# design 1

### Routing congestion map, design 1

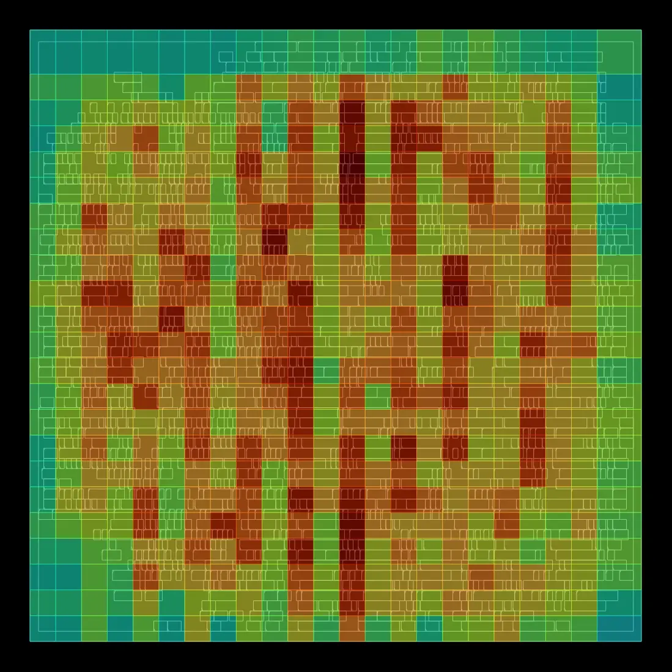
[config.mk]
export PLATFORM = sky130hd
export DESIGN_NAME = if_prefetch
export DESIGN_NICKNAME = d
export VERILOG_FILES = /design/src/rtl/if_prefetch.sv
export SDC_FILE = /design/constraint.sdc
export NUM_CORES = 1
export LEC_CHECK = 0
export ABC_AREA = 1
export CORE_MARGIN = 2
export CORE_UTILIZATION = 59
export CTS_BUF_LIST = sky130_fd_sc_hd__clkbuf_8
export DETAILED_ROUTE_END_ITERATION = 8
export GPL_TIMING_DRIVEN = 0
export PLACE_DENSITY = 0.83
export SYNTH_ARGS = -nofsm -noshare
export SYNTH_HDL_FRONTEND = slang
export SYNTH_SLANG_ARGS = --single-unit
export TNS_END_PERCENT = 50
[constraint.sdc]
create_clock -name clk -period 5.8 [get_ports clk]
set_clock_uncertainty 0.15 [all_clocks]
set_input_delay 1.16 -clock clk [delete_from_list [all_inputs] [get_ports clk]]
set_output_delay 1.16 -clock clk [all_outputs]
set_load 0.02 [all_outputs]
[src/rtl/if_prefetch.sv]
// Instruction-fetch front end: a sequential req/ack fetcher feeding a DEPTH-entry
// prefetch queue that presents {inst, pc+4} to decode and flushes on a taken jump.
module if_prefetch #(
    parameter int          DEPTH    = 4,
    parameter logic [31:0] RESET_PC = 32'd0
) (
    input  logic        clk,
    input  logic        rst,
    input  logic        redirect,
    input  logic [31:0] redirect_pc,
    input  logic        hold,
    output logic        id_valid,
    output logic [31:0] id_inst,
    output logic [31:0] id_pc4,
    output logic        imem_req,
    output logic [31:0] imem_addr,
    input  logic        imem_ack,
    input  logic [31:0] imem_rdata
);
    localparam int AW = $clog2(DEPTH);
    localparam int CW = AW + 1;

    typedef enum logic [1:0] {IDLE, WAIT, DROP} state_t;

    state_t        state, state_nx;
    logic [31:0]   pc, pc_nx;
    logic [31:0]   addr_nx;
    logic          req_nx;
    logic [AW-1:0] wr_ptr, rd_ptr;
    logic [CW-1:0] count, count_after;
    logic          push, pop, credit;
    logic [31:0]   inst_q [DEPTH];
    logic [31:0]   pc4_q  [DEPTH];

    assign id_valid    = (count != '0);
    assign pop         = id_valid && !hold && !redirect;
    assign push        = (state == WAIT) && imem_ack && !redirect;
    assign count_after = count + CW'(push) - CW'(pop);
    // A new request is allowed only if the queue can still absorb its response.
    assign credit      = (count_after < CW'(DEPTH));

    // NOTE: queue storage is never reset; gating with id_valid gives the zero reset values.
    assign id_inst = id_valid ? inst_q[rd_ptr] : '0;
    assign id_pc4  = id_valid ? pc4_q[rd_ptr]  : '0;

    always_comb begin
        // NOTE: every variable takes its held value first, so no path can infer a latch.
        state_nx = state;
        pc_nx    = pc;
        req_nx   = imem_req;
        addr_nx  = imem_addr;
        if (redirect) begin
            pc_nx = redirect_pc;
            unique case (state)
                IDLE: ;
                WAIT, DROP: begin
                    if (imem_ack) begin
                        req_nx   = 1'b0;
                        state_nx = IDLE;
                    end else begin
                        state_nx = DROP;
                    end
                end
                default: state_nx = IDLE;
            endcase
        end else begin
            unique case (state)
                IDLE: begin
                    if (credit) begin
                        req_nx   = 1'b1;
                        addr_nx  = pc;
                        state_nx = WAIT;
                    end
                end
                WAIT: begin
                    if (imem_ack) begin
                        pc_nx = pc + 32'd4;
                        if (credit) begin
                            addr_nx = pc + 32'd4;
                        end else begin
                            req_nx   = 1'b0;
                            state_nx = IDLE;
                        end
                    end
                end
                DROP: begin
                    if (imem_ack) begin
                        req_nx   = 1'b0;
                        state_nx = IDLE;
                    end
                end
                default: state_nx = IDLE;
            endcase
        end
    end

    always_ff @(posedge clk) begin
        if (rst) begin
            // NOTE: state registers use nonblocking assignments so all update on the same edge.
            state     <= IDLE;
            pc        <= RESET_PC;
            imem_req  <= 1'b0;
            imem_addr <= RESET_PC;
            wr_ptr    <= '0;
            rd_ptr    <= '0;
            count     <= '0;
        end else begin
            state     <= state_nx;
            pc        <= pc_nx;
            imem_req  <= req_nx;
            imem_addr <= addr_nx;
            if (redirect) begin
                wr_ptr <= '0;
                rd_ptr <= '0;
                count  <= '0;
            end else begin
                if (push) wr_ptr <= wr_ptr + AW'(1);
                if (pop)  rd_ptr <= rd_ptr + AW'(1);
                count <= count_after;
            end
        end
    end

    always_ff @(posedge clk) begin
        if (push) begin
            inst_q[wr_ptr] <= imem_rdata;
            pc4_q[wr_ptr]  <= imem_addr + 32'd4;
        end
    end

endmodule

==> flow_metrics.py <==
# Flow results
metrics = {
    "outcome": {
        "outcome": "finished clean",
    },
    "cells_and_area": {
        "drive_gt1_share_pct": 7.77,
        "insertedDiodeCount": 0,
    },
    "logic_synthesis": {
        "cells_in_synth_stat_txt": 1589,
        "dominantRegCellSynth": "edfxtp_1",
        "synth-edff-count": 256,
        "instance_tally_after_logic_synthesis": 1589,
        "post_synth_main_logic_family": "simple AND/OR/NAND/NOR gates",
    },
    "global_routing": {
        "antenna_violations_before_repair": 0,
        "grt_start_max_net_pins": 31,
    },
    "sta": {
        "final_min_period_over_clock_period_pct": 79.6,
        "postLayoutSetupSlackWorst_ns": 1.19,
        "timing.final.hold_violations": 0,
    },
    "power": {
        "pwr-share-clk_pct": 29.9,
        "power.total_mw": 5.69,
        "clockNetworkPower_mw": 1.70,
        "internal_power_mw": 4.00,
    },
    "worst_setup_path": {
        "reg2reg_depth": 17,
        "worst_ep_required_time_ns": 4.49,
        "critical_path.top_delay_family": "buffers and inverters",
        "regToRegStartpoint": "count[1]",
        "worst_setup_path_end_kind": "output pin",
        "critPathCapture": "id_pc4[14]",
    },
    "cts": {
        "ctsHtreeMaxLevel": 2,
        "clk_transition_reported_paths_ns": 0.06,
        "cts_made_buffers": 50,
    },
    "die": {
        "num_rows": 58,
        "coreArea_sq_um": 25100,
        "num_io_pins": 167,
    },
    "hold_path": {
        "min_to": "rd_ptr[0]",
        "worstHoldStart": "rd_ptr[0]",
    },
    "place": {
        "port_buffers": 165,
    },
    "job": {
        "maxCapViolCount": 0,
        "warnings": 31,
    },
    "routing": {
        "dr_total_vias": 12000,
    },
}
About 'Routing congestion map' of design 1:
met3 track utilization from global routing: 4.67%
post-DR wirelength/cell: 17.6 microns

flip-flops by register name, summed over array words and instances, names as in the netlist, named ones only:
signal,cells
pc,32
inst_q,128
rd_ptr,2
state,2
pc4_q,128
count,3
wr_ptr,2
imem_addr,32
imem_req,1
layout by cell type (no fill, tap or decap), types with 15 or more instances in the layout:
cell	instances
nor2_1	324
nor3_1	16
o21ai_0	155
nand2_1	262
a21oi_1	148
clkdlybuf4s50_1	165
clkbuf_8	51
xor2_1	38
clkbuf_1	35
buf_2	30
edfxtp_1	256
dfxtp_1	76
clkinv_1	15
nand3_1	44
inv_1	123
metal layers:
layer  track usage (%)  vias to the layer above  share of wire [%]
li1                  -                     5775                  -
met2              48.0                      548                 48
met4              14.5                        0                4.5
met3              4.67                      105                7.4
met1              35.3                     5534                 40
met5                 0                        -                  0
metrics by stage:
step                      cell area (sq um)  std cells  hold WS (ns)
after floorplan                       15000       1589         0.286
after global placement                17100       2084         0.303
after detailed placement              17300       2092         0.344
after CTS                             18200       2183         0.362
after global routing                  18200       2183         0.373
final                                 18200       2183         0.371

# design 2

## src/rtl/cmp_sar_search_pkg.sv

```systemverilog
// Shared types and helpers for the SAR target search.
// State encoding, default width and the flag consistency check.
package cmp_pkg;

   localparam int DEF_WIDTH = 4;

   typedef enum logic [1:0] {
      ST_IDLE  = 2'd0,
      ST_PROBE = 2'd1,
      ST_DONE  = 2'd2
   } state_e;

   // Comparator flags are valid only when exactly one is set.
   function automatic logic onehot3(input logic a,
                                    input logic b,
                                    input logic c);
      return ({a, b, c} == 3'b100) ||
             ({a, b, c} == 3'b010) ||
             ({a, b, c} == 3'b001);
   endfunction

endpackage

```

## src/rtl/cmp_sar_bounds.sv

```systemverilog
// Search window registers for the SAR target search.
// Produces the next midpoint and the window-exhausted flag.
module cmp_sar_bounds
   import cmp_pkg::*;
#(
   parameter int WIDTH = DEF_WIDTH
) (
   input  logic             clk,
   input  logic             rst_n,
   input  logic             init,
   input  logic             upd_lo,
   input  logic             upd_hi,
   input  logic [WIDTH-1:0] guess,
   output logic [WIDTH-1:0] mid,
   output logic             exhausted
);

   localparam logic [WIDTH-1:0] ONE = WIDTH'(1);

   logic [WIDTH-1:0] lo_q, lo_d;
   logic [WIDTH-1:0] hi_q, hi_d;
   logic [WIDTH:0]   sum;

   // Next window and midpoint; the sum is one bit wider to avoid overflow.
   always_comb begin
      lo_d = lo_q;
      hi_d = hi_q;
      if (init) begin
         lo_d = '0;
         hi_d = '1;
      end else begin
         if (upd_lo) lo_d = guess + ONE;
         if (upd_hi) hi_d = guess - ONE;
      end
      sum       = {1'b0, lo_d} + {1'b0, hi_d};
      mid       = sum[WIDTH:1];
      exhausted = lo_d > hi_d;
   end

   // Window registers.
   always_ff @(posedge clk or negedge rst_n) begin
      if (!rst_n) begin
         lo_q <= '0;
         hi_q <= '1;
      end else begin
         lo_q <= lo_d;
         hi_q <= hi_d;
      end
   end

endmodule

```

## src/rtl/cmp_sar_search.sv

```systemverilog
// Binary search for a hidden comparator target.
// Drives the probe, consumes G/L/E flags, reports via start/done.
module cmp_sar_search
   import cmp_pkg::*;
#(
   parameter  int WIDTH  = DEF_WIDTH,
   localparam int PCNT_W = $clog2(WIDTH + 2)
) (
   input  logic              clk,
   input  logic              rst_n,
   input  logic              start,
   output logic [WIDTH-1:0]  guess,
   input  logic              gt_in,
   input  logic              lt_in,
   input  logic              eq_in,
   output logic              busy,
   output logic              done,
   output logic              found,
   output logic              error,
   output logic [WIDTH-1:0]  result,
   output logic [PCNT_W-1:0] probes
);

   localparam logic [PCNT_W-1:0] P_ONE = PCNT_W'(1);

   state_e            state_q, state_d;
   logic [WIDTH-1:0]  guess_q, guess_d;
   logic [WIDTH-1:0]  result_q, result_d;
   logic [PCNT_W-1:0] probes_q, probes_d;
   logic              found_q, found_d;
   logic              error_q, error_d;

   logic             flags_ok;
   logic             init;
   logic             upd_lo;
   logic             upd_hi;
   logic [WIDTH-1:0] mid;
   logic             exhausted;

   assign flags_ok = onehot3(gt_in, lt_in, eq_in);
   assign init     = (state_q == ST_IDLE) && start;
   assign upd_lo   = (state_q == ST_PROBE) && flags_ok &&
                     gt_in && (guess_q != '1);
   assign upd_hi   = (state_q == ST_PROBE) && flags_ok &&
                     lt_in && (guess_q != '0);

   cmp_sar_bounds #(.WIDTH(WIDTH)) u_bounds (
      .clk       (clk),
      .rst_n     (rst_n),
      .init      (init),
      .upd_lo    (upd_lo),
      .upd_hi    (upd_hi),
      .guess     (guess_q),
      .mid       (mid),
      .exhausted (exhausted)
   );

   // Next-state and result bookkeeping for the search FSM.
   always_comb begin
      state_d  = state_q;
      guess_d  = guess_q;
      result_d = result_q;
      probes_d = probes_q;
      found_d  = found_q;
      error_d  = error_q;
      unique case (state_q)
         ST_IDLE: begin
            if (start) begin
               guess_d  = mid;
               result_d = '0;
               probes_d = '0;
               found_d  = 1'b0;
               error_d  = 1'b0;
               state_d  = ST_PROBE;
            end
         end
         ST_PROBE: begin
            probes_d = probes_q + P_ONE;
            state_d  = ST_DONE;
            if (!flags_ok) begin
               error_d = 1'b1;
               found_d = 1'b0;
            end else if (eq_in) begin
               result_d = guess_q;
               found_d  = 1'b1;
            end else if (upd_lo || upd_hi) begin
               if (!exhausted) begin
                  guess_d = mid;
                  state_d = ST_PROBE;
               end
            end
         end
         ST_DONE: state_d = ST_IDLE;
         default: state_d = ST_IDLE;
      endcase
   end

   // Search state registers.
   always_ff @(posedge clk or negedge rst_n) begin
      if (!rst_n) begin
         state_q  <= ST_IDLE;
         guess_q  <= '0;
         result_q <= '0;
         probes_q <= '0;
         found_q  <= 1'b0;
         error_q  <= 1'b0;
      end else begin
         state_q  <= state_d;
         guess_q  <= guess_d;
         result_q <= result_d;
         probes_q <= probes_d;
         found_q  <= found_d;
         error_q  <= error_d;
      end
   end

   assign guess  = guess_q;
   assign result = result_q;
   assign probes = probes_q;
   assign found  = found_q;
   assign error  = error_q;
   assign busy   = (state_q == ST_PROBE);
   assign done   = (state_q == ST_DONE);

endmodule

```

## config.mk

```make
export PLATFORM = sky130hd
export DESIGN_NAME = cmp_sar_search
export DESIGN_NICKNAME = d
export VERILOG_FILES = /design/src/rtl/cmp_sar_search_pkg.sv /design/src/rtl/cmp_sar_bounds.sv /design/src/rtl/cmp_sar_search.sv
export SDC_FILE = /design/constraint.sdc
export NUM_CORES = 1
export LEC_CHECK = 0
export ABC_AREA = 1
export CAP_MARGIN = 0
export CELL_PAD_IN_SITES_DETAIL_PLACEMENT = 0
export CELL_PAD_IN_SITES_GLOBAL_PLACEMENT = 2
export CORE_MARGIN = 3
export CORE_UTILIZATION = 30
export DETAILED_ROUTE_END_ITERATION = 10
export MAX_ROUTING_LAYER = met4
export PLACE_DENSITY = 0.86
export REMOVE_ABC_BUFFERS = 1
export SLEW_MARGIN = 20
export SYNTH_ARGS = -nofsm -noshare
export SYNTH_HDL_FRONTEND = slang
export SYNTH_SLANG_ARGS = --single-unit
```

## constraint.sdc

```tcl
create_clock -name clk -period 2.8 [get_ports clk]
set_clock_uncertainty 0.2 [all_clocks]
set_input_delay 0.42 -clock clk [delete_from_list [all_inputs] [get_ports clk]]
set_output_delay 0.42 -clock clk [all_outputs]
set_load 0.02 [all_outputs]
```

==> flow_metrics.py <==
# Flow results
metrics = {
    "worst_setup_path": {
        "cp_slowest_stage_delay_ns": 0.40,
        "cp.arrival_ns": 2.58,
        "crit_chain": "buf_4 > ha_1 > nand3_1 > nand2_4 > clkinv_4 > o21ai_0 > a21oi_1 > ha_4 > nor2_2 > o21ai_0 > nand2_1 > nand2_2 > nand2_4 > nand2_4 > nand2_1 > nand2_1",
        "worst_ep_required_time_ns": 2.75,
        "critPathCapture": "guess[2]",
        "critical_path_class": "reg2reg",
    },
    "global_routing": {
        "grt.met1_usage_pct": 17.2,
        "grt_busiest_layer": "met2",
        "grt_start_max_net_pins": 24,
    },
    "hold_path": {
        "hold_path_class": "reg2reg",
        "min_to": "result[3]",
    },
    "logic_synthesis": {
        "synth.yosys.chip_area_sq_um": 1390,
        "post_synth_main_logic_family": "simple AND/OR/NAND/NOR gates",
        "cells_in_synth_stat_txt": 165,
        "xor_area_share_pct": 2.52,
    },
    "cells_and_area": {
        "clock_tree_area_fraction_pct": 2.38,
        "final_core_utilization_pct": 42.9,
        "insertedDiodeCount": 0,
        "fin_cells": 261,
        "lay_top_count": "nand2_1",
        "final-comb-area_sq_um": 731,
        "mostFrequentLayoutCells": "nand2_1, buf_4, clkdlybuf4s50_1",
        "sequential_fraction_of_total_cell_area_pct": 30.7,
        "largest_class": "logic gates",
    },
    "die": {
        "die_y_microns": 74.1,
        "num_rows": 24,
        "coreArea_sq_um": 4410,
        "fraction_of_the_core_area_occupied_by_cells_at_floorplan_pct": 31.5,
    },
    "outcome": {
        "outcome": "finished clean",
    },
    "routing": {
        "wl_met3_microns": 165,
    },
    "place": {
        "dpl.cell_count": 256,
    },
    "sta": {
        "setup_violations": 0,
        "period_needed_ns": 2.62,
    },
    "cts": {
        "cts_hold_buffers": 0,
    },
    "job": {
        "warnings": 30,
    },
}
==> sequential cells by signal, indices dropped and copies added, names as in the netlist <==
register,count
u_bounds.hi_q,4
result,4
probes,3
u_bounds.lo_q,4
error,1
found,1
state_q,2
guess,4
==> repair_timing <==
| item | 4_1_cts | 5_1_grt |
|---|---|---|
| hold endpoints to repair | 0 | 0 |
| endpoints found under the setup margin | 0 | 6 |
| gates resized | 0 | 9 |
| setup buffers | 0 | 1 |
==> where the power goes <==
| part | switching [mW] | internal (mW) |
|---|---|---|
| combinational | 0.642 | 0.543 |
| sequential | 0.105 | 0.476 |
| clock | 0.103 | 0.101 |
| total | 0.851 | 1.12 |
==> synth_stat cells <==
library cell and n:
nand3_1 11, xnor2_1 1, buf_4 1, a21oi_1 9, ha_1 11, a21boi_0 1
nand4_2 1, nor2_2 2, dfrtp_1 19, xor2_1 3, o31ai_1 1, fa_1 1
nand2_4 5, clkinv_4 1, o22ai_1 1, o21ai_0 11, buf_2 1, nor2_4 1
nor3_2 3, nand4_1 2, o21bai_1 1, dfstp_2 4, o21ai_1 1, nor2_1 17
inv_2 8, inv_1 18, nand2_1 30
### Met2 routing, design 2

Scale bar: 20 microns.
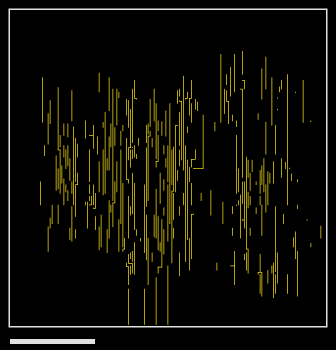
wire length on this layer = 1510 microns
main direction = vertical
nets with wire on the layer = 170
total detailed-routing wirelength: 3180 microns
met2 track utilization from global routing: 23.0%


# design 3

### Metal 3, design 3

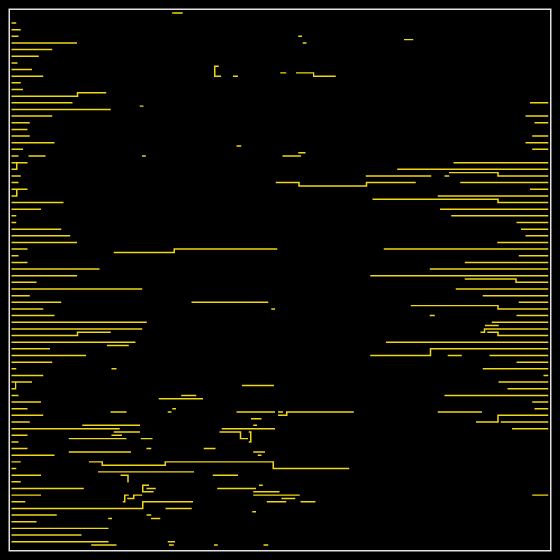
### config.mk
export PLATFORM = sky130hd
export DESIGN_NAME = mem_access_unit
export DESIGN_NICKNAME = d
export VERILOG_FILES = /design/src/rtl/mem_access_unit.sv
export SDC_FILE = /design/constraint.sdc
export NUM_CORES = 1
export LEC_CHECK = 0
export ABC_AREA = 1
export CAP_MARGIN = 20
export CORE_MARGIN = 3
export CORE_UTILIZATION = 50
export CTS_BUF_LIST = sky130_fd_sc_hd__clkbuf_4
export DETAILED_ROUTE_END_ITERATION = 10
export DONT_BUFFER_PORTS = 1
export GPL_TIMING_DRIVEN = 1
export PLACE_DENSITY = 0.74
export SETUP_SLACK_MARGIN = 0.05
export SKIP_CTS_REPAIR_TIMING = 1
export SLEW_MARGIN = 20
export SYNTH_ARGS = -nofsm -noshare
export SYNTH_HDL_FRONTEND = slang
export SYNTH_SLANG_ARGS = --single-unit
### constraint.sdc
create_clock -name clk -period 2.2 [get_ports clk]
set_input_delay 0.33 -clock clk [delete_from_list [all_inputs] [get_ports clk]]
set_output_delay 0.33 -clock clk [all_outputs]
set_load 0.03 [all_outputs]
### src/rtl/mem_access_unit.sv
// mem_access_unit: MEM-stage load/store unit, req/ack data bus, load align/extend, stall (optional MISALIGN_TRAP_EN adds misalign_exc)
module mem_access_unit #(
  parameter int ADDR_W = 32,
  parameter int XLEN = 32
) (
  input  logic              clk,
  input  logic              rst,
  input  logic              mem_read_in,
  input  logic              mem_write_in,
  input  logic [2:0]        funct3_in,
  input  logic [XLEN-1:0]   alu_res_in,
  input  logic [XLEN-1:0]   store_data_in,
  input  logic [4:0]        rd_in,
  input  logic              reg_write_in,
  input  logic              mem_to_reg_in,
  output logic              dbus_req,
  output logic              dbus_we,
  output logic [ADDR_W-1:0] dbus_addr,
  output logic [XLEN-1:0]   dbus_wdata,
  output logic [3:0]        dbus_be,
  input  logic [XLEN-1:0]   dbus_rdata,
  input  logic              dbus_ack,
  output logic [XLEN-1:0]   mem_data_out,
  output logic [XLEN-1:0]   alu_res_out,
  output logic [4:0]        rd_out,
  output logic              reg_write_out,
  output logic              mem_to_reg_out,
`ifdef MISALIGN_TRAP_EN
  output logic              misalign_exc,
`endif
  output logic              stall
);
  typedef enum logic [1:0] {IDLE, BUS, DONE} state_t;
  state_t state, nxt;
  logic mem_op, is_b, is_h, mis, ld_b, ld_h, ld_sgn;
  logic [1:0] off, h_off, off_q, ld_hoff;
  logic [2:0] f3_q;
  logic [3:0] be_n;
  logic [XLEN-1:0] wdata_n, ext;
  logic [7:0] lb;
  logic [15:0] lh;
  assign mem_op = mem_read_in | mem_write_in;
  assign off = alu_res_in[1:0];
  assign is_b = mem_write_in ? funct3_in == 3'b000 : funct3_in[1:0] == 2'b00;
  assign is_h = mem_write_in ? funct3_in == 3'b001 : funct3_in[1:0] == 2'b01;
`ifdef MISALIGN_TRAP_EN
  logic mis_q;
  assign mis = (is_h & off == 2'b11) | (!is_b & !is_h & off != 2'b00);
  assign h_off = off;
  assign ld_hoff = off_q;
`else
  assign mis = 1'b0;
  assign h_off = {off[1], 1'b0};
  assign ld_hoff = {off_q[1], 1'b0};
`endif
  assign be_n = is_b ? 4'b0001 << off : is_h ? 4'b0011 << h_off : 4'b1111;
  assign wdata_n = is_b ? {4{store_data_in[7:0]}} :
                   is_h ? (h_off[0] ? {store_data_in[7:0], store_data_in[15:0], store_data_in[7:0]}
                                    : {2{store_data_in[15:0]}}) : store_data_in;
  assign ld_b = f3_q[1:0] == 2'b00;
  assign ld_h = f3_q[1:0] == 2'b01;
  assign ld_sgn = !f3_q[2];
  assign lb = 8'(dbus_rdata >> {off_q, 3'b000});
  assign lh = 16'(dbus_rdata >> {ld_hoff, 3'b000});
  assign ext = ld_b ? {{24{ld_sgn & lb[7]}}, lb} : ld_h ? {{16{ld_sgn & lh[15]}}, lh} : dbus_rdata;
  always_ff @(posedge clk)
    state <= rst ? IDLE : nxt;
  always_comb
    nxt = state == IDLE ? (mem_op ? (mis ? DONE : BUS) : IDLE) :
          state == BUS  ? (dbus_ack ? DONE : BUS) : IDLE;
  always_comb begin
    stall = !rst & ((state == IDLE & mem_op) | state == BUS);
    alu_res_out = alu_res_in;
    rd_out = rd_in;
    mem_to_reg_out = mem_to_reg_in;
`ifdef MISALIGN_TRAP_EN
    misalign_exc = state == DONE & mis_q;
    reg_write_out = reg_write_in & !misalign_exc;
`else
    reg_write_out = reg_write_in;
`endif
  end
  always_ff @(posedge clk) begin
    if (rst) begin
      dbus_req <= 1'b0;
      dbus_we <= 1'b0;
      dbus_addr <= '0;
      dbus_wdata <= '0;
      dbus_be <= '0;
      mem_data_out <= '0;
      f3_q <= '0;
      off_q <= '0;
`ifdef MISALIGN_TRAP_EN
      mis_q <= 1'b0;
`endif
    end else begin
      if (state == IDLE && mem_op && !mis) begin
        dbus_req <= 1'b1;
        dbus_we <= mem_write_in;
        dbus_addr <= {alu_res_in[ADDR_W-1:2], 2'b00};
        dbus_wdata <= wdata_n;
        dbus_be <= be_n;
        f3_q <= funct3_in;
        off_q <= off;
      end
      if (state == BUS && dbus_ack) begin
        dbus_req <= 1'b0;
        if (!dbus_we) mem_data_out <= ext;
      end
`ifdef MISALIGN_TRAP_EN
      if (state == IDLE) mis_q <= mem_op & mis;
      if (state == IDLE && mem_op && mis) mem_data_out <= '0;
`endif
    end
  end
endmodule

==> flow_metrics.py <==
# Flow results
metrics = {
    "worst_setup_path": {
        "worst_setup_path_start_kind": "flop",
        "regToRegEndpoint": "dbus_wdata[20]",
        "worst_ep_required_time_ns": 2.65,
        "regToRegStartpoint": "state[0]",
        "cp_slowest_cell": "dlygate4sd3_1",
    },
    "sta": {
        "period_needed_ns": 2.11,
        "worst_hold_slack_ns": -0.000988,
        "timing.final.hold_violations": 1,
    },
    "routing": {
        "antenna_violating_nets_post_route": 0,
        "total_drc_errors_in_the_routed_layout": 0,
        "dr_total_vias": 4913,
    },
    "outcome": {
        "outcome": "finished with violations",
        "violated_checks": "hold timing",
    },
    "cells_and_area": {
        "number_of_nets_in_the_finished_design": 885,
        "combAreaFraction_pct": 42.6,
        "lay_top_count": "nor2_1",
    },
    "cts": {
        "clk_transition_reported_paths_ns": 0.16,
        "clock-root-buffer": "clkbuf_4",
    },
    "logic_synthesis": {
        "synth.yosys.chip_area_sq_um": 5450,
    },
    "place": {
        "dp_wirelength_microns": 10800,
    },
    "power": {
        "power.static_leakage_nw": 2.74,
    },
    "global_routing": {
        "first_global_vias": 4579,
    },
    "die": {
        "die_y_microns": 110,
    },
}
## Picture notes: 'Metal 3' of design 3
main direction = horizontal
nets with wire on the layer = 146

## layer usage
layer	track usage [%]	vias to the layer above	part of all wire [%]	routed length [microns]
li1	-	2419	-	-
met1	25.5	2200	36	5480
met2	40.0	243	49	7510
met3	10.7	51	11	1690
met4	9.52	0	3.6	541
met5	0	-	0	0
## report_power, final
part           switching, mW  internal (mW)
Clock                  0.641          0.289
Sequential             0.551           2.15
Combinational          0.608          0.368
## stage by stage
step	instance area [sq um]	utilization (%)	total power [mW]	setup TNS, ns	setup WS (ns)
2_1_floorplan	5460	-	3.58	0	0.644
3_3_place_gp	5180	49.5	3.61	0	0.639
3_5_place_dp	5180	49.5	3.64	0	0.604
4_1_cts	5300	50.7	4.56	0	0.222
5_1_grt	5710	54.6	4.90	-0.0564	-0.0433
6_report	5710	54.6	4.61	0	0.0925
## logic make-up after synthesis
logic type | count (synthesis) | share of synthesized area, %
DFF | 107 | 39.3
buffers and inverters | 168 | 16.2
other | 1 | 0.0688
and+or+nand+nor | 379 | 29.9
AOI/OAI and AO/OA | 142 | 14.5

# design 4

### Metal 3, design 4

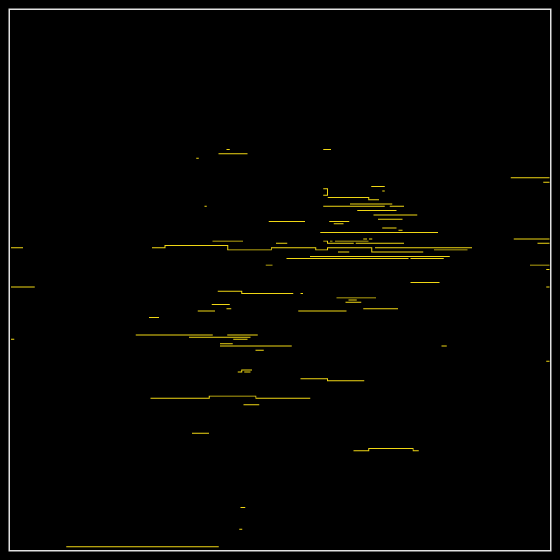
**src/rtl/egr_pfs_pkg.sv**
```systemverilog
// Shared defaults and types for the egress packet fetch scheduler.
package egr_pfs_pkg;

  localparam int unsigned PFS_NUM_Q   = 8;
  localparam int unsigned PFS_QID_W   = $clog2(PFS_NUM_Q);
  localparam int unsigned PFS_CNT_W   = 10;
  localparam int unsigned PFS_CREDITS = 4;

  typedef logic [PFS_QID_W-1:0] qid_t;
  typedef logic [PFS_CNT_W-1:0] pcnt_t;

endpackage : egr_pfs_pkg

```
**src/rtl/egr_rr_arb.sv**
```systemverilog
// Combinational round-robin picker: searches ptr+1, ptr+2, ... ending at ptr.
module egr_rr_arb #(
  parameter int unsigned N = 8
) (
  input  logic [N-1:0]         req_i,
  input  logic [$clog2(N)-1:0] ptr_i,
  output logic                 gnt_valid_o,
  output logic [$clog2(N)-1:0] gnt_idx_o
);

  localparam int unsigned IW = $clog2(N);

  logic [IW-1:0] idx;

  // Walk offsets from farthest to nearest so the nearest requester wins.
  always_comb begin
    gnt_valid_o = 1'b0;
    gnt_idx_o   = '0;
    idx         = '0;
    for (int i = N; i >= 1; i--) begin
      idx = IW'(ptr_i + IW'(i));
      if (req_i[idx]) begin
        gnt_valid_o = 1'b1;
        gnt_idx_o   = idx;
      end
    end
  end

endmodule : egr_rr_arb

```
**src/rtl/egr_pfs_sched.sv**
```systemverilog
// Egress packet fetch scheduler: per-queue pending counts, credit-limited
// round-robin selection, one registered fetch request toward the PRC.
module egr_pfs_sched
  import egr_pfs_pkg::*;
#(
  parameter int unsigned NUM_Q   = PFS_NUM_Q,
  parameter int unsigned QID_W   = $clog2(NUM_Q),
  parameter int unsigned CNT_W   = PFS_CNT_W,
  parameter int unsigned CREDITS = PFS_CREDITS
) (
  input  logic             clk,
  input  logic             rst,
  input  logic             enq_valid,
  input  logic [QID_W-1:0] enq_qid,
  input  logic [NUM_Q-1:0] pause,
  input  logic             credit_return,
  output logic             req_valid,
  input  logic             req_ready,
  output logic [QID_W-1:0] req_qid,
  output logic             ovf_err,
  output logic             crd_err
);

  localparam int unsigned     CRD_W    = 4;
  localparam logic [CNT_W-1:0] CNT_MAX  = '1;
  localparam logic [CRD_W-1:0] CRD_FULL = CRD_W'(CREDITS);

  logic [CNT_W-1:0] cnt_q [NUM_Q];
  logic [CNT_W-1:0] cnt_d [NUM_Q];
  logic [CRD_W-1:0] crd_q, crd_d;
  logic [QID_W-1:0] rr_ptr_q, rr_ptr_d;
  logic             req_valid_q, req_valid_d;
  logic [QID_W-1:0] req_qid_q, req_qid_d;
  logic             ovf_err_q, ovf_err_d;
  logic             crd_err_q, crd_err_d;

  logic [NUM_Q-1:0] elig;
  logic [NUM_Q-1:0] enq_hit;
  logic [NUM_Q-1:0] gnt_hit;
  logic             gnt_valid;
  logic [QID_W-1:0] gnt_idx;
  logic             slot_free;
  logic             grant;

  // Eligibility: pending work, not paused, and a credit to spend.
  always_comb begin
    for (int q = 0; q < NUM_Q; q++) begin
      elig[q] = (cnt_q[q] != '0) && !pause[q] && (crd_q != '0);
    end
  end

  egr_rr_arb #(.N(NUM_Q)) u_arb (
    .req_i       (elig),
    .ptr_i       (rr_ptr_q),
    .gnt_valid_o (gnt_valid),
    .gnt_idx_o   (gnt_idx)
  );

  assign slot_free = !req_valid_q || req_ready;
  assign grant     = slot_free && gnt_valid;

  // Per-queue decode of enqueue and grant events.
  always_comb begin
    for (int q = 0; q < NUM_Q; q++) begin
      enq_hit[q] = enq_valid && (enq_qid == QID_W'(q));
      gnt_hit[q] = grant && (gnt_idx == QID_W'(q));
    end
  end

  // Next-state for counters, credits, pointer, request slot and sticky errors.
  always_comb begin
    cnt_d       = cnt_q;
    crd_d       = crd_q;
    rr_ptr_d    = rr_ptr_q;
    req_valid_d = req_valid_q;
    req_qid_d   = req_qid_q;
    ovf_err_d   = ovf_err_q;
    crd_err_d   = crd_err_q;

    for (int q = 0; q < NUM_Q; q++) begin
      if (enq_hit[q] && !gnt_hit[q]) begin
        if (cnt_q[q] == CNT_MAX) begin
          ovf_err_d = 1'b1;
        end else begin
          cnt_d[q] = cnt_q[q] + CNT_W'(1);
        end
      end else if (gnt_hit[q] && !enq_hit[q]) begin
        cnt_d[q] = cnt_q[q] - CNT_W'(1);
      end
    end

    if (grant && !credit_return) begin
      crd_d = crd_q - CRD_W'(1);
    end else if (credit_return && !grant) begin
      if (crd_q == CRD_FULL) begin
        crd_err_d = 1'b1;
      end else begin
        crd_d = crd_q + CRD_W'(1);
      end
    end

    if (slot_free) begin
      req_valid_d = grant;
      if (grant) begin
        req_qid_d = gnt_idx;
        rr_ptr_d  = gnt_idx;
      end
    end
  end

  // State registers with synchronous reset.
  always_ff @(posedge clk) begin
    if (rst) begin
      for (int q = 0; q < NUM_Q; q++) begin
        cnt_q[q] <= '0;
      end
      crd_q       <= CRD_FULL;
      rr_ptr_q    <= QID_W'(NUM_Q - 1);
      req_valid_q <= 1'b0;
      req_qid_q   <= '0;
      ovf_err_q   <= 1'b0;
      crd_err_q   <= 1'b0;
    end else begin
      cnt_q       <= cnt_d;
      crd_q       <= crd_d;
      rr_ptr_q    <= rr_ptr_d;
      req_valid_q <= req_valid_d;
      req_qid_q   <= req_qid_d;
      ovf_err_q   <= ovf_err_d;
      crd_err_q   <= crd_err_d;
    end
  end

  assign req_valid = req_valid_q;
  assign req_qid   = req_qid_q;
  assign ovf_err   = ovf_err_q;
  assign crd_err   = crd_err_q;

endmodule : egr_pfs_sched

```
**config.mk**
```make
export PLATFORM = sky130hd
export DESIGN_NAME = egr_pfs_sched
export DESIGN_NICKNAME = d
export VERILOG_FILES = /design/src/rtl/egr_pfs_pkg.sv /design/src/rtl/egr_rr_arb.sv /design/src/rtl/egr_pfs_sched.sv
export SDC_FILE = /design/constraint.sdc
export NUM_CORES = 1
export LEC_CHECK = 0
export CORE_MARGIN = 1.5
export CORE_UTILIZATION = 29
export CTS_CLUSTER_DIAMETER = 60
export DETAILED_ROUTE_END_ITERATION = 6
export RECOVER_POWER = 25
export SLEW_MARGIN = 10
export SYNTH_ARGS = -nofsm -noshare
export SYNTH_HDL_FRONTEND = slang
export SYNTH_SLANG_ARGS = --single-unit
```
**constraint.sdc**
```tcl
create_clock -name clk -period 5.2 [get_ports clk]
set_input_delay 0.78 -clock clk [delete_from_list [all_inputs] [get_ports clk]]
set_output_delay 0.78 -clock clk [all_outputs]
set_load 0.01 [all_outputs]
```
==> flow_metrics.py <==
# Flow results
metrics = {
    "cells_and_area": {
        "num-multi-input-gates": 760,
        "non_clock_inverter_count": 44,
        "non_clock_buffer_area_share_pct": 16.9,
        "filler_cell_count": 2703,
    },
    "hold_path": {
        "hold_path_class": "reg2reg",
        "worstHoldStart": "req_qid[0]",
    },
    "worst_setup_path": {
        "critPathLaunch": "pause[4]",
        "worst_ep_required_time_ns": 5.45,
        "path_common_cell": "a21o_1",
        "cp_slowest_stage_delay_ns": 0.52,
        "critical_path_class": "in2reg",
        "cp_max_fo": 5,
    },
    "global_routing": {
        "grt_start_max_net_pins": 55,
        "total_global_routing_overflow": 0,
        "first_global_vias": 7163,
    },
    "sta": {
        "period_needed_ns": 5.04,
    },
    "cts": {
        "post_cts_setup_buffer_count": 1,
        "ctsHtreeMaxLevel": 3,
    },
    "job": {
        "maxCapViolCount": 0,
    },
    "logic_synthesis": {
        "mappedNetlistNets": 1024,
        "synth_area_leader_cell": "dfxtp_1",
        "instance_tally_after_logic_synthesis": 929,
    },
    "outcome": {
        "outcome": "finished clean",
    },
    "die": {
        "num_rows": 60,
        "fraction_of_the_core_area_occupied_by_cells_at_floorplan_pct": 29.5,
    },
    "place": {
        "port_buffers": 21,
        "worst_slack_after_detailed_placement_ns": -0.392,
        "dpl.cell_count": 1461,
    },
}
Notes on 'Metal 3' of design 4 above:
wire length on this layer = 822 microns
share of all routed wire = 3.7%
longest straight run = 47.2 microns
nets with wire on the layer = 58

-- routing by layer --
layer  global-route usage (%)  routed length [microns]  vias up
met5                        0                        0        -
met3                     2.77                      822       27
li1                         -                        -     3847
met2                     26.1                    10200      135
met1                     20.6                    10500     3583
met4                     4.81                      460        0
-- worst max-delay path, delay by kind of cell --
family          cells  cell delay, ns
mux                 2            0.54
fa+ha+maj           1            0.26
buf+inv             3            0.72
simple gates        3            0.41
compound gates     13            2.56
-- flip-flops by register name, indices dropped and copies added, names as in the netlist --
signal,flops
rr_ptr_q,3
crd_err,1
req_valid,1
ovf_err,1
crd_q,4
req_qid,3
cnt_q,80
-- final timing paths --
kind	endpoint	slack, ns	cells after the start
worst max-delay path	cnt_q[79]	0.16	22
worst min-delay path	req_qid[0]	0.45	2
worst max register to register	cnt_q[29]	0.20	23
worst min register to register	req_qid[0]	0.45	2
-- cells by family (layout without fill, tap and decap cells) --
group	Yosys count	count (layout)	share of synthesized area, %
AND-OR/OR-AND	239	239	23.2
XOR/XNOR	76	76	8.41
adder cells (fa/ha/maj)	79	79	13.3
buffers and inverters	76	291	4.33
flip-flops	93	93	23.5
multiplexers	66	66	8.39
AND/OR/NAND/NOR	300	300	18.8

# design 5

### Met2 routing, design 5

Scale bar: 20 microns.
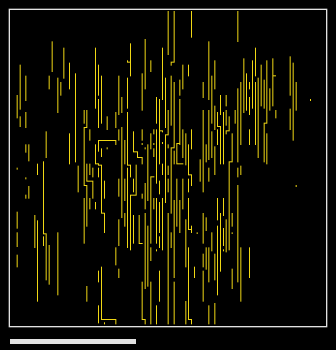
## config.mk

```make
export PLATFORM = sky130hd
export DESIGN_NAME = int_ctrl_flat
export DESIGN_NICKNAME = d
export VERILOG_FILES = /design/src/rtl/int_ctrl_if.sv /design/src/rtl/int_ctrl.sv /design/src/flat_wrapper.sv
export SDC_FILE = /design/constraint.sdc
export NUM_CORES = 1
export LEC_CHECK = 0
export ABC_AREA = 1
export CAP_MARGIN = 25
export CORE_MARGIN = 2
export CORE_UTILIZATION = 45
export CTS_BUF_LIST = sky130_fd_sc_hd__clkbuf_4
export CTS_CLUSTER_DIAMETER = 200
export DETAILED_ROUTE_END_ITERATION = 8
export GPL_TIMING_DRIVEN = 0
export HOLD_SLACK_MARGIN = 0.15
export MAX_ROUTING_LAYER = met4
export PLACE_DENSITY = 0.86
export SYNTH_ARGS = -nofsm -noshare
export SYNTH_HDL_FRONTEND = slang
export SYNTH_SLANG_ARGS = --single-unit
```

## constraint.sdc

```tcl
create_clock -name clk -period 2.2 [get_ports clk]
set_clock_uncertainty 0.05 [all_clocks]
set_input_delay 0.66 -clock clk [delete_from_list [all_inputs] [get_ports clk]]
set_output_delay 0.66 -clock clk [all_outputs]
set_load 0.005 [all_outputs]
```

## src/rtl/int_ctrl_if.sv

```systemverilog
// int_ctrl bus: interrupt lines, mask load, CPU handshake, status.
// master = CPU/stimulus side, slave = the controller.
interface int_ctrl_if #(
  parameter int NUM_IRQ = 8
);
  localparam int VW = $clog2(NUM_IRQ);

  logic [NUM_IRQ-1:0] irq;
  logic [NUM_IRQ-1:0] mask_in;
  logic               ld_mask;
  logic               int_ack;
  logic               int_eoi;
  logic               hwint;
  logic [VW-1:0]      int_vec;
  logic               in_service;
  logic [NUM_IRQ-1:0] pending;

  modport master (
    output irq, mask_in, ld_mask,
    output int_ack, int_eoi,
    input  hwint, int_vec,
    input  in_service, pending
  );

  modport slave (
    input  irq, mask_in, ld_mask,
    input  int_ack, int_eoi,
    output hwint, int_vec,
    output in_service, pending
  );
endinterface

```

## src/rtl/int_ctrl.sv

```systemverilog
// Fixed-priority interrupt controller, IDLE/REQ/SERVICE handshake.
// Define INT_CTRL_EDGE_DETECT_EN for edge-triggered sources.
module int_ctrl #(
  parameter int NUM_IRQ = 8
) (
  input logic     clk,
  input logic     rst,
  int_ctrl_if.slave bus
);
  localparam int VW = $clog2(NUM_IRQ);

  typedef enum logic [1:0] {
    IDLE    = 2'd0,
    REQ     = 2'd1,
    SERVICE = 2'd2
  } state_t;

  state_t             state;
  logic [NUM_IRQ-1:0] mask;
  logic [NUM_IRQ-1:0] pend;
  logic [NUM_IRQ-1:0] elig;
  logic [VW-1:0]      vec;
  logic [VW-1:0]      sel;
  logic               hw;
  logic               svc;
  logic               any;
  logic               withdraw;

  assign elig = pend & mask;
  assign any  = |elig;

  // Lowest index wins: scan downward so the last hit is the smallest.
  always_comb begin
    sel = '0;
    for (int i = NUM_IRQ - 1; i >= 0; i--) begin
      if (elig[i]) sel = VW'(i);
    end
  end

  assign withdraw = bus.ld_mask & ~bus.mask_in[vec];

  always_ff @(posedge clk) begin
    if (rst) mask <= '0;
    else if (bus.ld_mask) mask <= bus.mask_in;
  end

`ifdef INT_CTRL_EDGE_DETECT_EN
  logic [NUM_IRQ-1:0] hist;
  logic [NUM_IRQ-1:0] rise;
  logic [NUM_IRQ-1:0] clr;

  assign rise = bus.irq & ~hist;
  assign clr  = (state == REQ && bus.int_ack)
              ? (NUM_IRQ'(1) << vec) : '0;

  // Clear before set so a fresh edge in the ack cycle survives.
  always_ff @(posedge clk) begin
    if (rst) begin
      hist <= '0;
      pend <= '0;
    end else begin
      hist <= bus.irq;
      pend <= (pend & ~clr) | rise;
    end
  end
`else
  always_ff @(posedge clk) begin
    if (rst) pend <= '0;
    else pend <= bus.irq;
  end
`endif

  always_ff @(posedge clk) begin
    if (rst) begin
      state <= IDLE;
      hw    <= 1'b0;
      vec   <= '0;
      svc   <= 1'b0;
    end else begin
      case (state)
        IDLE: begin
          if (any) begin
            state <= REQ;
            vec   <= sel;
            hw    <= 1'b1;
          end
        end
        REQ: begin
          if (bus.int_ack) begin
            state <= SERVICE;
            hw    <= 1'b0;
            svc   <= 1'b1;
          end else if (withdraw) begin
            state <= IDLE;
            hw    <= 1'b0;
          end
        end
        SERVICE: begin
          if (bus.int_eoi) begin
            state <= IDLE;
            svc   <= 1'b0;
          end
        end
        default: begin
          state <= IDLE;
          hw    <= 1'b0;
          svc   <= 1'b0;
        end
      endcase
    end
  end

  assign bus.hwint      = hw;
  assign bus.int_vec    = vec;
  assign bus.in_service = svc;
  assign bus.pending    = pend;
endmodule

```

## src/flat_wrapper.sv

```systemverilog
// flat-port wrapper written by rule: the top's interface ports become plain ports
module int_ctrl_flat 
#(
  parameter int NUM_IRQ = 8
)
  (clk, rst, bus_irq, bus_mask_in, bus_ld_mask, bus_int_ack, bus_int_eoi, bus_hwint, bus_int_vec, bus_in_service, bus_pending);
  int_ctrl_if #(.NUM_IRQ(NUM_IRQ)) bus_i ();
  input logic clk;
  input logic rst;
  input wire logic [$bits(bus_i.irq)-1:0] bus_irq;
  input wire logic [$bits(bus_i.mask_in)-1:0] bus_mask_in;
  input wire logic [$bits(bus_i.ld_mask)-1:0] bus_ld_mask;
  input wire logic [$bits(bus_i.int_ack)-1:0] bus_int_ack;
  input wire logic [$bits(bus_i.int_eoi)-1:0] bus_int_eoi;
  output wire logic [$bits(bus_i.hwint)-1:0] bus_hwint;
  output wire logic [$bits(bus_i.int_vec)-1:0] bus_int_vec;
  output wire logic [$bits(bus_i.in_service)-1:0] bus_in_service;
  output wire logic [$bits(bus_i.pending)-1:0] bus_pending;
  assign bus_i.irq = bus_irq;
  assign bus_i.mask_in = bus_mask_in;
  assign bus_i.ld_mask = bus_ld_mask;
  assign bus_i.int_ack = bus_int_ack;
  assign bus_i.int_eoi = bus_int_eoi;
  assign bus_hwint = bus_i.hwint;
  assign bus_int_vec = bus_i.int_vec;
  assign bus_in_service = bus_i.in_service;
  assign bus_pending = bus_i.pending;
  int_ctrl #(.NUM_IRQ(NUM_IRQ)) u_core (.clk(clk), .rst(rst), .bus(bus_i));
endmodule
```

==> flow_metrics.py <==
# Flow results
metrics = {
    "cells_and_area": {
        "area_growth_syn_to_layout_pct": 40.2,
        "filler_cell_count": 159,
        "fin_cells": 197,
        "sequential_fraction_of_total_cell_area_pct": 34.4,
        "number_of_nets_in_the_finished_design": 192,
        "num-multi-input-gates": 92,
        "final_core_utilization_pct": 67.6,
    },
    "logic_synthesis": {
        "syn_area_sq_um": 955,
        "synthDistinctLibCells": 17,
    },
    "routing": {
        "antenna_violating_nets_post_route": 0,
        "total_drc_errors_in_the_routed_layout": 0,
        "drt_pre_antenna_iters": 5,
        "viasPerCell": 4.94,
    },
    "cts": {
        "cts_made_buffers": 3,
        "post_cts_setup_buffer_count": 0,
    },
    "die": {
        "coreArea_sq_um": 1980,
    },
    "power": {
        "pwr-share-clk_pct": 23.4,
        "vdd_ir_drop_max_mv": 0.447,
    },
    "sta": {
        "timing.final.hold_violations": 0,
        "fin_tns_setup_ns": 0,
        "tightestPinTransition_ns": 0.482,
    },
    "worst_setup_path": {
        "path_buffers": 1,
        "critical_path.top_delay_family": "buffers and inverters",
        "crit_chain": "clkdlybuf4s50_1",
        "cp_slowest_stage_delay_ns": 0.55,
    },
    "hold_path": {
        "min_path_cells": 2,
        "hold_path_class": "reg2reg",
    },
    "global_routing": {
        "grt_start_max_net_pins": 13,
    },
    "place": {
        "placement.cell_area_sq_um": 1310,
        "dpl.cell_count": 193,
    },
    "outcome": {
        "outcome": "finished clean",
    },
}
About 'Met2 routing' of design 5:
share of all routed wire = 50%
wire length on this layer = 1100 microns
nets with wire on the layer = 160
longest straight run = 17.5 microns
routed via count: 974
total detailed-routing wirelength: 2180 microns
met2 track utilization from global routing: 35.1%

## power by group through the flow
stage          combinational [mW]  sequential [mW]  clock (mW)
2_1_floorplan              0.0902            0.478           0
3_3_place_gp                0.177            0.479           0
3_5_place_dp                0.182            0.481           0
4_1_cts                     0.183            0.471       0.203
5_1_grt                     0.206            0.476       0.224
6_report                    0.183            0.471       0.200
## metal layers
metal	GRT usage [%]	vias up
met5	-	-
met4	3.24	0
met3	3.03	2
met2	35.1	34
met1	25.4	445
li1	-	493
## final timing paths
kind | slack [ns] | to
worst min register to register | 0.44 | u_core.bus.hwint
worst max-delay path | 0.19 | bus_int_vec[0]
worst min-delay path | 0.44 | u_core.bus.hwint
worst max register to register | 0.91 | u_core.bus.hwint
## layout by cell type (no fill, tap or decap)
cell type / count
dfxtp_1: 23
nor2_2: 2
inv_2: 1
clkdlybuf4s50_1: 32
a21boi_0: 1
o21ai_0: 11
inv_1: 16
a21oi_1: 7
clkbuf_1: 2
nand3b_1: 1
o21a_1: 1
nor3_1: 2
a21oi_2: 1
clkbuf_4: 4
a31oi_1: 1
nor2_1: 26
nand3_1: 9
nand2_1: 23
nand2_2: 7

# design 6

### Routing congestion map, design 6

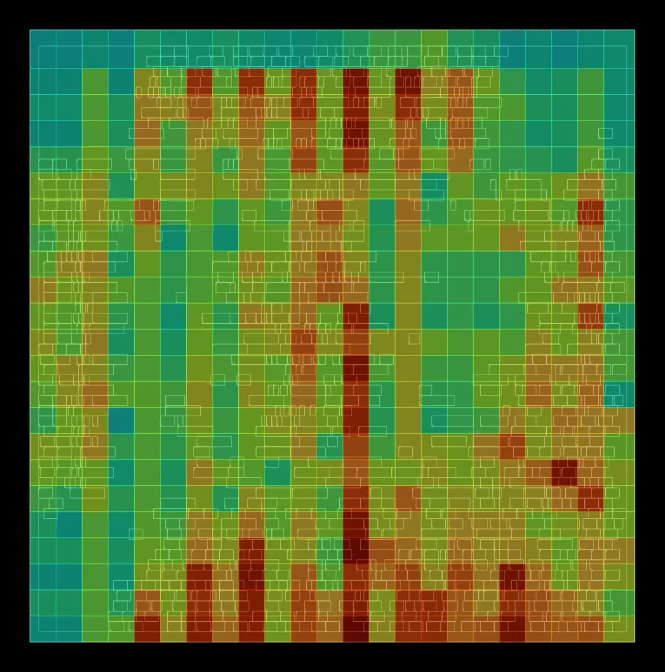
--- src/rtl/mioc_gen.sv ---
// Memory/IO controller between the CPU data port, the data RAM and NUM_IO IO channels.
// Registered request FSM with memReady stall handshake, IO timeout and sticky bus error.
module mioc_gen #(
  parameter int unsigned NUM_IO  = 4,
  parameter logic [3:0]  IO_PAGE = 4'hF,
  parameter int unsigned CH_LSB  = 8,
  parameter int unsigned RAM_LAT = 1,
  parameter int unsigned TIMEOUT = 16
) (
  input  logic                   clk,
  input  logic                   rst,
  input  logic                   memCe,
  input  logic                   memWr,
  input  logic [31:0]            memAddr,
  input  logic [31:0]            wtData,
  output logic [31:0]            rdData,
  output logic                   memReady,
  output logic                   ramCe,
  output logic                   ramWe,
  output logic [31:0]            ramAddr,
  output logic [31:0]            ramWtData,
  input  logic [31:0]            ramRdData,
  output logic [NUM_IO-1:0]      ioCe,
  output logic                   ioWe,
  output logic [31:0]            ioAddr,
  output logic [31:0]            ioWtData,
  input  logic [32*NUM_IO-1:0]   ioRdData,
  input  logic [NUM_IO-1:0]      ioReady,
  output logic                   busErr,
  input  logic                   errClr
);

  localparam int unsigned MAX_WAIT = (RAM_LAT > TIMEOUT) ? RAM_LAT : TIMEOUT;
  localparam int unsigned CNT_W    = $clog2(MAX_WAIT + 1);

  typedef enum logic [2:0] {IDLE, RAM, IO, ERR, DONE} stateT;

  typedef struct packed {
    logic        wr;
    logic [31:0] addr;
    logic [31:0] data;
  } reqT;

  stateT             state, nextState;
  reqT               req, reqD;
  logic [3:0]        ch, chD;
  logic [CNT_W-1:0]  cnt, cntD;
  logic [31:0]       rdDataD;
  logic              memReadyD, ramCeD, ramWeD, ioWeD, busErrD;
  logic [NUM_IO-1:0] ioCeD;
  logic              selReady;
  logic [31:0]       selRdData;

  assign ramAddr   = req.addr;
  assign ramWtData = req.data;
  assign ioAddr    = req.addr;
  assign ioWtData  = req.data;

  // Route the latched channel's handshake and read data; other channels are ignored.
  always_comb begin
    selReady  = 1'b0;
    selRdData = '0;
    for (int unsigned i = 0; i < NUM_IO; i++) begin
      if (ch == 4'(i)) begin
        selReady  = ioReady[i];
        selRdData = ioRdData[32*i +: 32];
      end
    end
  end

  always_ff @(posedge clk or negedge rst) begin
    if (!rst) begin
      state    <= IDLE;
      req      <= '0;
      ch       <= '0;
      cnt      <= '0;
      rdData   <= '0;
      memReady <= 1'b0;
      ramCe    <= 1'b0;
      ramWe    <= 1'b0;
      ioCe     <= '0;
      ioWe     <= 1'b0;
      busErr   <= 1'b0;
    end else begin
      state    <= nextState;
      req      <= reqD;
      ch       <= chD;
      cnt      <= cntD;
      rdData   <= rdDataD;
      memReady <= memReadyD;
      ramCe    <= ramCeD;
      ramWe    <= ramWeD;
      ioCe     <= ioCeD;
      ioWe     <= ioWeD;
      busErr   <= busErrD;
    end
  end

  // Outputs are decoded from the next state so they line up with the state they belong to.
  always_comb begin
    nextState = state;
    reqD      = req;
    chD       = ch;
    cntD      = cnt;
    rdDataD   = rdData;
    busErrD   = errClr ? 1'b0 : busErr;

    case (state)
      IDLE: begin
        if (memCe) begin
          reqD = '{wr: memWr, addr: memAddr, data: wtData};
          chD  = memAddr[CH_LSB +: 4];
          cntD = '0;
          if (memAddr[31:28] != IO_PAGE)
            nextState = RAM;
          else if (32'(memAddr[CH_LSB +: 4]) < NUM_IO)
            nextState = IO;
          else
            nextState = ERR;
        end
      end
      RAM: begin
        cntD = cnt + CNT_W'(1);
        if (cnt == CNT_W'(RAM_LAT - 1)) begin
          if (!req.wr) rdDataD = ramRdData;
          nextState = DONE;
        end
      end
      IO: begin
        cntD = cnt + CNT_W'(1);
        if (selReady) begin
          if (!req.wr) rdDataD = selRdData;
          nextState = DONE;
        end else if (cnt == CNT_W'(TIMEOUT - 1)) begin
          nextState = ERR;
        end
      end
      ERR: begin
        rdDataD   = '0;
        busErrD   = 1'b1;
        nextState = DONE;
      end
      DONE:    nextState = IDLE;
      default: nextState = IDLE;
    endcase

    memReadyD = (nextState == DONE);
    ramCeD    = (nextState == RAM);
    ramWeD    = (nextState == RAM) && reqD.wr;
    ioCeD     = (nextState == IO) ? (NUM_IO'(1) << chD) : '0;
    ioWeD     = (nextState == IO) && reqD.wr;
  end

endmodule

--- config.mk ---
export PLATFORM = sky130hd
export DESIGN_NAME = mioc_gen
export DESIGN_NICKNAME = d
export VERILOG_FILES = /design/src/rtl/mioc_gen.sv
export SDC_FILE = /design/constraint.sdc
export NUM_CORES = 1
export LEC_CHECK = 0
export CORE_AREA = 2 2 158 160
export DETAILED_ROUTE_END_ITERATION = 6
export DIE_AREA = 0 0 160 162
export PLACE_DENSITY = 0.75
export SYNTH_ARGS = -nofsm -noshare
export SYNTH_HDL_FRONTEND = slang
export SYNTH_SLANG_ARGS = --single-unit
--- constraint.sdc ---
create_clock -name clk -period 2 [get_ports clk]
set_input_delay 0.4 -clock clk [delete_from_list [all_inputs] [get_ports clk]]
set_output_delay 0.4 -clock clk [all_outputs]
set_load 0.01 [all_outputs]
==> flow_metrics.py <==
# Flow results
metrics = {
    "global_routing": {
        "grt_start_max_net_pins": 57,
        "first_global_vias": 6471,
    },
    "logic_synthesis": {
        "syn_area_sq_um": 6950,
        "synthDistinctLibCells": 43,
        "dominantRegCellSynth": "dfrtp_1",
        "ys.flops": 118,
        "ys_top_cells_by_area": "dfrtp_1, buf_4, nand2_1",
    },
    "sta": {
        "setup_violations": 32,
        "fmax_mhz": 484,
        "timing.final.hold_violations": 0,
        "postLayoutSetupSlackWorst_ns": -0.0676,
    },
    "cells_and_area": {
        "sequential_fraction_of_total_cell_area_pct": 25.8,
        "num-nonclk-buffers": 451,
    },
    "outcome": {
        "outcome": "finished with violations",
        "violated_checks": "setup timing",
    },
    "power": {
        "power_attributed_to_sequential_cells_mw": 4.37,
        "power.sequential.fraction_pct": 26.1,
    },
    "routing": {
        "detail_route.wirelength.met1_microns": 10200,
    },
    "cts": {
        "clock_tree_from_tritoncts": "done",
    },
}
Notes on 'Routing congestion map' of design 6 above:
post-DR wirelength/cell: 17.7 microns
layer carrying the most global-route usage: met2

## per-stage QoR
| step | setup TNS, ns | setup slack, ns |
|---|---|---|
| after global routing | -3.38 | -0.121 |
| after detailed placement | -17.06 | -0.386 |
| after CTS | -0.937 | -0.0464 |
| after global placement | -14.54 | -0.370 |
| final | -1.47 | -0.0676 |
| after floorplan | -1.84 | -0.0634 |
## kinds of logic after synthesis
group	share of synthesized area [%]
AND-OR/OR-AND	10.3
XOR/XNOR	0.252
adder cells (fa/ha/maj)	0.540
buffers and inverters	17.1
flip-flops	42.5
multiplexers	11.0
AND/OR/NAND/NOR	18.2
## registers in the layout, indices dropped and copies added, names as in the netlist, 3 cells and up
signal,count
ch,4
ioCe,4
rdData,32
cnt,5
state,3
ioWtData,32
ioAddr,32
## how the worst max path moves through the flow
stage	end	depth (start not counted)
4_1_cts	rdData[1]	6
3_3_place_gp	rdData[11]	6
5_1_grt	rdData[30]	6
3_5_place_dp	rdData[28]	6
2_1_floorplan	rdData[17]	6
6_report	rdData[2]	6

# design 7

--- config.mk ---
export PLATFORM = sky130hd
export DESIGN_NAME = bcd_scan_display_flat
export DESIGN_NICKNAME = d
export VERILOG_FILES = /design/src/rtl/disp_pkg.sv /design/src/rtl/bcd_scan_display_if.sv /design/src/rtl/bcd_to_seg.sv /design/src/rtl/bcd_scan_display.sv /design/src/flat_wrapper.sv
export SDC_FILE = /design/constraint.sdc
export NUM_CORES = 1
export LEC_CHECK = 0
export CORE_ASPECT_RATIO = 1.4
export CORE_MARGIN = 2
export CORE_UTILIZATION = 49
export DETAILED_ROUTE_END_ITERATION = 16
export MAX_ROUTING_LAYER = met4
export PLACE_DENSITY_LB_ADDON = 0.12
export SLEW_MARGIN = 20
export SYNTH_ARGS = -nofsm -noshare
export SYNTH_HDL_FRONTEND = slang
export SYNTH_SLANG_ARGS = --single-unit
--- constraint.sdc ---
create_clock -name clk -period 3.34 [get_ports clk]
set_input_delay 0.668 -clock clk [delete_from_list [all_inputs] [get_ports clk]]
set_output_delay 0.668 -clock clk [all_outputs]
set_load 0.02 [all_outputs]
--- src/rtl/disp_pkg.sv ---
// rtl/disp_pkg.sv - shared constants and seven-segment decode table for the scan display
// Purpose: active-low segment patterns {g,f,e,d,c,b,a} and anode constants
//          used by bcd_to_seg and bcd_scan_display.
// Ports:   none (package).
package disp_pkg;

    localparam logic [6:0] SEG_BLANK = 7'h7F;
    localparam logic [6:0] SEG_DASH  = 7'h3F;
    localparam logic [3:0] AN_OFF    = 4'hF;

    // Element k is the pattern for value k; 10..15 render as a dash.
    localparam logic [15:0][6:0] SEG_TABLE = {
        SEG_DASH, SEG_DASH, SEG_DASH, SEG_DASH, SEG_DASH, SEG_DASH,
        7'b0010000,  // 9
        7'b0000000,  // 8
        7'b1111000,  // 7
        7'b0000010,  // 6
        7'b0010010,  // 5
        7'b0011001,  // 4
        7'b0110000,  // 3
        7'b0100100,  // 2
        7'b1111001,  // 1
        7'b1000000   // 0
    };

endpackage

--- src/rtl/bcd_scan_display_if.sv ---
// rtl/bcd_scan_display_if.sv - digit load and display pin bundle for bcd_scan_display
// Purpose: groups the digit/load inputs and the seg/an/err outputs.
// Ports:   digits[15:0], load (toward display); seg[6:0], an[3:0], err (from display).
interface bcd_scan_display_if;

    logic [15:0] digits;
    logic        load;
    logic [6:0]  seg;
    logic [3:0]  an;
    logic        err;

    modport master (output digits, load, input seg, an, err);
    modport slave  (input digits, load, output seg, an, err);

endinterface

--- src/rtl/bcd_to_seg.sv ---
// rtl/bcd_to_seg.sv - combinational 4-bit value to active-low seven-segment decode
// Purpose: looks up the segment pattern for one digit.
// Ports:   bcd[3:0] in, seg[6:0] out ({g,f,e,d,c,b,a}, active low).
module bcd_to_seg
    import disp_pkg::*;
(
    input  logic [3:0] bcd,
    output logic [6:0] seg
);

    assign seg = SEG_TABLE[bcd];

endmodule

--- src/rtl/bcd_scan_display.sv ---
// rtl/bcd_scan_display.sv - four-digit multiplexed common-anode seven-segment driver
// Purpose: captures a BCD digit vector on load, scans one digit per SCAN_DIV
//          cycles starting with digit 0, blanks leading zeros, flags non-BCD.
// Ports:   clk, reset (async, active high), bus (slave: digits, load in;
//          seg, an, err out, all registered).
module bcd_scan_display
    import disp_pkg::*;
#(
    parameter int SCAN_DIV = 50000,
    parameter bit BLANK_LZ = 1'b1
)
(
    input  logic                clk,
    input  logic                reset,
    bcd_scan_display_if.slave   bus
);

    localparam int              PW       = (SCAN_DIV > 2) ? $clog2(SCAN_DIV) : 1;
    localparam logic [PW-1:0]   PRE_LAST = PW'(SCAN_DIV - 1);

    logic [PW-1:0] presc;
    logic [1:0]    idx;
    logic [1:0]    idx_next;
    logic [15:0]   shadow;
    logic          tick;
    logic [3:0]    cur_digit;
    logic [6:0]    dec_seg;
    logic          blank;
    logic          any_bad;

    assign tick     = (presc == PRE_LAST);
    assign idx_next = idx + 2'd1;

    // The slot being entered is decoded from the shadow as it stands before
    // this edge, so a load coinciding with a tick only shows from the next slot.
    assign cur_digit = shadow[{idx_next, 2'b00} +: 4];

    // Digit k is a leading zero when digits k..3 are all zero.
    always_comb begin
        blank = 1'b0;
        if (BLANK_LZ && (idx_next != 2'd0))
            blank = ((shadow >> {idx_next, 2'b00}) == 16'h0000);
    end

    always_comb begin
        any_bad = 1'b0;
        for (int k = 0; k < 4; k++)
            if (shadow[k*4 +: 4] > 4'd9)
                any_bad = 1'b1;
    end

    bcd_to_seg u_dec (
        .bcd (cur_digit),
        .seg (dec_seg)
    );

    always_ff @(posedge clk or posedge reset) begin
        if (reset) begin
            presc   <= '0;
            idx     <= 2'd3;
            shadow  <= 16'h0000;
            bus.an  <= AN_OFF;
            bus.seg <= SEG_BLANK;
            bus.err <= 1'b0;
        end else begin
            presc   <= tick ? '0 : presc + 1'b1;
            bus.err <= any_bad;
            if (bus.load)
                shadow <= bus.digits;
            if (tick) begin
                idx <= idx_next;
                if (blank) begin
                    bus.an  <= AN_OFF;
                    bus.seg <= SEG_BLANK;
                end else begin
                    bus.an  <= ~(4'b0001 << idx_next);
                    bus.seg <= dec_seg;
                end
            end
        end
    end

endmodule

--- src/flat_wrapper.sv ---
// flat-port wrapper written by rule: the top's interface ports become plain ports
module bcd_scan_display_flat import disp_pkg::*;
#(
    parameter int SCAN_DIV = 50000,
    parameter bit BLANK_LZ = 1'b1
)
  (clk, reset, bus_digits, bus_load, bus_seg, bus_an, bus_err);
  bcd_scan_display_if bus_i ();
  input  logic clk;
  input  logic reset;
  input wire logic [$bits(bus_i.digits)-1:0] bus_digits;
  input wire logic [$bits(bus_i.load)-1:0] bus_load;
  output wire logic [$bits(bus_i.seg)-1:0] bus_seg;
  output wire logic [$bits(bus_i.an)-1:0] bus_an;
  output wire logic [$bits(bus_i.err)-1:0] bus_err;
  assign bus_i.digits = bus_digits;
  assign bus_i.load = bus_load;
  assign bus_seg = bus_i.seg;
  assign bus_an = bus_i.an;
  assign bus_err = bus_i.err;
  bcd_scan_display #(.SCAN_DIV(SCAN_DIV), .BLANK_LZ(BLANK_LZ)) u_core (.clk(clk), .reset(reset), .bus(bus_i));
endmodule
==> flow_metrics.py <==
# Flow results
metrics = {
    "outcome": {
        "outcome": "finished clean",
    },
    "sta": {
        "postLayoutSetupSlackWorst_ns": 0.302,
        "maxSlewViolCount": 0,
        "timing.slew.headroom_pct": 54.8,
        "timing.final.hold_violations": 0,
        "worst_hold_slack_ns": 0.476,
        "fmax_mhz": 329,
        "clock_skew_ns": 0.0106,
    },
    "cells_and_area": {
        "mostFrequentLayoutCells": "dfrtp_1, clkdlybuf4s50_1, nor2_1",
        "final.clkbuf_count": 6,
        "lay_top_count": "dfrtp_1",
    },
    "worst_setup_path": {
        "path_common_cell": "ha_1",
        "worst_ep_required_time_ns": 3.56,
        "cp.arrival_ns": 3.26,
        "worst_setup_path_start_kind": "flop",
        "worst_setup_path_end_kind": "flop",
        "cp_slowest_stage_delay_ns": 0.68,
    },
    "global_routing": {
        "total_global_routing_overflow": 0,
    },
    "routing": {
        "dr_total_vias": 1614,
        "total_drc_errors_in_the_routed_layout": 0,
    },
    "die": {
        "die_y_microns": 85.3,
    },
    "logic_synthesis": {
        "synth_area_leader_cell": "dfrtp_1",
        "synth.yosys.chip_area_sq_um": 2310,
        "synthDistinctLibCells": 40,
    },
    "place": {
        "port_buffers": 30,
    },
    "cts": {
        "post_cts_resize_count": 0,
        "clock_tree_from_tritoncts": "done",
    },
}
[report_power, final]
group	switching, mW	internal (mW)	leakage [nW]	total, mW
clock network	0.184	0.223	0.0514	0.407
registers	0.0250	0.578	0.540	0.603
logic	0.0545	0.0644	0.527	0.119
[kinds of logic (layout without fill, tap and decap cells)]
kind of cell / after synthesis / after routing / synth area share, %
simple gates: 61 / 61 / 13.5
flops: 46 / 46 / 50.4
compound gates: 28 / 28 / 8.32
mux: 25 / 25 / 14.1
buf+inv: 16 / 50 / 2.97
xor+xnor: 14 / 14 / 5.30
fa+ha+maj: 10 / 10 / 5.41
[metal layers]
layer,GRT usage [%],part of all wire (%),up-vias
li1,-,-,775
met1,22.2,42,797
met2,33.4,54,35
met3,3.35,2.5,7
met4,7.35,1.8,0
met5,-,0,-
[registers in the layout, summed over array words and instances, names as in the netlist]
signal	cells
u_core.bus.an	4
u_core.shadow	16
u_core.idx	2
u_core.bus.err	1
u_core.presc	16
u_core.bus.seg	7
[critical path: cells and delay by family (launching register included)]
family          cells  cell delay [ns]
compound gates      2             0.36
fa+ha+maj           2             0.59
buf+inv             2             0.23
flops               1             0.68
mux                 1             0.58
simple gates        2             0.51
### Routing congestion map, design 7

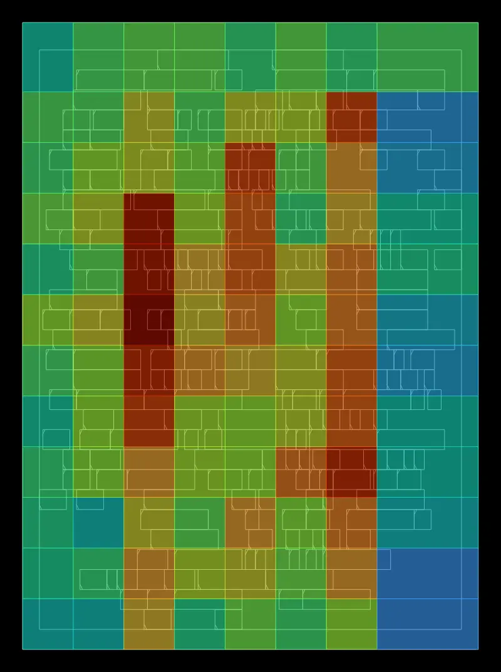
layer carrying the most global-route usage: met2
post-DR wirelength/cell: 15.2 microns
met1 usage: 22.2%
met2 track utilization from global routing: 33.4%

### Gate families picked out, design 7

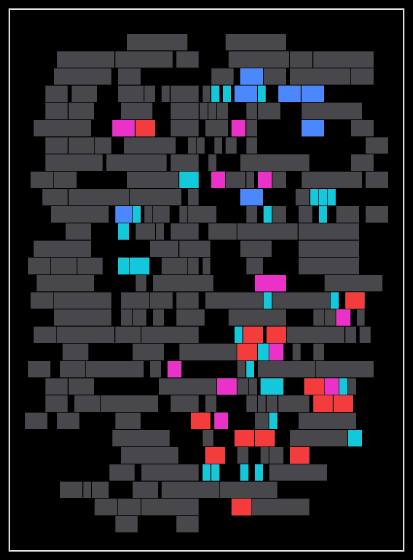
blue -> non-inverting ao/oa cells  # cells 7, most used o32a_1
cyan -> nor cells  # cells 26, most used nor2_1
magenta -> and/or cells  # cells 11, most used or2_1
red -> xor and xnor cells  # cells 14, most used xnor2_1

### Sequential cells colored by netlist name, design 7

Scale bar: 20 microns. Other sequential cells in the stronger gray, the rest of the logic in the fainter gray.
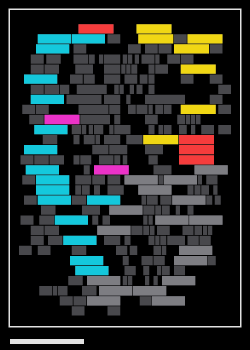
red -> u_core.bus.an  # placed flops 4, where east
cyan -> u_core.shadow  # placed flops 16
yellow -> u_core.bus.seg  # placed flops 7, where north-east
magenta -> u_core.idx  # placed flops 2
not colored = 17


# design 8

### Gate families picked out, design 8

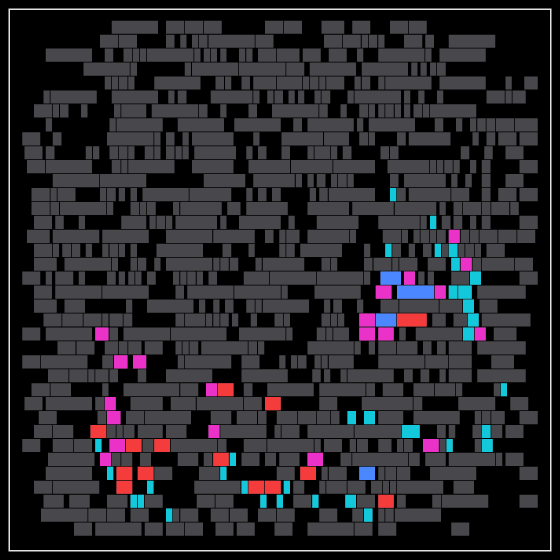
### Routing congestion map, design 8

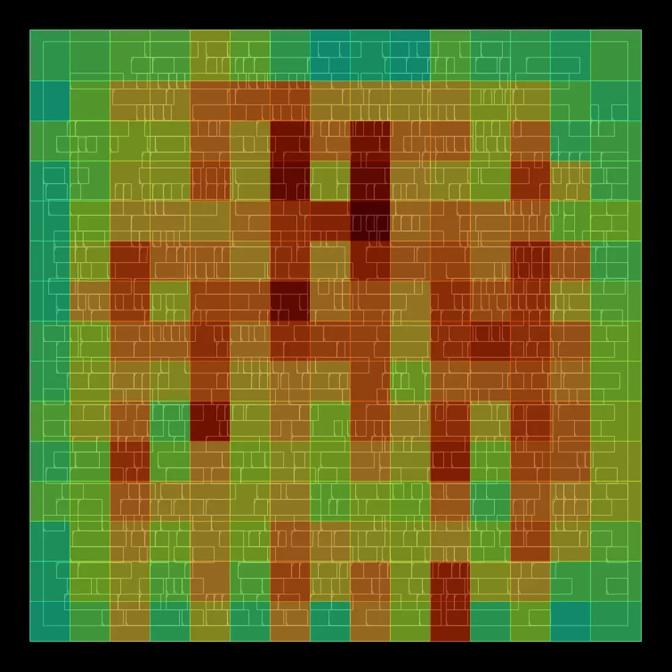
File: src/rtl/misaligned_load_sequencer_if.sv
// Load request / data memory / writeback bundle for the
// misaligned load sequencer.
interface misaligned_load_sequencer_if #(
  parameter int DATA_WIDTH     = 32,
  parameter int ADDRESS_BITS   = 20,
  parameter int LOG2_NUM_BYTES = 2
);
  logic                      load_req;
  logic                      load_ready;
  logic [ADDRESS_BITS-1:0]   load_address;
  logic [LOG2_NUM_BYTES-1:0] log2_bytes;
  logic                      unsigned_load;
  logic                      mem_read;
  logic [ADDRESS_BITS-1:0]   mem_address;
  logic                      mem_ready;
  logic                      mem_valid;
  logic [DATA_WIDTH-1:0]     mem_data_in;
  logic                      load_valid;
  logic [DATA_WIDTH-1:0]     load_data;
  logic                      load_error;

  modport master (
    output load_req, load_address, log2_bytes,
    output unsigned_load,
    output mem_ready, mem_valid, mem_data_in,
    input  load_ready, mem_read, mem_address,
    input  load_valid, load_data, load_error
  );

  modport slave (
    input  load_req, load_address, log2_bytes,
    input  unsigned_load,
    input  mem_ready, mem_valid, mem_data_in,
    output load_ready, mem_read, mem_address,
    output load_valid, load_data, load_error
  );
endinterface

File: src/rtl/misaligned_load_sequencer.sv
// Splits a load into one or two aligned word reads,
// merges them, then shifts and sign/zero-extends.
module misaligned_load_sequencer #(
  parameter int CORE            = 0,
  parameter int DATA_WIDTH      = 32,
  parameter int ADDRESS_BITS    = 20,
  parameter int NUM_BYTES       = DATA_WIDTH / 8,
  parameter int LOG2_NUM_BYTES  = $clog2(NUM_BYTES),
  parameter int SCAN_CYCLES_MIN = 0,
  parameter int SCAN_CYCLES_MAX = 1000
) (
  input logic clock,
  input logic reset,
  input logic scan,
  misaligned_load_sequencer_if.slave bus
);
  localparam int DW = DATA_WIDTH;
  localparam int AB = ADDRESS_BITS;
  localparam int LB = LOG2_NUM_BYTES;
  localparam int SW = $clog2(DATA_WIDTH);

  typedef enum logic [2:0] {
    IDLE, ISSUE0, WAIT0, ISSUE1, WAIT1, RESP
  } state_t;

  state_t state_q, state_d;

  logic [AB-1:0]  addr_q;
  logic [LB-1:0]  size_q;
  logic           uns_q;
  logic           cross_q;
  logic           err_q;
  logic [DW-1:0]  lo_q;
  logic [DW-1:0]  hi_q;
  logic [31:0]    cycle_q;

  int             req_bytes;
  logic           accept;
  logic           illegal;
  logic           crosses;
  logic [AB-1:0]  aligned;
  logic [2*DW-1:0] pair;
  logic [DW-1:0]  shifted;
  logic [DW-1:0]  mask;
  logic [DW-1:0]  ext;
  logic [SW:0]    nbits;
  logic [SW:0]    top;
  logic           sbit;

  always_comb begin
    req_bytes = 1 << int'(bus.log2_bytes);
    illegal   = req_bytes > NUM_BYTES;
    crosses   = int'(bus.load_address[LB-1:0])
              + req_bytes > NUM_BYTES;
    accept    = (state_q == IDLE) && bus.load_req;
  end

  always_comb begin
    state_d = state_q;
    unique case (state_q)
      IDLE:
        if (accept && !illegal) state_d = ISSUE0;
      ISSUE0:
        if (bus.mem_ready) state_d = WAIT0;
      WAIT0:
        if (bus.mem_valid)
          state_d = cross_q ? ISSUE1 : RESP;
      ISSUE1:
        if (bus.mem_ready) state_d = WAIT1;
      WAIT1:
        if (bus.mem_valid) state_d = RESP;
      RESP:
        state_d = IDLE;
      default:
        state_d = IDLE;
    endcase
  end

  always_ff @(posedge clock or posedge reset) begin
    if (reset) state_q <= IDLE;
    else       state_q <= state_d;
  end

  always_ff @(posedge clock or posedge reset) begin
    if (reset) begin
      addr_q  <= '0;
      size_q  <= '0;
      uns_q   <= 1'b0;
      cross_q <= 1'b0;
      err_q   <= 1'b0;
      lo_q    <= '0;
      hi_q    <= '0;
      cycle_q <= '0;
    end else begin
      err_q   <= accept & illegal;
      cycle_q <= cycle_q + 32'd1;
      if (accept) begin
        addr_q  <= bus.load_address;
        size_q  <= bus.log2_bytes;
        uns_q   <= bus.unsigned_load;
        cross_q <= crosses;
        lo_q    <= '0;
        hi_q    <= '0;
      end
      if (state_q == WAIT0 && bus.mem_valid)
        lo_q <= bus.mem_data_in;
      if (state_q == WAIT1 && bus.mem_valid)
        hi_q <= bus.mem_data_in;
    end
  end

  // Extension point is the top bit of the access;
  // everything above it is filled with sign or zero.
  always_comb begin
    mask    = '0;
    pair    = {hi_q, lo_q} >> {addr_q[LB-1:0], 3'b000};
    shifted = pair[DW-1:0];
    nbits   = (SW+1)'(8) << size_q;
    top     = nbits - (SW+1)'(1);
    sbit    = ~uns_q & shifted[top[SW-1:0]];
    for (int i = 0; i < DW; i++)
      mask[i] = i < int'(nbits);
    ext = (shifted & mask) | ({DW{sbit}} & ~mask);
  end

  assign aligned = {addr_q[AB-1:LB], LB'(0)};

  assign bus.load_ready  = (state_q == IDLE) & ~reset;
  assign bus.mem_read    = (state_q == ISSUE0)
                         | (state_q == ISSUE1);
  assign bus.mem_address =
    (state_q == ISSUE0) ? aligned :
    (state_q == ISSUE1) ? aligned + AB'(NUM_BYTES) :
    '0;
  assign bus.load_valid  = state_q == RESP;
  assign bus.load_data   = (state_q == RESP) ? ext : '0;
  assign bus.load_error  = err_q;

`ifndef SYNTHESIS
  always @(posedge clock) begin
    if (scan
        && longint'(cycle_q) >= longint'(SCAN_CYCLES_MIN)
        && longint'(cycle_q) <= longint'(SCAN_CYCLES_MAX))
      $display(
        "core=%0d cyc=%0d st=%s adr=%h rd=%b madr=%h rdy=%b vld=%b din=%h ld=%h",
        CORE, cycle_q, state_q.name(), addr_q,
        bus.mem_read, bus.mem_address, bus.mem_ready,
        bus.mem_valid, bus.mem_data_in, bus.load_data);
  end
`endif
endmodule

File: src/flat_wrapper.sv
// flat-port wrapper written by rule: the top's interface ports become plain ports
module misaligned_load_sequencer_flat 
#(
  parameter int CORE            = 0,
  parameter int DATA_WIDTH      = 32,
  parameter int ADDRESS_BITS    = 20,
  parameter int NUM_BYTES       = DATA_WIDTH / 8,
  parameter int LOG2_NUM_BYTES  = $clog2(NUM_BYTES),
  parameter int SCAN_CYCLES_MIN = 0,
  parameter int SCAN_CYCLES_MAX = 1000
)
  (clock, reset, scan, bus_load_req, bus_load_address, bus_log2_bytes, bus_unsigned_load, bus_mem_ready, bus_mem_valid, bus_mem_data_in, bus_load_ready, bus_mem_read, bus_mem_address, bus_load_valid, bus_load_data, bus_load_error);
  misaligned_load_sequencer_if #(.DATA_WIDTH(DATA_WIDTH), .ADDRESS_BITS(ADDRESS_BITS), .LOG2_NUM_BYTES(LOG2_NUM_BYTES)) bus_i ();
  input logic clock;
  input logic reset;
  input logic scan;
  input wire logic [$bits(bus_i.load_req)-1:0] bus_load_req;
  input wire logic [$bits(bus_i.load_address)-1:0] bus_load_address;
  input wire logic [$bits(bus_i.log2_bytes)-1:0] bus_log2_bytes;
  input wire logic [$bits(bus_i.unsigned_load)-1:0] bus_unsigned_load;
  input wire logic [$bits(bus_i.mem_ready)-1:0] bus_mem_ready;
  input wire logic [$bits(bus_i.mem_valid)-1:0] bus_mem_valid;
  input wire logic [$bits(bus_i.mem_data_in)-1:0] bus_mem_data_in;
  output wire logic [$bits(bus_i.load_ready)-1:0] bus_load_ready;
  output wire logic [$bits(bus_i.mem_read)-1:0] bus_mem_read;
  output wire logic [$bits(bus_i.mem_address)-1:0] bus_mem_address;
  output wire logic [$bits(bus_i.load_valid)-1:0] bus_load_valid;
  output wire logic [$bits(bus_i.load_data)-1:0] bus_load_data;
  output wire logic [$bits(bus_i.load_error)-1:0] bus_load_error;
  assign bus_i.load_req = bus_load_req;
  assign bus_i.load_address = bus_load_address;
  assign bus_i.log2_bytes = bus_log2_bytes;
  assign bus_i.unsigned_load = bus_unsigned_load;
  assign bus_i.mem_ready = bus_mem_ready;
  assign bus_i.mem_valid = bus_mem_valid;
  assign bus_i.mem_data_in = bus_mem_data_in;
  assign bus_load_ready = bus_i.load_ready;
  assign bus_mem_read = bus_i.mem_read;
  assign bus_mem_address = bus_i.mem_address;
  assign bus_load_valid = bus_i.load_valid;
  assign bus_load_data = bus_i.load_data;
  assign bus_load_error = bus_i.load_error;
  misaligned_load_sequencer #(.CORE(CORE), .DATA_WIDTH(DATA_WIDTH), .ADDRESS_BITS(ADDRESS_BITS), .NUM_BYTES(NUM_BYTES), .LOG2_NUM_BYTES(LOG2_NUM_BYTES), .SCAN_CYCLES_MIN(SCAN_CYCLES_MIN), .SCAN_CYCLES_MAX(SCAN_CYCLES_MAX)) u_core (.clock(clock), .reset(reset), .scan(scan), .bus(bus_i));
endmodule
File: config.mk
export PLATFORM = sky130hd
export DESIGN_NAME = misaligned_load_sequencer_flat
export DESIGN_NICKNAME = d
export VERILOG_FILES = /design/src/rtl/misaligned_load_sequencer_if.sv /design/src/rtl/misaligned_load_sequencer.sv /design/src/flat_wrapper.sv
export SDC_FILE = /design/constraint.sdc
export NUM_CORES = 1
export LEC_CHECK = 0
export CORE_MARGIN = 2
export CORE_UTILIZATION = 52
export CTS_CLUSTER_DIAMETER = 120
export DETAILED_ROUTE_END_ITERATION = 8
export GPL_TIMING_DRIVEN = 0
export PLACE_DENSITY_LB_ADDON = 0.08
export SYNTH_ARGS = -nofsm -noshare
export SYNTH_HDL_FRONTEND = slang
export SYNTH_SLANG_ARGS = --single-unit
File: constraint.sdc
create_clock -name clock -period 3.7 [get_ports clock]
set_clock_uncertainty 0.05 [all_clocks]
set_input_delay 0.74 -clock clock [delete_from_list [all_inputs] [get_ports clock]]
set_output_delay 0.74 -clock clock [all_outputs]
set_load 0.02 [all_outputs]
==> flow_metrics.py <==
# Flow results
metrics = {
    "job": {
        "maxCapViolCount": 0,
        "warnings": 33,
    },
    "power": {
        "power.static_leakage_nw": 3.05,
        "internal_power_mw": 2.95,
        "power.sequential.fraction_pct": 35.8,
        "pwr-share-clk_pct": 15.8,
        "switching_power_mw": 2.15,
        "pwr.group.combinational_mw": 2.47,
    },
    "sta": {
        "fin_tns_setup_ns": 0,
        "fmax_mhz": 271,
    },
    "worst_setup_path": {
        "cp_max_fo": 9,
        "worst_setup_path_end_kind": "output pin",
        "critical_path.top_delay_family": "buffers and inverters",
        "regToRegStartpoint": "u_core.state_q[2]",
    },
    "global_routing": {
        "antenna_violations_before_repair": 0,
    },
    "logic_synthesis": {
        "syn_area_sq_um": 5340,
        "synth_async_sr_flop_share_pct": 100,
        "most_repeated_cell_in_the_gate_level_netlist_after_synthesis": "nand2_1",
    },
    "die": {
        "tap-cell-count": 136,
        "dieArea_sq_um": 11100,
        "die_y_microns": 105,
        "coreArea_sq_um": 10100,
        "num_io_pins": 117,
    },
    "cts": {
        "cts_hold_buffers": 0,
        "clock_sinks": 84,
    },
    "outcome": {
        "outcome": "finished clean",
    },
    "cells_and_area": {
        "number_of_nets_in_the_finished_design": 769,
        "sequential_cell_area_sq_um": 2100,
    },
    "place": {
        "dpl.cell_count": 823,
        "gp_congestion": 0.935,
    },
}
Notes on 'Gate families picked out' of design 8 above:
magenta -> and/or cells  # cells 20
blue -> non-inverting ao/oa cells  # cells 4, most used a2111o_1
cyan -> nor cells  # cells 34, most used nor2_1
red -> xor and xnor cells  # cells 14, most used xor2_1

Notes on 'Routing congestion map' of design 8 above:
global-route total usage across every layer: 29.6%
met3 track utilization from global routing: 5.94%
final core utilization: 68.9%

==> worst min-delay path by stage <==
stage,end,slack [ns],depth (start not counted)
floorplan,u_core.cross_q,0.39,2
global placement,u_core.cross_q,0.43,2
detailed placement,u_core.uns_q,0.44,1
CTS,u_core.uns_q,0.46,1
global route,u_core.uns_q,0.47,1
finish,u_core.uns_q,0.45,1
==> what timing repair did <==
item	4_1_cts	5_1_grt
buffers inserted	0	1
pin swaps	0	1
endpoints found under the setup margin	10	32
resized	1	13
==> cells by family (layout without fill, tap and decap cells) <==
family,count (synthesis),count (layout),share of synthesized area [%]
AND/OR/NAND/NOR,268,268,23.0
flip-flops,84,84,39.3
multiplexers,56,56,17.6
buffers and inverters,53,184,4.71
XOR/XNOR,14,14,2.29
adder cells (fa/ha/maj),9,9,2.25
other,1,2,0.0702
AND-OR/OR-AND,87,87,10.8
==> per-layer routing <==
metal | share of wire (%) | global-route usage (%)
met5 | 0 | 0
met4 | 2.0 | 10.2
met3 | 8.4 | 5.94
met2 | 49 | 48.5
met1 | 41 | 39.3

# design 9

### Metal 3, design 9

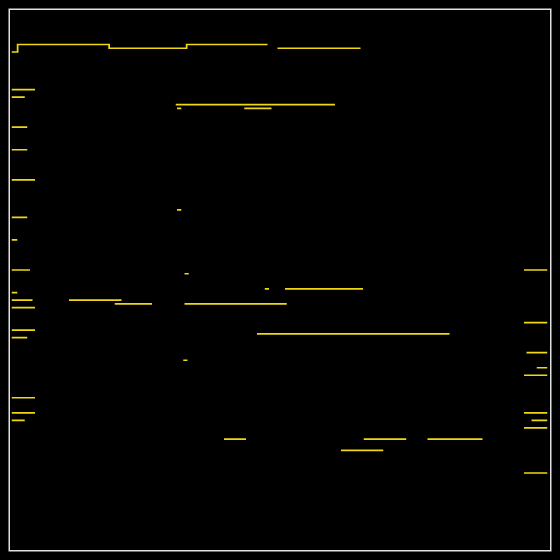
### Gate families picked out, design 9

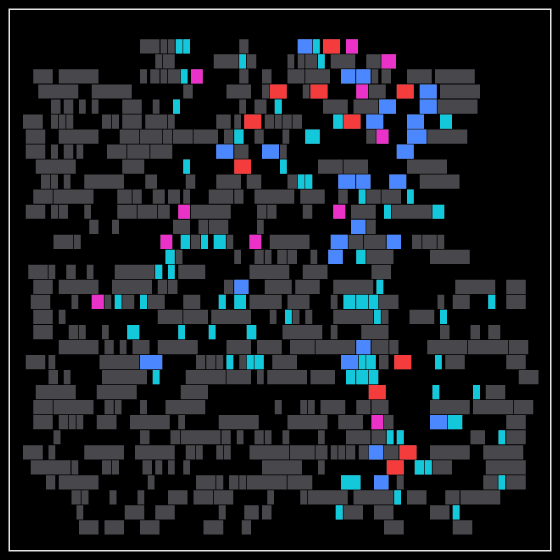
## src/rtl/ms_pkg.sv

```systemverilog
// Shared definitions for the multiply-subtract sequencer and its consumers:
// FSM state encoding and status-word bit positions.
package ms_pkg;

  typedef enum logic [1:0] {
    IDLE = 2'd0,
    MUL  = 2'd1,
    SUB  = 2'd2,
    DONE = 2'd3
  } state_t;

  // Status word layout {N, B, C, Z}; write-back decodes with the same indices.
  localparam int ST_Z = 0;
  localparam int ST_C = 1;
  localparam int ST_B = 2;
  localparam int ST_N = 3;
  localparam int ST_W = 4;

endpackage

```

## src/rtl/ms_seq_ctrl_if.sv

```systemverilog
// Issue-side handshake and result bus of the multiply-subtract sequencer.
// master = issue/write-back logic, slave = ms_seq_ctrl.
interface ms_seq_ctrl_if #(
  parameter int WIDTH = 8
);
  import ms_pkg::*;

  logic             start;
  logic [WIDTH-1:0] x;
  logic [WIDTH-1:0] y;
  logic [WIDTH-1:0] z;
  logic             busy;
  logic             done;
  logic [WIDTH-1:0] res;
  logic [ST_W-1:0]  st;

  modport master (
    output start, x, y, z,
    input  busy, done, res, st
  );

  modport slave (
    input  start, x, y, z,
    output busy, done, res, st
  );

endinterface

```

## src/rtl/ms_status_gen.sv

```systemverilog
// Combinational result/status generation from the finished product P and
// the latched subtrahend z. Registered by the sequencer in its SUB state.
module ms_status_gen
  import ms_pkg::*;
#(
  parameter int WIDTH = 8
) (
  input  logic [2*WIDTH-1:0] p,
  input  logic [WIDTH-1:0]   z,
  output logic [WIDTH-1:0]   res,
  output logic [ST_W-1:0]    st
);

  logic [2*WIDTH-1:0] z_ext;

  assign z_ext = {{WIDTH{1'b0}}, z};

  // The low half of P - z only depends on the low half of P, so the
  // narrow subtract gives the truncated result directly.
  always_comb begin
    res       = p[WIDTH-1:0] - z;
    st        = '0;
    st[ST_Z]  = (res == '0);
    st[ST_C]  = |p[2*WIDTH-1:WIDTH];
    st[ST_B]  = (p < z_ext);
    st[ST_N]  = res[WIDTH-1];
  end

endmodule

```

## src/rtl/ms_seq_ctrl.sv

```systemverilog
// Sequential multiply-subtract controller: res = x*y - z using one
// shift-add step per multiplier bit, with a start/busy/done handshake.
//
// state | meaning
// IDLE  | waiting for start; operands latched on the accepting edge
// MUL   | one shift-add per multiplier bit, WIDTH edges, no early exit
// SUB   | register res/st from the finished product
// DONE  | done pulse for one cycle, then back to IDLE
module ms_seq_ctrl
  import ms_pkg::*;
#(
  parameter int WIDTH = 8,
  parameter int CNT_W = 3
) (
  input  logic          clk,
  input  logic          rst,
  ms_seq_ctrl_if.slave  bus
);

  state_t             state;
  state_t             state_nxt;
  logic [CNT_W-1:0]   cnt;
  logic [WIDTH-1:0]   x_q;
  logic [WIDTH-1:0]   y_q;
  logic [WIDTH-1:0]   z_q;
  logic [2*WIDTH-1:0] p;
  logic [2*WIDTH-1:0] addend;
  logic               last_bit;
  logic [WIDTH-1:0]   res_q;
  logic [WIDTH-1:0]   res_c;
  logic [ST_W-1:0]    st_q;
  logic [ST_W-1:0]    st_c;

  assign last_bit = (cnt == CNT_W'(WIDTH - 1));
  assign addend   = {{WIDTH{1'b0}}, x_q} << cnt;

  ms_status_gen #(.WIDTH(WIDTH)) u_status (
    .p   (p),
    .z   (z_q),
    .res (res_c),
    .st  (st_c)
  );

  // State register; reset abandons any computation in flight.
  always_ff @(posedge clk) begin
    if (rst) state <= IDLE;
    else     state <= state_nxt;
  end

  // Next-state: fixed-length walk IDLE -> MUL x WIDTH -> SUB -> DONE.
  always_comb begin
    state_nxt = state;
    case (state)
      IDLE:    if (bus.start) state_nxt = MUL;
      MUL:     if (last_bit)  state_nxt = SUB;
      SUB:     state_nxt = DONE;
      DONE:    state_nxt = IDLE;
      default: state_nxt = IDLE;
    endcase
  end

  // Outputs decoded from the registered state, so done is glitch-free.
  always_comb begin
    bus.busy = (state != IDLE);
    bus.done = (state == DONE);
    bus.res  = res_q;
    bus.st   = st_q;
  end

  // Operand latches, shift-add accumulator, bit counter and result registers.
  always_ff @(posedge clk) begin
    if (rst) begin
      cnt   <= '0;
      x_q   <= '0;
      y_q   <= '0;
      z_q   <= '0;
      p     <= '0;
      res_q <= '0;
      st_q  <= '0;
    end else begin
      case (state)
        IDLE: begin
          if (bus.start) begin
            x_q <= bus.x;
            y_q <= bus.y;
            z_q <= bus.z;
            p   <= '0;
            cnt <= '0;
          end
        end
        MUL: begin
          if (y_q[cnt]) p <= p + addend;
          cnt <= cnt + 1'b1;
        end
        SUB: begin
          res_q <= res_c;
          st_q  <= st_c;
        end
        default: ;
      endcase
    end
  end

endmodule

```

## src/flat_wrapper.sv

```systemverilog
// flat-port wrapper written by rule: the top's interface ports become plain ports
module ms_seq_ctrl_flat import ms_pkg::*;
#(
  parameter int WIDTH = 8,
  parameter int CNT_W = 3
)
  (clk, rst, bus_start, bus_x, bus_y, bus_z, bus_busy, bus_done, bus_res, bus_st);
  ms_seq_ctrl_if #(.WIDTH(WIDTH)) bus_i ();
  input  logic clk;
  input  logic rst;
  input wire logic [$bits(bus_i.start)-1:0] bus_start;
  input wire logic [$bits(bus_i.x)-1:0] bus_x;
  input wire logic [$bits(bus_i.y)-1:0] bus_y;
  input wire logic [$bits(bus_i.z)-1:0] bus_z;
  output wire logic [$bits(bus_i.busy)-1:0] bus_busy;
  output wire logic [$bits(bus_i.done)-1:0] bus_done;
  output wire logic [$bits(bus_i.res)-1:0] bus_res;
  output wire logic [$bits(bus_i.st)-1:0] bus_st;
  assign bus_i.start = bus_start;
  assign bus_i.x = bus_x;
  assign bus_i.y = bus_y;
  assign bus_i.z = bus_z;
  assign bus_busy = bus_i.busy;
  assign bus_done = bus_i.done;
  assign bus_res = bus_i.res;
  assign bus_st = bus_i.st;
  ms_seq_ctrl #(.WIDTH(WIDTH), .CNT_W(CNT_W)) u_core (.clk(clk), .rst(rst), .bus(bus_i));
endmodule
```

## config.mk

```make
export PLATFORM = sky130hd
export DESIGN_NAME = ms_seq_ctrl_flat
export DESIGN_NICKNAME = d
export VERILOG_FILES = /design/src/rtl/ms_pkg.sv /design/src/rtl/ms_seq_ctrl_if.sv /design/src/rtl/ms_status_gen.sv /design/src/rtl/ms_seq_ctrl.sv /design/src/flat_wrapper.sv
export SDC_FILE = /design/constraint.sdc
export NUM_CORES = 1
export LEC_CHECK = 0
export CAP_MARGIN = 40
export CORE_MARGIN = 2
export CORE_UTILIZATION = 40
export CTS_CLUSTER_SIZE = 10
export DETAILED_ROUTE_END_ITERATION = 8
export PLACE_DENSITY_LB_ADDON = 0.08
export SETUP_SLACK_MARGIN = 0.05
export SLEW_MARGIN = 10
export SYNTH_ARGS = -nofsm -noshare
export SYNTH_HDL_FRONTEND = slang
export SYNTH_SLANG_ARGS = --single-unit
```

## constraint.sdc

```tcl
create_clock -name clk -period 6.9 [get_ports clk]
set_clock_uncertainty 0.1 [all_clocks]
set_input_delay 1.38 -clock clk [delete_from_list [all_inputs] [get_ports clk]]
set_output_delay 1.38 -clock clk [all_outputs]
set_load 0.05 [all_outputs]
```

==> flow_metrics.py <==
# Flow results
metrics = {
    "sta": {
        "fin_tns_setup_ns": 0,
        "worst_hold_slack_ns": 0.361,
        "period_needed_ns": 3.57,
        "tightestPinTransition_ns": 0.924,
    },
    "die": {
        "floorplan.die.width_microns": 97.7,
        "dieArea_sq_um": 9550,
        "fraction_of_the_core_area_occupied_by_cells_at_floorplan_pct": 40.7,
    },
    "routing": {
        "routedWlPerCell_microns": 14.1,
        "drt_first_iter_violations": 91,
    },
    "job": {
        "warnings": 29,
    },
    "logic_synthesis": {
        "synth.yosys.chip_area_sq_um": 3510,
        "synth.area.mux_share_pct": 7.70,
        "syn_area_sq_um": 3510,
        "cells_in_synth_stat_txt": 441,
        "post_synth_main_logic_family": "AND-OR/OR-AND gates",
        "instance_tally_after_logic_synthesis": 441,
        "dominantRegCellSynth": "dfxtp_1",
        "synthesized_area_fraction_occupied_by_ao_oa_aoi_and_oai_cells_pct": 20.9,
        "mappedNetlistNets": 499,
    },
    "global_routing": {
        "antenna_violations_before_repair": 0,
        "grt_usage_pct": 17.4,
        "total_global_routing_overflow": 0,
        "grt_first_pass_wirelength_microns": 13800,
        "grt_start_max_net_pins": 54,
    },
    "hold_path": {
        "hold_path_class": "reg2reg",
        "min_to": "u_core.y_q[4]",
    },
    "outcome": {
        "outcome": "finished clean",
    },
    "cts": {
        "cts_made_buffers": 5,
        "clock_insertion_delay_worst_skew_ns": 0.32,
        "clk_transition_reported_paths_ns": 0.12,
        "ctsHtreeMaxLevel": 2,
    },
    "cells_and_area": {
        "filler_cell_count": 886,
        "register_ranked_first_by_flip_flop_count": "u_core.p",
        "fin_cells": 577,
    },
    "worst_setup_path": {
        "r2r_setup_slack_ns": 3.33,
        "cp.arrival_ns": 3.69,
        "regToRegEndpoint": "u_core.p[14]",
        "cp_slowest_cell": "dfxtp_1",
    },
    "place": {
        "placement.cell_area_sq_um": 3960,
    },
}
About 'Metal 3' of design 9:
longest straight run = 34.5 microns
main direction = horizontal
wire length on this layer = 285 microns
nets with wire on the layer = 36
routed via count: 3057
met3 track utilization from global routing: 2.37%
total detailed-routing wirelength: 8160 microns

About 'Gate families picked out' of design 9:
red -> xor and xnor cells  # cells 11, most used xnor2_1
cyan -> nor cells  # cells 66, most used nor2_1
magenta -> and/or cells  # cells 11, most used and2_1
blue -> non-inverting ao/oa cells  # cells 26, most used a21o_1

[cells in the mapped netlist (all sizes together), types with 9 or more instances]
library cell   n
nor3          12
o21ai         15
nand2         73
dfxtp         56
a211oi         9
clkbuf        16
mux2i         18
nor2          43
inv           22
ha            29
xnor2          9
a21oi         44
[layout make-up]
type | count | area, sq um | area share [%]
well taps | 108 | 135 | 3.33
repair buffers | 41 | 403 | 9.93
multi-input cells | 342 | 2220 | 54.7
inverters | 22 | 82.6 | 2.04
flip-flops and latches | 56 | 1120 | 27.6
clock inverters | 3 | 28.8 | 0.709
clock buffers | 5 | 68.8 | 1.70
[routing by layer]
metal  routed length [microns]  vias to the layer above  GRT usage [%]
met1                      4220                     1382           24.8
met5                         0                        -              0
met3                       284                        7           2.37
met4                        78                        0           4.17
met2                      3570                       55           27.8
li1                          -                     1613              -
[power breakdown]
part / switching [mW] / leakage, nW / total [mW] / internal, mW
logic: 0.361 / 1.08 / 0.579 / 0.218
registers: 0.0457 / 0.456 / 0.420 / 0.374
clock network: 0.119 / 0.0511 / 0.196 / 0.0770
total: 0.526 / 1.59 / 1.20 / 0.669

# design 10

[src/rtl/life_pkg.sv]
// Shared types and constants for the Life grid and its consumers.
//
// Contents:
//   GRID_ROWS / GRID_COLS : default grid geometry (8x8)
//   row_t                 : one grid row, bit c = cell[r][c]
//   grid_t                : flattened grid, bit r*GRID_COLS+c = cell[r][c]
//   state_t               : frame streamer states {IDLE, SEND}
//   row_of()              : extracts one row from a flattened grid
package life_pkg;

  localparam int GRID_ROWS = 8;
  localparam int GRID_COLS = 8;

  typedef logic [GRID_COLS-1:0]           row_t;
  typedef logic [GRID_ROWS*GRID_COLS-1:0] grid_t;

  typedef enum logic {IDLE, SEND} state_t;

  function automatic row_t row_of(input grid_t grid, input int unsigned idx);
    return grid[idx*GRID_COLS +: GRID_COLS];
  endfunction

endpackage

[src/rtl/life_popcount.sv]
// Combinational population count over a flattened cell grid.
// Shared by the frame streamer (per-frame live count) and the matrix
// (extinction check).
//
// Parameters:
//   N      : number of input bits (defaults to the full grid)
// Ports:
//   bits   in  N                live cell bits
//   count  out $clog2(N+1)      number of set bits; wide enough that N does
//                               not wrap
module life_popcount
  import life_pkg::*;
#(
  parameter int N = GRID_ROWS * GRID_COLS
) (
  input  logic [N-1:0]             bits,
  output logic [$clog2(N+1)-1:0]   count
);

  localparam int CW = $clog2(N + 1);

  // Written as a running sum; synthesis rebalances it into an adder tree.
  always_comb begin
    count = '0;
    for (int i = 0; i < N; i++) begin
      count = count + CW'(bits[i]);
    end
  end

endmodule

[src/rtl/life_frame_streamer.sv]
// Snapshots the Life grid on every generation tick and streams it out one
// row per beat over a valid/ready interface. A single pending snapshot
// absorbs ticks that arrive while a frame is in flight; when a second tick
// lands on an occupied pending slot the newest grid wins and the dropped
// frame counter saturates upward.
//
// Optional feature (macro LIFE_STABLE_DETECT_EN): adds out_stable, which is
// high on every beat of a frame identical to the previously completed frame.
//
// Ports:
//   clk        in   system clock, rising edge
//   _rst       in   asynchronous reset, active-high
//   grid_in    in   live cells, bit r*COLS+c = cell[r][c]
//   gen_tick   in   one-cycle pulse, grid_in holds a new generation
//   out_valid  out  beat valid
//   out_ready  in   sink accepts a beat when out_valid & out_ready
//   out_data   out  row bits, bit c = cell[out_row][c]
//   out_row    out  row index of the current beat
//   out_sof    out  high on the row-0 beat
//   out_eof    out  high on the last-row beat
//   pop_count  out  live-cell count of the frame being streamed
//   drop_cnt   out  saturating count of overwritten pending snapshots
//   out_stable out  (LIFE_STABLE_DETECT_EN only) frame equals previous frame
//   busy       out  frame in flight or snapshot pending
module life_frame_streamer
  import life_pkg::*;
#(
  parameter int ROWS   = GRID_ROWS,
  parameter int COLS   = GRID_COLS,
  parameter int DROP_W = 8
) (
  input  logic                            clk,
  input  logic                            _rst,
  input  logic [ROWS*COLS-1:0]            grid_in,
  input  logic                            gen_tick,
  output logic                            out_valid,
  input  logic                            out_ready,
  output logic [COLS-1:0]                 out_data,
  output logic [$clog2(ROWS)-1:0]         out_row,
  output logic                            out_sof,
  output logic                            out_eof,
  output logic [$clog2(ROWS*COLS+1)-1:0]  pop_count,
  output logic [DROP_W-1:0]               drop_cnt,
`ifdef LIFE_STABLE_DETECT_EN
  output logic                            out_stable,
`endif
  output logic                            busy
);

  localparam int N     = ROWS * COLS;
  localparam int ROW_W = $clog2(ROWS);
  localparam int POP_W = $clog2(N + 1);
  localparam logic [ROW_W-1:0] LAST_ROW = ROW_W'(ROWS - 1);

  state_t             state_q, state_d;
  logic [ROW_W-1:0]   row_q, row_d;
  logic [N-1:0]       cur_buf_q, cur_buf_d;
  logic [POP_W-1:0]   cur_pop_q, cur_pop_d;
  logic [N-1:0]       pend_buf_q, pend_buf_d;
  logic [POP_W-1:0]   pend_pop_q, pend_pop_d;
  logic               pend_v_q, pend_v_d;
  logic [DROP_W-1:0]  drop_q, drop_d;

  logic [POP_W-1:0]   grid_pop;
  logic               handshake;
  logic               last_beat;

  life_popcount #(.N(N)) u_popcount (
    .bits  (grid_in),
    .count (grid_pop)
  );

  assign handshake = (state_q == SEND) && out_ready;
  assign last_beat = handshake && (row_q == LAST_ROW);

  always_ff @(posedge clk or posedge _rst) begin
    if (_rst) begin
      state_q    <= IDLE;
      row_q      <= '0;
      cur_buf_q  <= '0;
      cur_pop_q  <= '0;
      pend_buf_q <= '0;
      pend_pop_q <= '0;
      pend_v_q   <= 1'b0;
      drop_q     <= '0;
    end else begin
      state_q    <= state_d;
      row_q      <= row_d;
      cur_buf_q  <= cur_buf_d;
      cur_pop_q  <= cur_pop_d;
      pend_buf_q <= pend_buf_d;
      pend_pop_q <= pend_pop_d;
      pend_v_q   <= pend_v_d;
      drop_q     <= drop_d;
    end
  end

  always_comb begin
    state_d    = state_q;
    row_d      = row_q;
    cur_buf_d  = cur_buf_q;
    cur_pop_d  = cur_pop_q;
    pend_buf_d = pend_buf_q;
    pend_pop_d = pend_pop_q;
    pend_v_d   = pend_v_q;
    drop_d     = drop_q;

    case (state_q)
      IDLE: begin
        if (gen_tick) begin
          cur_buf_d = grid_in;
          cur_pop_d = grid_pop;
          row_d     = '0;
          state_d   = SEND;
        end
      end

      SEND: begin
        if (last_beat) begin
          row_d = '0;
          // The pending slot drains first, so a coincident tick refills it
          // rather than colliding with the old snapshot: no drop here.
          if (pend_v_q) begin
            cur_buf_d = pend_buf_q;
            cur_pop_d = pend_pop_q;
            if (gen_tick) begin
              pend_buf_d = grid_in;
              pend_pop_d = grid_pop;
            end else begin
              pend_v_d = 1'b0;
            end
          end else if (gen_tick) begin
            cur_buf_d = grid_in;
            cur_pop_d = grid_pop;
          end else begin
            state_d = IDLE;
          end
        end else begin
          if (handshake) begin
            row_d = row_q + 1'b1;
          end
          if (gen_tick) begin
            pend_buf_d = grid_in;
            pend_pop_d = grid_pop;
            pend_v_d   = 1'b1;
            if (pend_v_q && (drop_q != '1)) begin
              drop_d = drop_q + 1'b1;
            end
          end
        end
      end

      default: state_d = IDLE;
    endcase
  end

  assign out_valid = (state_q == SEND);
  assign out_data  = out_valid ? cur_buf_q[int'(row_q)*COLS +: COLS] : '0;
  assign out_row   = row_q;
  assign out_sof   = out_valid && (row_q == '0);
  assign out_eof   = out_valid && (row_q == LAST_ROW);
  assign pop_count = cur_pop_q;
  assign drop_cnt  = drop_q;
  assign busy      = out_valid || pend_v_q;

`ifdef LIFE_STABLE_DETECT_EN
  logic [N-1:0] prev_buf_q, prev_buf_d;
  logic         prev_v_q, prev_v_d;

  always_ff @(posedge clk or posedge _rst) begin
    if (_rst) begin
      prev_buf_q <= '0;
      prev_v_q   <= 1'b0;
    end else begin
      prev_buf_q <= prev_buf_d;
      prev_v_q   <= prev_v_d;
    end
  end

  // The reference frame only advances once the sink has taken the eof
  // beat, so a frame aborted by reset never becomes the comparison basis.
  always_comb begin
    prev_buf_d = prev_buf_q;
    prev_v_d   = prev_v_q;
    if (last_beat) begin
      prev_buf_d = cur_buf_q;
      prev_v_d   = 1'b1;
    end
  end

  assign out_stable = out_valid && prev_v_q && (cur_buf_q == prev_buf_q);
`endif

endmodule

[config.mk]
export PLATFORM = sky130hd
export DESIGN_NAME = life_frame_streamer
export DESIGN_NICKNAME = d
export VERILOG_FILES = /design/src/rtl/life_pkg.sv /design/src/rtl/life_popcount.sv /design/src/rtl/life_frame_streamer.sv
export SDC_FILE = /design/constraint.sdc
export NUM_CORES = 1
export LEC_CHECK = 0
export CORE_ASPECT_RATIO = 1.25
export CORE_MARGIN = 10
export CORE_UTILIZATION = 40
export DETAILED_ROUTE_END_ITERATION = 8
export PLACE_DENSITY = 0.58
export SLEW_MARGIN = 20
export SYNTH_ARGS = -nofsm -noshare
export SYNTH_HDL_FRONTEND = slang
export SYNTH_SLANG_ARGS = --single-unit
[constraint.sdc]
create_clock -name clk -period 8.2 [get_ports clk]
set_clock_uncertainty 0.15 [all_clocks]
set_input_delay 1.64 -clock clk [delete_from_list [all_inputs] [get_ports clk]]
set_output_delay 1.64 -clock clk [all_outputs]
set_load 0.03 [all_outputs]
### Routing congestion map, design 10

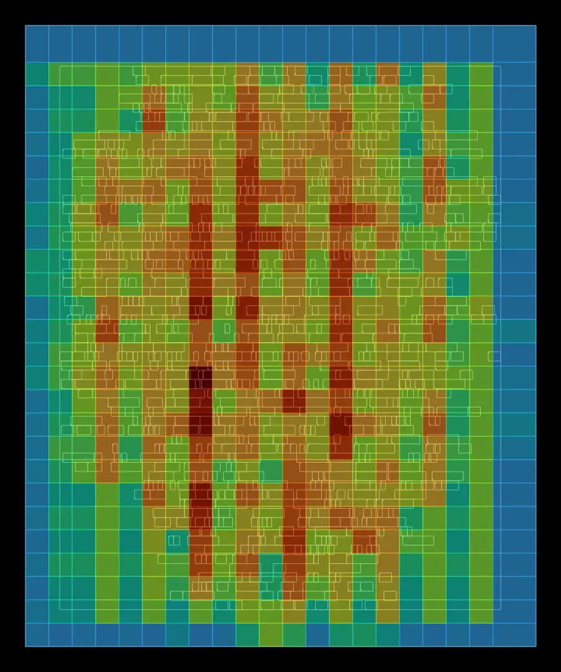
global-route total usage across every layer: 17.3%
met1 usage: 22.8%
met2 track utilization from global routing: 28.2%

==> flow_metrics.py <==
# Flow results
metrics = {
    "die": {
        "num_rows": 59,
        "floorplan.die.width_microns": 151,
    },
    "cells_and_area": {
        "combAreaFraction_pct": 39.6,
        "sequential_cell_area_sq_um": 3880,
        "num-nonclk-buffers": 104,
        "drive_gt1_share_pct": 11.5,
    },
    "worst_setup_path": {
        "worst_setup_path_start_kind": "input pin",
        "regToRegStartpoint": "out_row[0]",
        "critical_path.top_delay_family": "adder cells",
        "critPathCapture": "pend_pop_q[6]",
    },
    "logic_synthesis": {
        "synth-edff-count": 0,
        "synth.area.mux_share_pct": 9.61,
        "average_instance_area_after_synthesis_sq_um": 10.7,
        "instance_tally_after_logic_synthesis": 801,
        "synth_area_leader_cell": "dfrtp_1",
    },
    "global_routing": {
        "grt_util_met3_pct": 3.05,
    },
    "cts": {
        "post_cts_setup_buffer_count": 0,
        "clock_insertion_delay_worst_skew_ns": 0.42,
    },
    "routing": {
        "detail_route.wirelength.met1_microns": 9990,
        "drt_pre_antenna_iters": 5,
        "drt-total-wl_microns": 23000,
        "total_drc_errors_in_the_routed_layout": 0,
    },
    "place": {
        "placement.cell_area_sq_um": 9680,
    },
    "power": {
        "switching_power_mw": 2.35,
        "power.sequential.fraction_pct": 21.9,
        "internal_power_mw": 3.10,
        "power.static_leakage_nw": 4.54,
    },
    "sta": {
        "fmax_mhz": 130,
        "timing.slew.headroom_pct": 39.2,
    },
    "outcome": {
        "outcome": "finished clean",
    },
}
-- registers in the layout, summed over array words and instances (netlist names) --
name,flops
pend_pop_q,7
pop_count,7
out_row,3
cur_buf_q,64
pend_buf_q,64
pend_v_q,1
out_valid,1
drop_cnt,8
-- layout by cell type (no fill, tap or decap), drive strengths merged, types with 2 or more instances in the layout --
master | Yosys | layout
a21boi | 10 | 10
a21oi | 70 | 70
a22o | 2 | 2
a32oi | 2 | 2
and2 | 2 | 2
and3 | 5 | 5
buf | 29 | 7
bufinv | 0 | 3
clkbuf | 20 | 21
clkdlybuf4s50 | 0 | 97
clkinv | 0 | 5
clkinvlp | 0 | 2
dfrtp | 155 | 155
fa | 54 | 54
ha | 20 | 20
inv | 96 | 97
mux2 | 40 | 40
mux4 | 16 | 16
nand2 | 63 | 63
nand3 | 4 | 4
nand4 | 3 | 3
nor2 | 79 | 79
nor2b | 2 | 2
o21a | 3 | 3
o21ai | 41 | 41
o22ai | 66 | 66
o31ai | 2 | 2
xnor2 | 5 | 5
xor2 | 4 | 4
-- metrics by stage --
step	util, %	cells
floorplan	-	801
global placement	46.4	1130
detailed placement	46.4	1130
CTS	49.2	1162
global route	49.2	1162
finish	49.2	1162

# design 11

### Met2 routing, design 11

Scale bar: 20 microns.
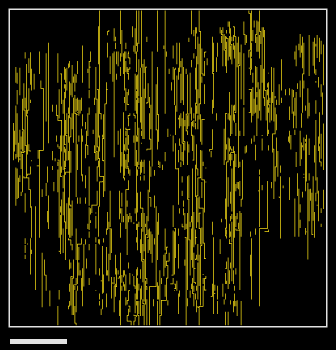
### Metal 3, design 11

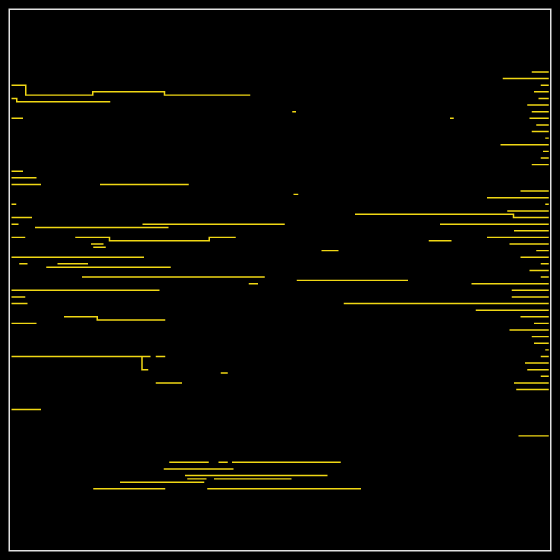
### Routing congestion map, design 11

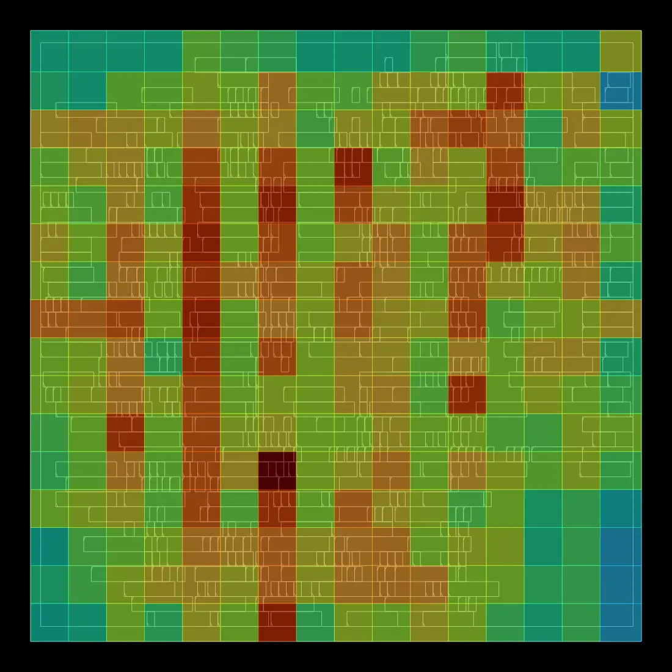
==> config.mk <==
export PLATFORM = sky130hd
export DESIGN_NAME = madd_issue_ctrl
export DESIGN_NICKNAME = d
export VERILOG_FILES = /design/src/rtl/madd_issue_ctrl.sv
export SDC_FILE = /design/constraint.sdc
export NUM_CORES = 1
export LEC_CHECK = 0
export ABC_AREA = 1
export CORE_MARGIN = 1.5
export CORE_UTILIZATION = 54
export DETAILED_ROUTE_END_ITERATION = 6
export DONT_BUFFER_PORTS = 1
export HOLD_SLACK_MARGIN = 0.12
export PLACE_DENSITY = 0.77
export SYNTH_ARGS = -nofsm -noshare
export SYNTH_HDL_FRONTEND = slang
export SYNTH_SLANG_ARGS = --single-unit
==> constraint.sdc <==
create_clock -name clk -period 3.1 [get_ports clk]
set_clock_uncertainty 0.15 [all_clocks]
set_input_delay 0.62 -clock clk [delete_from_list [all_inputs] [get_ports clk]]
set_output_delay 0.62 -clock clk [all_outputs]
set_load 0.1 [all_outputs]
==> src/rtl/madd_issue_ctrl.sv <==
// rtl/madd_issue_ctrl.sv - in-order operand FIFO and start/done issue FSM for multiply_add_seq
// Optional WAIT watchdog with timeout_err port: define MADD_ISSUE_TIMEOUT_EN.
module madd_issue_ctrl #(
  parameter int FIFO_DEPTH     = 4,
  parameter int TIMEOUT_CYCLES = 64
) (
  input  logic                        clk,
  input  logic                        nrst,
  input  logic                        in_valid,
  output logic                        in_ready,
  input  logic [7:0]                  in_a,
  input  logic [7:0]                  in_b,
  input  logic [7:0]                  in_c,
  output logic [7:0]                  mac_a,
  output logic [7:0]                  mac_b,
  output logic [7:0]                  mac_constant,
  output logic                        mac_start,
  input  logic                        mac_done,
  input  logic [15:0]                 mac_o,
  output logic                        out_valid,
  input  logic                        out_ready,
  output logic [15:0]                 out_data,
  output logic                        busy,
  output logic [$clog2(FIFO_DEPTH):0] fifo_count
`ifdef MADD_ISSUE_TIMEOUT_EN
  ,
  output logic                        timeout_err
`endif
);

  localparam int AW = $clog2(FIFO_DEPTH);
  localparam int CW = AW + 1;

  if (FIFO_DEPTH < 2 || (FIFO_DEPTH & (FIFO_DEPTH - 1)) != 0 || TIMEOUT_CYCLES < 1) begin : g_bad_cfg
    $error("madd_issue_ctrl: FIFO_DEPTH must be a power of 2 >= 2 and TIMEOUT_CYCLES >= 1");
  end

  typedef enum logic [1:0] {IDLE, ISSUE, WAIT, RESULT} state_t;

  state_t        state;
  logic [23:0]   mem [FIFO_DEPTH];
  logic [AW-1:0] wr_ptr;
  logic [AW-1:0] rd_ptr;
  logic          push;
  logic          pop;

  // in_ready depends only on the registered count, so a pop this cycle never frees a slot early
  assign in_ready = (fifo_count != CW'(FIFO_DEPTH));
  assign push     = in_valid && in_ready;
  assign pop      = (state == IDLE) && (fifo_count != '0);

  always_ff @(posedge clk) begin
    if (push) mem[wr_ptr] <= {in_a, in_b, in_c};
  end

  always_ff @(posedge clk or negedge nrst) begin
    if (!nrst) begin
      wr_ptr     <= '0;
      rd_ptr     <= '0;
      fifo_count <= '0;
    end else begin
      if (push) wr_ptr <= wr_ptr + 1'b1;
      if (pop)  rd_ptr <= rd_ptr + 1'b1;
      case ({push, pop})
        2'b10:   fifo_count <= fifo_count + 1'b1;
        2'b01:   fifo_count <= fifo_count - 1'b1;
        default: fifo_count <= fifo_count;
      endcase
    end
  end

`ifdef MADD_ISSUE_TIMEOUT_EN
  localparam int TW = $clog2(TIMEOUT_CYCLES + 1);
  logic [TW-1:0] wait_cnt;
`endif

  always_ff @(posedge clk or negedge nrst) begin
    if (!nrst) begin
      state        <= IDLE;
      mac_a        <= '0;
      mac_b        <= '0;
      mac_constant <= '0;
      mac_start    <= 1'b0;
      out_valid    <= 1'b0;
      out_data     <= '0;
      busy         <= 1'b0;
`ifdef MADD_ISSUE_TIMEOUT_EN
      wait_cnt     <= '0;
      timeout_err  <= 1'b0;
`endif
    end else begin
      case (state)
        IDLE: begin
          if (pop) begin
            {mac_a, mac_b, mac_constant} <= mem[rd_ptr];
            mac_start <= 1'b1;
            busy      <= 1'b1;
            state     <= ISSUE;
          end
        end
        ISSUE: begin
          mac_start <= 1'b0;
          state     <= WAIT;
`ifdef MADD_ISSUE_TIMEOUT_EN
          wait_cnt  <= '0;
`endif
        end
        WAIT: begin
          if (mac_done) begin
            out_data  <= mac_o;
            out_valid <= 1'b1;
            state     <= RESULT;
          end
`ifdef MADD_ISSUE_TIMEOUT_EN
          // the TIMEOUT_CYCLES-th WAIT cycle without done produces the error result
          else if (wait_cnt == TW'(TIMEOUT_CYCLES - 1)) begin
            out_data    <= 16'hFFFF;
            out_valid   <= 1'b1;
            timeout_err <= 1'b1;
            state       <= RESULT;
          end else begin
            wait_cnt <= wait_cnt + 1'b1;
          end
`endif
        end
        RESULT: begin
          if (out_ready) begin
            out_valid <= 1'b0;
            busy      <= 1'b0;
            state     <= IDLE;
`ifdef MADD_ISSUE_TIMEOUT_EN
            timeout_err <= 1'b0;
`endif
          end
        end
        default: state <= IDLE;
      endcase
    end
  end

endmodule
==> flow_metrics.py <==
# Flow results
metrics = {
    "logic_synthesis": {
        "dominantRegCellSynth": "edfxtp_1",
        "synth.area.mux_share_pct": 2.86,
        "synth.yosys.chip_area_sq_um": 6300,
        "post_synth_main_logic_family": "simple AND/OR/NAND/NOR gates",
        "simple_gate_share_pct": 17.9,
    },
    "cells_and_area": {
        "area_growth_syn_to_layout_pct": 11.7,
        "drive_gt1_share_pct": 10.5,
        "non_clock_buffer_area_share_pct": 1.81,
    },
    "worst_setup_path": {
        "critPathCapture": "fifo_count[2]",
        "r2r_setup_slack_ns": 0.80,
        "regToRegEndpoint": "fifo_count[2]",
        "cp_slowest_cell": "dfrtp_1",
    },
    "outcome": {
        "outcome": "finished clean",
    },
    "job": {
        "maxCapViolCount": 0,
    },
    "hold_path": {
        "hold_path_class": "in2reg",
        "min_to": "mem[2][21]",
    },
    "routing": {
        "maxUsedRoutingLayer": "met4",
        "wl_met3_microns": 922,
        "dr_total_vias": 3814,
        "routedWlPerCell_microns": 15.3,
    },
    "global_routing": {
        "first_global_vias": 3945,
        "grt_usage_pct": 20.4,
        "antenna_violations_before_repair": 0,
    },
    "sta": {
        "maxSlewViolCount": 0,
        "fmax_mhz": 434,
    },
    "die": {
        "num_rows": 39,
    },
    "cts": {
        "clockBufferDepth": 2,
    },
}
Notes on 'Met2 routing' of design 11 above:
nets with wire on the layer = 479
wire length on this layer = 6090 microns
longest straight run = 40.3 microns

Notes on 'Metal 3' of design 11 above:
share of all routed wire = 7.8%
longest straight run = 41.8 microns
main direction = horizontal
wire length on this layer = 922 microns

Notes on 'Routing congestion map' of design 11 above:
final core utilization: 61.6%
met3 track utilization from global routing: 7.82%
met1 usage: 23.0%
met2 track utilization from global routing: 34.4%
layer carrying the most global-route usage: met2

==> layout by cell type, fill, tap and decap left out, types with 3 or more instances in the layout <==
cell and n:
dfrtp_1 52, xor2_1 3, edfxtp_1 96, nand2_2 4
nand2_1 215, clkbuf_1 5, nor2_2 5, mux2_2 16
ha_1 9, clkbuf_16 17, buf_4 12, inv_1 117
o21ai_0 3, nand3_1 53, clkbuf_8 4
==> metrics by stage <==
stage	hold WS, ns	std cells	utilization [%]
2_1_floorplan	0.174	604	-
5_1_grt	0.126	771	61.6
4_1_cts	0.122	771	61.6
3_3_place_gp	0.176	737	56.2
6_report	0.141	771	61.6
3_5_place_dp	0.176	737	56.2
==> kinds of logic after synthesis <==
| family | after synthesis |
|---|---|
| multiplexers | 16 |
| flip-flops | 148 |
| AND-OR/OR-AND | 4 |
| adder cells (fa/ha/maj) | 10 |
| XOR/XNOR | 5 |
| AND/OR/NAND/NOR | 280 |
| buffers and inverters | 141 |
==> sequential cells by signal (all words and copies together), names as in the netlist <==
name	count
mem	96
out_data	16
mac_a	8
mac_b	8
mac_constant	8
fifo_count	3
rd_ptr	2
state	2
wr_ptr	2
busy	1
mac_start	1
out_valid	1

# design 12

## src/rtl/xor_pipe_if.sv

```systemverilog
// rtl/xor_pipe_if.sv - operand/result handshake bundle for xor_pipe
//
// Groups the input transaction (in_valid/in_ready, a, b, mode) and the
// output result (out_valid/out_ready, y, parity, zero) of xor_pipe.
//   master : the side that issues operands and consumes results
//   slave  : the xor_pipe unit itself
interface xor_pipe_if #(
  parameter int WIDTH = 64
);
  logic             in_valid;
  logic             in_ready;
  logic [WIDTH-1:0] a;
  logic [WIDTH-1:0] b;
  logic             mode;
  logic             out_valid;
  logic             out_ready;
  logic [WIDTH-1:0] y;
  logic             parity;
  logic             zero;

  modport master (
    output in_valid, a, b, mode, out_ready,
    input  in_ready, out_valid, y, parity, zero
  );

  modport slave (
    input  in_valid, a, b, mode, out_ready,
    output in_ready, out_valid, y, parity, zero
  );
endinterface

```

## src/rtl/xor_pipe.sv

```systemverilog
// rtl/xor_pipe.sv - pipelined XOR/XNOR unit with parity and zero flags
//
// Computes y = a^b (mode=0) or ~(a^b) (mode=1), with parity = ^y and
// zero = (y == 0), through STAGES elastic register stages.
//   clk   : rising-edge clock
//   rst_n : asynchronous active-low reset
//   bus   : xor_pipe_if slave port
//           in_valid/in_ready/a/b/mode    operand transaction
//           out_valid/out_ready/y/parity/zero  result
module xor_pipe #(
  parameter int WIDTH  = 64,
  parameter int STAGES = 2
) (
  input logic       clk,
  input logic       rst_n,
  xor_pipe_if.slave bus
);

  if (WIDTH < 1 || WIDTH > 128) begin : g_bad_width
    $error("xor_pipe: WIDTH must be in 1..128");
  end
  if (STAGES < 1 || STAGES > 4) begin : g_bad_stages
    $error("xor_pipe: STAGES must be in 1..4");
  end

  logic [STAGES-1:0] v_q;
  logic [WIDTH-1:0]  y_q [STAGES];
  logic [STAGES-1:0] par_q;
  logic [STAGES-1:0] zero_q;

  logic [STAGES-1:0] load;
  logic              full_tail;
  logic [WIDTH-1:0]  op_y;

  assign op_y = bus.mode ? ~(bus.a ^ bus.b) : (bus.a ^ bus.b);

  // Ready chain, walked from the output back to the input. A stage loads
  // when it is empty or when it can pass its entry on; that is only
  // impossible when it and every stage after it are full and the consumer
  // is stalling. Empty stages ahead of a stall therefore still load, which
  // collapses bubbles.
  always_comb begin
    full_tail = 1'b1;
    load      = '0;
    for (int k = STAGES - 1; k >= 0; k--) begin
      full_tail = full_tail & v_q[k];
      load[k]   = bus.out_ready | ~full_tail;
    end
  end

  // The flags are derived at entry so y, parity and zero of one transaction
  // always travel down the pipe as a single entry. Data registers only
  // capture when a valid entry arrives, so idle operand changes are ignored
  // and a stalled output stays put.
  always_ff @(posedge clk or negedge rst_n) begin
    if (!rst_n) begin
      v_q    <= '0;
      par_q  <= '0;
      zero_q <= '0;
      for (int k = 0; k < STAGES; k++) begin
        y_q[k] <= '0;
      end
    end else begin
      if (load[0]) begin
        v_q[0] <= bus.in_valid;
        if (bus.in_valid) begin
          y_q[0]    <= op_y;
          par_q[0]  <= ^op_y;
          zero_q[0] <= ~|op_y;
        end
      end
      for (int k = 1; k < STAGES; k++) begin
        if (load[k]) begin
          v_q[k] <= v_q[k-1];
          if (v_q[k-1]) begin
            y_q[k]    <= y_q[k-1];
            par_q[k]  <= par_q[k-1];
            zero_q[k] <= zero_q[k-1];
          end
        end
      end
    end
  end

  assign bus.in_ready  = load[0];
  assign bus.out_valid = v_q[STAGES-1];
  assign bus.y         = y_q[STAGES-1];
  assign bus.parity    = par_q[STAGES-1];
  assign bus.zero      = zero_q[STAGES-1];

endmodule

```

## src/flat_wrapper.sv

```systemverilog
// flat-port wrapper written by rule: the top's interface ports become plain ports
module xor_pipe_flat 
#(
  parameter int WIDTH  = 64,
  parameter int STAGES = 2
)
  (clk, rst_n, bus_in_valid, bus_a, bus_b, bus_mode, bus_out_ready, bus_in_ready, bus_out_valid, bus_y, bus_parity, bus_zero);
  xor_pipe_if #(.WIDTH(WIDTH)) bus_i ();
  input logic clk;
  input logic rst_n;
  input wire logic [$bits(bus_i.in_valid)-1:0] bus_in_valid;
  input wire logic [$bits(bus_i.a)-1:0] bus_a;
  input wire logic [$bits(bus_i.b)-1:0] bus_b;
  input wire logic [$bits(bus_i.mode)-1:0] bus_mode;
  input wire logic [$bits(bus_i.out_ready)-1:0] bus_out_ready;
  output wire logic [$bits(bus_i.in_ready)-1:0] bus_in_ready;
  output wire logic [$bits(bus_i.out_valid)-1:0] bus_out_valid;
  output wire logic [$bits(bus_i.y)-1:0] bus_y;
  output wire logic [$bits(bus_i.parity)-1:0] bus_parity;
  output wire logic [$bits(bus_i.zero)-1:0] bus_zero;
  assign bus_i.in_valid = bus_in_valid;
  assign bus_i.a = bus_a;
  assign bus_i.b = bus_b;
  assign bus_i.mode = bus_mode;
  assign bus_i.out_ready = bus_out_ready;
  assign bus_in_ready = bus_i.in_ready;
  assign bus_out_valid = bus_i.out_valid;
  assign bus_y = bus_i.y;
  assign bus_parity = bus_i.parity;
  assign bus_zero = bus_i.zero;
  xor_pipe #(.WIDTH(WIDTH), .STAGES(STAGES)) u_core (.clk(clk), .rst_n(rst_n), .bus(bus_i));
endmodule
```

## config.mk

```make
export PLATFORM = sky130hd
export DESIGN_NAME = xor_pipe_flat
export DESIGN_NICKNAME = d
export VERILOG_FILES = /design/src/rtl/xor_pipe_if.sv /design/src/rtl/xor_pipe.sv /design/src/flat_wrapper.sv
export SDC_FILE = /design/constraint.sdc
export NUM_CORES = 1
export LEC_CHECK = 0
export CELL_PAD_IN_SITES_DETAIL_PLACEMENT = 1
export CELL_PAD_IN_SITES_GLOBAL_PLACEMENT = 1
export CORE_MARGIN = 2
export CORE_UTILIZATION = 25
export CTS_BUF_LIST = sky130_fd_sc_hd__clkbuf_4 sky130_fd_sc_hd__clkbuf_8
export DETAILED_ROUTE_END_ITERATION = 10
export PLACE_DENSITY_LB_ADDON = 0.1
export SLEW_MARGIN = 20
export SYNTH_ARGS = -nofsm -noshare
export SYNTH_HDL_FRONTEND = slang
export SYNTH_SLANG_ARGS = --single-unit
export TNS_END_PERCENT = 100
```

## constraint.sdc

```tcl
create_clock -name clk -period 1.48 [get_ports clk]
set_clock_uncertainty 0.2 [all_clocks]
set_input_delay 0.296 -clock clk [delete_from_list [all_inputs] [get_ports clk]]
set_output_delay 0.296 -clock clk [all_outputs]
set_load 0.03 [all_outputs]
```

==> flow_metrics.py <==
# Flow results
metrics = {
    "hold_path": {
        "hold_path_class": "in2async",
    },
    "power": {
        "power.share.combinational_pct": 52.5,
        "vdd_ir_drop_max_mv": 0.867,
        "power.density_cell_area_nw_per_um2": 1450,
        "internal_power_mw": 11.5,
        "switching_power_mw": 6.37,
    },
    "worst_setup_path": {
        "cp.arrival_ns": 2.40,
        "r2r_setup_slack_ns": -0.24,
        "path_buffers": 1,
        "crit_chain": "clkdlybuf4s50_1 > xor2_2 > xnor2_2 > ha_1 > xor2_2 > xnor2_2 > xnor2_4 > xnor2_2 > xnor2_1 > o21ai_1",
        "critPathCapture": "u_core.par_q[0]",
        "worst_setup_path_start_kind": "input pin",
    },
    "logic_synthesis": {
        "synth_warnings": 0,
        "post-synth-top-area-fraction_pct": 46.4,
        "most_repeated_cell_in_the_gate_level_netlist_after_synthesis": "dfrtp_1",
        "synth-edff-count": 0,
    },
    "outcome": {
        "violated_checks": "setup timing",
        "outcome": "finished with violations",
    },
    "cells_and_area": {
        "sequential_cell_area_sq_um": 3350,
        "mostFrequentLayoutCells": "dfrtp_1, clkdlybuf4s50_1, buf_4",
        "non_clock_buffer_area_share_pct": 31.6,
        "lay_top_count": "dfrtp_1",
        "sequential_fraction_of_total_cell_area_pct": 27.2,
    },
    "sta": {
        "maxSlewViolCount": 0,
        "tightestPinTransition_ns": 0.420,
        "final_min_period_over_clock_period_pct": 153,
        "timing.final.hold_violations": 0,
        "setup_violations": 172,
        "postLayoutSetupSlackWorst_ns": -0.791,
        "worst_hold_slack_ns": 0.0628,
    },
    "cts": {
        "clockBufferDepth": 2,
        "clock_sinks": 134,
    },
    "routing": {
        "routedWlPerCell_microns": 18.3,
    },
    "die": {
        "num_io_pins": 201,
    },
}
[kinds of logic (layout without fill, tap and decap cells)]
group,count (synthesis),count (layout)
mux,66,66
simple gates,83,84
fa+ha+maj,32,32
xor+xnor,159,159
other cells,0,1
flops,134,134
compound gates,66,66
buf+inv,92,373
[layer usage]
| metal | GRT usage (%) | wire [microns] | up-vias |
|---|---|---|---|
| met4 | 3.19 | 153 | 0 |
| met2 | 25.9 | 12700 | 116 |
| li1 | - | - | 2549 |
| met5 | 0 | 0 | - |
| met1 | 17.5 | 9920 | 2690 |
| met3 | 4.00 | 933 | 12 |
[flip-flops by register name, indices dropped and copies added (netlist names)]
| register | count |
|---|---|
| u_core.y_q | 64 |
| u_core.v_q | 2 |
| u_core.zero_q | 2 |
| u_core.par_q | 2 |
| u_core.bus.y | 64 |
[what timing repair did]
| action | in CTS | in global routing |
|---|---|---|
| pin swaps | 56 | 64 |
| buffers inserted | 53 | 27 |
| cloned | 9 | 15 |
| hold buffers | 1 | 0 |
| setup endpoints to repair | 135 | 174 |
| hold endpoints to repair | 134 | 0 |
| gates resized | 142 | 166 |
### Gate families picked out, design 12

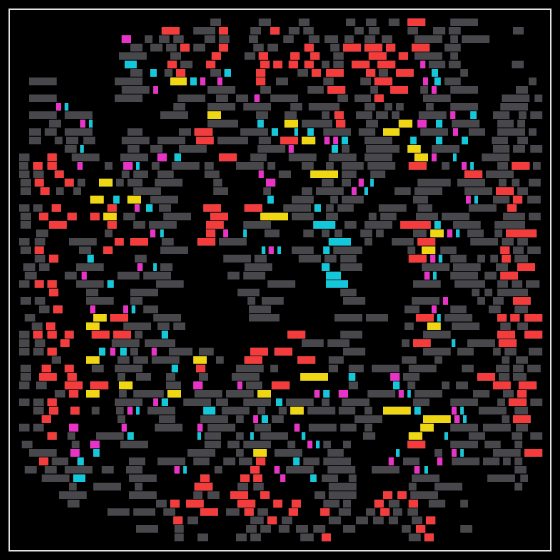
magenta -> aoi and oai cells  # cells 66, most used o21ai_1, where widely spread
cyan -> nand cells  # cells 82, most used nand2_1, where widely spread
red -> xor and xnor cells  # cells 159, most used xor2_1, where widely spread
yellow -> fa/ha/maj cells  # cells 32, most used ha_1


# design 13

### Routing congestion map, design 13

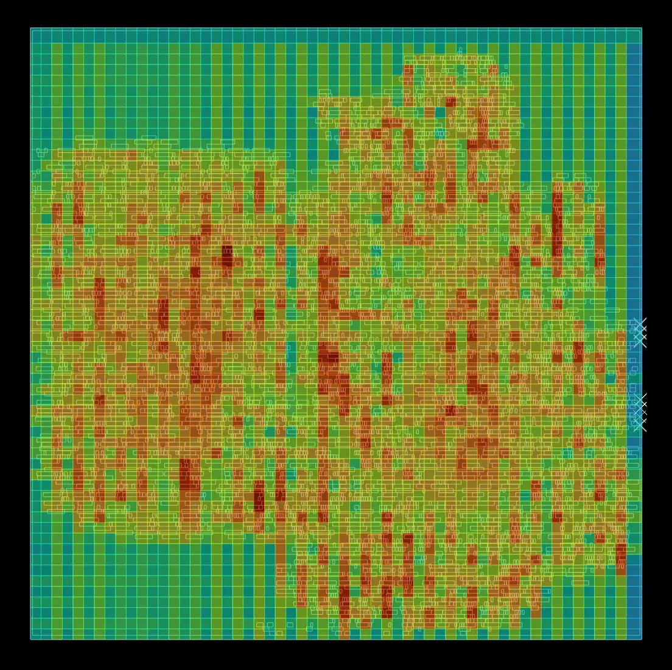
===== config.mk =====
export PLATFORM = sky130hd
export DESIGN_NAME = conv_kxk_stream
export DESIGN_NICKNAME = d
export VERILOG_FILES = /design/src/rtl/conv_kxk_stream.sv
export SDC_FILE = /design/constraint.sdc
export NUM_CORES = 2
export LEC_CHECK = 0
export ABC_AREA = 1
export CORE_UTILIZATION = 35
export DETAILED_ROUTE_END_ITERATION = 8
export PLACE_DENSITY_LB_ADDON = 0.2
export SETUP_SLACK_MARGIN = 0.02
export SLEW_MARGIN = 15
export SYNTH_ARGS = -nofsm -noshare
export SYNTH_HDL_FRONTEND = slang
export SYNTH_SLANG_ARGS = --single-unit

===== constraint.sdc =====
create_clock -name clk -period 5.9 [get_ports clk]
set_input_delay 0.885 -clock clk [delete_from_list [all_inputs] [get_ports clk]]
set_output_delay 0.885 -clock clk [all_outputs]
set_load 0.1 [all_outputs]

===== src/rtl/conv_kxk_stream.sv =====
// conv_kxk_stream: streaming KxK valid convolution over one channel.
// Define CONV_RELU_EN to clamp negative results to zero.
module conv_kxk_stream #(
  parameter int DATA_W = 8,
  parameter int COEF_W = 8,
  parameter int OUT_W  = 16,
  parameter int K      = 3,
  parameter int IMG_W  = 28,
  parameter int SHIFT  = 0,
  localparam int ACC_W = DATA_W + COEF_W + $clog2(K*K),
  localparam int AW    = $clog2(K*K)
) (
  input  logic                     clk,
  input  logic                     rst,
  input  logic                     ena_in,
  input  logic                     frame_start_in,
  input  logic                     line_start_in,
  input  logic                     frame_end_in,
  input  logic signed [DATA_W-1:0] ima,
  input  logic                     w_we,
  input  logic [AW-1:0]            w_addr,
  input  logic signed [COEF_W-1:0] w_data,
  output logic                     valid,
  output logic                     frame_start_out,
  output logic                     line_start_out,
  output logic                     frame_end_out,
  output logic signed [OUT_W-1:0]  sig_layer,
  output logic                     busy
);

  localparam int NC = K * K;
  localparam int CW = $clog2(IMG_W);
  localparam int RW = $clog2(K);
  localparam int PW = DATA_W + COEF_W;
  localparam int EW = (ACC_W > OUT_W ? ACC_W : OUT_W) + 1;

  typedef enum logic [1:0] {
    IDLE = 2'd0,
    FILL = 2'd1,
    RUN  = 2'd2
  } state_t;

  state_t state;
  logic [CW-1:0] col;
  logic [CW-1:0] pc;
  logic [RW-1:0] row;
  logic fs_pend;
  logic acc;
  logic wrap;
  logic emit;

  logic signed [COEF_W-1:0] coef [NC];
  logic signed [DATA_W-1:0] lb   [K-1][IMG_W];
  logic signed [DATA_W-1:0] colv [K];
  logic signed [DATA_W-1:0] win  [K][K];
  logic signed [PW-1:0]     prod [NC];

  logic v1, fs1, ls1, fe1;
  logic v2, fs2, ls2, fe2;

  logic signed [ACC_W-1:0] sum;
  logic signed [ACC_W-1:0] y;
  logic signed [EW-1:0]    y_ext;
  logic signed [EW-1:0]    max_v;
  logic signed [EW-1:0]    min_v;
  logic signed [OUT_W-1:0] sat;

  // accept decode; a frame start or line start pins the pixel to column 0
  always_comb begin
    acc  = ena_in && (frame_start_in || state != IDLE);
    pc   = (frame_start_in || line_start_in) ? '0 : col;
    wrap = (pc == CW'(IMG_W - 1));
    emit = acc && !frame_start_in && state == RUN
        && pc >= CW'(K - 1);
  end

  // frame FSM with raster counters; row saturates once the window is full
  always_ff @(posedge clk) begin
    if (rst) begin
      state   <= IDLE;
      col     <= '0;
      row     <= '0;
      busy    <= 1'b0;
      fs_pend <= 1'b0;
    end else if (acc) begin
      col <= wrap ? '0 : pc + 1'b1;
      if (frame_start_in) begin
        state   <= FILL;
        row     <= '0;
        busy    <= 1'b1;
        fs_pend <= 1'b1;
      end else begin
        if (wrap && row != RW'(K - 1))
          row <= row + 1'b1;
        if (emit)
          fs_pend <= 1'b0;
        if (frame_end_in) begin
          state <= IDLE;
          busy  <= 1'b0;
        end else if (state == FILL && wrap
                     && row == RW'(K - 2)) begin
          state <= RUN;
        end
      end
    end
  end

  // coefficient file, writable only between frames
  always_ff @(posedge clk) begin
    if (rst) begin
      for (int i = 0; i < NC; i++)
        coef[i] <= '0;
    end else if (w_we && !busy && int'(w_addr) < NC) begin
      coef[w_addr] <= w_data;
    end
  end

  // incoming column: new pixel at the bottom, older lines above it
  always_comb begin
    colv[0] = ima;
    for (int i = 1; i < K; i++)
      colv[i] = lb[i-1][pc];
  end

  // line buffers and window shift register advance on accepted pixels
  always_ff @(posedge clk) begin
    if (acc) begin
      lb[0][pc] <= ima;
      for (int i = 1; i < K - 1; i++)
        lb[i][pc] <= lb[i-1][pc];
      for (int r = 0; r < K; r++) begin
        for (int c = 0; c < K - 1; c++)
          win[r][c] <= win[r][c+1];
        win[r][K-1] <= colv[K-1-r];
      end
    end
  end

  // stage 1 control: window valid and markers
  always_ff @(posedge clk) begin
    if (rst) begin
      v1  <= 1'b0;
      fs1 <= 1'b0;
      ls1 <= 1'b0;
      fe1 <= 1'b0;
    end else begin
      v1  <= emit;
      fs1 <= emit && fs_pend;
      ls1 <= emit && pc == CW'(K - 1);
      fe1 <= emit && frame_end_in;
    end
  end

  // stage 2 datapath: registered products
  always_ff @(posedge clk) begin
    if (v1) begin
      for (int r = 0; r < K; r++)
        for (int c = 0; c < K; c++)
          prod[r*K+c] <= PW'(win[r][c]) * PW'(coef[r*K+c]);
    end
  end

  // stage 2 control
  always_ff @(posedge clk) begin
    if (rst) begin
      v2  <= 1'b0;
      fs2 <= 1'b0;
      ls2 <= 1'b0;
      fe2 <= 1'b0;
    end else begin
      v2  <= v1;
      fs2 <= fs1;
      ls2 <= ls1;
      fe2 <= fe1;
    end
  end

  // adder tree, arithmetic shift, saturation and optional clamp at zero
  always_comb begin
    sum = '0;
    for (int i = 0; i < NC; i++)
      sum = sum + ACC_W'(prod[i]);
    y     = sum >>> SHIFT;
    y_ext = EW'(y);
    max_v = '0;
    max_v[OUT_W-2:0] = '1;
    min_v = '1;
    min_v[OUT_W-2:0] = '0;
    if (y_ext > max_v)
      sat = max_v[OUT_W-1:0];
    else if (y_ext < min_v)
      sat = min_v[OUT_W-1:0];
    else
      sat = y_ext[OUT_W-1:0];
`ifdef CONV_RELU_EN
    if (sat[OUT_W-1])
      sat = '0;
`endif
  end

  // stage 3: registered result and markers
  always_ff @(posedge clk) begin
    if (rst) begin
      valid           <= 1'b0;
      frame_start_out <= 1'b0;
      line_start_out  <= 1'b0;
      frame_end_out   <= 1'b0;
      sig_layer       <= '0;
    end else begin
      valid           <= v2;
      frame_start_out <= fs2;
      line_start_out  <= ls2;
      frame_end_out   <= fe2;
      if (v2)
        sig_layer <= sat;
    end
  end

endmodule


==> flow_metrics.py <==
# Flow results
metrics = {
    "outcome": {
        "outcome": "finished with violations",
        "violated_checks": "DRC",
    },
    "logic_synthesis": {
        "synth_area_leader_cell": "edfxtp_1",
        "post-synth-top-area-fraction_pct": 40.6,
        "synth.yosys.chip_area_sq_um": 54400,
        "cells_in_synth_stat_txt": 5233,
        "dominantRegCellSynth": "edfxtp_1",
    },
    "cts": {
        "ctsHtreeMaxLevel": 3,
        "clock-root-buffer": "clkbuf_16",
    },
    "sta": {
        "timing.final.hold_violations": 0,
        "rsz0062_at_grt": "no",
        "fin_tns_setup_ns": 0,
        "fmax_mhz": 196,
        "clock_skew_ns": 0.0749,
        "setup_violations": 0,
    },
    "cells_and_area": {
        "filler_cell_count": 15200,
        "clock_tree_area_fraction_pct": 4.83,
        "number_of_nets_in_the_finished_design": 6145,
        "sequential_cell_area_sq_um": 22900,
    },
    "power": {
        "power.sequential.fraction_pct": 36.5,
        "switching_share_pct": 35.0,
    },
    "hold_path": {
        "worstHoldStart": "fs1",
    },
    "routing": {
        "total_drc_errors_in_the_routed_layout": 13,
    },
    "global_routing": {
        "grt_first_pass_wirelength_microns": 222000,
    },
}
Notes on 'Routing congestion map' of design 13 above:
final core utilization: 39.0%
post-DR wirelength/cell: 19.6 microns

==> per-stage QoR <==
stage,power [mW],area (sq um)
after floorplan,10.6,54400
after global placement,12.7,57300
final,18.0,60200
after global routing,19.1,60200
after CTS,18.3,60200
after detailed placement,12.7,57300
==> power groups by stage <==
stage / combinational [mW] / sequential (mW) / clock [mW]
2_1_floorplan: 4.05 / 6.55 / 0
3_3_place_gp: 5.99 / 6.68 / 0
3_5_place_dp: 6.00 / 6.68 / 0
4_1_cts: 6.06 / 6.57 / 5.67
5_1_grt: 6.71 / 6.58 / 5.86
6_report: 5.89 / 6.57 / 5.54
==> sequential cells by signal (all words and copies together) (netlist names), 2 cells and up <==
register,cells
lb,448
prod,144
row,2
win,72
state,2
col,5
coef,72
sig_layer,16
==> per-layer routing <==
metal / up-vias / part of all wire, % / track usage (%)
met5: - / 0 / 0
met4: 0 / 1.9 / 3.86
li1: 16300 / - / -
met3: 142 / 4.1 / 2.63
met2: 670 / 49 / 31.9
met1: 17300 / 45 / 25.4
==> kinds of logic after synthesis <==
logic type,count (synthesis)
AOI/OAI and AO/OA,628
adders and majority gates,897
DFF,775
and+or+nand+nor,1335
buffers and inverters,1436
xor gates and xnor gates,162

# design 14

### Sequential cells colored by netlist name, design 14

Scale bar: 20 microns. Other sequential cells in the stronger gray, the rest of the logic in the fainter gray.
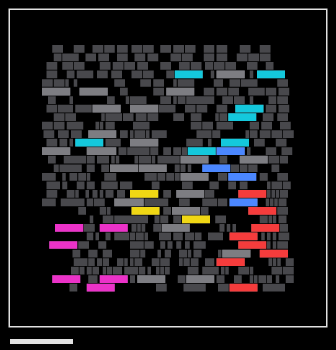
`config.mk`:
```
export PLATFORM = sky130hd
export DESIGN_NAME = i2c_txn_arbiter
export DESIGN_NICKNAME = d
export VERILOG_FILES = /design/src/rtl/i2c_txn_arbiter.sv
export SDC_FILE = /design/constraint.sdc
export NUM_CORES = 1
export LEC_CHECK = 0
export CORE_MARGIN = 10
export CORE_UTILIZATION = 43
export DETAILED_ROUTE_END_ITERATION = 8
export GPL_ROUTABILITY_DRIVEN = 1
export HOLD_SLACK_MARGIN = 0.12
export PLACE_DENSITY_LB_ADDON = 0.05
export SLEW_MARGIN = 20
export SYNTH_ARGS = -nofsm -noshare
export SYNTH_HDL_FRONTEND = slang
export SYNTH_SLANG_ARGS = --single-unit
export TNS_END_PERCENT = 10
```
`constraint.sdc`:
```
create_clock -name clk -period 2.05 [get_ports clk]
set_clock_uncertainty 0.15 [all_clocks]
set_input_delay 0.3075 -clock clk [delete_from_list [all_inputs] [get_ports clk]]
set_output_delay 0.3075 -clock clk [all_outputs]
set_load 0.1 [all_outputs]
```
`src/rtl/i2c_txn_arbiter.sv`:
```
// i2c_txn_arbiter: round-robin front end that shares one i2c_master
// between NREQ clients, sequencing start/stop under a watchdog.
module i2c_txn_arbiter #(
  parameter int NREQ    = 4,
  parameter int TIMEOUT = 64
) (
  input  logic              clk,
  input  logic              reset,
  input  logic [NREQ-1:0]   req,
  input  logic [7*NREQ-1:0] req_addr,
  input  logic [8*NREQ-1:0] req_data,
  input  logic [NREQ-1:0]   req_rw,
  output logic [NREQ-1:0]   grant,
  output logic [NREQ-1:0]   done,
  output logic              status_ok,
  output logic              status_timeout,
  output logic [7:0]        rd_data,
  output logic              busy,
  output logic              m_start,
  output logic [6:0]        m_addr,
  output logic [7:0]        m_data,
  output logic              m_rw,
  output logic              m_stop,
  input  logic              m_ready,
  input  logic              m_fin_data,
  input  logic [7:0]        m_data_out
);

  localparam int IW = $clog2(NREQ);
  localparam int WW = $clog2(TIMEOUT);
  localparam logic [WW-1:0] WD_LAST = WW'(TIMEOUT - 1);

  typedef enum logic [2:0] {
    IDLE,
    LAUNCH,
    ACCEPT,
    RUN,
    ABORT,
    DONE
  } state_t;

  state_t        state;
  logic [IW-1:0] last;
  logic [IW-1:0] win;
  logic [IW-1:0] pick;
  logic          found;
  logic [WW-1:0] wd;
  logic [WW-1:0] wd_next;
  logic          wd_hit;

  // Scan upward from the slot after the last winner, wrapping once.
  always_comb begin
    logic [IW:0] idx;
    found = 1'b0;
    pick  = '0;
    idx   = '0;
    for (int k = 1; k <= NREQ; k++) begin
      idx = {1'b0, last} + (IW+1)'(k);
      if (idx >= (IW+1)'(NREQ)) begin
        idx = idx - (IW+1)'(NREQ);
      end
      if (!found && req[idx[IW-1:0]]) begin
        found = 1'b1;
        pick  = idx[IW-1:0];
      end
    end
  end

  assign wd_hit  = (wd == WD_LAST);
  assign wd_next = wd_hit ? wd : wd + 1'b1;

  always_ff @(posedge clk or negedge reset) begin
    if (!reset) begin
      state          <= IDLE;
      grant          <= '0;
      done           <= '0;
      status_ok      <= 1'b0;
      status_timeout <= 1'b0;
      rd_data        <= '0;
      busy           <= 1'b0;
      m_start        <= 1'b0;
      m_addr         <= '0;
      m_data         <= '0;
      m_rw           <= 1'b0;
      m_stop         <= 1'b0;
      last           <= IW'(NREQ - 1);
      win            <= '0;
      wd             <= '0;
    end else begin
      m_start <= 1'b0;
      unique case (state)
        IDLE: begin
          if (found) begin
            win    <= pick;
            grant  <= NREQ'(1) << pick;
            busy   <= 1'b1;
            m_addr <= req_addr[7*pick +: 7];
            m_data <= req_data[8*pick +: 8];
            m_rw   <= req_rw[pick];
            wd     <= '0;
            state  <= LAUNCH;
          end
        end
        LAUNCH: begin
          if (wd_hit) begin
            m_stop <= 1'b1;
            state  <= ABORT;
          end else if (m_ready) begin
            m_start <= 1'b1;
            wd      <= '0;
            state   <= ACCEPT;
          end else begin
            wd <= wd_next;
          end
        end
        ACCEPT: begin
          if (wd_hit) begin
            m_stop <= 1'b1;
            state  <= ABORT;
          end else begin
            wd <= wd_next;
            if (!m_ready) begin
              state <= RUN;
            end
          end
        end
        RUN: begin
          if (wd_hit) begin
            m_stop <= 1'b1;
            state  <= ABORT;
          end else if (m_ready) begin
            done           <= grant;
            rd_data        <= m_data_out;
            status_ok      <= m_fin_data;
            status_timeout <= 1'b0;
            state          <= DONE;
          end else begin
            wd <= wd_next;
          end
        end
        ABORT: begin
          // Ready is only trusted once the stop pulse has gone out.
          m_stop <= 1'b0;
          if (!m_stop && m_ready) begin
            done           <= grant;
            rd_data        <= m_data_out;
            status_ok      <= 1'b0;
            status_timeout <= 1'b1;
            state          <= DONE;
          end
        end
        DONE: begin
          done  <= '0;
          grant <= '0;
          busy  <= 1'b0;
          last  <= win;
          state <= IDLE;
        end
        default: state <= IDLE;
      endcase
    end
  end

endmodule

```
==> flow_metrics.py <==
# Flow results
metrics = {
    "routing": {
        "antenna_violating_nets_post_route": 0,
    },
    "cells_and_area": {
        "lay_top_count": "clkdlybuf4s50_1",
        "final_core_utilization_pct": 68.0,
        "fin_cells": 479,
    },
    "worst_setup_path": {
        "worst_setup_path_end_kind": "flop",
        "critPathLaunch": "wd[0]",
        "cp.arrival_ns": 1.98,
        "timing.critical_path.depth": 6,
        "critical_path.top_delay_family": "AND-OR/OR-AND gates",
    },
    "hold_path": {
        "min_to": "rd_data[4]",
        "min_path_cells": 2,
    },
    "power": {
        "top_power_group": "combinational cells",
        "internal_power_mw": 3.41,
        "pwr.group.combinational_mw": 5.23,
        "power_attributed_to_sequential_cells_mw": 1.66,
        "power.density_cell_area_nw_per_um2": 1770,
        "clockNetworkPower_mw": 0.752,
        "power.share.combinational_pct": 68.4,
    },
    "die": {
        "die_y_microns": 101,
        "num_io_pins": 117,
    },
    "place": {
        "dp_wirelength_microns": 6230,
    },
    "global_routing": {
        "total_global_routing_overflow": 0,
        "grt_start_max_net_pins": 51,
    },
    "logic_synthesis": {
        "cells_in_synth_stat_txt": 257,
        "yosys.stat.seqShare_pct": 44.7,
    },
    "sta": {
        "timing.slew.headroom_pct": 71.6,
        "tightestPinTransition_ns": 0.427,
        "fin_tns_setup_ns": 0,
    },
    "cts": {
        "post_cts_resize_count": 0,
    },
    "outcome": {
        "outcome": "finished clean",
    },
}
About 'Sequential cells colored by netlist name' of design 14:
magenta -> wd  # placed flops 6, where south-west
cyan -> m_addr  # placed flops 7
blue -> done  # placed flops 4
yellow -> state  # placed flops 3
red -> rd_data  # placed flops 8, where south-east
not colored = 22

==> area by class of cell <==
type	count	area (sq um)	area share, %
Multi-Input combinational cell	190	1420	33.0
Clock buffer	6	82.6	1.91
Inverter	4	15.0	0.348
Timing Repair Buffer	150	1410	32.6
Clock inverter	2	38.8	0.898
Sequential cell	50	1250	29.0
Tap cell	77	96.3	2.23
==> routing by layer <==
metal,GRT usage [%],share of wire (%)
met5,0,0
met4,2.61,0.72
met3,5.08,7.6
met2,24.4,49
met1,19.6,43
==> cells in the mapped netlist (all sizes together) <==
cell and count:
o221a 1, a22oi 1, nand3 9, inv 4
and4 2, nor2b 3, dfrtp 48, o21ai 9
nand2b 5, a21boi 2, o21bai 1, or3b 1
o2bb2ai 3, mux2i 35, o221ai 17, nor4 3
and2 1, a41oi 1, mux2 2, or4 1
o21a 1, ha 1, buf 13, dfstp 2
a41o 1, a211oi 3, nand2 61, a32o 3
a22o 5, nor3 2, xnor2 1, or2 1
nor2 8, o211ai 1, a21oi 5
==> cells by family after synthesis <==
logic type                 synth area share, %
AOI/OAI and AO/OA                         18.6
xor gates and xnor gates                 0.312
adders and majority gates                0.446
buffers and inverters                     5.44
DFF                                       44.7
muxes                                     13.3
and+or+nand+nor                           17.2

# design 15

**src/rtl/manchester_pkg.sv**
```systemverilog
// Shared types and constants for the Manchester transmit front end.
package manchester_pkg;

   localparam int unsigned MANCHESTER_BYTE_W = 8;

   typedef enum logic [1:0] {
      StIdle,
      StPass,
      StGap
   } arb_state_e;

endpackage

```
**src/rtl/rr_picker.sv**
```systemverilog
// Combinational round-robin picker: first set request searching upward (with wrap)
// from last_grant+1. Returns a one-hot pick and a valid flag.
module rr_picker #(
   parameter int unsigned N     = 2,
   parameter int unsigned IDX_W = (N > 1) ? $clog2(N) : 1
) (
   input  logic [N-1:0]     req,
   input  logic [IDX_W-1:0] last_grant,
   output logic [N-1:0]     pick,
   output logic             valid
);

   logic [IDX_W-1:0] idx;

   always_comb begin
      pick  = '0;
      valid = 1'b0;
      idx   = '0;
      for (int unsigned off = 1; off <= N; off++) begin
         idx = IDX_W'((32'(last_grant) + off) % N);
         if (!valid && req[idx]) begin
            pick[idx] = 1'b1;
            valid     = 1'b1;
         end
      end
   end

endmodule

```
**src/rtl/manchester_frame_arbiter.sv**
```systemverilog
// Round-robin whole-frame arbiter in front of the Manchester escape stage.
// Optional inter-frame gap compiled in with MANCHESTER_FRAME_ARB_GAP_EN.
module manchester_frame_arbiter
   import manchester_pkg::*;
#(
   parameter int unsigned N_PORTS    = 2,
   parameter int unsigned DATA_WIDTH = MANCHESTER_BYTE_W,
   parameter int unsigned GAP_CYCLES = 4
) (
   input  logic                          aclk,
   input  logic                          aresetn,
   input  logic [N_PORTS*DATA_WIDTH-1:0] s_axis_tdata,
   input  logic [N_PORTS-1:0]            s_axis_tvalid,
   output logic [N_PORTS-1:0]            s_axis_tready,
   input  logic [N_PORTS-1:0]            s_axis_tlast,
   output logic [DATA_WIDTH-1:0]         m_axis_tdata,
   output logic                          m_axis_tvalid,
   input  logic                          m_axis_tready,
   output logic                          m_axis_tlast,
   output logic [N_PORTS-1:0]            grant,
   output logic                          busy
);

   localparam int unsigned IdxW = (N_PORTS > 1) ? $clog2(N_PORTS) : 1;

   if (N_PORTS < 2 || N_PORTS > 8 || GAP_CYCLES < 1 || GAP_CYCLES > 255) begin : g_bad_param
      $error("manchester_frame_arbiter: N_PORTS or GAP_CYCLES out of range");
   end

   arb_state_e          state_q;
   logic [N_PORTS-1:0]  grant_q;
   logic [IdxW-1:0]     owner_q;
   logic [IdxW-1:0]     last_grant_q;
   logic                busy_q;
`ifdef MANCHESTER_FRAME_ARB_GAP_EN
   logic [7:0]          gap_cnt_q;
`endif

   logic [N_PORTS-1:0]    pick;
   logic                  pick_valid;
   logic [IdxW-1:0]       pick_idx;
   logic                  pass;
   logic                  own_valid;
   logic                  own_last;
   logic [DATA_WIDTH-1:0] own_data;
   logic                  hs_last;

   rr_picker #(
      .N     (N_PORTS),
      .IDX_W (IdxW)
   ) u_picker (
      .req        (s_axis_tvalid),
      .last_grant (last_grant_q),
      .pick       (pick),
      .valid      (pick_valid)
   );

   always_comb begin
      pick_idx = '0;
      for (int unsigned i = 0; i < N_PORTS; i++) begin
         if (pick[i]) pick_idx = IdxW'(i);
      end
   end

   // Zero-latency forwarding of the registered owner; everything is gated by PASS.
   always_comb begin
      pass          = (state_q == StPass);
      own_valid     = s_axis_tvalid[owner_q];
      own_last      = s_axis_tlast[owner_q];
      own_data      = s_axis_tdata[owner_q*DATA_WIDTH +: DATA_WIDTH];
      m_axis_tvalid = pass & own_valid;
      m_axis_tlast  = pass & own_last;
      m_axis_tdata  = pass ? own_data : '0;
      s_axis_tready = pass ? (grant_q & {N_PORTS{m_axis_tready}}) : '0;
      hs_last       = pass & own_valid & own_last & m_axis_tready;
      grant         = grant_q;
      busy          = busy_q;
   end

   always_ff @(posedge aclk or negedge aresetn) begin
      if (!aresetn) begin
         state_q      <= StIdle;
         grant_q      <= '0;
         owner_q      <= '0;
         last_grant_q <= IdxW'(N_PORTS - 1);
         busy_q       <= 1'b0;
`ifdef MANCHESTER_FRAME_ARB_GAP_EN
         gap_cnt_q    <= '0;
`endif
      end else begin
         unique case (state_q)
            StIdle: begin
               if (pick_valid) begin
                  grant_q <= pick;
                  owner_q <= pick_idx;
                  busy_q  <= 1'b1;
                  state_q <= StPass;
               end
            end
            StPass: begin
               if (hs_last) begin
                  last_grant_q <= owner_q;
                  grant_q      <= '0;
`ifdef MANCHESTER_FRAME_ARB_GAP_EN
                  gap_cnt_q    <= 8'(GAP_CYCLES - 1);
                  state_q      <= StGap;
`else
                  busy_q       <= 1'b0;
                  state_q      <= StIdle;
`endif
               end
            end
`ifdef MANCHESTER_FRAME_ARB_GAP_EN
            StGap: begin
               if (gap_cnt_q == 8'd0) begin
                  busy_q  <= 1'b0;
                  state_q <= StIdle;
               end else begin
                  gap_cnt_q <= gap_cnt_q - 8'd1;
               end
            end
`endif
            default: state_q <= StIdle;
         endcase
      end
   end

endmodule

```
**config.mk**
```make
export PLATFORM = sky130hd
export DESIGN_NAME = manchester_frame_arbiter
export DESIGN_NICKNAME = d
export VERILOG_FILES = /design/src/rtl/manchester_pkg.sv /design/src/rtl/rr_picker.sv /design/src/rtl/manchester_frame_arbiter.sv
export SDC_FILE = /design/constraint.sdc
export NUM_CORES = 1
export LEC_CHECK = 0
export CELL_PAD_IN_SITES_DETAIL_PLACEMENT = 0
export CELL_PAD_IN_SITES_GLOBAL_PLACEMENT = 1
export CORE_UTILIZATION = 16
export CTS_CLUSTER_DIAMETER = 30
export CTS_CLUSTER_SIZE = 14
export DETAILED_ROUTE_END_ITERATION = 16
export PLACE_DENSITY_LB_ADDON = 0.1
export SLEW_MARGIN = 20
export SYNTH_ARGS = -nofsm -noshare
export SYNTH_HDL_FRONTEND = slang
export SYNTH_SLANG_ARGS = --single-unit
```
**constraint.sdc**
```tcl
create_clock -name aclk -period 1.6 [get_ports aclk]
set_clock_uncertainty 0.15 [all_clocks]
set_input_delay 0.16 -clock aclk [delete_from_list [all_inputs] [get_ports aclk]]
set_output_delay 0.16 -clock aclk [all_outputs]
set_load 0.005 [all_outputs]
```
### Routing congestion map, design 15

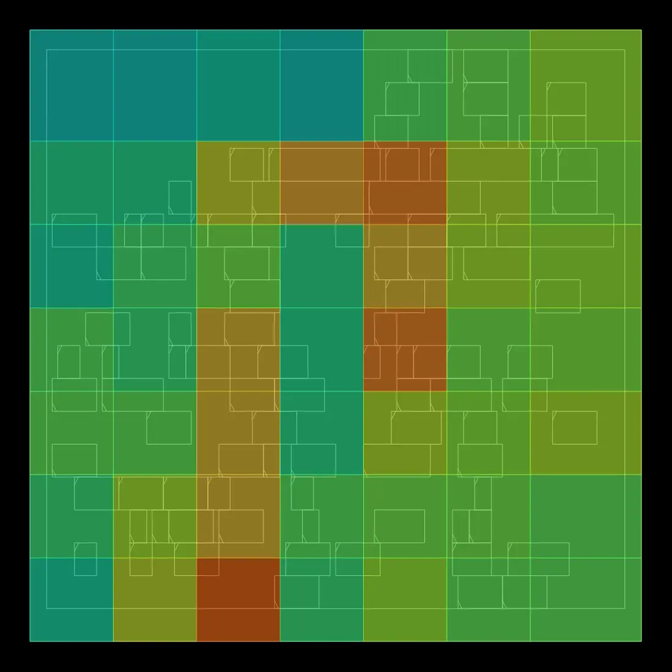
met2 track utilization from global routing: 24.4%
final core utilization: 41.0%

### Port wiring, design 15

Scale bar: 20 microns.
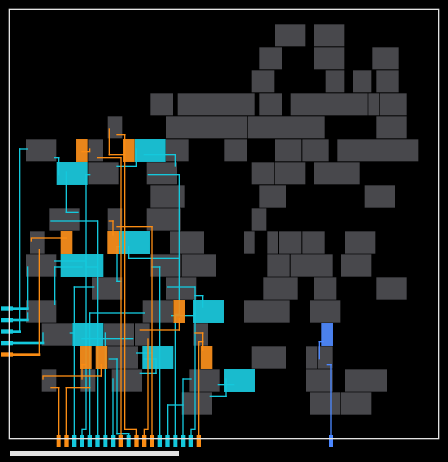
cyan -> s_axis_tdata  # bits 16, direction input, end cells 8, buffers 16, wire 329 microns
blue -> m_axis_tvalid  # bits 1, direction output, end cells 1, buffers 1, wire 11.3 microns
orange -> m_axis_tdata  # bits 8, direction output, end cells 8, buffers 8, wire 188 microns
I/O pin cnt: 38
tally of buffers added on design ports: 37

==> flow_metrics.py <==
# Flow results
metrics = {
    "cells_and_area": {
        "num-multi-input-gates": 31,
        "filler_cell_count": 241,
        "non_clock_inverter_count": 2,
        "combAreaFraction_pct": 26.8,
        "area_growth_syn_to_layout_pct": 140,
    },
    "sta": {
        "timing.slew.headroom_pct": 80.1,
        "rsz0062_at_grt": "yes",
        "postLayoutSetupSlackWorst_ns": -0.0811,
        "fmax_mhz": 595,
        "period_needed_ns": 1.68,
        "worst_hold_slack_ns": 0.383,
        "final_min_period_over_clock_period_pct": 105,
        "setup_violations": 3,
    },
    "cts": {
        "cts_made_buffers": 3,
        "cts_hold_buffers": 1,
        "ctsHtreeMaxLevel": 1,
        "clock_tree_from_tritoncts": "done",
    },
    "die": {
        "dieArea_sq_um": 2560,
        "num_rows": 17,
        "coreArea_sq_um": 2210,
        "floorplan.die.width_microns": 50.6,
    },
    "worst_setup_path": {
        "critical_path_class": "reg2reg",
        "crit_chain": "mux2i_1 > or4b_4 > mux2_4",
        "critPathCapture": "last_grant_q",
        "critPathLaunch": "owner_q",
    },
    "logic_synthesis": {
        "average_instance_area_after_synthesis_sq_um": 9.45,
        "mappedNetlistNets": 63,
        "synth_async_sr_flop_share_pct": 100,
        "instance_tally_after_logic_synthesis": 40,
        "post_synth_main_logic_family": "multiplexers",
    },
    "outcome": {
        "violated_checks": "setup timing",
        "outcome": "finished with violations",
    },
    "power": {
        "power.total_mw": 1.19,
        "pwr.group.combinational_mw": 0.798,
        "pwr-share-clk_pct": 12.2,
    },
    "global_routing": {
        "total_global_routing_overflow": 0,
    },
    "hold_path": {
        "min_to": "grant[0]",
    },
    "routing": {
        "drt-total-wl_microns": 1450,
        "drt_first_iter_violations": 2,
    },
}
## registers in the layout (all words and copies together), names as in the netlist
| signal | flops |
|---|---|
| owner_q | 1 |
| last_grant_q | 1 |
| grant | 2 |
| busy | 1 |
## per-layer routing
| metal | vias up | part of all wire [%] | wire [microns] | global-route usage [%] |
|---|---|---|---|---|
| met2 | 15 | 57 | 824 | 24.4 |
| met5 | - | 0 | 0 | 0 |
| met4 | 0 | 0 | 0 | 1.39 |
| met3 | 0 | 4.7 | 69 | 3.94 |
| met1 | 224 | 39 | 560 | 13.5 |
| li1 | 252 | - | - | - |
## placed cells by master (no fill, tap or decap), drive strengths merged
cell	instances
o211a	1
dlygate4sd3	1
dlygate4sd2	3
o31a	1
mux2i	10
mux2	1
inv	2
and3	2
o21ai	1
clkdlybuf4s50	25
nor2	10
a21o	1
a31o	2
dfstp	1
a211oi	1
dfrtp	4
buf	22
clkbuf	5
or4b	1
## worst max-delay path, delay by kind of cell (launching register included)
kind          cells  cell delay (ns)
mux               2             0.46
flops             1             0.45
simple gates      1             0.56

# design 16

### Metal 3, design 16

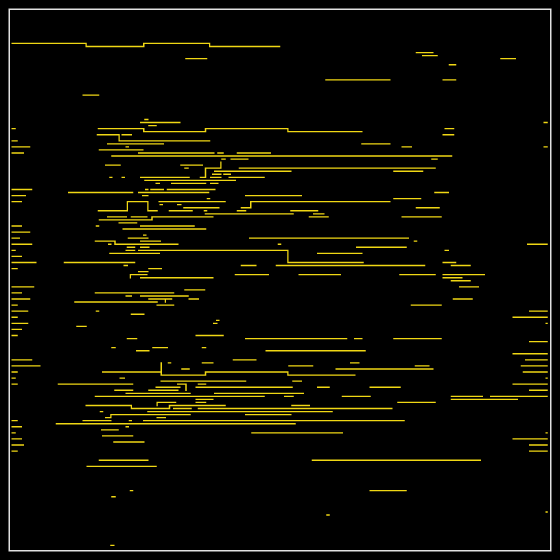
### Met2 routing, design 16

Scale bar: 20 microns.
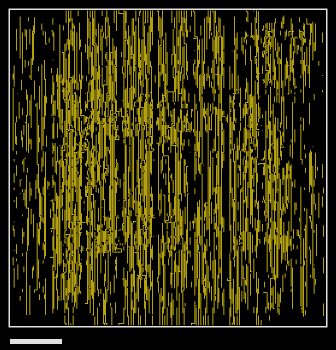
`config.mk`:
```
export PLATFORM = sky130hd
export DESIGN_NAME = config_serializer_flat
export DESIGN_NICKNAME = d
export VERILOG_FILES = /design/src/rtl/config_serializer_if.sv /design/src/rtl/config_serializer.sv /design/src/flat_wrapper.sv
export SDC_FILE = /design/constraint.sdc
export NUM_CORES = 1
export LEC_CHECK = 0
export ABC_CLOCK_PERIOD_IN_PS = 7100
export CORE_MARGIN = 1
export CORE_UTILIZATION = 58
export CTS_CLUSTER_SIZE = 20
export DETAILED_ROUTE_END_ITERATION = 12
export GPL_TIMING_DRIVEN = 0
export HOLD_SLACK_MARGIN = 0.02
export PLACE_DENSITY_LB_ADDON = 0.1
export SYNTH_ARGS = -nofsm -noshare
export SYNTH_HDL_FRONTEND = slang
export SYNTH_SLANG_ARGS = --single-unit
```
`constraint.sdc`:
```
create_clock -name clk -period 7.1 [get_ports clk]
set_clock_uncertainty 0.2 [all_clocks]
set_input_delay 1.42 -clock clk [delete_from_list [all_inputs] [get_ports clk]]
set_output_delay 1.42 -clock clk [all_outputs]
set_load 0.02 [all_outputs]
```
`src/rtl/config_serializer_if.sv`:
```
// Bundle between the regfile side and the configuration serializer.
// Slave is the serializer; master supplies config_bits and start.
interface config_serializer_if #(
    parameter int NUMREGS = 16
);
    logic [7:0] config_bits [0:NUMREGS-1];
    logic       start;
    logic       busy;
    logic       done;
    logic       sclk;
    logic       sdata;
    logic       sload;

    modport master (
        output config_bits, start,
        input  busy, done, sclk, sdata, sload
    );

    modport slave (
        input  config_bits, start,
        output busy, done, sclk, sdata, sload
    );
endinterface

```
`src/rtl/config_serializer.sv`:
```
// Snapshots config_bits and shifts it into the analog config chain.
// Optional macro CONFIG_PARITY_EN appends an odd-parity bit per register.
module config_serializer #(
    parameter int NUMREGS = 16,
    parameter int CLKDIV  = 4
) (
    input  logic clk,
    input  logic reset_n,
    config_serializer_if.slave bus
);
`ifdef CONFIG_PARITY_EN
    localparam int BPR = 9;
`else
    localparam int BPR = 8;
`endif
    localparam int POS_W = $clog2(BPR);
    localparam int IDX_W = (NUMREGS > 1) ? $clog2(NUMREGS) : 1;
    localparam int DIV_W = (CLKDIV > 1) ? $clog2(CLKDIV + 1) : 1;

    localparam logic [IDX_W-1:0] LAST_IDX = IDX_W'(NUMREGS - 1);
    localparam logic [POS_W-1:0] LAST_POS = POS_W'(BPR - 1);
    localparam logic [DIV_W-1:0] DIV_END  = DIV_W'(CLKDIV - 1);

    typedef enum logic [2:0] {
        IDLE,
        LOAD,
        SHIFT_LO,
        SHIFT_HI,
        LATCH,
        DONE
    } state_t;

    state_t           state;
    logic [7:0]       shadow [0:NUMREGS-1];
    logic [IDX_W-1:0] idx;
    logic [POS_W-1:0] pos;
    logic [IDX_W-1:0] nxt_idx;
    logic [POS_W-1:0] nxt_pos;
    logic [DIV_W-1:0] div;
    logic             pending;
    logic             busy_q;
    logic             done_q;
    logic             sclk_q;
    logic             sdata_q;
    logic             sload_q;
    logic             last_bit;
    logic             cur_bit;
    logic             nxt_bit;

    // Bit pos within a register, MSB first; pos 8 is the parity slot.
    function automatic logic bit_of(logic [7:0] b, logic [POS_W-1:0] p);
`ifdef CONFIG_PARITY_EN
        if (p == LAST_POS) return ~^b;
`endif
        return b[3'd7 - p[2:0]];
    endfunction

    // Next chain position: registers walk down from NUMREGS-1 to 0.
    always_comb begin
        nxt_pos = pos + 1'b1;
        nxt_idx = idx;
        if (pos == LAST_POS) begin
            nxt_pos = '0;
            nxt_idx = idx - 1'b1;
        end
    end

    assign last_bit = (idx == '0) && (pos == LAST_POS);
    assign cur_bit  = bit_of(shadow[idx], pos);
    assign nxt_bit  = bit_of(shadow[nxt_idx], nxt_pos);

    // Load/shift/latch sequencer with registered chain outputs.
    always_ff @(posedge clk or negedge reset_n) begin
        if (!reset_n) begin
            state   <= IDLE;
            idx     <= '0;
            pos     <= '0;
            div     <= '0;
            pending <= 1'b0;
            busy_q  <= 1'b0;
            done_q  <= 1'b0;
            sclk_q  <= 1'b0;
            sdata_q <= 1'b0;
            sload_q <= 1'b0;
            for (int i = 0; i < NUMREGS; i++) shadow[i] <= '0;
        end else begin
            if (bus.start && state != IDLE) pending <= 1'b1;
            unique case (state)
                IDLE: begin
                    if (bus.start) begin
                        state  <= LOAD;
                        busy_q <= 1'b1;
                        shadow <= bus.config_bits;
                        idx    <= LAST_IDX;
                        pos    <= '0;
                    end
                end
                LOAD: begin
                    div     <= '0;
                    sclk_q  <= 1'b0;
                    sdata_q <= cur_bit;
                    state   <= SHIFT_LO;
                end
                SHIFT_LO: begin
                    if (div == DIV_END) begin
                        div    <= '0;
                        sclk_q <= 1'b1;
                        state  <= SHIFT_HI;
                    end else begin
                        div <= div + 1'b1;
                    end
                end
                SHIFT_HI: begin
                    if (div == DIV_END) begin
                        div    <= '0;
                        sclk_q <= 1'b0;
                        if (last_bit) begin
                            sdata_q <= 1'b0;
                            sload_q <= 1'b1;
                            state   <= LATCH;
                        end else begin
                            idx     <= nxt_idx;
                            pos     <= nxt_pos;
                            sdata_q <= nxt_bit;
                            state   <= SHIFT_LO;
                        end
                    end else begin
                        div <= div + 1'b1;
                    end
                end
                LATCH: begin
                    if (div == DIV_END) begin
                        div     <= '0;
                        sload_q <= 1'b0;
                        done_q  <= 1'b1;
                        state   <= DONE;
                    end else begin
                        div <= div + 1'b1;
                    end
                end
                DONE: begin
                    done_q  <= 1'b0;
                    pending <= 1'b0;
                    if (pending || bus.start) begin
                        state  <= LOAD;
                        shadow <= bus.config_bits;
                        idx    <= LAST_IDX;
                        pos    <= '0;
                    end else begin
                        busy_q <= 1'b0;
                        state  <= IDLE;
                    end
                end
                default: state <= IDLE;
            endcase
        end
    end

    assign bus.busy  = busy_q;
    assign bus.done  = done_q;
    assign bus.sclk  = sclk_q;
    assign bus.sdata = sdata_q;
    assign bus.sload = sload_q;
endmodule

```
`src/flat_wrapper.sv`:
```
// flat-port wrapper written by rule: the top's interface ports become plain ports
module config_serializer_flat 
#(
    parameter int NUMREGS = 16,
    parameter int CLKDIV  = 4
)
  (clk, reset_n, bus_config_bits, bus_start, bus_busy, bus_done, bus_sclk, bus_sdata, bus_sload);
  config_serializer_if #(.NUMREGS(NUMREGS)) bus_i ();
  input  logic clk;
  input  logic reset_n;
  input wire logic [$bits(bus_i.config_bits)-1:0] bus_config_bits;
  input wire logic [$bits(bus_i.start)-1:0] bus_start;
  output wire logic [$bits(bus_i.busy)-1:0] bus_busy;
  output wire logic [$bits(bus_i.done)-1:0] bus_done;
  output wire logic [$bits(bus_i.sclk)-1:0] bus_sclk;
  output wire logic [$bits(bus_i.sdata)-1:0] bus_sdata;
  output wire logic [$bits(bus_i.sload)-1:0] bus_sload;
  assign bus_i.config_bits = {>>{bus_config_bits}};
  assign bus_i.start = bus_start;
  assign bus_busy = bus_i.busy;
  assign bus_done = bus_i.done;
  assign bus_sclk = bus_i.sclk;
  assign bus_sdata = bus_i.sdata;
  assign bus_sload = bus_i.sload;
  config_serializer #(.NUMREGS(NUMREGS), .CLKDIV(CLKDIV)) u_core (.clk(clk), .reset_n(reset_n), .bus(bus_i));
endmodule
```
==> flow_metrics.py <==
# Flow results
metrics = {
    "sta": {
        "maxSlewViolCount": 0,
        "final_min_period_over_clock_period_pct": 58.2,
        "tightestPinTransition_ns": 1.09,
    },
    "hold_path": {
        "hold_path_class": "reg2reg",
    },
    "place": {
        "port_buffers": 135,
    },
    "cells_and_area": {
        "largest_class": "logic gates",
        "final-comb-area_sq_um": 4190,
        "register_ranked_first_by_flip_flop_count": "u_core.shadow",
    },
    "outcome": {
        "outcome": "finished clean",
    },
    "logic_synthesis": {
        "synthDistinctLibCells": 53,
        "synth_warnings": 0,
        "syn_area_sq_um": 8170,
        "ys_top_cells_by_area": "dfrtp_1, mux2_2, mux4_2",
        "cells_in_synth_stat_txt": 674,
    },
    "global_routing": {
        "first_global_vias": 6966,
    },
    "cts": {
        "ctsHtreeMaxLevel": 4,
        "clock_sinks": 147,
    },
    "worst_setup_path": {
        "worst_setup_path_end_kind": "flop",
        "crit_chain": "buf_4 > clkbuf_1 > inv_1 > ha_1 > or4b_2 > nand3_1 > a221oi_1 > a311oi_1 > nand4_1 > o21ai_0 > o31ai_1",
    },
    "power": {
        "vdd_ir_drop_max_mv": 0.182,
        "switching_share_pct": 32.4,
    },
    "die": {
        "floorplan.die.width_microns": 121,
    },
    "routing": {
        "wl_met3_microns": 2050,
    },
}
## Picture notes: 'Metal 3' of design 16
nets with wire on the layer = 158
wire length on this layer = 2050 microns
share of all routed wire = 8.4%
met3 track utilization from global routing: 9.76%
total detailed-routing wirelength: 24500 microns
routed via count: 6701

## Picture notes: 'Met2 routing' of design 16
nets with wire on the layer = 888
share of all routed wire = 50%
met2 track utilization from global routing: 59.6%

[logic make-up after synthesis]
family | after synthesis
adder cells (fa/ha/maj) | 4
AND/OR/NAND/NOR | 196
flip-flops | 147
multiplexers | 180
AND-OR/OR-AND | 87
XOR/XNOR | 5
buffers and inverters | 55
[worst paths after layout]
check                                           to  slack (ns)  cells after the start
worst max-delay path              u_core.bus.sdata        2.96                     11
worst min-delay path                 u_core.div[2]        0.32                      2
worst max register to register    u_core.bus.sdata        2.96                     11
worst min register to register       u_core.div[2]        0.32                      2
max in group asynchronous       u_core.shadow[111]        5.10                      2
min in group asynchronous        u_core.shadow[10]        0.79                      1
[power by group through the flow]
stage,logic (mW),clock network (mW),registers [mW]
detailed placement,0.922,0,1.27
global placement,0.894,0,1.25
global route,1.01,0.966,1.28
CTS,0.936,0.929,1.25
finish,0.947,0.925,1.26
floorplan,0.630,0,1.19
[stage by stage]
step	setup slack, ns	setup TNS [ns]	instances	util [%]
floorplan	3.93	0	674	-
CTS	3.04	0	1021	75.0
detailed placement	2.87	0	990	70.7
finish	2.96	0	1021	75.0
global route	2.78	0	1021	75.0
global placement	-1.14	-166.02	989	70.5

# design 17

### Port wiring, design 17

Scale bar: 20 microns.
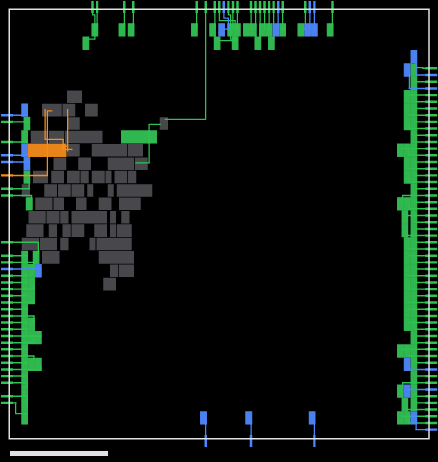
### Gate families picked out, design 17

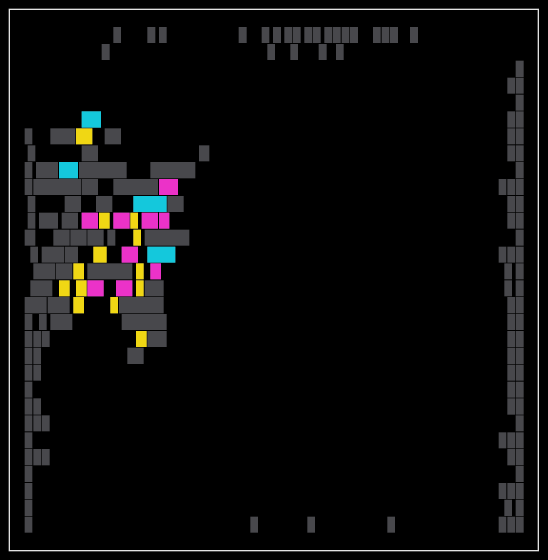
**config.mk**
```make
export PLATFORM = sky130hd
export DESIGN_NAME = cell_reduce_pipe
export DESIGN_NICKNAME = d
export VERILOG_FILES = /design/src/rtl/cell_reduce_pkg.sv /design/src/rtl/cell_reduce_pipe_lane.sv /design/src/rtl/cell_reduce_pipe.sv
export SDC_FILE = /design/constraint.sdc
export NUM_CORES = 1
export LEC_CHECK = 0
export CAP_MARGIN = 0
export CORE_AREA = 2 2 83 85
export CTS_BUF_LIST = sky130_fd_sc_hd__clkbuf_4
export DETAILED_ROUTE_END_ITERATION = 10
export DIE_AREA = 0 0 85 87
export HOLD_SLACK_MARGIN = 0.02
export PLACE_DENSITY = 0.85
export SYNTH_ARGS = -nofsm -noshare
export SYNTH_HDL_FRONTEND = slang
export SYNTH_SLANG_ARGS = --single-unit
```
**constraint.sdc**
```tcl
create_clock -name clk -period 1.3 [get_ports clk]
set_clock_uncertainty 0.2 [all_clocks]
set_input_delay 0.26 -clock clk [delete_from_list [all_inputs] [get_ports clk]]
set_output_delay 0.26 -clock clk [all_outputs]
set_load 0.01 [all_outputs]
```
**src/rtl/cell_reduce_pkg.sv**
```systemverilog
// Shared types and helpers for the cell_reduce_pipe slice: cell function modes
// and the wrapped lane-to-bit index mapping.
package cell_reduce_pkg;

  localparam int CELL_MODE_W = 2;

  typedef enum logic [CELL_MODE_W-1:0] {
    NAND_OR = 2'd0,
    AND_OR  = 2'd1,
    XOR3    = 2'd2,
    PASS    = 2'd3
  } cell_mode_e;

  function automatic int lane_idx(input int base, input int i, input int w);
    return (base + i) % w;
  endfunction

endpackage

```
**src/rtl/cell_reduce_pipe_lane.sv**
```systemverilog
// Single-lane 3-input cell evaluator; purely combinational.
module cell_lane_eval
  import cell_reduce_pkg::*;
(
  input  logic       a,
  input  logic       b,
  input  logic       c,
  input  cell_mode_e mode,
  output logic       r
);

  always_comb begin
    r = a;
    case (mode)
      NAND_OR: r = a | ~(b & c);
      AND_OR:  r = a | (b & c);
      XOR3:    r = a ^ b ^ c;
      PASS:    r = a;
      default: r = a;
    endcase
  end

endmodule

```
**src/rtl/cell_reduce_pipe.sv**
```systemverilog
// Two-stage valid/ready pipeline evaluating LANES cell functions over in_data.
// Optional macro CELL_REDUCE_STATS_EN enables the saturating hit_count.
module cell_reduce_pipe
  import cell_reduce_pkg::*;
#(
  parameter int W        = 96,
  parameter int LANES    = 1,
  parameter int A_BASE   = 64,
  parameter int B_BASE   = 72,
  parameter int C_BASE   = 43,
  parameter int OUT_BASE = 32,
  parameter int CW       = 16
) (
  input  logic                   clk,
  input  logic                   rst_n,
  input  logic                   in_valid,
  output logic                   in_ready,
  input  logic [W-1:0]           in_data,
  input  logic [CELL_MODE_W-1:0] mode,
  output logic                   out_valid,
  input  logic                   out_ready,
  output logic [W-1:0]           out_data,
  output logic [CW-1:0]          hit_count
);

  // Handshake: a word moves on any edge where valid & ready are both high;
  // a stage refills when it is empty or its content leaves this cycle, so
  // in_ready depends combinationally on out_ready but never on in_valid.
  logic             s2_adv;
  logic             s1_adv;
  logic             s1_valid;
  logic [LANES-1:0] op_a, op_b, op_c;
  logic [LANES-1:0] s1_a, s1_b, s1_c;
  cell_mode_e       s1_mode;
  logic [LANES-1:0] lane_r;
  logic [W-1:0]     lane_word [LANES];
  logic [W-1:0]     eval_word;
  logic             unused_in;

  assign s2_adv    = !out_valid || out_ready;
  assign s1_adv    = !s1_valid || s2_adv;
  assign in_ready  = rst_n && s1_adv;
  assign unused_in = ^in_data;

  for (genvar i = 0; i < LANES; i++) begin : g_lane
    localparam int AI = lane_idx(A_BASE, i, W);
    localparam int BI = lane_idx(B_BASE, i, W);
    localparam int CI = lane_idx(C_BASE, i, W);
    localparam int OI = lane_idx(OUT_BASE, i, W);

    assign op_a[i] = in_data[AI];
    assign op_b[i] = in_data[BI];
    assign op_c[i] = in_data[CI];

    cell_lane_eval u_eval (
      .a    (s1_a[i]),
      .b    (s1_b[i]),
      .c    (s1_c[i]),
      .mode (s1_mode),
      .r    (lane_r[i])
    );

    assign lane_word[i] = {{(W-1){1'b0}}, lane_r[i]} << OI;
  end

  // Lanes sharing an output bit are merged by OR.
  always_comb begin
    eval_word = '0;
    for (int i = 0; i < LANES; i++) begin
      eval_word = eval_word | lane_word[i];
    end
  end

  always_ff @(posedge clk) begin
    if (!rst_n) begin
      s1_valid <= 1'b0;
      s1_a     <= '0;
      s1_b     <= '0;
      s1_c     <= '0;
      s1_mode  <= NAND_OR;
    end else if (s1_adv) begin
      s1_valid <= in_valid;
      if (in_valid) begin
        s1_a    <= op_a;
        s1_b    <= op_b;
        s1_c    <= op_c;
        s1_mode <= cell_mode_e'(mode);
      end
    end
  end

  always_ff @(posedge clk) begin
    if (!rst_n) begin
      out_valid <= 1'b0;
      out_data  <= '0;
    end else if (s2_adv) begin
      out_valid <= s1_valid;
      if (s1_valid) begin
        out_data <= eval_word;
      end
    end
  end

`ifdef CELL_REDUCE_STATS_EN
  logic [CW-1:0] hit_q;

  always_ff @(posedge clk) begin
    if (!rst_n) begin
      hit_q <= '0;
    end else if (out_valid && out_ready && (|out_data) && (hit_q != {CW{1'b1}})) begin
      hit_q <= hit_q + 1'b1;
    end
  end

  assign hit_count = hit_q;
`else
  assign hit_count = '0;
`endif

endmodule

```
==> flow_metrics.py <==
# Flow results
metrics = {
    "logic_synthesis": {
        "post_synth_main_logic_family": "buffers and inverters",
        "simple_gate_share_pct": 8.41,
        "xor_area_share_pct": 0.736,
        "synth.cellmix.adderShare_pct": 0,
        "synth_area_leader_cell": "buf_4",
        "synth-edff-count": 0,
        "post-synth-top-area-fraction_pct": 70.0,
        "synth_async_sr_flop_share_pct": 0,
        "synthDistinctLibCells": 18,
        "synthTopCellsByCount": "buf_4, dfxtp_1, a21boi_1, nand2_1, nand3_1",
    },
    "job": {
        "maxCapViolCount": 0,
        "warnings": 121,
    },
    "worst_setup_path": {
        "regToRegStartpoint": "out_valid",
        "r2r_setup_slack_ns": -0.05,
        "worst_setup_path_start_kind": "flop",
        "critPathLaunch": "out_valid",
        "cp_slowest_cell": "dfxtp_2",
        "critPathCapture": "in_ready",
        "cp.arrival_ns": 0.97,
    },
    "power": {
        "switching_power_mw": 0.282,
        "switching_share_pct": 39.6,
        "top_power_group": "sequential cells",
        "power.density_cell_area_nw_per_um2": 665,
        "vdd_ir_drop_max_mv": 0.410,
        "clockNetworkPower_mw": 0.193,
    },
    "routing": {
        "drt-total-wl_microns": 1290,
        "viasPerCell": 2.70,
    },
    "die": {
        "fraction_of_the_core_area_occupied_by_cells_at_floorplan_pct": 18.1,
        "num_rows": 30,
        "coreArea_sq_um": 6570,
        "dieArea_sq_um": 7400,
    },
    "sta": {
        "postLayoutSetupSlackWorst_ns": -0.126,
        "setup_violations": 2,
    },
    "place": {
        "gp_congestion": 0.690,
        "port_buffers": 11,
    },
    "cts": {
        "post_cts_setup_buffer_count": 1,
        "clk_transition_reported_paths_ns": 0.05,
        "clock_insertion_delay_worst_skew_ns": 0.26,
    },
    "outcome": {
        "violated_checks": "setup timing",
        "outcome": "finished with violations",
    },
    "global_routing": {
        "grt_start_max_net_pins": 9,
        "first_global_vias": 431,
    },
    "hold_path": {
        "hold_path_class": "reg2reg",
    },
    "cells_and_area": {
        "number_of_nets_in_the_finished_design": 276,
    },
}
Notes on 'Port wiring' of design 17 above:
orange -> out_valid  # bits 1, direction output, end cells 1, buffers 2, wire 44.2 microns
blue -> hit_count  # bits 16, direction output, end cells 16, buffers 0, wire 68.8 microns
green -> out_data  # bits 96, direction output, end cells 96, buffers 1, wire 416 microns

Notes on 'Gate families picked out' of design 17 above:
cyan -> nor cells  # cells 4, most used nor2b_2
magenta -> aoi and oai cells  # cells 9, most used a21boi_1, where west
yellow -> nand cells  # cells 13, most used nand3_1, where west
most frequently placed logic cell in the final layout: conb_1
Non-Filler Instances: 252
share of the final layout cell area in multi-input gates: 58.0%

## layout make-up
type / count / area [sq um] / area share, %
well taps: 80 / 100 / 9.37
clock buffers: 3 / 22.5 / 2.11
multi-input cells: 141 / 619 / 58.0
inverters: 1 / 3.75 / 0.351
flip-flops and latches: 8 / 163 / 15.2
repair buffers: 19 / 160 / 15.0
## registers in the layout, indices dropped and copies added (netlist names)
name,count
s1_mode,2
out_data,1
out_valid,1
s1_a,1
s1_b,1
s1_c,1
s1_valid,1
## metrics by stage
stage                     setup WS, ns  setup TNS (ns)  hold WS, ns  power, mW
final                           -0.126          -0.174        0.277      0.711
after global routing            -0.167          -0.258        0.303      0.754
after CTS                       -0.140          -0.173        0.278      0.712
after detailed placement        -0.687           -3.17        0.266      0.513
after global placement          -0.663           -2.80        0.253      0.509
after floorplan                 0.0413               0        0.178      0.698
## metal layers
| layer | track usage [%] | wire length (microns) | vias up |
|---|---|---|---|
| li1 | - | - | 294 |
| met1 | 2.05 | 328 | 284 |
| met2 | 5.89 | 604 | 99 |
| met3 | 0.664 | 325 | 3 |
| met4 | 2.16 | 32 | 0 |
| met5 | 0 | 0 | - |

# design 18

### Met2 routing, design 18

Scale bar: 20 microns.
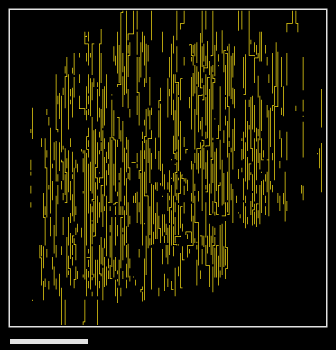
<file path="src/rtl/mlp_disp_pkg.sv">
// Shared types and constants for the perceptron argmax / 7-segment output stage.
package mlp_disp_pkg;

  typedef enum logic [1:0] {
    IDLE  = 2'd0,
    ACCUM = 2'd1,
    DONE  = 2'd2
  } state_t;

  // Segment order {dp,g,f,e,d,c,b,a}, active-high; dp never lit.
  localparam logic [7:0] SEG7_LUT [16] = '{
    8'h3F, 8'h06, 8'h5B, 8'h4F, 8'h66, 8'h6D, 8'h7D, 8'h07,
    8'h7F, 8'h6F, 8'h77, 8'h7C, 8'h39, 8'h5E, 8'h79, 8'h71
  };

  localparam logic [7:0] SEG_BLANK = 8'h00;

endpackage

</file>
<file path="src/rtl/mlp_argmax_disp_if.sv">
// Score stream into the argmax stage: frame start pulse plus valid-qualified scores.
interface mlp_argmax_disp_if #(
  parameter int SCORE_W = 8
);
  logic               START_I;
  logic               SCORE_VALID_I;
  logic [SCORE_W-1:0] SCORE_I;

  modport master (output START_I, output SCORE_VALID_I, output SCORE_I);
  modport slave  (input  START_I, input  SCORE_VALID_I, input  SCORE_I);
endinterface

</file>
<file path="src/rtl/mlp_argmax_disp_seg7_dec.sv">
// Hex nibble to 7-segment pattern, optional active-low output.
module seg7_dec
  import mlp_disp_pkg::*;
#(
  parameter bit SEG_INV = 1'b0
) (
  input  logic [3:0] digit,
  output logic [7:0] seg
);

  // Table lookup with optional polarity inversion
  always_comb begin
    seg = SEG7_LUT[digit];
    if (SEG_INV) begin
      seg = ~SEG7_LUT[digit];
    end else begin
      seg = SEG7_LUT[digit];
    end
  end

endmodule

</file>
<file path="src/rtl/mlp_argmax_disp.sv">
// Tracks best/second-best L2 score per frame, reports the winning class and
// drives class digit and saturated confidence margin to two 7-seg displays.
module mlp_argmax_disp
  import mlp_disp_pkg::*;
#(
  parameter int N_CLASS      = 10,
  parameter int SCORE_W      = 8,
  parameter int MARGIN_SHIFT = 0,
  parameter bit SEG_INV      = 1'b0
) (
  input  logic                    CK,
  input  logic                    RB,
  mlp_argmax_disp_if.slave        s_if,
  output logic                    BUSY_O,
  output logic [3:0]              CLASS_O,
  output logic                    CLASS_VALID_O,
  output logic                    ERR_O,
  output logic [7:0]              SEG_0,
  output logic [7:0]              SEG_1
);

  localparam logic [1:0]         ST_IDLE   = IDLE;
  localparam logic [1:0]         ST_ACCUM  = ACCUM;
  localparam logic [1:0]         ST_DONE   = DONE;
  localparam logic [3:0]         LAST_IDX  = 4'(N_CLASS - 1);
  localparam logic [7:0]         BLANK_VAL = SEG_INV ? ~SEG_BLANK : SEG_BLANK;
  localparam logic [SCORE_W-1:0] MOST_NEG  = {1'b1, {(SCORE_W-1){1'b0}}};
  localparam logic [SCORE_W:0]   SAT_MAX   = {{(SCORE_W-3){1'b0}}, 4'hF};

  logic [1:0]                state_r;
  logic [3:0]                count_r;
  logic [3:0]                idx_r;
  logic signed [SCORE_W-1:0] best_r;
  logic signed [SCORE_W-1:0] second_r;
  logic                      finish_r;
  logic [3:0]                class_r;
  logic                      class_valid_r;
  logic                      err_r;
  logic [7:0]                seg0_r;
  logic [7:0]                seg1_r;

  logic signed [SCORE_W-1:0] score_s;
  logic [SCORE_W:0]          diff_s;
  logic [SCORE_W:0]          shifted_s;
  logic [3:0]                margin_s;
  logic [7:0]                seg0_s;
  logic [7:0]                seg1_s;

  assign score_s = $signed(s_if.SCORE_I);

  // Margin is best minus second in one extra bit so it never wraps
  always_comb begin
    diff_s    = {best_r[SCORE_W-1], best_r} - {second_r[SCORE_W-1], second_r};
    shifted_s = diff_s >> MARGIN_SHIFT;
    if (shifted_s > SAT_MAX) begin
      margin_s = 4'hF;
    end else begin
      margin_s = shifted_s[3:0];
    end
  end

  seg7_dec #(.SEG_INV(SEG_INV)) u_dec_class  (.digit(idx_r),    .seg(seg0_s));
  seg7_dec #(.SEG_INV(SEG_INV)) u_dec_margin (.digit(margin_s), .seg(seg1_s));

  // Frame FSM, running argmax, and registered result/display outputs
  always_ff @(posedge CK) begin
    if (!RB) begin
      state_r       <= ST_IDLE;
      count_r       <= 4'd0;
      idx_r         <= 4'd0;
      best_r        <= MOST_NEG;
      second_r      <= MOST_NEG;
      finish_r      <= 1'b0;
      class_r       <= 4'd0;
      class_valid_r <= 1'b0;
      err_r         <= 1'b0;
      seg0_r        <= BLANK_VAL;
      seg1_r        <= BLANK_VAL;
    end else begin
      class_valid_r <= 1'b0;
      finish_r      <= 1'b0;
      if (finish_r) begin
        class_r       <= idx_r;
        class_valid_r <= 1'b1;
        seg0_r        <= seg0_s;
        seg1_r        <= seg1_s;
      end
      // A start always wins over a coincident score, which is dropped
      if (s_if.START_I) begin
        state_r  <= ST_ACCUM;
        count_r  <= 4'd0;
        idx_r    <= 4'd0;
        best_r   <= MOST_NEG;
        second_r <= MOST_NEG;
        err_r    <= 1'b0;
      end else if (s_if.SCORE_VALID_I) begin
        if (state_r == ST_ACCUM) begin
          if (score_s > best_r) begin
            second_r <= best_r;
            best_r   <= score_s;
            idx_r    <= count_r;
          end else if (score_s > second_r) begin
            second_r <= score_s;
          end
          count_r <= count_r + 4'd1;
          if (count_r == LAST_IDX) begin
            state_r  <= ST_DONE;
            finish_r <= 1'b1;
          end
        end else begin
          err_r <= 1'b1;
        end
      end
    end
  end

  assign BUSY_O        = (state_r == ST_ACCUM);
  assign CLASS_O       = class_r;
  assign CLASS_VALID_O = class_valid_r;
  assign ERR_O         = err_r;
  assign SEG_0         = seg0_r;
  assign SEG_1         = seg1_r;

endmodule

</file>
<file path="src/flat_wrapper.sv">
// flat-port wrapper written by rule: the top's interface ports become plain ports
module mlp_argmax_disp_flat import mlp_disp_pkg::*;
#(
  parameter int N_CLASS      = 10,
  parameter int SCORE_W      = 8,
  parameter int MARGIN_SHIFT = 0,
  parameter bit SEG_INV      = 1'b0
)
  (CK, RB, BUSY_O, CLASS_O, CLASS_VALID_O, ERR_O, SEG_0, SEG_1, s_if_START_I, s_if_SCORE_VALID_I, s_if_SCORE_I);
  mlp_argmax_disp_if #(.SCORE_W(SCORE_W)) s_if_i ();
  input  logic CK;
  input  logic RB;
  output logic BUSY_O;
  output logic [3:0] CLASS_O;
  output logic CLASS_VALID_O;
  output logic ERR_O;
  output logic [7:0] SEG_0;
  output logic [7:0] SEG_1;
  input wire logic [$bits(s_if_i.START_I)-1:0] s_if_START_I;
  input wire logic [$bits(s_if_i.SCORE_VALID_I)-1:0] s_if_SCORE_VALID_I;
  input wire logic [$bits(s_if_i.SCORE_I)-1:0] s_if_SCORE_I;
  assign s_if_i.START_I = s_if_START_I;
  assign s_if_i.SCORE_VALID_I = s_if_SCORE_VALID_I;
  assign s_if_i.SCORE_I = s_if_SCORE_I;
  mlp_argmax_disp #(.N_CLASS(N_CLASS), .SCORE_W(SCORE_W), .MARGIN_SHIFT(MARGIN_SHIFT), .SEG_INV(SEG_INV)) u_core (.CK(CK), .RB(RB), .s_if(s_if_i), .BUSY_O(BUSY_O), .CLASS_O(CLASS_O), .CLASS_VALID_O(CLASS_VALID_O), .ERR_O(ERR_O), .SEG_0(SEG_0), .SEG_1(SEG_1));
endmodule
</file>
<file path="config.mk">
export PLATFORM = sky130hd
export DESIGN_NAME = mlp_argmax_disp_flat
export DESIGN_NICKNAME = d
export VERILOG_FILES = /design/src/rtl/mlp_disp_pkg.sv /design/src/rtl/mlp_argmax_disp_if.sv /design/src/rtl/mlp_argmax_disp_seg7_dec.sv /design/src/rtl/mlp_argmax_disp.sv /design/src/flat_wrapper.sv
export SDC_FILE = /design/constraint.sdc
export NUM_CORES = 1
export LEC_CHECK = 0
export CORE_MARGIN = 4
export CORE_UTILIZATION = 61
export CTS_CLUSTER_SIZE = 24
export DETAILED_ROUTE_END_ITERATION = 7
export PLACE_DENSITY = 0.89
export SYNTH_ARGS = -nofsm -noshare
export SYNTH_HDL_FRONTEND = slang
export SYNTH_SLANG_ARGS = --single-unit
</file>
<file path="constraint.sdc">
create_clock -name CK -period 6.91 [get_ports CK]
set_input_delay 0.691 -clock CK [delete_from_list [all_inputs] [get_ports CK]]
set_output_delay 0.691 -clock CK [all_outputs]
set_load 0.02 [all_outputs]
</file>
==> flow_metrics.py <==
# Flow results
metrics = {
    "outcome": {
        "outcome": "finished clean",
    },
    "die": {
        "die_y_microns": 80.6,
    },
    "sta": {
        "tightestPinTransition_ns": 1.17,
    },
    "global_routing": {
        "antenna_violations_before_repair": 0,
        "total_global_routing_overflow": 0,
    },
    "logic_synthesis": {
        "synthDistinctLibCells": 61,
        "synth.cellmix.adderShare_pct": 16.2,
        "simple_gate_share_pct": 17.7,
    },
    "cells_and_area": {
        "fin_cells": 474,
        "num-nonclk-buffers": 33,
        "lay_top_count": "dfxtp_1",
        "filler_cell_count": 376,
    },
    "power": {
        "internal_power_mw": 0.431,
        "power.sequential.fraction_pct": 44.7,
    },
    "job": {
        "warnings": 38,
    },
    "hold_path": {
        "hold_path_class": "reg2reg",
    },
    "place": {
        "dp_wirelength_microns": 5220,
    },
}
## Picture notes: 'Met2 routing' of design 18
wire length on this layer = 3440 microns
share of all routed wire = 47%

[worst max-delay path by stage]
stage / to / slack, ns / cells after the start
2_1_floorplan: u_core.SEG_1[3] / 3.55 / 15
3_3_place_gp: u_core.SEG_1[3] / 3.34 / 16
3_5_place_dp: u_core.SEG_1[3] / 3.23 / 16
4_1_cts: u_core.SEG_1[3] / 3.19 / 16
5_1_grt: u_core.SEG_1[1] / 2.89 / 15
6_report: u_core.SEG_1[3] / 3.14 / 16
[registers in the layout (all words and copies together) (netlist names)]
name	cells
u_core.state_r	2
u_core.CLASS_O	4
u_core.second_r	8
u_core.idx_r	4
u_core.count_r	4
u_core.best_r	8
u_core.SEG_0	7
u_core.CLASS_VALID_O	1
u_core.finish_r	1
u_core.ERR_O	1
u_core.SEG_1	7
[metal layers]
layer	wire length [microns]	vias to the layer above	part of all wire [%]	global-route usage, %
met5	0	-	0	0
met4	159	0	2.2	8.95
met3	376	20	5.2	5.04
met2	3440	86	47	39.4
met1	3270	1314	45	30.3
li1	-	1378	-	-

# design 19

### Met2 routing, design 19

Scale bar: 20 microns.
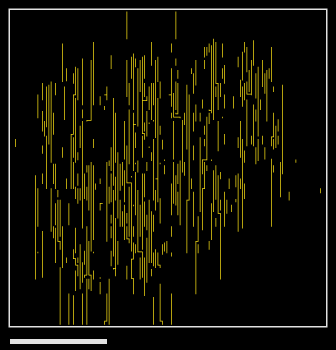
### Metal 3, design 19

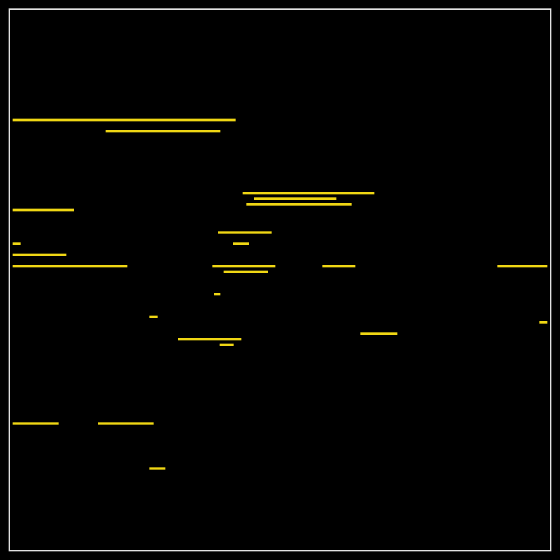
### Routing congestion map, design 19

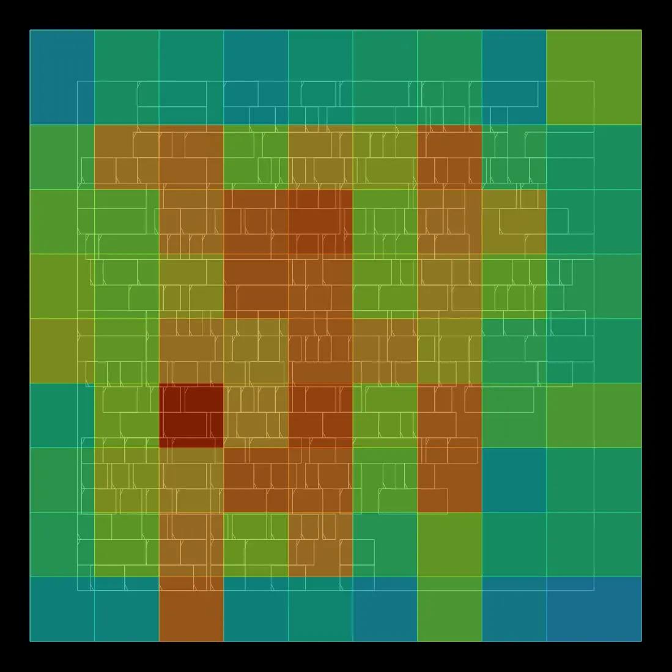
`src/rtl/display_scan_driver_pkg.sv`:
```
// display_pkg: scan states, blank pattern and the hex-to-segment table
// shared by the scan driver and its decoder.
package display_pkg;

    typedef enum logic {
        SHOW  = 1'b0,
        BLANK = 1'b1
    } scan_state_t;

    // All segments off on an active-low bus
    localparam logic [6:0] SEG_OFF = 7'h7F;

    // Hex digit to {g,f,e,d,c,b,a}, active-low
    localparam logic [6:0] SEG_TABLE [16] = '{
        7'h40, 7'h79, 7'h24, 7'h30, 7'h19, 7'h12, 7'h02, 7'h78,
        7'h00, 7'h10, 7'h08, 7'h03, 7'h46, 7'h21, 7'h06, 7'h0E
    };

endpackage

```
`src/rtl/display_scan_driver_seg_decoder.sv`:
```
// seg_decoder: combinational hex to active-low seven-segment lookup.
module seg_decoder
    import display_pkg::*;
(
    input  logic [3:0] i_hex,
    output logic [6:0] o_seg
);

    assign o_seg = SEG_TABLE[i_hex];

endmodule

```
`src/rtl/display_scan_driver.sv`:
```
// display_scan_driver: two-digit common-anode scan driver with blanking
// around every anode changeover. Optional macro DISPLAY_BRIGHTNESS_EN adds a
// 4-bit brightness input that PWM-gates the segments during SHOW.
module display_scan_driver
    import display_pkg::*;
#(
    parameter int DIV_WIDTH    = 16,
    parameter int BLANK_CYCLES = 4
) (
    input  logic       clk,
    input  logic       reset,
    input  logic       enable,
    input  logic [3:0] digit0,
    input  logic [3:0] digit1,
`ifdef DISPLAY_BRIGHTNESS_EN
    input  logic [3:0] brightness,
`endif
    output logic       sel,
    output logic [6:0] seg,
    output logic       blank
);

    localparam int BCW = (BLANK_CYCLES > 1) ? $clog2(BLANK_CYCLES) : 1;
    localparam logic [BCW-1:0] BC_TOGGLE = BCW'(BLANK_CYCLES - 2);
    localparam logic [BCW-1:0] BC_LAST   = BCW'(BLANK_CYCLES - 1);

    scan_state_t          r_state, w_state_nxt;
    logic [BCW-1:0]       r_bcnt, w_bcnt_nxt;
    logic [DIV_WIDTH-1:0] r_dcnt, w_dcnt_nxt;
    logic                 r_sel, w_sel_nxt;
    logic [6:0]           r_snap, w_snap_nxt;
    logic [6:0]           r_seg, w_seg_nxt;
    logic                 r_blank, w_blank_nxt;
    logic                 w_lit;
    logic [3:0]           w_snap_hex;
    logic [6:0]           w_dec_seg;

    // sel has already toggled when the snapshot is taken, so it names the
    // digit about to be powered
    assign w_snap_hex = r_sel ? digit0 : digit1;

    seg_decoder u_dec (
        .i_hex (w_snap_hex),
        .o_seg (w_dec_seg)
    );

    // Next-state and next-output logic; outputs are derived from next state
    // so every output leaves the block straight from a flop
    always_comb begin
        w_state_nxt = r_state;
        w_bcnt_nxt  = r_bcnt;
        w_dcnt_nxt  = r_dcnt;
        w_sel_nxt   = r_sel;
        w_snap_nxt  = r_snap;
        if (!enable) begin
            w_state_nxt = BLANK;
            w_bcnt_nxt  = '0;
        end else begin
            case (r_state)
                BLANK: begin
                    w_bcnt_nxt = r_bcnt + BCW'(1);
                    if (r_bcnt == BC_TOGGLE) w_sel_nxt = ~r_sel;
                    if (r_bcnt == BC_LAST) begin
                        w_state_nxt = SHOW;
                        w_bcnt_nxt  = '0;
                        w_dcnt_nxt  = '0;
                        w_snap_nxt  = w_dec_seg;
                    end
                end
                SHOW: begin
                    w_dcnt_nxt = r_dcnt + DIV_WIDTH'(1);
                    if (&r_dcnt) begin
                        w_state_nxt = BLANK;
                        w_bcnt_nxt  = '0;
                    end
                end
                default: begin
                    w_state_nxt = BLANK;
                    w_bcnt_nxt  = '0;
                end
            endcase
        end
        w_blank_nxt = (w_state_nxt == BLANK);
`ifdef DISPLAY_BRIGHTNESS_EN
        w_lit = (w_state_nxt == SHOW) &&
                (w_dcnt_nxt[DIV_WIDTH-1 -: 4] < brightness);
`else
        w_lit = (w_state_nxt == SHOW);
`endif
        w_seg_nxt = w_lit ? w_snap_nxt : SEG_OFF;
    end

    // State, counters and registered outputs
    always_ff @(posedge clk) begin
        if (reset) begin
            r_state <= BLANK;
            r_bcnt  <= '0;
            r_dcnt  <= '0;
            r_sel   <= 1'b0;
            r_snap  <= SEG_OFF;
            r_seg   <= SEG_OFF;
            r_blank <= 1'b1;
        end else begin
            r_state <= w_state_nxt;
            r_bcnt  <= w_bcnt_nxt;
            r_dcnt  <= w_dcnt_nxt;
            r_sel   <= w_sel_nxt;
            r_snap  <= w_snap_nxt;
            r_seg   <= w_seg_nxt;
            r_blank <= w_blank_nxt;
        end
    end

    assign sel   = r_sel;
    assign seg   = r_seg;
    assign blank = r_blank;

endmodule

```
`config.mk`:
```
export PLATFORM = sky130hd
export DESIGN_NAME = display_scan_driver
export DESIGN_NICKNAME = d
export VERILOG_FILES = /design/src/rtl/display_scan_driver_pkg.sv /design/src/rtl/display_scan_driver_seg_decoder.sv /design/src/rtl/display_scan_driver.sv
export SDC_FILE = /design/constraint.sdc
export NUM_CORES = 1
export LEC_CHECK = 0
export ABC_AREA = 0
export CORE_MARGIN = 5
export CORE_UTILIZATION = 60
export DETAILED_ROUTE_END_ITERATION = 8
export GPL_ROUTABILITY_DRIVEN = 0
export MAX_ROUTING_LAYER = met4
export PLACE_DENSITY = 0.95
export SYNTH_ARGS = -nofsm -noshare
export SYNTH_HDL_FRONTEND = slang
export SYNTH_SLANG_ARGS = --single-unit
```
`constraint.sdc`:
```
create_clock -name clk -period 4.4 [get_ports clk]
set_clock_uncertainty 0.15 [all_clocks]
set_input_delay 0.66 -clock clk [delete_from_list [all_inputs] [get_ports clk]]
set_output_delay 0.66 -clock clk [all_outputs]
set_load 0.005 [all_outputs]
```
==> flow_metrics.py <==
# Flow results
metrics = {
    "logic_synthesis": {
        "synth_warnings": 0,
        "syn_area_sq_um": 1840,
        "synthDistinctLibCells": 49,
        "mappedNetlistNets": 226,
        "synthesized_area_fraction_occupied_by_ao_oa_aoi_and_oai_cells_pct": 14.9,
        "synth.area.mux_share_pct": 4.29,
        "post-synth-top-area-fraction_pct": 37.1,
    },
    "power": {
        "switching_share_pct": 25.6,
        "vdd_ir_drop_max_mv": 0.218,
        "power.density_cell_area_nw_per_um2": 265,
        "power.total_mw": 0.554,
    },
    "cells_and_area": {
        "insertedDiodeCount": 0,
        "fin_cells": 258,
        "final_core_utilization_pct": 69.7,
        "drive_gt1_share_pct": 9.33,
        "area_growth_syn_to_layout_pct": 13.9,
        "filler_cell_count": 230,
        "sequential_fraction_of_total_cell_area_pct": 32.5,
        "clock_tree_area_fraction_pct": 3.05,
    },
    "sta": {
        "timing.final.hold_violations": 0,
        "setup_violations": 0,
        "postLayoutSetupSlackWorst_ns": 1.56,
        "timing.slew.headroom_pct": 47.2,
        "fin_tns_setup_ns": 0,
        "fmax_mhz": 352,
    },
    "cts": {
        "ctsHtreeMaxLevel": 2,
        "clock-root-buffer": "clkbuf_4",
        "post_cts_resize_count": 0,
    },
    "worst_setup_path": {
        "regToRegStartpoint": "sel",
        "critical_path.top_delay_family": "flip-flops",
        "path_common_cell": "inv_1",
        "worst_ep_required_time_ns": 4.47,
        "critPathLaunch": "sel",
    },
    "routing": {
        "drt_first_iter_violations": 73,
        "total_drc_errors_in_the_routed_layout": 0,
    },
    "outcome": {
        "outcome": "finished clean",
    },
    "hold_path": {
        "worstHoldStart": "r_snap[0]",
    },
    "die": {
        "fraction_of_the_core_area_occupied_by_cells_at_floorplan_pct": 61.2,
    },
    "place": {
        "placement.cell_area_sq_um": 2030,
    },
}
About 'Met2 routing' of design 19:
longest straight run = 22.1 microns
main direction = vertical
share of all routed wire = 47%
routed via count: 1479
total detailed-routing wirelength: 3680 microns
met2 track utilization from global routing: 31.5%

About 'Metal 3' of design 19:
share of all routed wire = 4.4%
nets with wire on the layer = 19
main direction = horizontal

About 'Routing congestion map' of design 19:
global-route total usage across every layer: 20.4%
post-DR wirelength/cell: 14.3 microns
met3 track utilization from global routing: 6.15%
met1 usage: 26.4%

[final timing paths]
kind                                   to  slack, ns  cells past startpoint
worst max register to register     seg[3]       1.56                      8
worst min register to register  r_snap[0]       0.34                      1
worst max-delay path               seg[3]       1.56                      8
worst min-delay path            r_snap[0]       0.34                      1
[cells by family (layout without fill, tap and decap cells)]
group / count (synthesis) / after routing
simple gates: 92 / 92
compound gates: 37 / 37
flops: 34 / 34
buf+inv: 15 / 34
xor+xnor: 12 / 12
fa+ha+maj: 9 / 9
mux: 7 / 7
[flip-flops by register name, indices dropped and copies added, names as in the netlist]
signal and count:
seg 7, r_bcnt 2, blank 1, r_snap 7, r_dcnt 16, sel 1
[power groups by stage]
stage | clock [mW] | combinational, mW | sequential (mW)
after detailed placement | 0 | 0.0544 | 0.319
after global placement | 0 | 0.0532 | 0.319
after CTS | 0.189 | 0.0548 | 0.312
final | 0.187 | 0.0554 | 0.312
after global routing | 0.205 | 0.0613 | 0.312
after floorplan | 0 | 0.0353 | 0.317
[per-layer routing]
metal  vias to the layer above  wire length (microns)
met3                         7                    163
met5                         -                      0
met4                         0                     53
li1                        757                      -
met1                       680                   1730
met2                        35                   1740

# design 20

### Metal 3, design 20

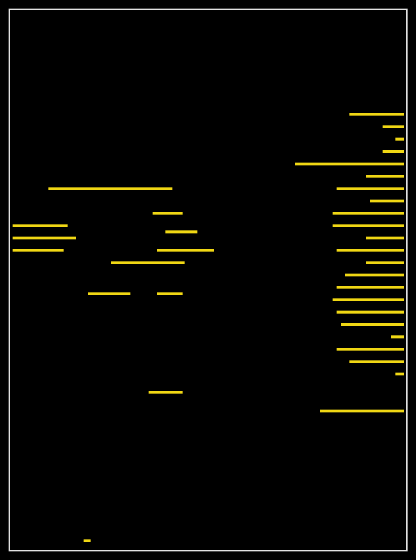
### Routing congestion map, design 20

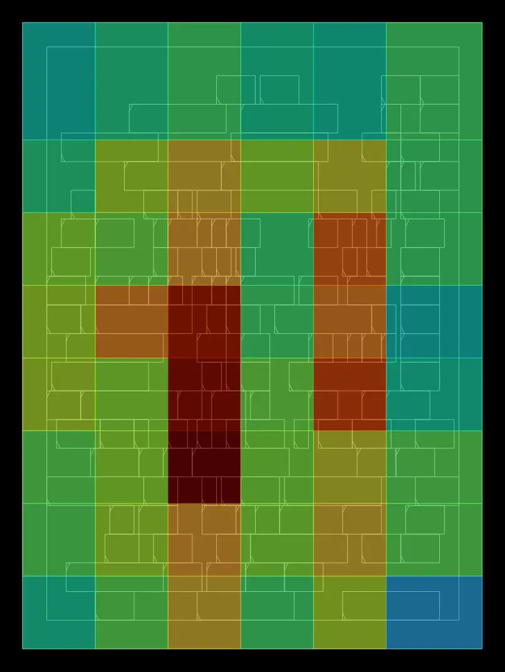
<file path="src/rtl/rv32i_types.sv">
// rv32i_types: shared rv32i pipeline types.
// Provides the opcode enum and the control word carried down the pipeline.
// It also holds the port-state enums and the access classifier used by
// mem_stall_ctrl.
package rv32i_types;

  typedef enum logic [6:0] {
    op_lui   = 7'b0110111,
    op_auipc = 7'b0010111,
    op_jal   = 7'b1101111,
    op_jalr  = 7'b1100111,
    op_br    = 7'b1100011,
    op_load  = 7'b0000011,
    op_store = 7'b0100011,
    op_imm   = 7'b0010011,
    op_reg   = 7'b0110011,
    op_csr   = 7'b1110011
  } rv32i_opcode;

  typedef struct packed {
    rv32i_opcode opcode;
    logic [2:0]  funct3;
    logic        load_regfile;
  } rv32i_control_word;

  // Instruction-port response capture
  typedef enum logic [1:0] {
    I_WAIT = 2'd0,
    I_DONE = 2'd1,
    I_DROP = 2'd2
  } imem_state_t;

  // Data-port response capture
  typedef enum logic {
    D_IDLE = 1'b0,
    D_DONE = 1'b1
  } dmem_state_t;

  // True when the instruction in EX_MEM touches data memory
  function automatic logic is_mem_access(input rv32i_opcode op);
    return (op == op_load) || (op == op_store);
  endfunction

endpackage

</file>
<file path="src/rtl/mem_stall_ctrl_sat_counter.sv">
// sat_counter: W-bit up-counter that sticks at all-ones instead of wrapping.
// Ports: clk, rst (async, active-high), inc (count this cycle), clr (sync
// clear, wins over inc), count (current value).
module sat_counter #(
  parameter int W = 16
) (
  input  logic         clk,
  input  logic         rst,
  input  logic         inc,
  input  logic         clr,
  output logic [W-1:0] count
);

  // Count register: clear, saturating increment, or hold
  always_ff @(posedge clk or posedge rst) begin
    if (rst) begin
      count <= {W{1'b0}};
    end else if (clr) begin
      count <= {W{1'b0}};
    end else if (inc && (count != {W{1'b1}})) begin
      count <= count + {{(W-1){1'b0}}, 1'b1};
    end else begin
      count <= count;
    end
  end

endmodule

</file>
<file path="src/rtl/mem_stall_ctrl.sv">
// mem_stall_ctrl: pipeline stall controller for split I/D memory ports.
// Each cycle it decides which pipeline registers and the PC may load.
// Both ports have a small FSM that captures a response which arrives
// while the other port is still busy, so that the response is not lost.
// Ports:
//   clk, rst          clock, asynchronous active-high reset
//   mem_ctrl_word_i   control word in EX_MEM (load/store => data access)
//   imem_resp_i       I-cache response pulse
//   dmem_resp_i       D-cache response pulse
//   flush_i           redirect from branch resolution
//   ld_o              per-pipeline-register load enable (0=IF_ID .. MEM_WB)
//   pc_ld_o           PC load enable
//   bubble_o          inject NOP into ID_EX
//   imem_read_o       issue/hold I-cache read
//   imem_stall_o      stall caused by I-port
//   dmem_stall_o      stall caused by D-port
//   stall_cycles_o    saturating count of non-advancing, non-flush cycles
module mem_stall_ctrl
  import rv32i_types::*;
#(
  parameter int NUM_REGS    = 4,
  parameter int SPLIT_STALL = 1,
  parameter int CNT_W       = 16
) (
  input  logic                  clk,
  input  logic                  rst,
  input  rv32i_control_word     mem_ctrl_word_i,
  input  logic                  imem_resp_i,
  input  logic                  dmem_resp_i,
  input  logic                  flush_i,
  output logic [NUM_REGS-1:0]   ld_o,
  output logic                  pc_ld_o,
  output logic                  bubble_o,
  output logic                  imem_read_o,
  output logic                  imem_stall_o,
  output logic                  dmem_stall_o,
  output logic [CNT_W-1:0]      stall_cycles_o
);

  imem_state_t i_state, i_next;
  dmem_state_t d_state, d_next;
  logic        mem_access;
  logic        i_ok;
  logic        d_ok;
  logic        advance;
  logic        stall_inc;
  logic        unused_cw;

  // Only the opcode matters here; the rest of the word is carried for others
  assign unused_cw = ^{mem_ctrl_word_i.funct3, mem_ctrl_word_i.load_regfile};

  // Port satisfaction terms and the global advance decision
  always_comb begin
    mem_access = is_mem_access(mem_ctrl_word_i.opcode);
    i_ok       = ((i_state == I_WAIT) && imem_resp_i && !flush_i) || (i_state == I_DONE);
    d_ok       = !mem_access || dmem_resp_i || (d_state == D_DONE);
    advance    = i_ok && d_ok;
    stall_inc  = !advance && !flush_i;
  end

  // Port state registers
  always_ff @(posedge clk or posedge rst) begin
    if (rst) begin
      i_state <= I_WAIT;
      d_state <= D_IDLE;
    end else begin
      i_state <= i_next;
      d_state <= d_next;
    end
  end

  // I-port next state: a flush beats a same-cycle response (that fetch is stale)
  always_comb begin
    i_next = i_state;
    case (i_state)
      I_WAIT: begin
        if (flush_i) begin
          i_next = imem_resp_i ? I_WAIT : I_DROP;
        end else if (imem_resp_i) begin
          i_next = advance ? I_WAIT : I_DONE;
        end else begin
          i_next = I_WAIT;
        end
      end
      I_DONE: begin
        if (advance || flush_i) begin
          i_next = I_WAIT;
        end else begin
          i_next = I_DONE;
        end
      end
      I_DROP: begin
        if (imem_resp_i) begin
          i_next = I_WAIT;
        end else begin
          i_next = I_DROP;
        end
      end
      default: i_next = I_WAIT;
    endcase
  end

  // D-port next state: a captured response is meaningless once EX_MEM holds no access
  always_comb begin
    d_next = d_state;
    if (!mem_access) begin
      d_next = D_IDLE;
    end else begin
      case (d_state)
        D_IDLE:  d_next = (dmem_resp_i && !advance) ? D_DONE : D_IDLE;
        D_DONE:  d_next = advance ? D_IDLE : D_DONE;
        default: d_next = D_IDLE;
      endcase
    end
  end

  // Load enables; the D-stall dominates both the I-stall and a flush
  always_comb begin
    ld_o         = {NUM_REGS{1'b0}};
    pc_ld_o      = 1'b0;
    bubble_o     = 1'b0;
    dmem_stall_o = !d_ok;
    imem_stall_o = !i_ok && !flush_i;
    imem_read_o  = !rst && (i_state == I_WAIT);
    if (rst) begin
      ld_o     = {NUM_REGS{1'b0}};
      pc_ld_o  = 1'b0;
      bubble_o = 1'b0;
    end else if (!d_ok) begin
      ld_o     = {NUM_REGS{1'b0}};
      pc_ld_o  = 1'b0;
      bubble_o = 1'b0;
    end else if (flush_i || advance) begin
      // On a flush the pipe keeps moving; IF_ID is cleared by the flush path
      ld_o     = {NUM_REGS{1'b1}};
      pc_ld_o  = 1'b1;
      bubble_o = 1'b0;
    end else if (SPLIT_STALL != 0) begin
      // I-only stall: hold IF_ID, drain the back stages behind a bubble
      ld_o     = {NUM_REGS{1'b1}};
      ld_o[0]  = 1'b0;
      pc_ld_o  = 1'b0;
      bubble_o = 1'b1;
    end else begin
      ld_o     = {NUM_REGS{1'b0}};
      pc_ld_o  = 1'b0;
      bubble_o = 1'b0;
    end
  end

  sat_counter #(
    .W(CNT_W)
  ) u_stall_cnt (
    .clk   (clk),
    .rst   (rst),
    .inc   (stall_inc),
    .clr   (1'b0),
    .count (stall_cycles_o)
  );

endmodule

</file>
<file path="config.mk">
export PLATFORM = sky130hd
export DESIGN_NAME = mem_stall_ctrl
export DESIGN_NICKNAME = d
export VERILOG_FILES = /design/src/rtl/rv32i_types.sv /design/src/rtl/mem_stall_ctrl_sat_counter.sv /design/src/rtl/mem_stall_ctrl.sv
export SDC_FILE = /design/constraint.sdc
export NUM_CORES = 1
export LEC_CHECK = 0
export CORE_ASPECT_RATIO = 1.4
export CORE_MARGIN = 2
export CORE_UTILIZATION = 44
export CTS_CLUSTER_DIAMETER = 200
export DETAILED_ROUTE_END_ITERATION = 12
export PLACE_DENSITY = 0.87
export SYNTH_ARGS = -nofsm -noshare
export SYNTH_HDL_FRONTEND = slang
export SYNTH_SLANG_ARGS = --single-unit
</file>
<file path="constraint.sdc">
create_clock -name clk -period 5.05 [get_ports clk]
set_clock_uncertainty 0.2 [all_clocks]
set_input_delay 1.01 -clock clk [delete_from_list [all_inputs] [get_ports clk]]
set_output_delay 1.01 -clock clk [all_outputs]
set_load 0.005 [all_outputs]
</file>
==> flow_metrics.py <==
# Flow results
metrics = {
    "logic_synthesis": {
        "synthDistinctLibCells": 26,
        "synth_async_sr_flop_share_pct": 100,
    },
    "die": {
        "tap-cell-count": 22,
    },
    "job": {
        "warnings": 31,
        "maxCapViolCount": 0,
    },
    "routing": {
        "drt-total-wl_microns": 2130,
        "drt_pre_antenna_iters": 4,
    },
    "global_routing": {
        "grt_start_max_net_pins": 20,
        "grt_usage_pct": 18.3,
    },
    "outcome": {
        "outcome": "finished clean",
    },
    "worst_setup_path": {
        "critPathLaunch": "dmem_resp_i",
        "cp.arrival_ns": 2.80,
        "worst_ep_required_time_ns": 3.84,
    },
    "place": {
        "worst_slack_after_detailed_placement_ns": 1.04,
    },
    "cells_and_area": {
        "lay_top_count": "clkdlybuf4s50_1",
    },
    "cts": {
        "post_cts_resize_count": 0,
    },
}
About 'Metal 3' of design 20:
share of all routed wire = 8.8%
longest straight run = 13.3 microns
wire length on this layer = 186 microns
nets with wire on the layer = 32
main direction = horizontal

About 'Routing congestion map' of design 20:
final core utilization: 63.5%
met1 usage: 19.6%

cell families after synthesis:
| family | Yosys count | share of synthesized area, % |
|---|---|---|
| compound gates | 6 | 4.53 |
| xor+xnor | 15 | 13.6 |
| fa+ha+maj | 1 | 1.30 |
| buf+inv | 8 | 4.40 |
| flops | 19 | 49.2 |
| mux | 1 | 1.17 |
| simple gates | 45 | 25.8 |
power by group:
part | internal (mW) | total (mW) | switching (mW)
logic | 0.0783 | 0.121 | 0.0429
registers | 0.175 | 0.212 | 0.0366
clock network | 0.0308 | 0.0783 | 0.0475
metal layers:
| layer | GRT usage [%] | up-vias | wire length [microns] |
|---|---|---|---|
| met4 | 9.52 | 0 | 46 |
| met2 | 34.5 | 41 | 1130 |
| met3 | 1.83 | 5 | 186 |
| met5 | 0 | - | 0 |
| met1 | 19.6 | 402 | 766 |
| li1 | - | 403 | - |
registers in the layout, indices dropped and copies added (netlist names):
register,flops
u_stall_cnt.count,16
i_state,2
d_state,1
cell usage after synthesis (2+ instances only):
cell,count
buf_4,3
dfrtp_1,19
inv_1,4
nand2_1,6
nand3_1,8
nand4_1,5
nor2_1,12
nor3_1,4
nor3_2,2
nor4_1,3
xnor2_1,9
xor2_1,6

# design 21

[src/rtl/atc_pkg.sv]
// Shared request-code constants and encoder FSM state encoding.
// Also used by the 4-to-16 decoder side, so the encoding is kept fixed here.
package atc_pkg;

  localparam int N_REQ  = 16;
  localparam int CODE_W = 4;

  typedef enum logic {
    IDLE    = 1'b0,
    PRESENT = 1'b1
  } state_t;

endpackage

[src/rtl/rr_search.sv]
// Round-robin search: finds the first set pending bit at ptr, ptr+1, ... with wrap.
// Purely combinational; there is no latency and no flow control.
module rr_search #(
  parameter int N_REQ  = atc_pkg::N_REQ,
  parameter int CODE_W = atc_pkg::CODE_W
) (
  input  logic [N_REQ-1:0]  pending,
  input  logic [CODE_W-1:0] ptr,
  output logic              found,
  output logic [CODE_W-1:0] idx
);

  logic [CODE_W-1:0] cand;

  // N_REQ == 2**CODE_W, so the CODE_W-bit add performs the wrap for free.
  always_comb begin
    found = 1'b0;
    idx   = '0;
    cand  = '0;
    for (int i = 0; i < N_REQ; i++) begin
      cand = ptr + CODE_W'(i);
      if (!found && pending[cand]) begin
        found = 1'b1;
        idx   = cand;
      end
    end
  end

endmodule

[src/rtl/request_encoder.sv]
// Round-robin encoder of pending request lines into a registered code/valid offer.
// Latency is two edges from req to valid; code holds under backpressure, with one idle cycle after each accept.
module request_encoder #(
  parameter int N_REQ  = atc_pkg::N_REQ,
  parameter int CODE_W = atc_pkg::CODE_W
) (
  input  logic              clk,
  input  logic              rst_n,
  input  logic [N_REQ-1:0]  req,
  input  logic              flush,
  output logic [CODE_W-1:0] code,
  output logic              valid,
  input  logic              ready,
  output logic [CODE_W:0]   pending_cnt
);

  import atc_pkg::*;

  state_t            state_q, state_d;
  logic [CODE_W-1:0] code_q, code_d;
  logic [CODE_W-1:0] ptr_q, ptr_d;
  logic [N_REQ-1:0]  pending_q, pending_d;
  logic [N_REQ-1:0]  clr_mask;
  logic              accept;
  logic              found;
  logic [CODE_W-1:0] found_idx;
  logic [CODE_W:0]   cnt;

  rr_search #(
    .N_REQ  (N_REQ),
    .CODE_W (CODE_W)
  ) u_search (
    .pending (pending_q),
    .ptr     (ptr_q),
    .found   (found),
    .idx     (found_idx)
  );

  assign accept = (state_q == PRESENT) && ready;

  always_comb begin
    clr_mask = '0;
    if (accept) begin
      clr_mask[code_q] = 1'b1;
    end
  end

  // A req on the granted slot in the accept cycle wins over its clear.
  always_comb begin
    state_d   = state_q;
    code_d    = code_q;
    ptr_d     = ptr_q;
    pending_d = (pending_q & ~clr_mask) | req;
    if (flush) begin
      state_d   = IDLE;
      code_d    = '0;
      ptr_d     = '0;
      pending_d = '0;
    end else begin
      case (state_q)
        IDLE: begin
          if (found) begin
            state_d = PRESENT;
            code_d  = found_idx;
          end
        end
        PRESENT: begin
          if (ready) begin
            state_d = IDLE;
            code_d  = '0;
            ptr_d   = code_q + CODE_W'(1);
          end
        end
        default: begin
          state_d = IDLE;
          code_d  = '0;
        end
      endcase
    end
  end

  always_ff @(posedge clk or negedge rst_n) begin
    if (!rst_n) begin
      state_q   <= IDLE;
      code_q    <= '0;
      ptr_q     <= '0;
      pending_q <= '0;
    end else begin
      state_q   <= state_d;
      code_q    <= code_d;
      ptr_q     <= ptr_d;
      pending_q <= pending_d;
    end
  end

  always_comb begin
    cnt = '0;
    for (int i = 0; i < N_REQ; i++) begin
      cnt = cnt + (CODE_W+1)'(pending_q[i]);
    end
  end

  assign pending_cnt = cnt;
  assign valid       = (state_q == PRESENT);
  assign code        = code_q;

endmodule

[config.mk]
export PLATFORM = sky130hd
export DESIGN_NAME = request_encoder
export DESIGN_NICKNAME = d
export VERILOG_FILES = /design/src/rtl/atc_pkg.sv /design/src/rtl/rr_search.sv /design/src/rtl/request_encoder.sv
export SDC_FILE = /design/constraint.sdc
export NUM_CORES = 1
export LEC_CHECK = 0
export ABC_AREA = 1
export CORE_MARGIN = 3
export CORE_UTILIZATION = 55
export CTS_CLUSTER_SIZE = 40
export DETAILED_ROUTE_END_ITERATION = 8
export PLACE_DENSITY = 0.77
export SYNTH_ARGS = -nofsm -noshare
export SYNTH_HDL_FRONTEND = slang
export SYNTH_SLANG_ARGS = --single-unit
export TNS_END_PERCENT = 30
[constraint.sdc]
create_clock -name clk -period 5.2 [get_ports clk]
set_input_delay 1.3 -clock clk [delete_from_list [all_inputs] [get_ports clk]]
set_output_delay 1.3 -clock clk [all_outputs]
set_load 0.01 [all_outputs]
### Routing congestion map, design 21

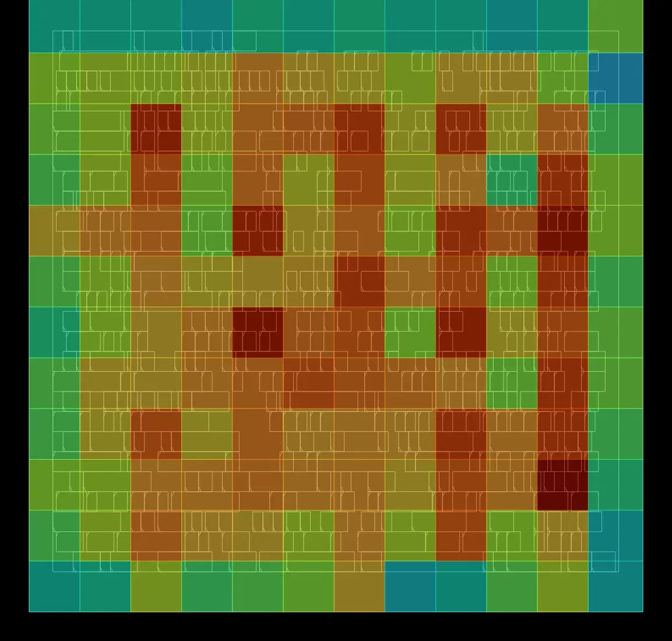
post-DR wirelength/cell: 15.6 microns
global-route total usage across every layer: 29.5%

### Sequential cells colored by netlist name, design 21

Scale bar: 20 microns. Other sequential cells in the stronger gray, the rest of the logic in the fainter gray.
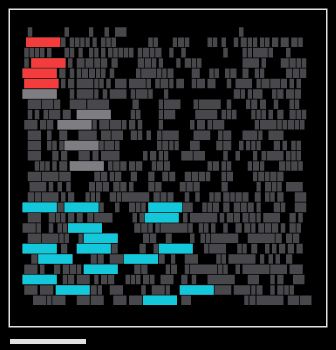
red -> code  # placed flops 4, where north-west
cyan -> pending_q  # placed flops 16
final core utilization: 65.2%
total area of sequential cells: 626 sq um
sequential fraction of total cell area: 17.0%
power attributed to sequential cells: 0.252 mW

### Gate families picked out, design 21

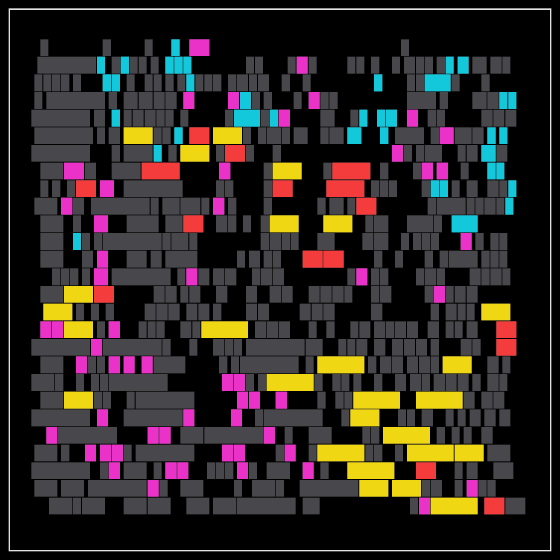
red -> xor and xnor cells  # cells 16, most used xor2_1
cyan -> nor cells  # cells 37, most used nor2_1, where a horizontal strip, top
magenta -> aoi and oai cells  # cells 57, most used o21ai_0, where widely spread
yellow -> fa/ha/maj cells  # cells 26, most used ha_1
Non-Filler Instances: 629
most frequently placed logic cell in the final layout: nand2_1

critical path, stage by stage, from the launching register on:
cell and delay (ns):
dfrtp_1 0.44, fa_1 0.52, fa_1 0.52, inv_1 0.05, fa_1 0.50, fa_1 0.41
inv_1 0.07, ha_1 0.16, inv_1 0.06, fa_1 0.47, inv_1 0.03, dlygate4sd2_1 0.27
cell usage after synthesis, types with 4 or more instances:
master and count:
a21oi_1 18, buf_2 5, dfrtp_1 25, fa_1 10, ha_1 16, inv_1 80, inv_2 6, nand2_1 152
nand2_2 4, nand3_1 97, nand4_1 7, nand4_2 6, nor2_1 29, o21ai_0 28, o21ai_1 5, o22ai_1 4
xnor2_1 6, xor2_1 7
registers in the layout, indices dropped and copies added (netlist names):
name and count:
code 4, pending_q 16, ptr_q 4, valid 1
cells by family (layout without fill, tap and decap cells):
| family | Yosys count | count (layout) | share of synthesized area (%) |
|---|---|---|---|
| AND/OR/NAND/NOR | 305 | 305 | 42.2 |
| buffers and inverters | 100 | 127 | 12.3 |
| AND-OR/OR-AND | 58 | 58 | 9.28 |
| adder cells (fa/ha/maj) | 26 | 26 | 12.2 |
| flip-flops | 25 | 25 | 19.0 |
| XOR/XNOR | 16 | 16 | 4.95 |
==> flow_metrics.py <==
# Flow results
metrics = {
    "cts": {
        "clk_transition_reported_paths_ns": 0.10,
        "cts_made_buffers": 3,
    },
    "power": {
        "pwr-share-clk_pct": 9.8,
        "top_power_group": "combinational cells",
    },
    "routing": {
        "antenna_violating_nets_post_route": 0,
        "drt_first_iter_violations": 281,
    },
    "logic_synthesis": {
        "synth.yosys.chip_area_sq_um": 3290,
        "mappedNetlistNets": 576,
    },
    "worst_setup_path": {
        "cp.arrival_ns": 3.79,
        "worst_setup_path_end_kind": "output pin",
    },
    "cells_and_area": {
        "filler_cell_count": 565,
    },
    "outcome": {
        "outcome": "finished clean",
    },
    "sta": {
        "maxSlewViolCount": 0,
    },
    "die": {
        "tap-cell-count": 72,
    },
    "global_routing": {
        "grt_start_max_net_pins": 26,
        "grt_busiest_layer": "met2",
    },
}

# design 22

<file path="src/rtl/reset_stretch_sequencer.sv">
// Reset release synchronizer and stretcher driving the downstream clock/reset broadcast node.
// Define RESET_SEQ_SW_RESET_EN to enable the software-requested domain reset (SWRST) path.
//
// state      | meaning
// -----------+-----------------------------------------------------------
// ASSERT  0  | held in reset, waiting for synchronized reset release
// STRETCH 1  | release seen, output reset held for STRETCH_CYCLES edges
// RUN     2  | output reset released, domain running
// SWRST   3  | software-requested reset, held for STRETCH_CYCLES edges
module reset_stretch_sequencer #(
    parameter int SYNC_STAGES    = 3,
    parameter int STRETCH_CYCLES = 16
) (
    input  logic       clock,
    input  logic       reset,
    output logic       auto_out_clock,
    output logic       auto_out_reset,
    input  logic       sw_reset_req,
    output logic       sw_reset_ack,
    output logic [1:0] seq_state
);

    typedef enum logic [1:0] {
        ST_ASSERT  = 2'd0,
        ST_STRETCH = 2'd1,
        ST_RUN     = 2'd2,
        ST_SWRST   = 2'd3
    } state_e;

    localparam logic [7:0] CNT_TERM = 8'(STRETCH_CYCLES - 1);

    logic [SYNC_STAGES-1:0] sync_q;
    logic                   sync_ok;
    logic                   sync_ok_next;
    state_e                 state_q, state_d;
    logic [7:0]             cnt_q, cnt_d;
    logic                   rst_out_q, rst_out_d;
    logic                   ack_q, ack_d;

    assign auto_out_clock = clock;

    always_ff @(posedge clock or negedge reset) begin
        if (!reset) begin
            sync_q <= '0;
        end else begin
            sync_q <= {sync_q[SYNC_STAGES-2:0], 1'b1};
        end
    end

    // Leaving ASSERT on the edge that loads sync_ok makes the output reset
    // fall exactly SYNC_STAGES+STRETCH_CYCLES edges after release.
    assign sync_ok      = sync_q[SYNC_STAGES-1];
    assign sync_ok_next = sync_q[SYNC_STAGES-2];

    always_ff @(posedge clock or negedge reset) begin
        if (!reset) begin
            state_q   <= ST_ASSERT;
            cnt_q     <= 8'd0;
            rst_out_q <= 1'b1;
            ack_q     <= 1'b0;
        end else begin
            state_q   <= state_d;
            cnt_q     <= cnt_d;
            rst_out_q <= rst_out_d;
            ack_q     <= ack_d;
        end
    end

    always_comb begin
        state_d = state_q;
        cnt_d   = cnt_q;
        case (state_q)
            ST_ASSERT: begin
                cnt_d = 8'd0;
                if (sync_ok_next || sync_ok) begin
                    state_d = ST_STRETCH;
                end
            end
            ST_STRETCH, ST_SWRST: begin
                if (cnt_q == CNT_TERM) begin
                    state_d = ST_RUN;
                    cnt_d   = 8'd0;
                end else begin
                    cnt_d = cnt_q + 8'd1;
                end
            end
            ST_RUN: begin
                cnt_d = 8'd0;
`ifdef RESET_SEQ_SW_RESET_EN
                if (sw_reset_req) begin
                    state_d = ST_SWRST;
                end
`endif
            end
            default: begin
                state_d = ST_ASSERT;
                cnt_d   = 8'd0;
            end
        endcase
    end

    // Output flops are loaded from the next state so they change on the same edge as the state.
    always_comb begin
        rst_out_d = (state_d != ST_RUN);
        ack_d     = (state_q == ST_SWRST) && (state_d == ST_RUN);
    end

    assign auto_out_reset = rst_out_q;
    assign seq_state      = state_q;

`ifdef RESET_SEQ_SW_RESET_EN
    assign sw_reset_ack = ack_q;
`else
    logic sw_path_unused;
    assign sw_path_unused = sw_reset_req | ack_q;
    assign sw_reset_ack   = 1'b0;
`endif

endmodule

</file>
<file path="config.mk">
export PLATFORM = sky130hd
export DESIGN_NAME = reset_stretch_sequencer
export DESIGN_NICKNAME = d
export VERILOG_FILES = /design/src/rtl/reset_stretch_sequencer.sv
export SDC_FILE = /design/constraint.sdc
export NUM_CORES = 1
export LEC_CHECK = 0
export CORE_AREA = 2 2 39 41
export DETAILED_ROUTE_END_ITERATION = 16
export DIE_AREA = 0 0 41 43
export PLACE_DENSITY_LB_ADDON = 0.12
export SETUP_SLACK_MARGIN = 0.4
export SKIP_CTS_REPAIR_TIMING = 1
export SLEW_MARGIN = 20
export SYNTH_ARGS = -nofsm -noshare
export SYNTH_HDL_FRONTEND = slang
export SYNTH_SLANG_ARGS = --single-unit
</file>
<file path="constraint.sdc">
create_clock -name clock -period 2.8 [get_ports clock]
set_input_delay 0.42 -clock clock [delete_from_list [all_inputs] [get_ports clock]]
set_output_delay 0.42 -clock clock [all_outputs]
set_load 0.01 [all_outputs]
</file>
### Metal 3, design 22

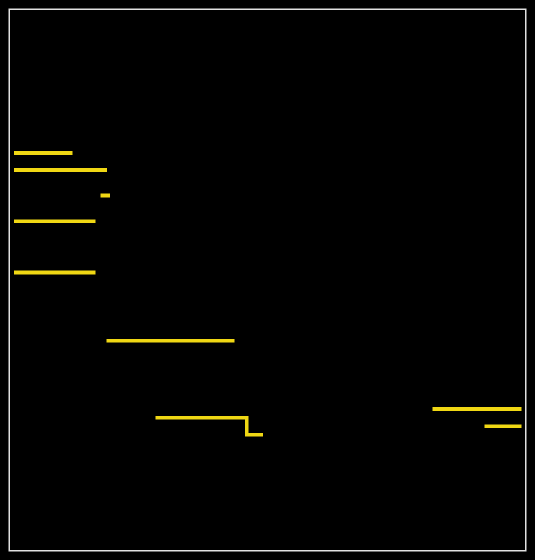
share of all routed wire = 5.6%
wire length on this layer = 53.1 microns
longest straight run = 9.90 microns
main direction = horizontal

==> flow_metrics.py <==
# Flow results
metrics = {
    "outcome": {
        "outcome": "finished clean",
    },
    "worst_setup_path": {
        "critPathLaunch": "clock",
        "critPathCapture": "auto_out_clock",
        "r2r_setup_slack_ns": 1.37,
    },
    "routing": {
        "maxUsedRoutingLayer": "met4",
        "dr_total_vias": 413,
    },
    "sta": {
        "timing.slew.headroom_pct": 59.5,
        "worst_hold_slack_ns": 0.353,
    },
    "job": {
        "warnings": 28,
    },
    "logic_synthesis": {
        "synthDistinctLibCells": 25,
        "mappedNetlistNets": 58,
        "most_repeated_cell_in_the_gate_level_netlist_after_synthesis": "dfrtp_1",
    },
    "die": {
        "floorplan.die.width_microns": 41,
    },
    "place": {
        "placement.cell_area_sq_um": 668,
        "port_buffers": 5,
    },
    "cells_and_area": {
        "final_core_utilization_pct": 52.7,
        "fin_cells": 80,
    },
    "global_routing": {
        "grt_usage_pct": 14.8,
    },
    "cts": {
        "clk_transition_reported_paths_ns": 0.08,
    },
}
[worst max-delay path, cell delays in order]
cell	delay, ns
clkbuf_4	0.11
clkbuf_4	0.12
dlymetal6s2s_1	0.16
[power by group]
part           switching (mW)  internal, mW
registers              0.0647         0.258
logic                  0.0875        0.0994
clock network          0.0848         0.146
total                   0.237         0.503
[placed cells by master, fill, tap and decap left out, types with 2 or more instances in the layout]
cell type	count
nand2_1	2
dfrtp_1	13
conb_1	2
o21ai_0	4
nor2_1	3
clkbuf_4	6
clkdlybuf4s50_1	4
inv_1	3
a21oi_1	5
or3_1	4
[logic make-up after synthesis]
family,synth area share (%)
and+or+nand+nor,19.8
DFF,57.3
AOI/OAI and AO/OA,13.9
buffers and inverters,4.28
other,1.22
xor gates and xnor gates,1.43
adders and majority gates,2.04
[area by class of cell]
cell class / instances / area, sq um / area share [%]
timing repair buffer: 4 / 40.0 / 5.49
inverter: 3 / 11.3 / 1.54
multi-input combinational: 35 / 235 / 32.2
clock buffer: 8 / 71.3 / 9.78
tap: 16 / 20.0 / 2.74
sequential: 14 / 352 / 48.2

# design 23

<file path="src/rtl/multidigit_counter_7seg.sv">
// Multi-digit up/down counter (each digit 0..MAX_DIGIT) with multiplexed active-low 7-segment scan.
// Optional build macro LEADING_ZERO_BLANK_EN blanks leading zero digits in slots above 0.
module multidigit_counter_7seg #(
  parameter int DIGITS    = 4,
  parameter int MAX_DIGIT = 9,
  parameter int SCAN_DIV  = 50000
) (
  input  logic                FPGA_clk,
  input  logic                rst,
  input  logic                incr,
  input  logic                decr,
  input  logic                load,
  input  logic [4*DIGITS-1:0] load_value,
  output logic [4*DIGITS-1:0] count,
  output logic                carry,
  output logic                borrow,
  output logic [6:0]          LED_segments,
  output logic                LED_dot,
  output logic [DIGITS-1:0]   LED_en
);

  localparam int CW    = 4 * DIGITS;
  localparam int PRE_W = (SCAN_DIV > 1) ? $clog2(SCAN_DIV) : 1;
  localparam int IDX_W = (DIGITS > 1) ? $clog2(DIGITS) : 1;
  localparam logic [3:0]       DMAX     = 4'(MAX_DIGIT);
  localparam logic [PRE_W-1:0] PRE_LAST = PRE_W'(SCAN_DIV - 1);
  localparam logic [IDX_W-1:0] IDX_LAST = IDX_W'(DIGITS - 1);

  function automatic logic [CW-1:0] clamp_digits(input logic [CW-1:0] v);
    logic [CW-1:0] r;
    r = v;
    for (int i = 0; i < DIGITS; i++)
      if (v[4*i +: 4] > DMAX) r[4*i +: 4] = DMAX;
    return r;
  endfunction

  function automatic logic [CW-1:0] inc_digits(input logic [CW-1:0] v);
    logic [CW-1:0] r;
    logic          c;
    r = v;
    c = 1'b1;
    for (int i = 0; i < DIGITS; i++) begin
      if (c) begin
        if (v[4*i +: 4] == DMAX) r[4*i +: 4] = 4'd0;
        else begin
          r[4*i +: 4] = v[4*i +: 4] + 4'd1;
          c = 1'b0;
        end
      end
    end
    return r;
  endfunction

  function automatic logic [CW-1:0] dec_digits(input logic [CW-1:0] v);
    logic [CW-1:0] r;
    logic          b;
    r = v;
    b = 1'b1;
    for (int i = 0; i < DIGITS; i++) begin
      if (b) begin
        if (v[4*i +: 4] == 4'd0) r[4*i +: 4] = DMAX;
        else begin
          r[4*i +: 4] = v[4*i +: 4] - 4'd1;
          b = 1'b0;
        end
      end
    end
    return r;
  endfunction

  function automatic logic all_digits(input logic [CW-1:0] v, input logic [3:0] d);
    logic r;
    r = 1'b1;
    for (int i = 0; i < DIGITS; i++)
      if (v[4*i +: 4] != d) r = 1'b0;
    return r;
  endfunction

  function automatic logic [6:0] seg_decode(input logic [3:0] d);
    logic [6:0] s;
    case (d)
      4'h0: s = 7'b1000000;
      4'h1: s = 7'b1111001;
      4'h2: s = 7'b0100100;
      4'h3: s = 7'b0110000;
      4'h4: s = 7'b0011001;
      4'h5: s = 7'b0010010;
      4'h6: s = 7'b0000010;
      4'h7: s = 7'b1111000;
      4'h8: s = 7'b0000000;
      4'h9: s = 7'b0010000;
      4'hA: s = 7'b0001000;
      4'hB: s = 7'b0000011;
      4'hC: s = 7'b1000110;
      4'hD: s = 7'b0100001;
      4'hE: s = 7'b0000110;
      default: s = 7'b0001110;
    endcase
    return s;
  endfunction

  logic             incr_p1, decr_p1;
  logic             incr_edge, decr_edge;
  logic             ovf;
  logic [CW-1:0]    count_nx;
  logic             carry_nx, borrow_nx, ovf_nx;
  logic [PRE_W-1:0] pre;
  logic [IDX_W-1:0] scan_idx;
  logic [3:0]       digit_sel;
  logic             blank;
  logic [DIGITS-1:0] en_nx;
  logic [6:0]       seg_nx;
  logic             dot_nx;

  assign incr_edge = incr & ~incr_p1;
  assign decr_edge = decr & ~decr_p1;

  // Stage 0: step selection (simultaneous incr/decr edges cancel)
  always_comb begin
    count_nx  = count;
    carry_nx  = 1'b0;
    borrow_nx = 1'b0;
    ovf_nx    = ovf;
    if (load) begin
      count_nx = clamp_digits(load_value);
      ovf_nx   = 1'b0;
    end else if (incr_edge && !decr_edge) begin
      count_nx = inc_digits(count);
      carry_nx = all_digits(count, DMAX);
      ovf_nx   = ovf | carry_nx;
    end else if (decr_edge && !incr_edge) begin
      count_nx  = dec_digits(count);
      borrow_nx = all_digits(count, 4'd0);
      ovf_nx    = ovf | borrow_nx;
    end
  end

  always_ff @(posedge FPGA_clk or negedge rst) begin
    if (!rst) begin
      incr_p1 <= 1'b0;
      decr_p1 <= 1'b0;
      count   <= '0;
      carry   <= 1'b0;
      borrow  <= 1'b0;
      ovf     <= 1'b0;
    end else begin
      incr_p1 <= incr;
      decr_p1 <= decr;
      count   <= count_nx;
      carry   <= carry_nx;
      borrow  <= borrow_nx;
      ovf     <= ovf_nx;
    end
  end

  // Stage 1: scan timing, independent of counter steps
  always_ff @(posedge FPGA_clk or negedge rst) begin
    if (!rst) begin
      pre      <= '0;
      scan_idx <= '0;
    end else if (pre == PRE_LAST) begin
      pre      <= '0;
      scan_idx <= (scan_idx == IDX_LAST) ? '0 : scan_idx + IDX_W'(1);
    end else begin
      pre <= pre + PRE_W'(1);
    end
  end

  always_comb begin
    digit_sel = 4'd0;
    en_nx     = '1;
    blank     = 1'b0;
    for (int i = 0; i < DIGITS; i++) begin
      if (IDX_W'(i) == scan_idx) begin
        digit_sel = count[4*i +: 4];
        en_nx[i]  = 1'b0;
      end
    end
`ifdef LEADING_ZERO_BLANK_EN
    begin
      logic zero_above;
      zero_above = 1'b1;
      for (int i = DIGITS - 1; i > 0; i--) begin
        zero_above = zero_above && (count[4*i +: 4] == 4'd0);
        if ((IDX_W'(i) == scan_idx) && zero_above) blank = 1'b1;
      end
    end
`endif
    seg_nx = blank ? 7'b1111111 : seg_decode(digit_sel);
    dot_nx = !((scan_idx == '0) && ovf);
  end

  // Stage 2: registered display drive
  always_ff @(posedge FPGA_clk or negedge rst) begin
    if (!rst) begin
      LED_en       <= '1;
      LED_segments <= 7'b1111111;
      LED_dot      <= 1'b1;
    end else begin
      LED_en       <= en_nx;
      LED_segments <= seg_nx;
      LED_dot      <= dot_nx;
    end
  end

endmodule

</file>
<file path="config.mk">
export PLATFORM = sky130hd
export DESIGN_NAME = multidigit_counter_7seg
export DESIGN_NICKNAME = d
export VERILOG_FILES = /design/src/rtl/multidigit_counter_7seg.sv
export SDC_FILE = /design/constraint.sdc
export NUM_CORES = 1
export LEC_CHECK = 0
export CAP_MARGIN = 20
export CORE_ASPECT_RATIO = 1.2
export CORE_MARGIN = 2
export CORE_UTILIZATION = 59
export CTS_CLUSTER_SIZE = 12
export DETAILED_ROUTE_END_ITERATION = 10
export GPL_TIMING_DRIVEN = 0
export PLACE_DENSITY = 0.86
export SLEW_MARGIN = 20
export SYNTH_ARGS = -nofsm -noshare
export SYNTH_HDL_FRONTEND = slang
export SYNTH_SLANG_ARGS = --single-unit
</file>
<file path="constraint.sdc">
create_clock -name FPGA_clk -period 6.1 [get_ports FPGA_clk]
set_clock_uncertainty 0.15 [all_clocks]
set_input_delay 1.22 -clock FPGA_clk [delete_from_list [all_inputs] [get_ports FPGA_clk]]
set_output_delay 1.22 -clock FPGA_clk [all_outputs]
set_load 0.005 [all_outputs]
</file>
### Metal 3, design 23

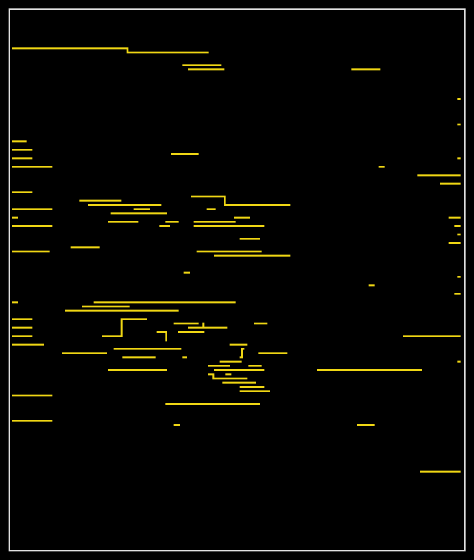
main direction = horizontal
longest straight run = 22.5 microns

==> flow_metrics.py <==
# Flow results
metrics = {
    "outcome": {
        "outcome": "finished clean",
    },
    "die": {
        "floorplan.die.width_microns": 72.9,
        "die_y_microns": 86.7,
    },
    "logic_synthesis": {
        "ys.flops": 51,
        "syn_area_sq_um": 3360,
        "ys_top_cells_by_area": "dfrtp_1, dfstp_2, ha_1",
        "synth_warnings": 0,
        "yosys.stat.seqShare_pct": 38.4,
        "synthTopCellsByCount": "dfrtp_1, nor2_1, inv_1",
        "synth.area.mux_share_pct": 4.02,
        "average_instance_area_after_synthesis_sq_um": 9.00,
        "synth_area_leader_cell": "dfrtp_1",
    },
    "global_routing": {
        "grt_first_pass_wirelength_microns": 13100,
        "grt_usage_pct": 25.9,
        "grt_util_met3_pct": 3.72,
        "grt_busiest_layer": "met2",
        "grt_start_max_net_pins": 34,
    },
    "power": {
        "power.sequential.fraction_pct": 40.3,
        "power.static_leakage_nw": 1.71,
        "top_power_group": "sequential cells",
        "vdd_ir_drop_max_mv": 0.157,
        "power.total_mw": 1.01,
        "power.share.combinational_pct": 35.7,
        "pwr.group.combinational_mw": 0.361,
        "switching_share_pct": 32.5,
        "pwr-share-clk_pct": 24.1,
    },
    "cts": {
        "clock_tree_from_tritoncts": "done",
        "cts_made_buffers": 5,
        "post_cts_resize_count": 0,
        "clock_sinks": 51,
        "clock_insertion_delay_worst_skew_ns": 0.31,
    },
    "routing": {
        "wl_met3_microns": 440,
        "met2_wirelength_microns": 3960,
        "viasPerCell": 6.24,
        "total_drc_errors_in_the_routed_layout": 0,
        "drt_first_iter_violations": 184,
    },
    "sta": {
        "tightestPinTransition_ns": 0.585,
        "postLayoutSetupSlackWorst_ns": 2.85,
        "fmax_mhz": 308,
        "final_min_period_over_clock_period_pct": 53.3,
    },
    "cells_and_area": {
        "insertedDiodeCount": 0,
    },
    "place": {
        "dp_wirelength_microns": 5770,
        "gp_congestion": 0.969,
    },
    "worst_setup_path": {
        "critical_path_class": "in2reg",
        "cp.arrival_ns": 3.31,
    },
}
### Met2 routing, design 23

Scale bar: 20 microns.
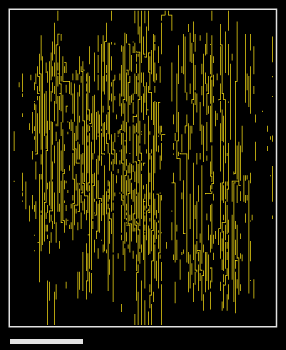
nets with wire on the layer = 402
wire length on this layer = 3960 microns
main direction = vertical
total detailed-routing wirelength: 7800 microns
routed via count: 3094
met2 track utilization from global routing: 44.7%

==> final timing paths <==
check / cells after the start / startpoint / endpoint / slack, ns
max: 7 / decr / count[12] / 2.85
min: 1 / ovf / LED_dot / 0.26
max reg2reg: 9 / scan_idx[0] / LED_segments[6] / 3.27
min reg2reg: 1 / ovf / LED_dot / 0.26
max in group asynchronous: 2 / rst / LED_segments[3] / 4.51
min in group asynchronous: 1 / rst / pre[7] / 0.69
==> metrics by stage <==
step / hold slack, ns / cell area (sq um) / util (%)
after global placement: 0.249 / 3940 / 70.4
final: 0.263 / 4070 / 72.7
after CTS: 0.277 / 4070 / 72.7
after floorplan: 0.227 / 3360 / -
after global routing: 0.308 / 4070 / 72.7
after detailed placement: 0.260 / 3950 / 70.6
==> critical path, stage by stage <==
cell	delay, ns
clkdlybuf4s50_1	0.44
nor2b_4	0.14
buf_6	0.13
or4_4	0.51
o21a_1	0.23
or2_4	0.29
a221o_1	0.34
==> area by class of cell <==
type / instances / area, sq um
multi-input cells: 270 / 1850
fillers: 429 / 1530
flip-flops and latches: 51 / 1290
repair buffers: 50 / 505
plain buffers: 28 / 130
inverters: 25 / 93.8
well taps: 64 / 80.1
clock buffers: 5 / 68.8
clock inverters: 3 / 46.3

# design 24

### config.mk
export PLATFORM = sky130hd
export DESIGN_NAME = rc_up_counter
export DESIGN_NICKNAME = d
export VERILOG_FILES = /design/src/rtl/rc_up_counter.sv
export SDC_FILE = /design/constraint.sdc
export NUM_CORES = 1
export LEC_CHECK = 0
export CAP_MARGIN = 20
export CORE_AREA = 5 5 42 44
export DETAILED_ROUTE_END_ITERATION = 10
export DIE_AREA = 0 0 47 49
export MAX_ROUTING_LAYER = met4
export PLACE_DENSITY = 0.3
export SYNTH_ARGS = -nofsm -noshare
export SYNTH_HDL_FRONTEND = slang
export SYNTH_SLANG_ARGS = --single-unit
### constraint.sdc
create_clock -name clk -period 3.28 [get_ports clk]
set_clock_uncertainty 0.2 [all_clocks]
set_input_delay 0.656 -clock clk [delete_from_list [all_inputs] [get_ports clk]]
set_output_delay 0.656 -clock clk [all_outputs]
set_load 0.05 [all_outputs]
### src/rtl/rc_up_counter.sv
// Purpose : free-running WIDTH-bit binary up counter, next state built from a ripple-carry increment chain.
// Latency : one clock; q shows the incremented (or reset) value after the rising edge that samples it.
// Backpressure : none; there is no enable, so the counter advances on every clock edge.
//
// Ports:
//   clk   - single clock; every flip-flop updates on its rising edge only
//   reset - synchronous active-high reset; forces q to 0 at the edge, overriding the increment
//   q     - current count, driven straight from the state flops
module rc_up_counter #(
    parameter int WIDTH = 4
) (
    input  logic             clk,
    input  logic             reset,
    output logic [WIDTH-1:0] q
);

    // Only widths 2..16 are supported.
    if (WIDTH < 2 || WIDTH > 16) begin : g_width_check
        $error("rc_up_counter: WIDTH must be within 2..16");
    end

    logic [WIDTH-1:0] q_q;
    logic [WIDTH-1:0] q_d;
    logic             carry;

    // Ripple-carry increment, one slice per bit. The carry into slice 0 is
    // a constant 1, so each slice toggles when every lower bit is 1.
    // carry is reused as the running carry from one slice to the next.
    always_comb begin
        q_d   = '0;
        carry = 1'b1;
        for (int i = 0; i < WIDTH; i++) begin
            q_d[i] = q_q[i] ^ carry;
            carry  = q_q[i] & carry;
        end
    end

    // All bits share clk, so there are no derived clocks. Reset takes
    // priority over the increment.
    always_ff @(posedge clk) begin
        if (reset) begin
            q_q <= '0;
        end else begin
            q_q <= q_d;
        end
    end

    assign q = q_q;

endmodule

### Metal 3, design 24

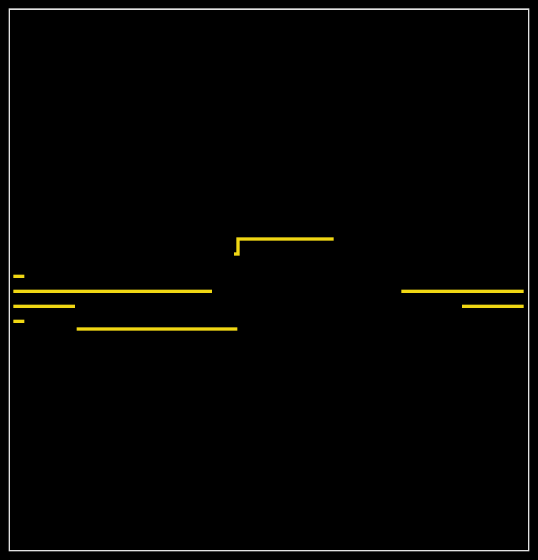
main direction = horizontal
share of all routed wire = 27%
nets with wire on the layer = 7
longest straight run = 17.7 microns
met3 track utilization from global routing: 6.64%
routed via count: 105
total detailed-routing wirelength: 239 microns

==> flow_metrics.py <==
# Flow results
metrics = {
    "logic_synthesis": {
        "yosys.stat.seqShare_pct": 59.8,
        "simple_gate_share_pct": 15.0,
        "synthDistinctLibCells": 5,
        "instance_tally_after_logic_synthesis": 11,
        "cells_in_synth_stat_txt": 11,
    },
    "worst_setup_path": {
        "worst_setup_path_end_kind": "output pin",
        "cp_slowest_stage_delay_ns": 0.82,
        "worst_setup_path_start_kind": "flop",
        "r2r_setup_slack_ns": 2.06,
    },
    "die": {
        "num_rows": 14,
        "die_y_microns": 49,
    },
    "sta": {
        "fmax_mhz": 444,
        "rsz0062_at_grt": "no",
    },
    "place": {
        "gp_congestion": 0.563,
        "dp_wirelength_microns": 187,
    },
    "cts": {
        "post_cts_resize_count": 0,
        "cts_hold_buffers": 0,
        "clk_transition_reported_paths_ns": 0.03,
    },
    "hold_path": {
        "min_path_cells": 1,
    },
    "cells_and_area": {
        "insertedDiodeCount": 0,
        "largest_register_ffs": 4,
        "sequential_cell_area_sq_um": 80.1,
    },
    "job": {
        "warnings": 26,
        "maxCapViolCount": 0,
    },
    "outcome": {
        "outcome": "finished clean",
    },
    "routing": {
        "routedWlPerCell_microns": 6.83,
    },
}
### Port wiring, design 24

Scale bar: 10 microns.
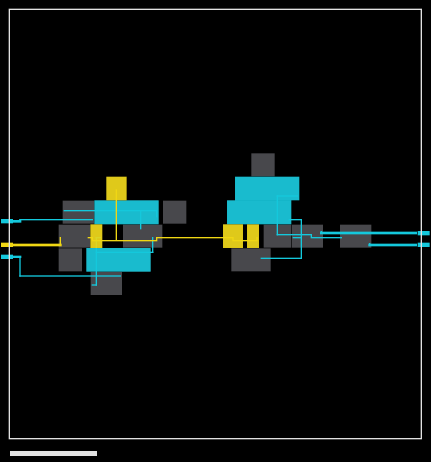
cyan -> q  # bits 4, direction output, end cells 4, buffers 4, wire 93.5 microns
yellow -> reset  # bits 1, direction input, end cells 4, buffers 1, wire 32.6 microns
tally of buffers added on design ports: 5
I/O pin cnt: 6

-- synth_stat cells --
master and count:
xnor2_1 1, nor2b_1 2, nor2_1 2, dfxtp_1 4, ha_1 2
-- through the flow --
step | instances | total power [mW] | area [sq um] | setup WS [ns]
2_1_floorplan | 11 | 0.0688 | 134 | 1.78
3_3_place_gp | 32 | 0.0772 | 204 | 1.27
3_5_place_dp | 32 | 0.0775 | 204 | 1.27
4_1_cts | 35 | 0.140 | 226 | 1.01
5_1_grt | 35 | 0.150 | 226 | 0.958
6_report | 35 | 0.135 | 226 | 1.03
-- cell usage in the layout, fill, tap and decap left out --
cell,netlist,layout
nor2b_1,2,2
ha_1,2,2
clkdlybuf4s50_1,0,5
clkbuf_4,0,3
dfxtp_1,4,4
xnor2_1,1,1
nor2_1,2,2
-- final cells by class --
type / instances / area share, %
sequential: 4 / 35.4
multi-input combinational: 7 / 23.8
timing repair buffer: 5 / 22.1
clock buffer: 3 / 9.94
tap: 16 / 8.84
-- layer usage --
layer  GRT usage (%)  vias up  wire (microns)
met5               -        -               0
met4            2.76        0               0
met3            6.64        0              64
met2            3.17       10              68
met1            3.30       44             105
li1                -       51               -

# design 25

--- config.mk ---
export PLATFORM = sky130hd
export DESIGN_NAME = i2s_rx
export DESIGN_NICKNAME = d
export VERILOG_FILES = /design/src/rtl/i2s_rx.sv
export SDC_FILE = /design/constraint.sdc
export NUM_CORES = 1
export LEC_CHECK = 0
export CORE_MARGIN = 1.5
export CORE_UTILIZATION = 41
export DETAILED_ROUTE_END_ITERATION = 8
export SLEW_MARGIN = 20
export SYNTH_ARGS = -nofsm -noshare
export SYNTH_HDL_FRONTEND = slang
export SYNTH_SLANG_ARGS = --single-unit
--- constraint.sdc ---
create_clock -name clk -period 4.6 [get_ports clk]
set_input_delay 0.92 -clock clk [delete_from_list [all_inputs] [get_ports clk]]
set_output_delay 0.92 -clock clk [all_outputs]
set_load 0.02 [all_outputs]
--- src/rtl/i2s_rx.sv ---
`default_nettype none
// i2s_rx: oversampled I2S slave receiver delivering stereo pairs over valid/ready. Rev 1.0.
// Optional I2S_RX_OVERRUN_EN: drop pairs under backpressure and set sticky overrun.
module i2s_rx #(
  parameter int WIDTH = 16,
  parameter int CNT_W = 6
) (
  input  logic             clk,
  input  logic             rst,
  input  logic             sck,
  input  logic             lrck,
  input  logic             sdin,
  output logic [WIDTH-1:0] left_data,
  output logic [WIDTH-1:0] right_data,
  output logic             out_valid,
  input  logic             out_ready,
  output logic             overrun,
  output logic             frame_err
);

  localparam logic [CNT_W-1:0] C_LAST = CNT_W'(WIDTH - 1);
  localparam logic [CNT_W-1:0] C_FULL = CNT_W'(WIDTH);
  localparam logic [CNT_W-1:0] C_ONE  = CNT_W'(1);

  logic [1:0]       sck_sync_q, lrck_sync_q, sdin_sync_q;
  logic             sck_d_q, lrck_prev_q, synced_q, have_left_q;
  logic [CNT_W-1:0] cnt_q;
  logic [WIDTH-1:0] shift_q, left_hold_q, left_data_q, right_data_q;
  logic             out_valid_q, frame_err_q;

  logic             sck_s, lrck_s, sdin_s, tick, change_tick;
  logic [WIDTH-1:0] shift_d;
  logic             word_done, short_err, pair_formed, pair_load;

  assign sck_s       = sck_sync_q[1];
  assign lrck_s      = lrck_sync_q[1];
  assign sdin_s      = sdin_sync_q[1];
  assign tick        = sck_s & ~sck_d_q;
  assign change_tick = tick & (lrck_s != lrck_prev_q);

  // On normal ticks lrck_prev_q equals lrck_s, so it names the channel in both cases.
  always_comb begin
    shift_d   = {shift_q[WIDTH-2:0], sdin_s};
    word_done = 1'b0;
    short_err = 1'b0;
    if (tick && synced_q) begin
      if (cnt_q == C_LAST) begin
        word_done = 1'b1;
      end else if (change_tick && (cnt_q < C_LAST)) begin
        short_err = 1'b1;
      end
    end
  end

  assign pair_formed = word_done & lrck_prev_q & have_left_q;

`ifdef I2S_RX_OVERRUN_EN
  logic overrun_q;
  assign pair_load = pair_formed & (~out_valid_q | out_ready);
  assign overrun   = overrun_q;

  always_ff @(posedge clk) begin
    if (rst) begin
      overrun_q <= 1'b0;
    end else if (pair_formed && out_valid_q && !out_ready) begin
      overrun_q <= 1'b1;
    end
  end
`else
  assign pair_load = pair_formed;
  assign overrun   = 1'b0;
`endif

  always_ff @(posedge clk) begin
    if (rst) begin
      sck_sync_q   <= '0;
      lrck_sync_q  <= '0;
      sdin_sync_q  <= '0;
      sck_d_q      <= 1'b0;
      lrck_prev_q  <= 1'b0;
      synced_q     <= 1'b0;
      have_left_q  <= 1'b0;
      cnt_q        <= '0;
      shift_q      <= '0;
      left_hold_q  <= '0;
      left_data_q  <= '0;
      right_data_q <= '0;
      out_valid_q  <= 1'b0;
      frame_err_q  <= 1'b0;
    end else begin
      sck_sync_q  <= {sck_sync_q[0], sck};
      lrck_sync_q <= {lrck_sync_q[0], lrck};
      sdin_sync_q <= {sdin_sync_q[0], sdin};
      sck_d_q     <= sck_s;
      frame_err_q <= short_err;

      if (tick) begin
        lrck_prev_q <= lrck_s;
        if (change_tick) begin
          synced_q <= 1'b1;
          cnt_q    <= '0;
          // The change tick carries the closing word's LSB only for exact-width slots.
          if (cnt_q == C_LAST) begin
            shift_q <= shift_d;
          end
        end else if (cnt_q < C_FULL) begin
          shift_q <= shift_d;
          cnt_q   <= cnt_q + C_ONE;
        end
      end

      if (word_done && !lrck_prev_q) begin
        left_hold_q <= shift_d;
        have_left_q <= 1'b1;
      end else if ((word_done && lrck_prev_q) || (short_err && !lrck_prev_q)) begin
        have_left_q <= 1'b0;
      end

      if (pair_load) begin
        left_data_q  <= left_hold_q;
        right_data_q <= shift_d;
        out_valid_q  <= 1'b1;
      end else if (out_ready) begin
        out_valid_q  <= 1'b0;
      end
    end
  end

  assign left_data  = left_data_q;
  assign right_data = right_data_q;
  assign out_valid  = out_valid_q;
  assign frame_err  = frame_err_q;

endmodule
`default_nettype wire

### Met2 routing, design 25

Scale bar: 20 microns.
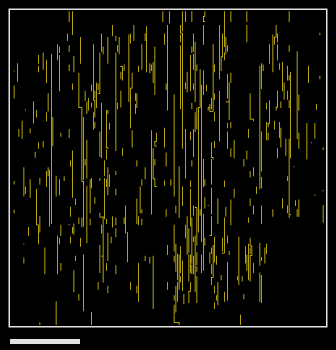
nets with wire on the layer = 264
wire length on this layer = 2190 microns

==> flow_metrics.py <==
# Flow results
metrics = {
    "die": {
        "tap-cell-count": 99,
        "coreArea_sq_um": 7290,
    },
    "cells_and_area": {
        "non_clock_buffer_area_share_pct": 10.6,
        "number_of_nets_in_the_finished_design": 320,
    },
    "place": {
        "placement.cell_area_sq_um": 3520,
        "worst_slack_after_detailed_placement_ns": 2.26,
    },
    "worst_setup_path": {
        "regToRegEndpoint": "have_left_q",
        "critPathLaunch": "cnt_q[4]",
        "critPathCapture": "have_left_q",
        "worst_setup_path_end_kind": "flop",
    },
    "global_routing": {
        "antenna_violations_before_repair": 0,
    },
    "logic_synthesis": {
        "synth.area.mux_share_pct": 21.0,
        "cells_in_synth_stat_txt": 280,
        "post_synth_main_logic_family": "multiplexers",
        "ys_top_cells_by_area": "dfxtp_1, mux2i_1, nand2b_1",
        "synth-edff-count": 0,
    },
    "outcome": {
        "outcome": "finished clean",
    },
    "sta": {
        "final_min_period_over_clock_period_pct": 50.4,
        "postLayoutSetupSlackWorst_ns": 2.28,
    },
    "cts": {
        "clock_tree_from_tritoncts": "done",
        "post_cts_resize_count": 0,
    },
    "power": {
        "power.density_cell_area_nw_per_um2": 341,
        "clockNetworkPower_mw": 0.528,
        "internal_power_mw": 0.979,
        "power_attributed_to_sequential_cells_mw": 0.706,
    },
    "routing": {
        "drt-total-wl_microns": 5440,
        "antenna_violating_nets_post_route": 0,
    },
}
sequential cells by signal (all words and copies together), names as in the netlist:
register / cells
cnt_q: 6
frame_err: 1
have_left_q: 1
left_data: 16
left_hold_q: 16
lrck_prev_q: 1
lrck_sync_q: 2
out_valid: 1
right_data: 16
sck_d_q: 1
sck_sync_q: 2
sdin_sync_q: 2
shift_q: 15
synced_q: 1
placed cells by master (no fill, tap or decap):
cell type,count
a2111oi_0,1
a211oi_1,1
a21oi_1,5
and2_1,1
and3_1,1
and3b_1,1
and4_1,1
buf_4,2
bufinv_16,1
clkbuf_8,9
clkdlybuf4s50_1,38
clkinv_2,1
clkinv_4,1
clkinvlp_4,2
conb_1,1
dfxtp_1,81
ha_1,1
inv_1,2
inv_6,1
inv_8,1
mux2i_1,65
nand2_1,3
nand2b_1,68
nand3_1,2
nand4_1,1
nor2_1,4
nor2b_1,8
nor4_1,1
nor4b_2,1
o21a_1,1
o21ai_0,3
o21bai_1,1
o22ai_1,1
or2_2,2
or3_1,1
or4_1,1
or4b_4,1
xnor2_1,2
critical path, stage by stage, from the launching register on:
cell and delay, ns:
dfxtp_1 0.36, or4b_4 0.55, or4_1 0.96, o22ai_1 0.35


==> layout pictures side by side <==
Sequential cells colored by netlist name.
picture 1
Scale bar: 20 microns. Other sequential cells in the stronger gray, the rest of the logic in the fainter gray.
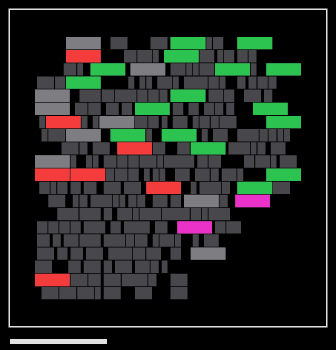
picture 2
Scale bar: 20 microns. Other sequential cells in the stronger gray, the rest of the logic in the fainter gray.
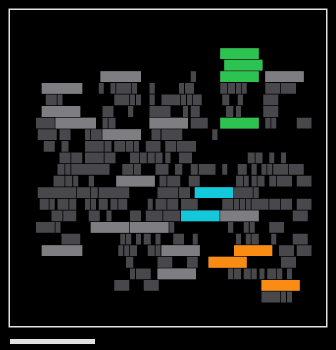
picture 3
Scale bar: 20 microns. Other sequential cells in the stronger gray, the rest of the logic in the fainter gray.
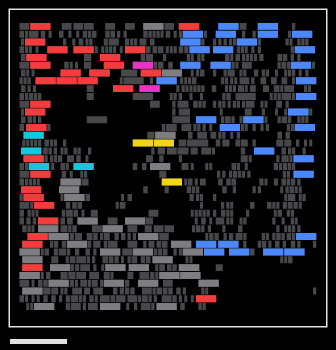
picture 4
Scale bar: 20 microns. Other sequential cells in the stronger gray, the rest of the logic in the fainter gray.
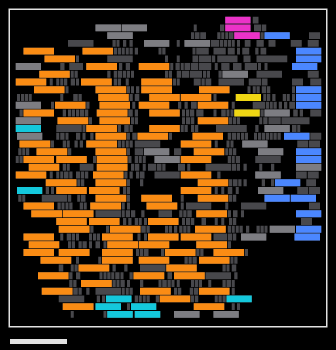
picture 5
Scale bar: 50 microns. Other sequential cells in the stronger gray, the rest of the logic in the fainter gray.
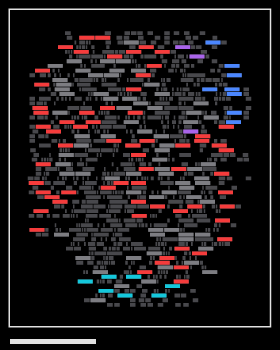
picture 6
Scale bar: 50 microns. Other sequential cells in the stronger gray, the rest of the logic in the fainter gray.
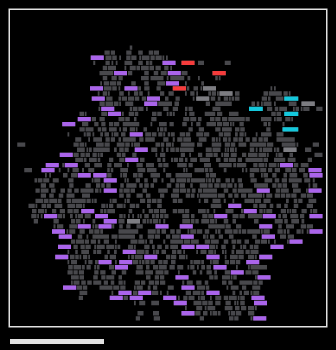
Design 2 is picture 2.
Design 10 is picture 5.
Design 11 is picture 4.
Design 4 is picture 6.
Design 3 is picture 3.
Design 19 is picture 1.
- smallest die: picture 1
- most cells: picture 6


==> layout pictures side by side <==
Gate families picked out.
image #1
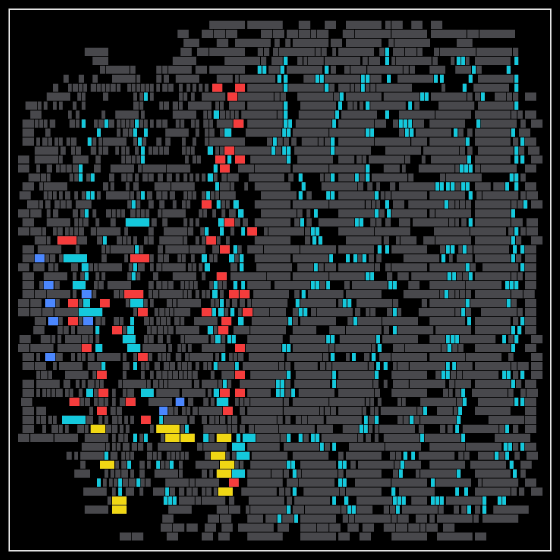
image #2
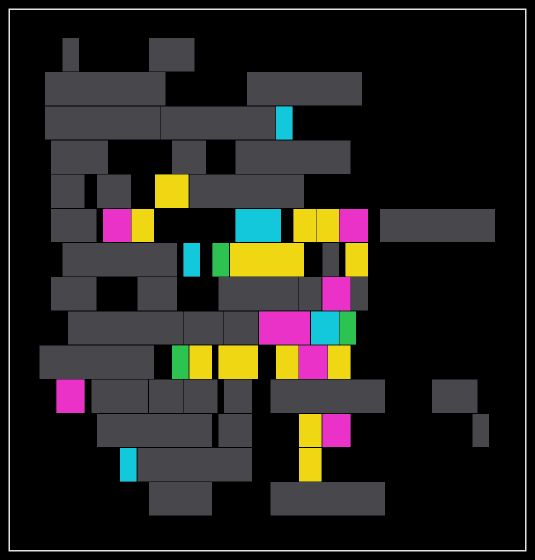
image #3
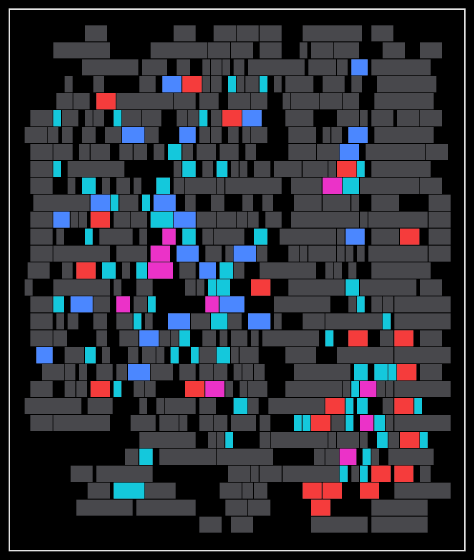
image #4
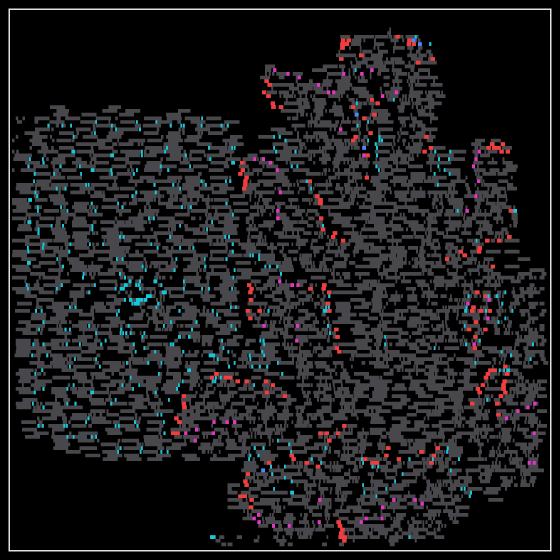
image #5
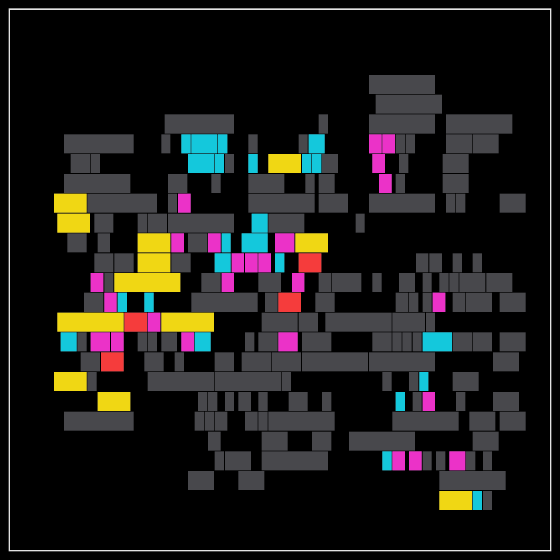
image #6
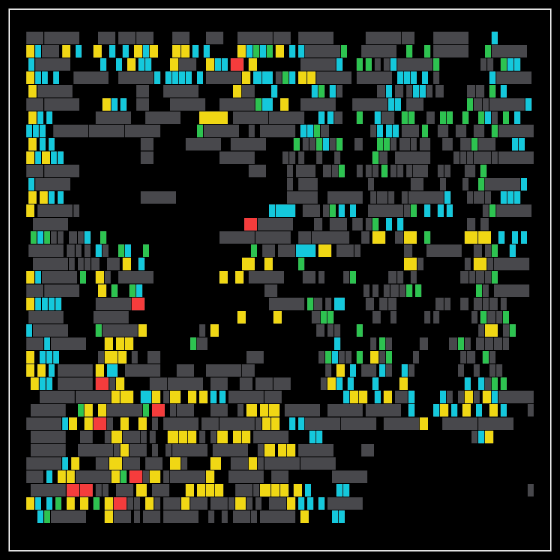
- most cells: image #4
- fewest cells: image #2
| picture | from |
|---|---|
| image #6 | design 3 |
| image #3 | design 23 |
| image #2 | design 22 |
| image #5 | design 2 |
| image #1 | design 1 |
| image #4 | design 13 |

Key to image #5:
red -> xor and xnor cells  # cells 4, most used xor2_1
magenta -> aoi and oai cells  # cells 25, most used o21ai_0
cyan -> nor cells  # cells 23, most used nor2_1
yellow -> fa/ha/maj cells  # cells 12, most used ha_1

Power figures rest on the tool's default switching activity, not on a simulated workload.
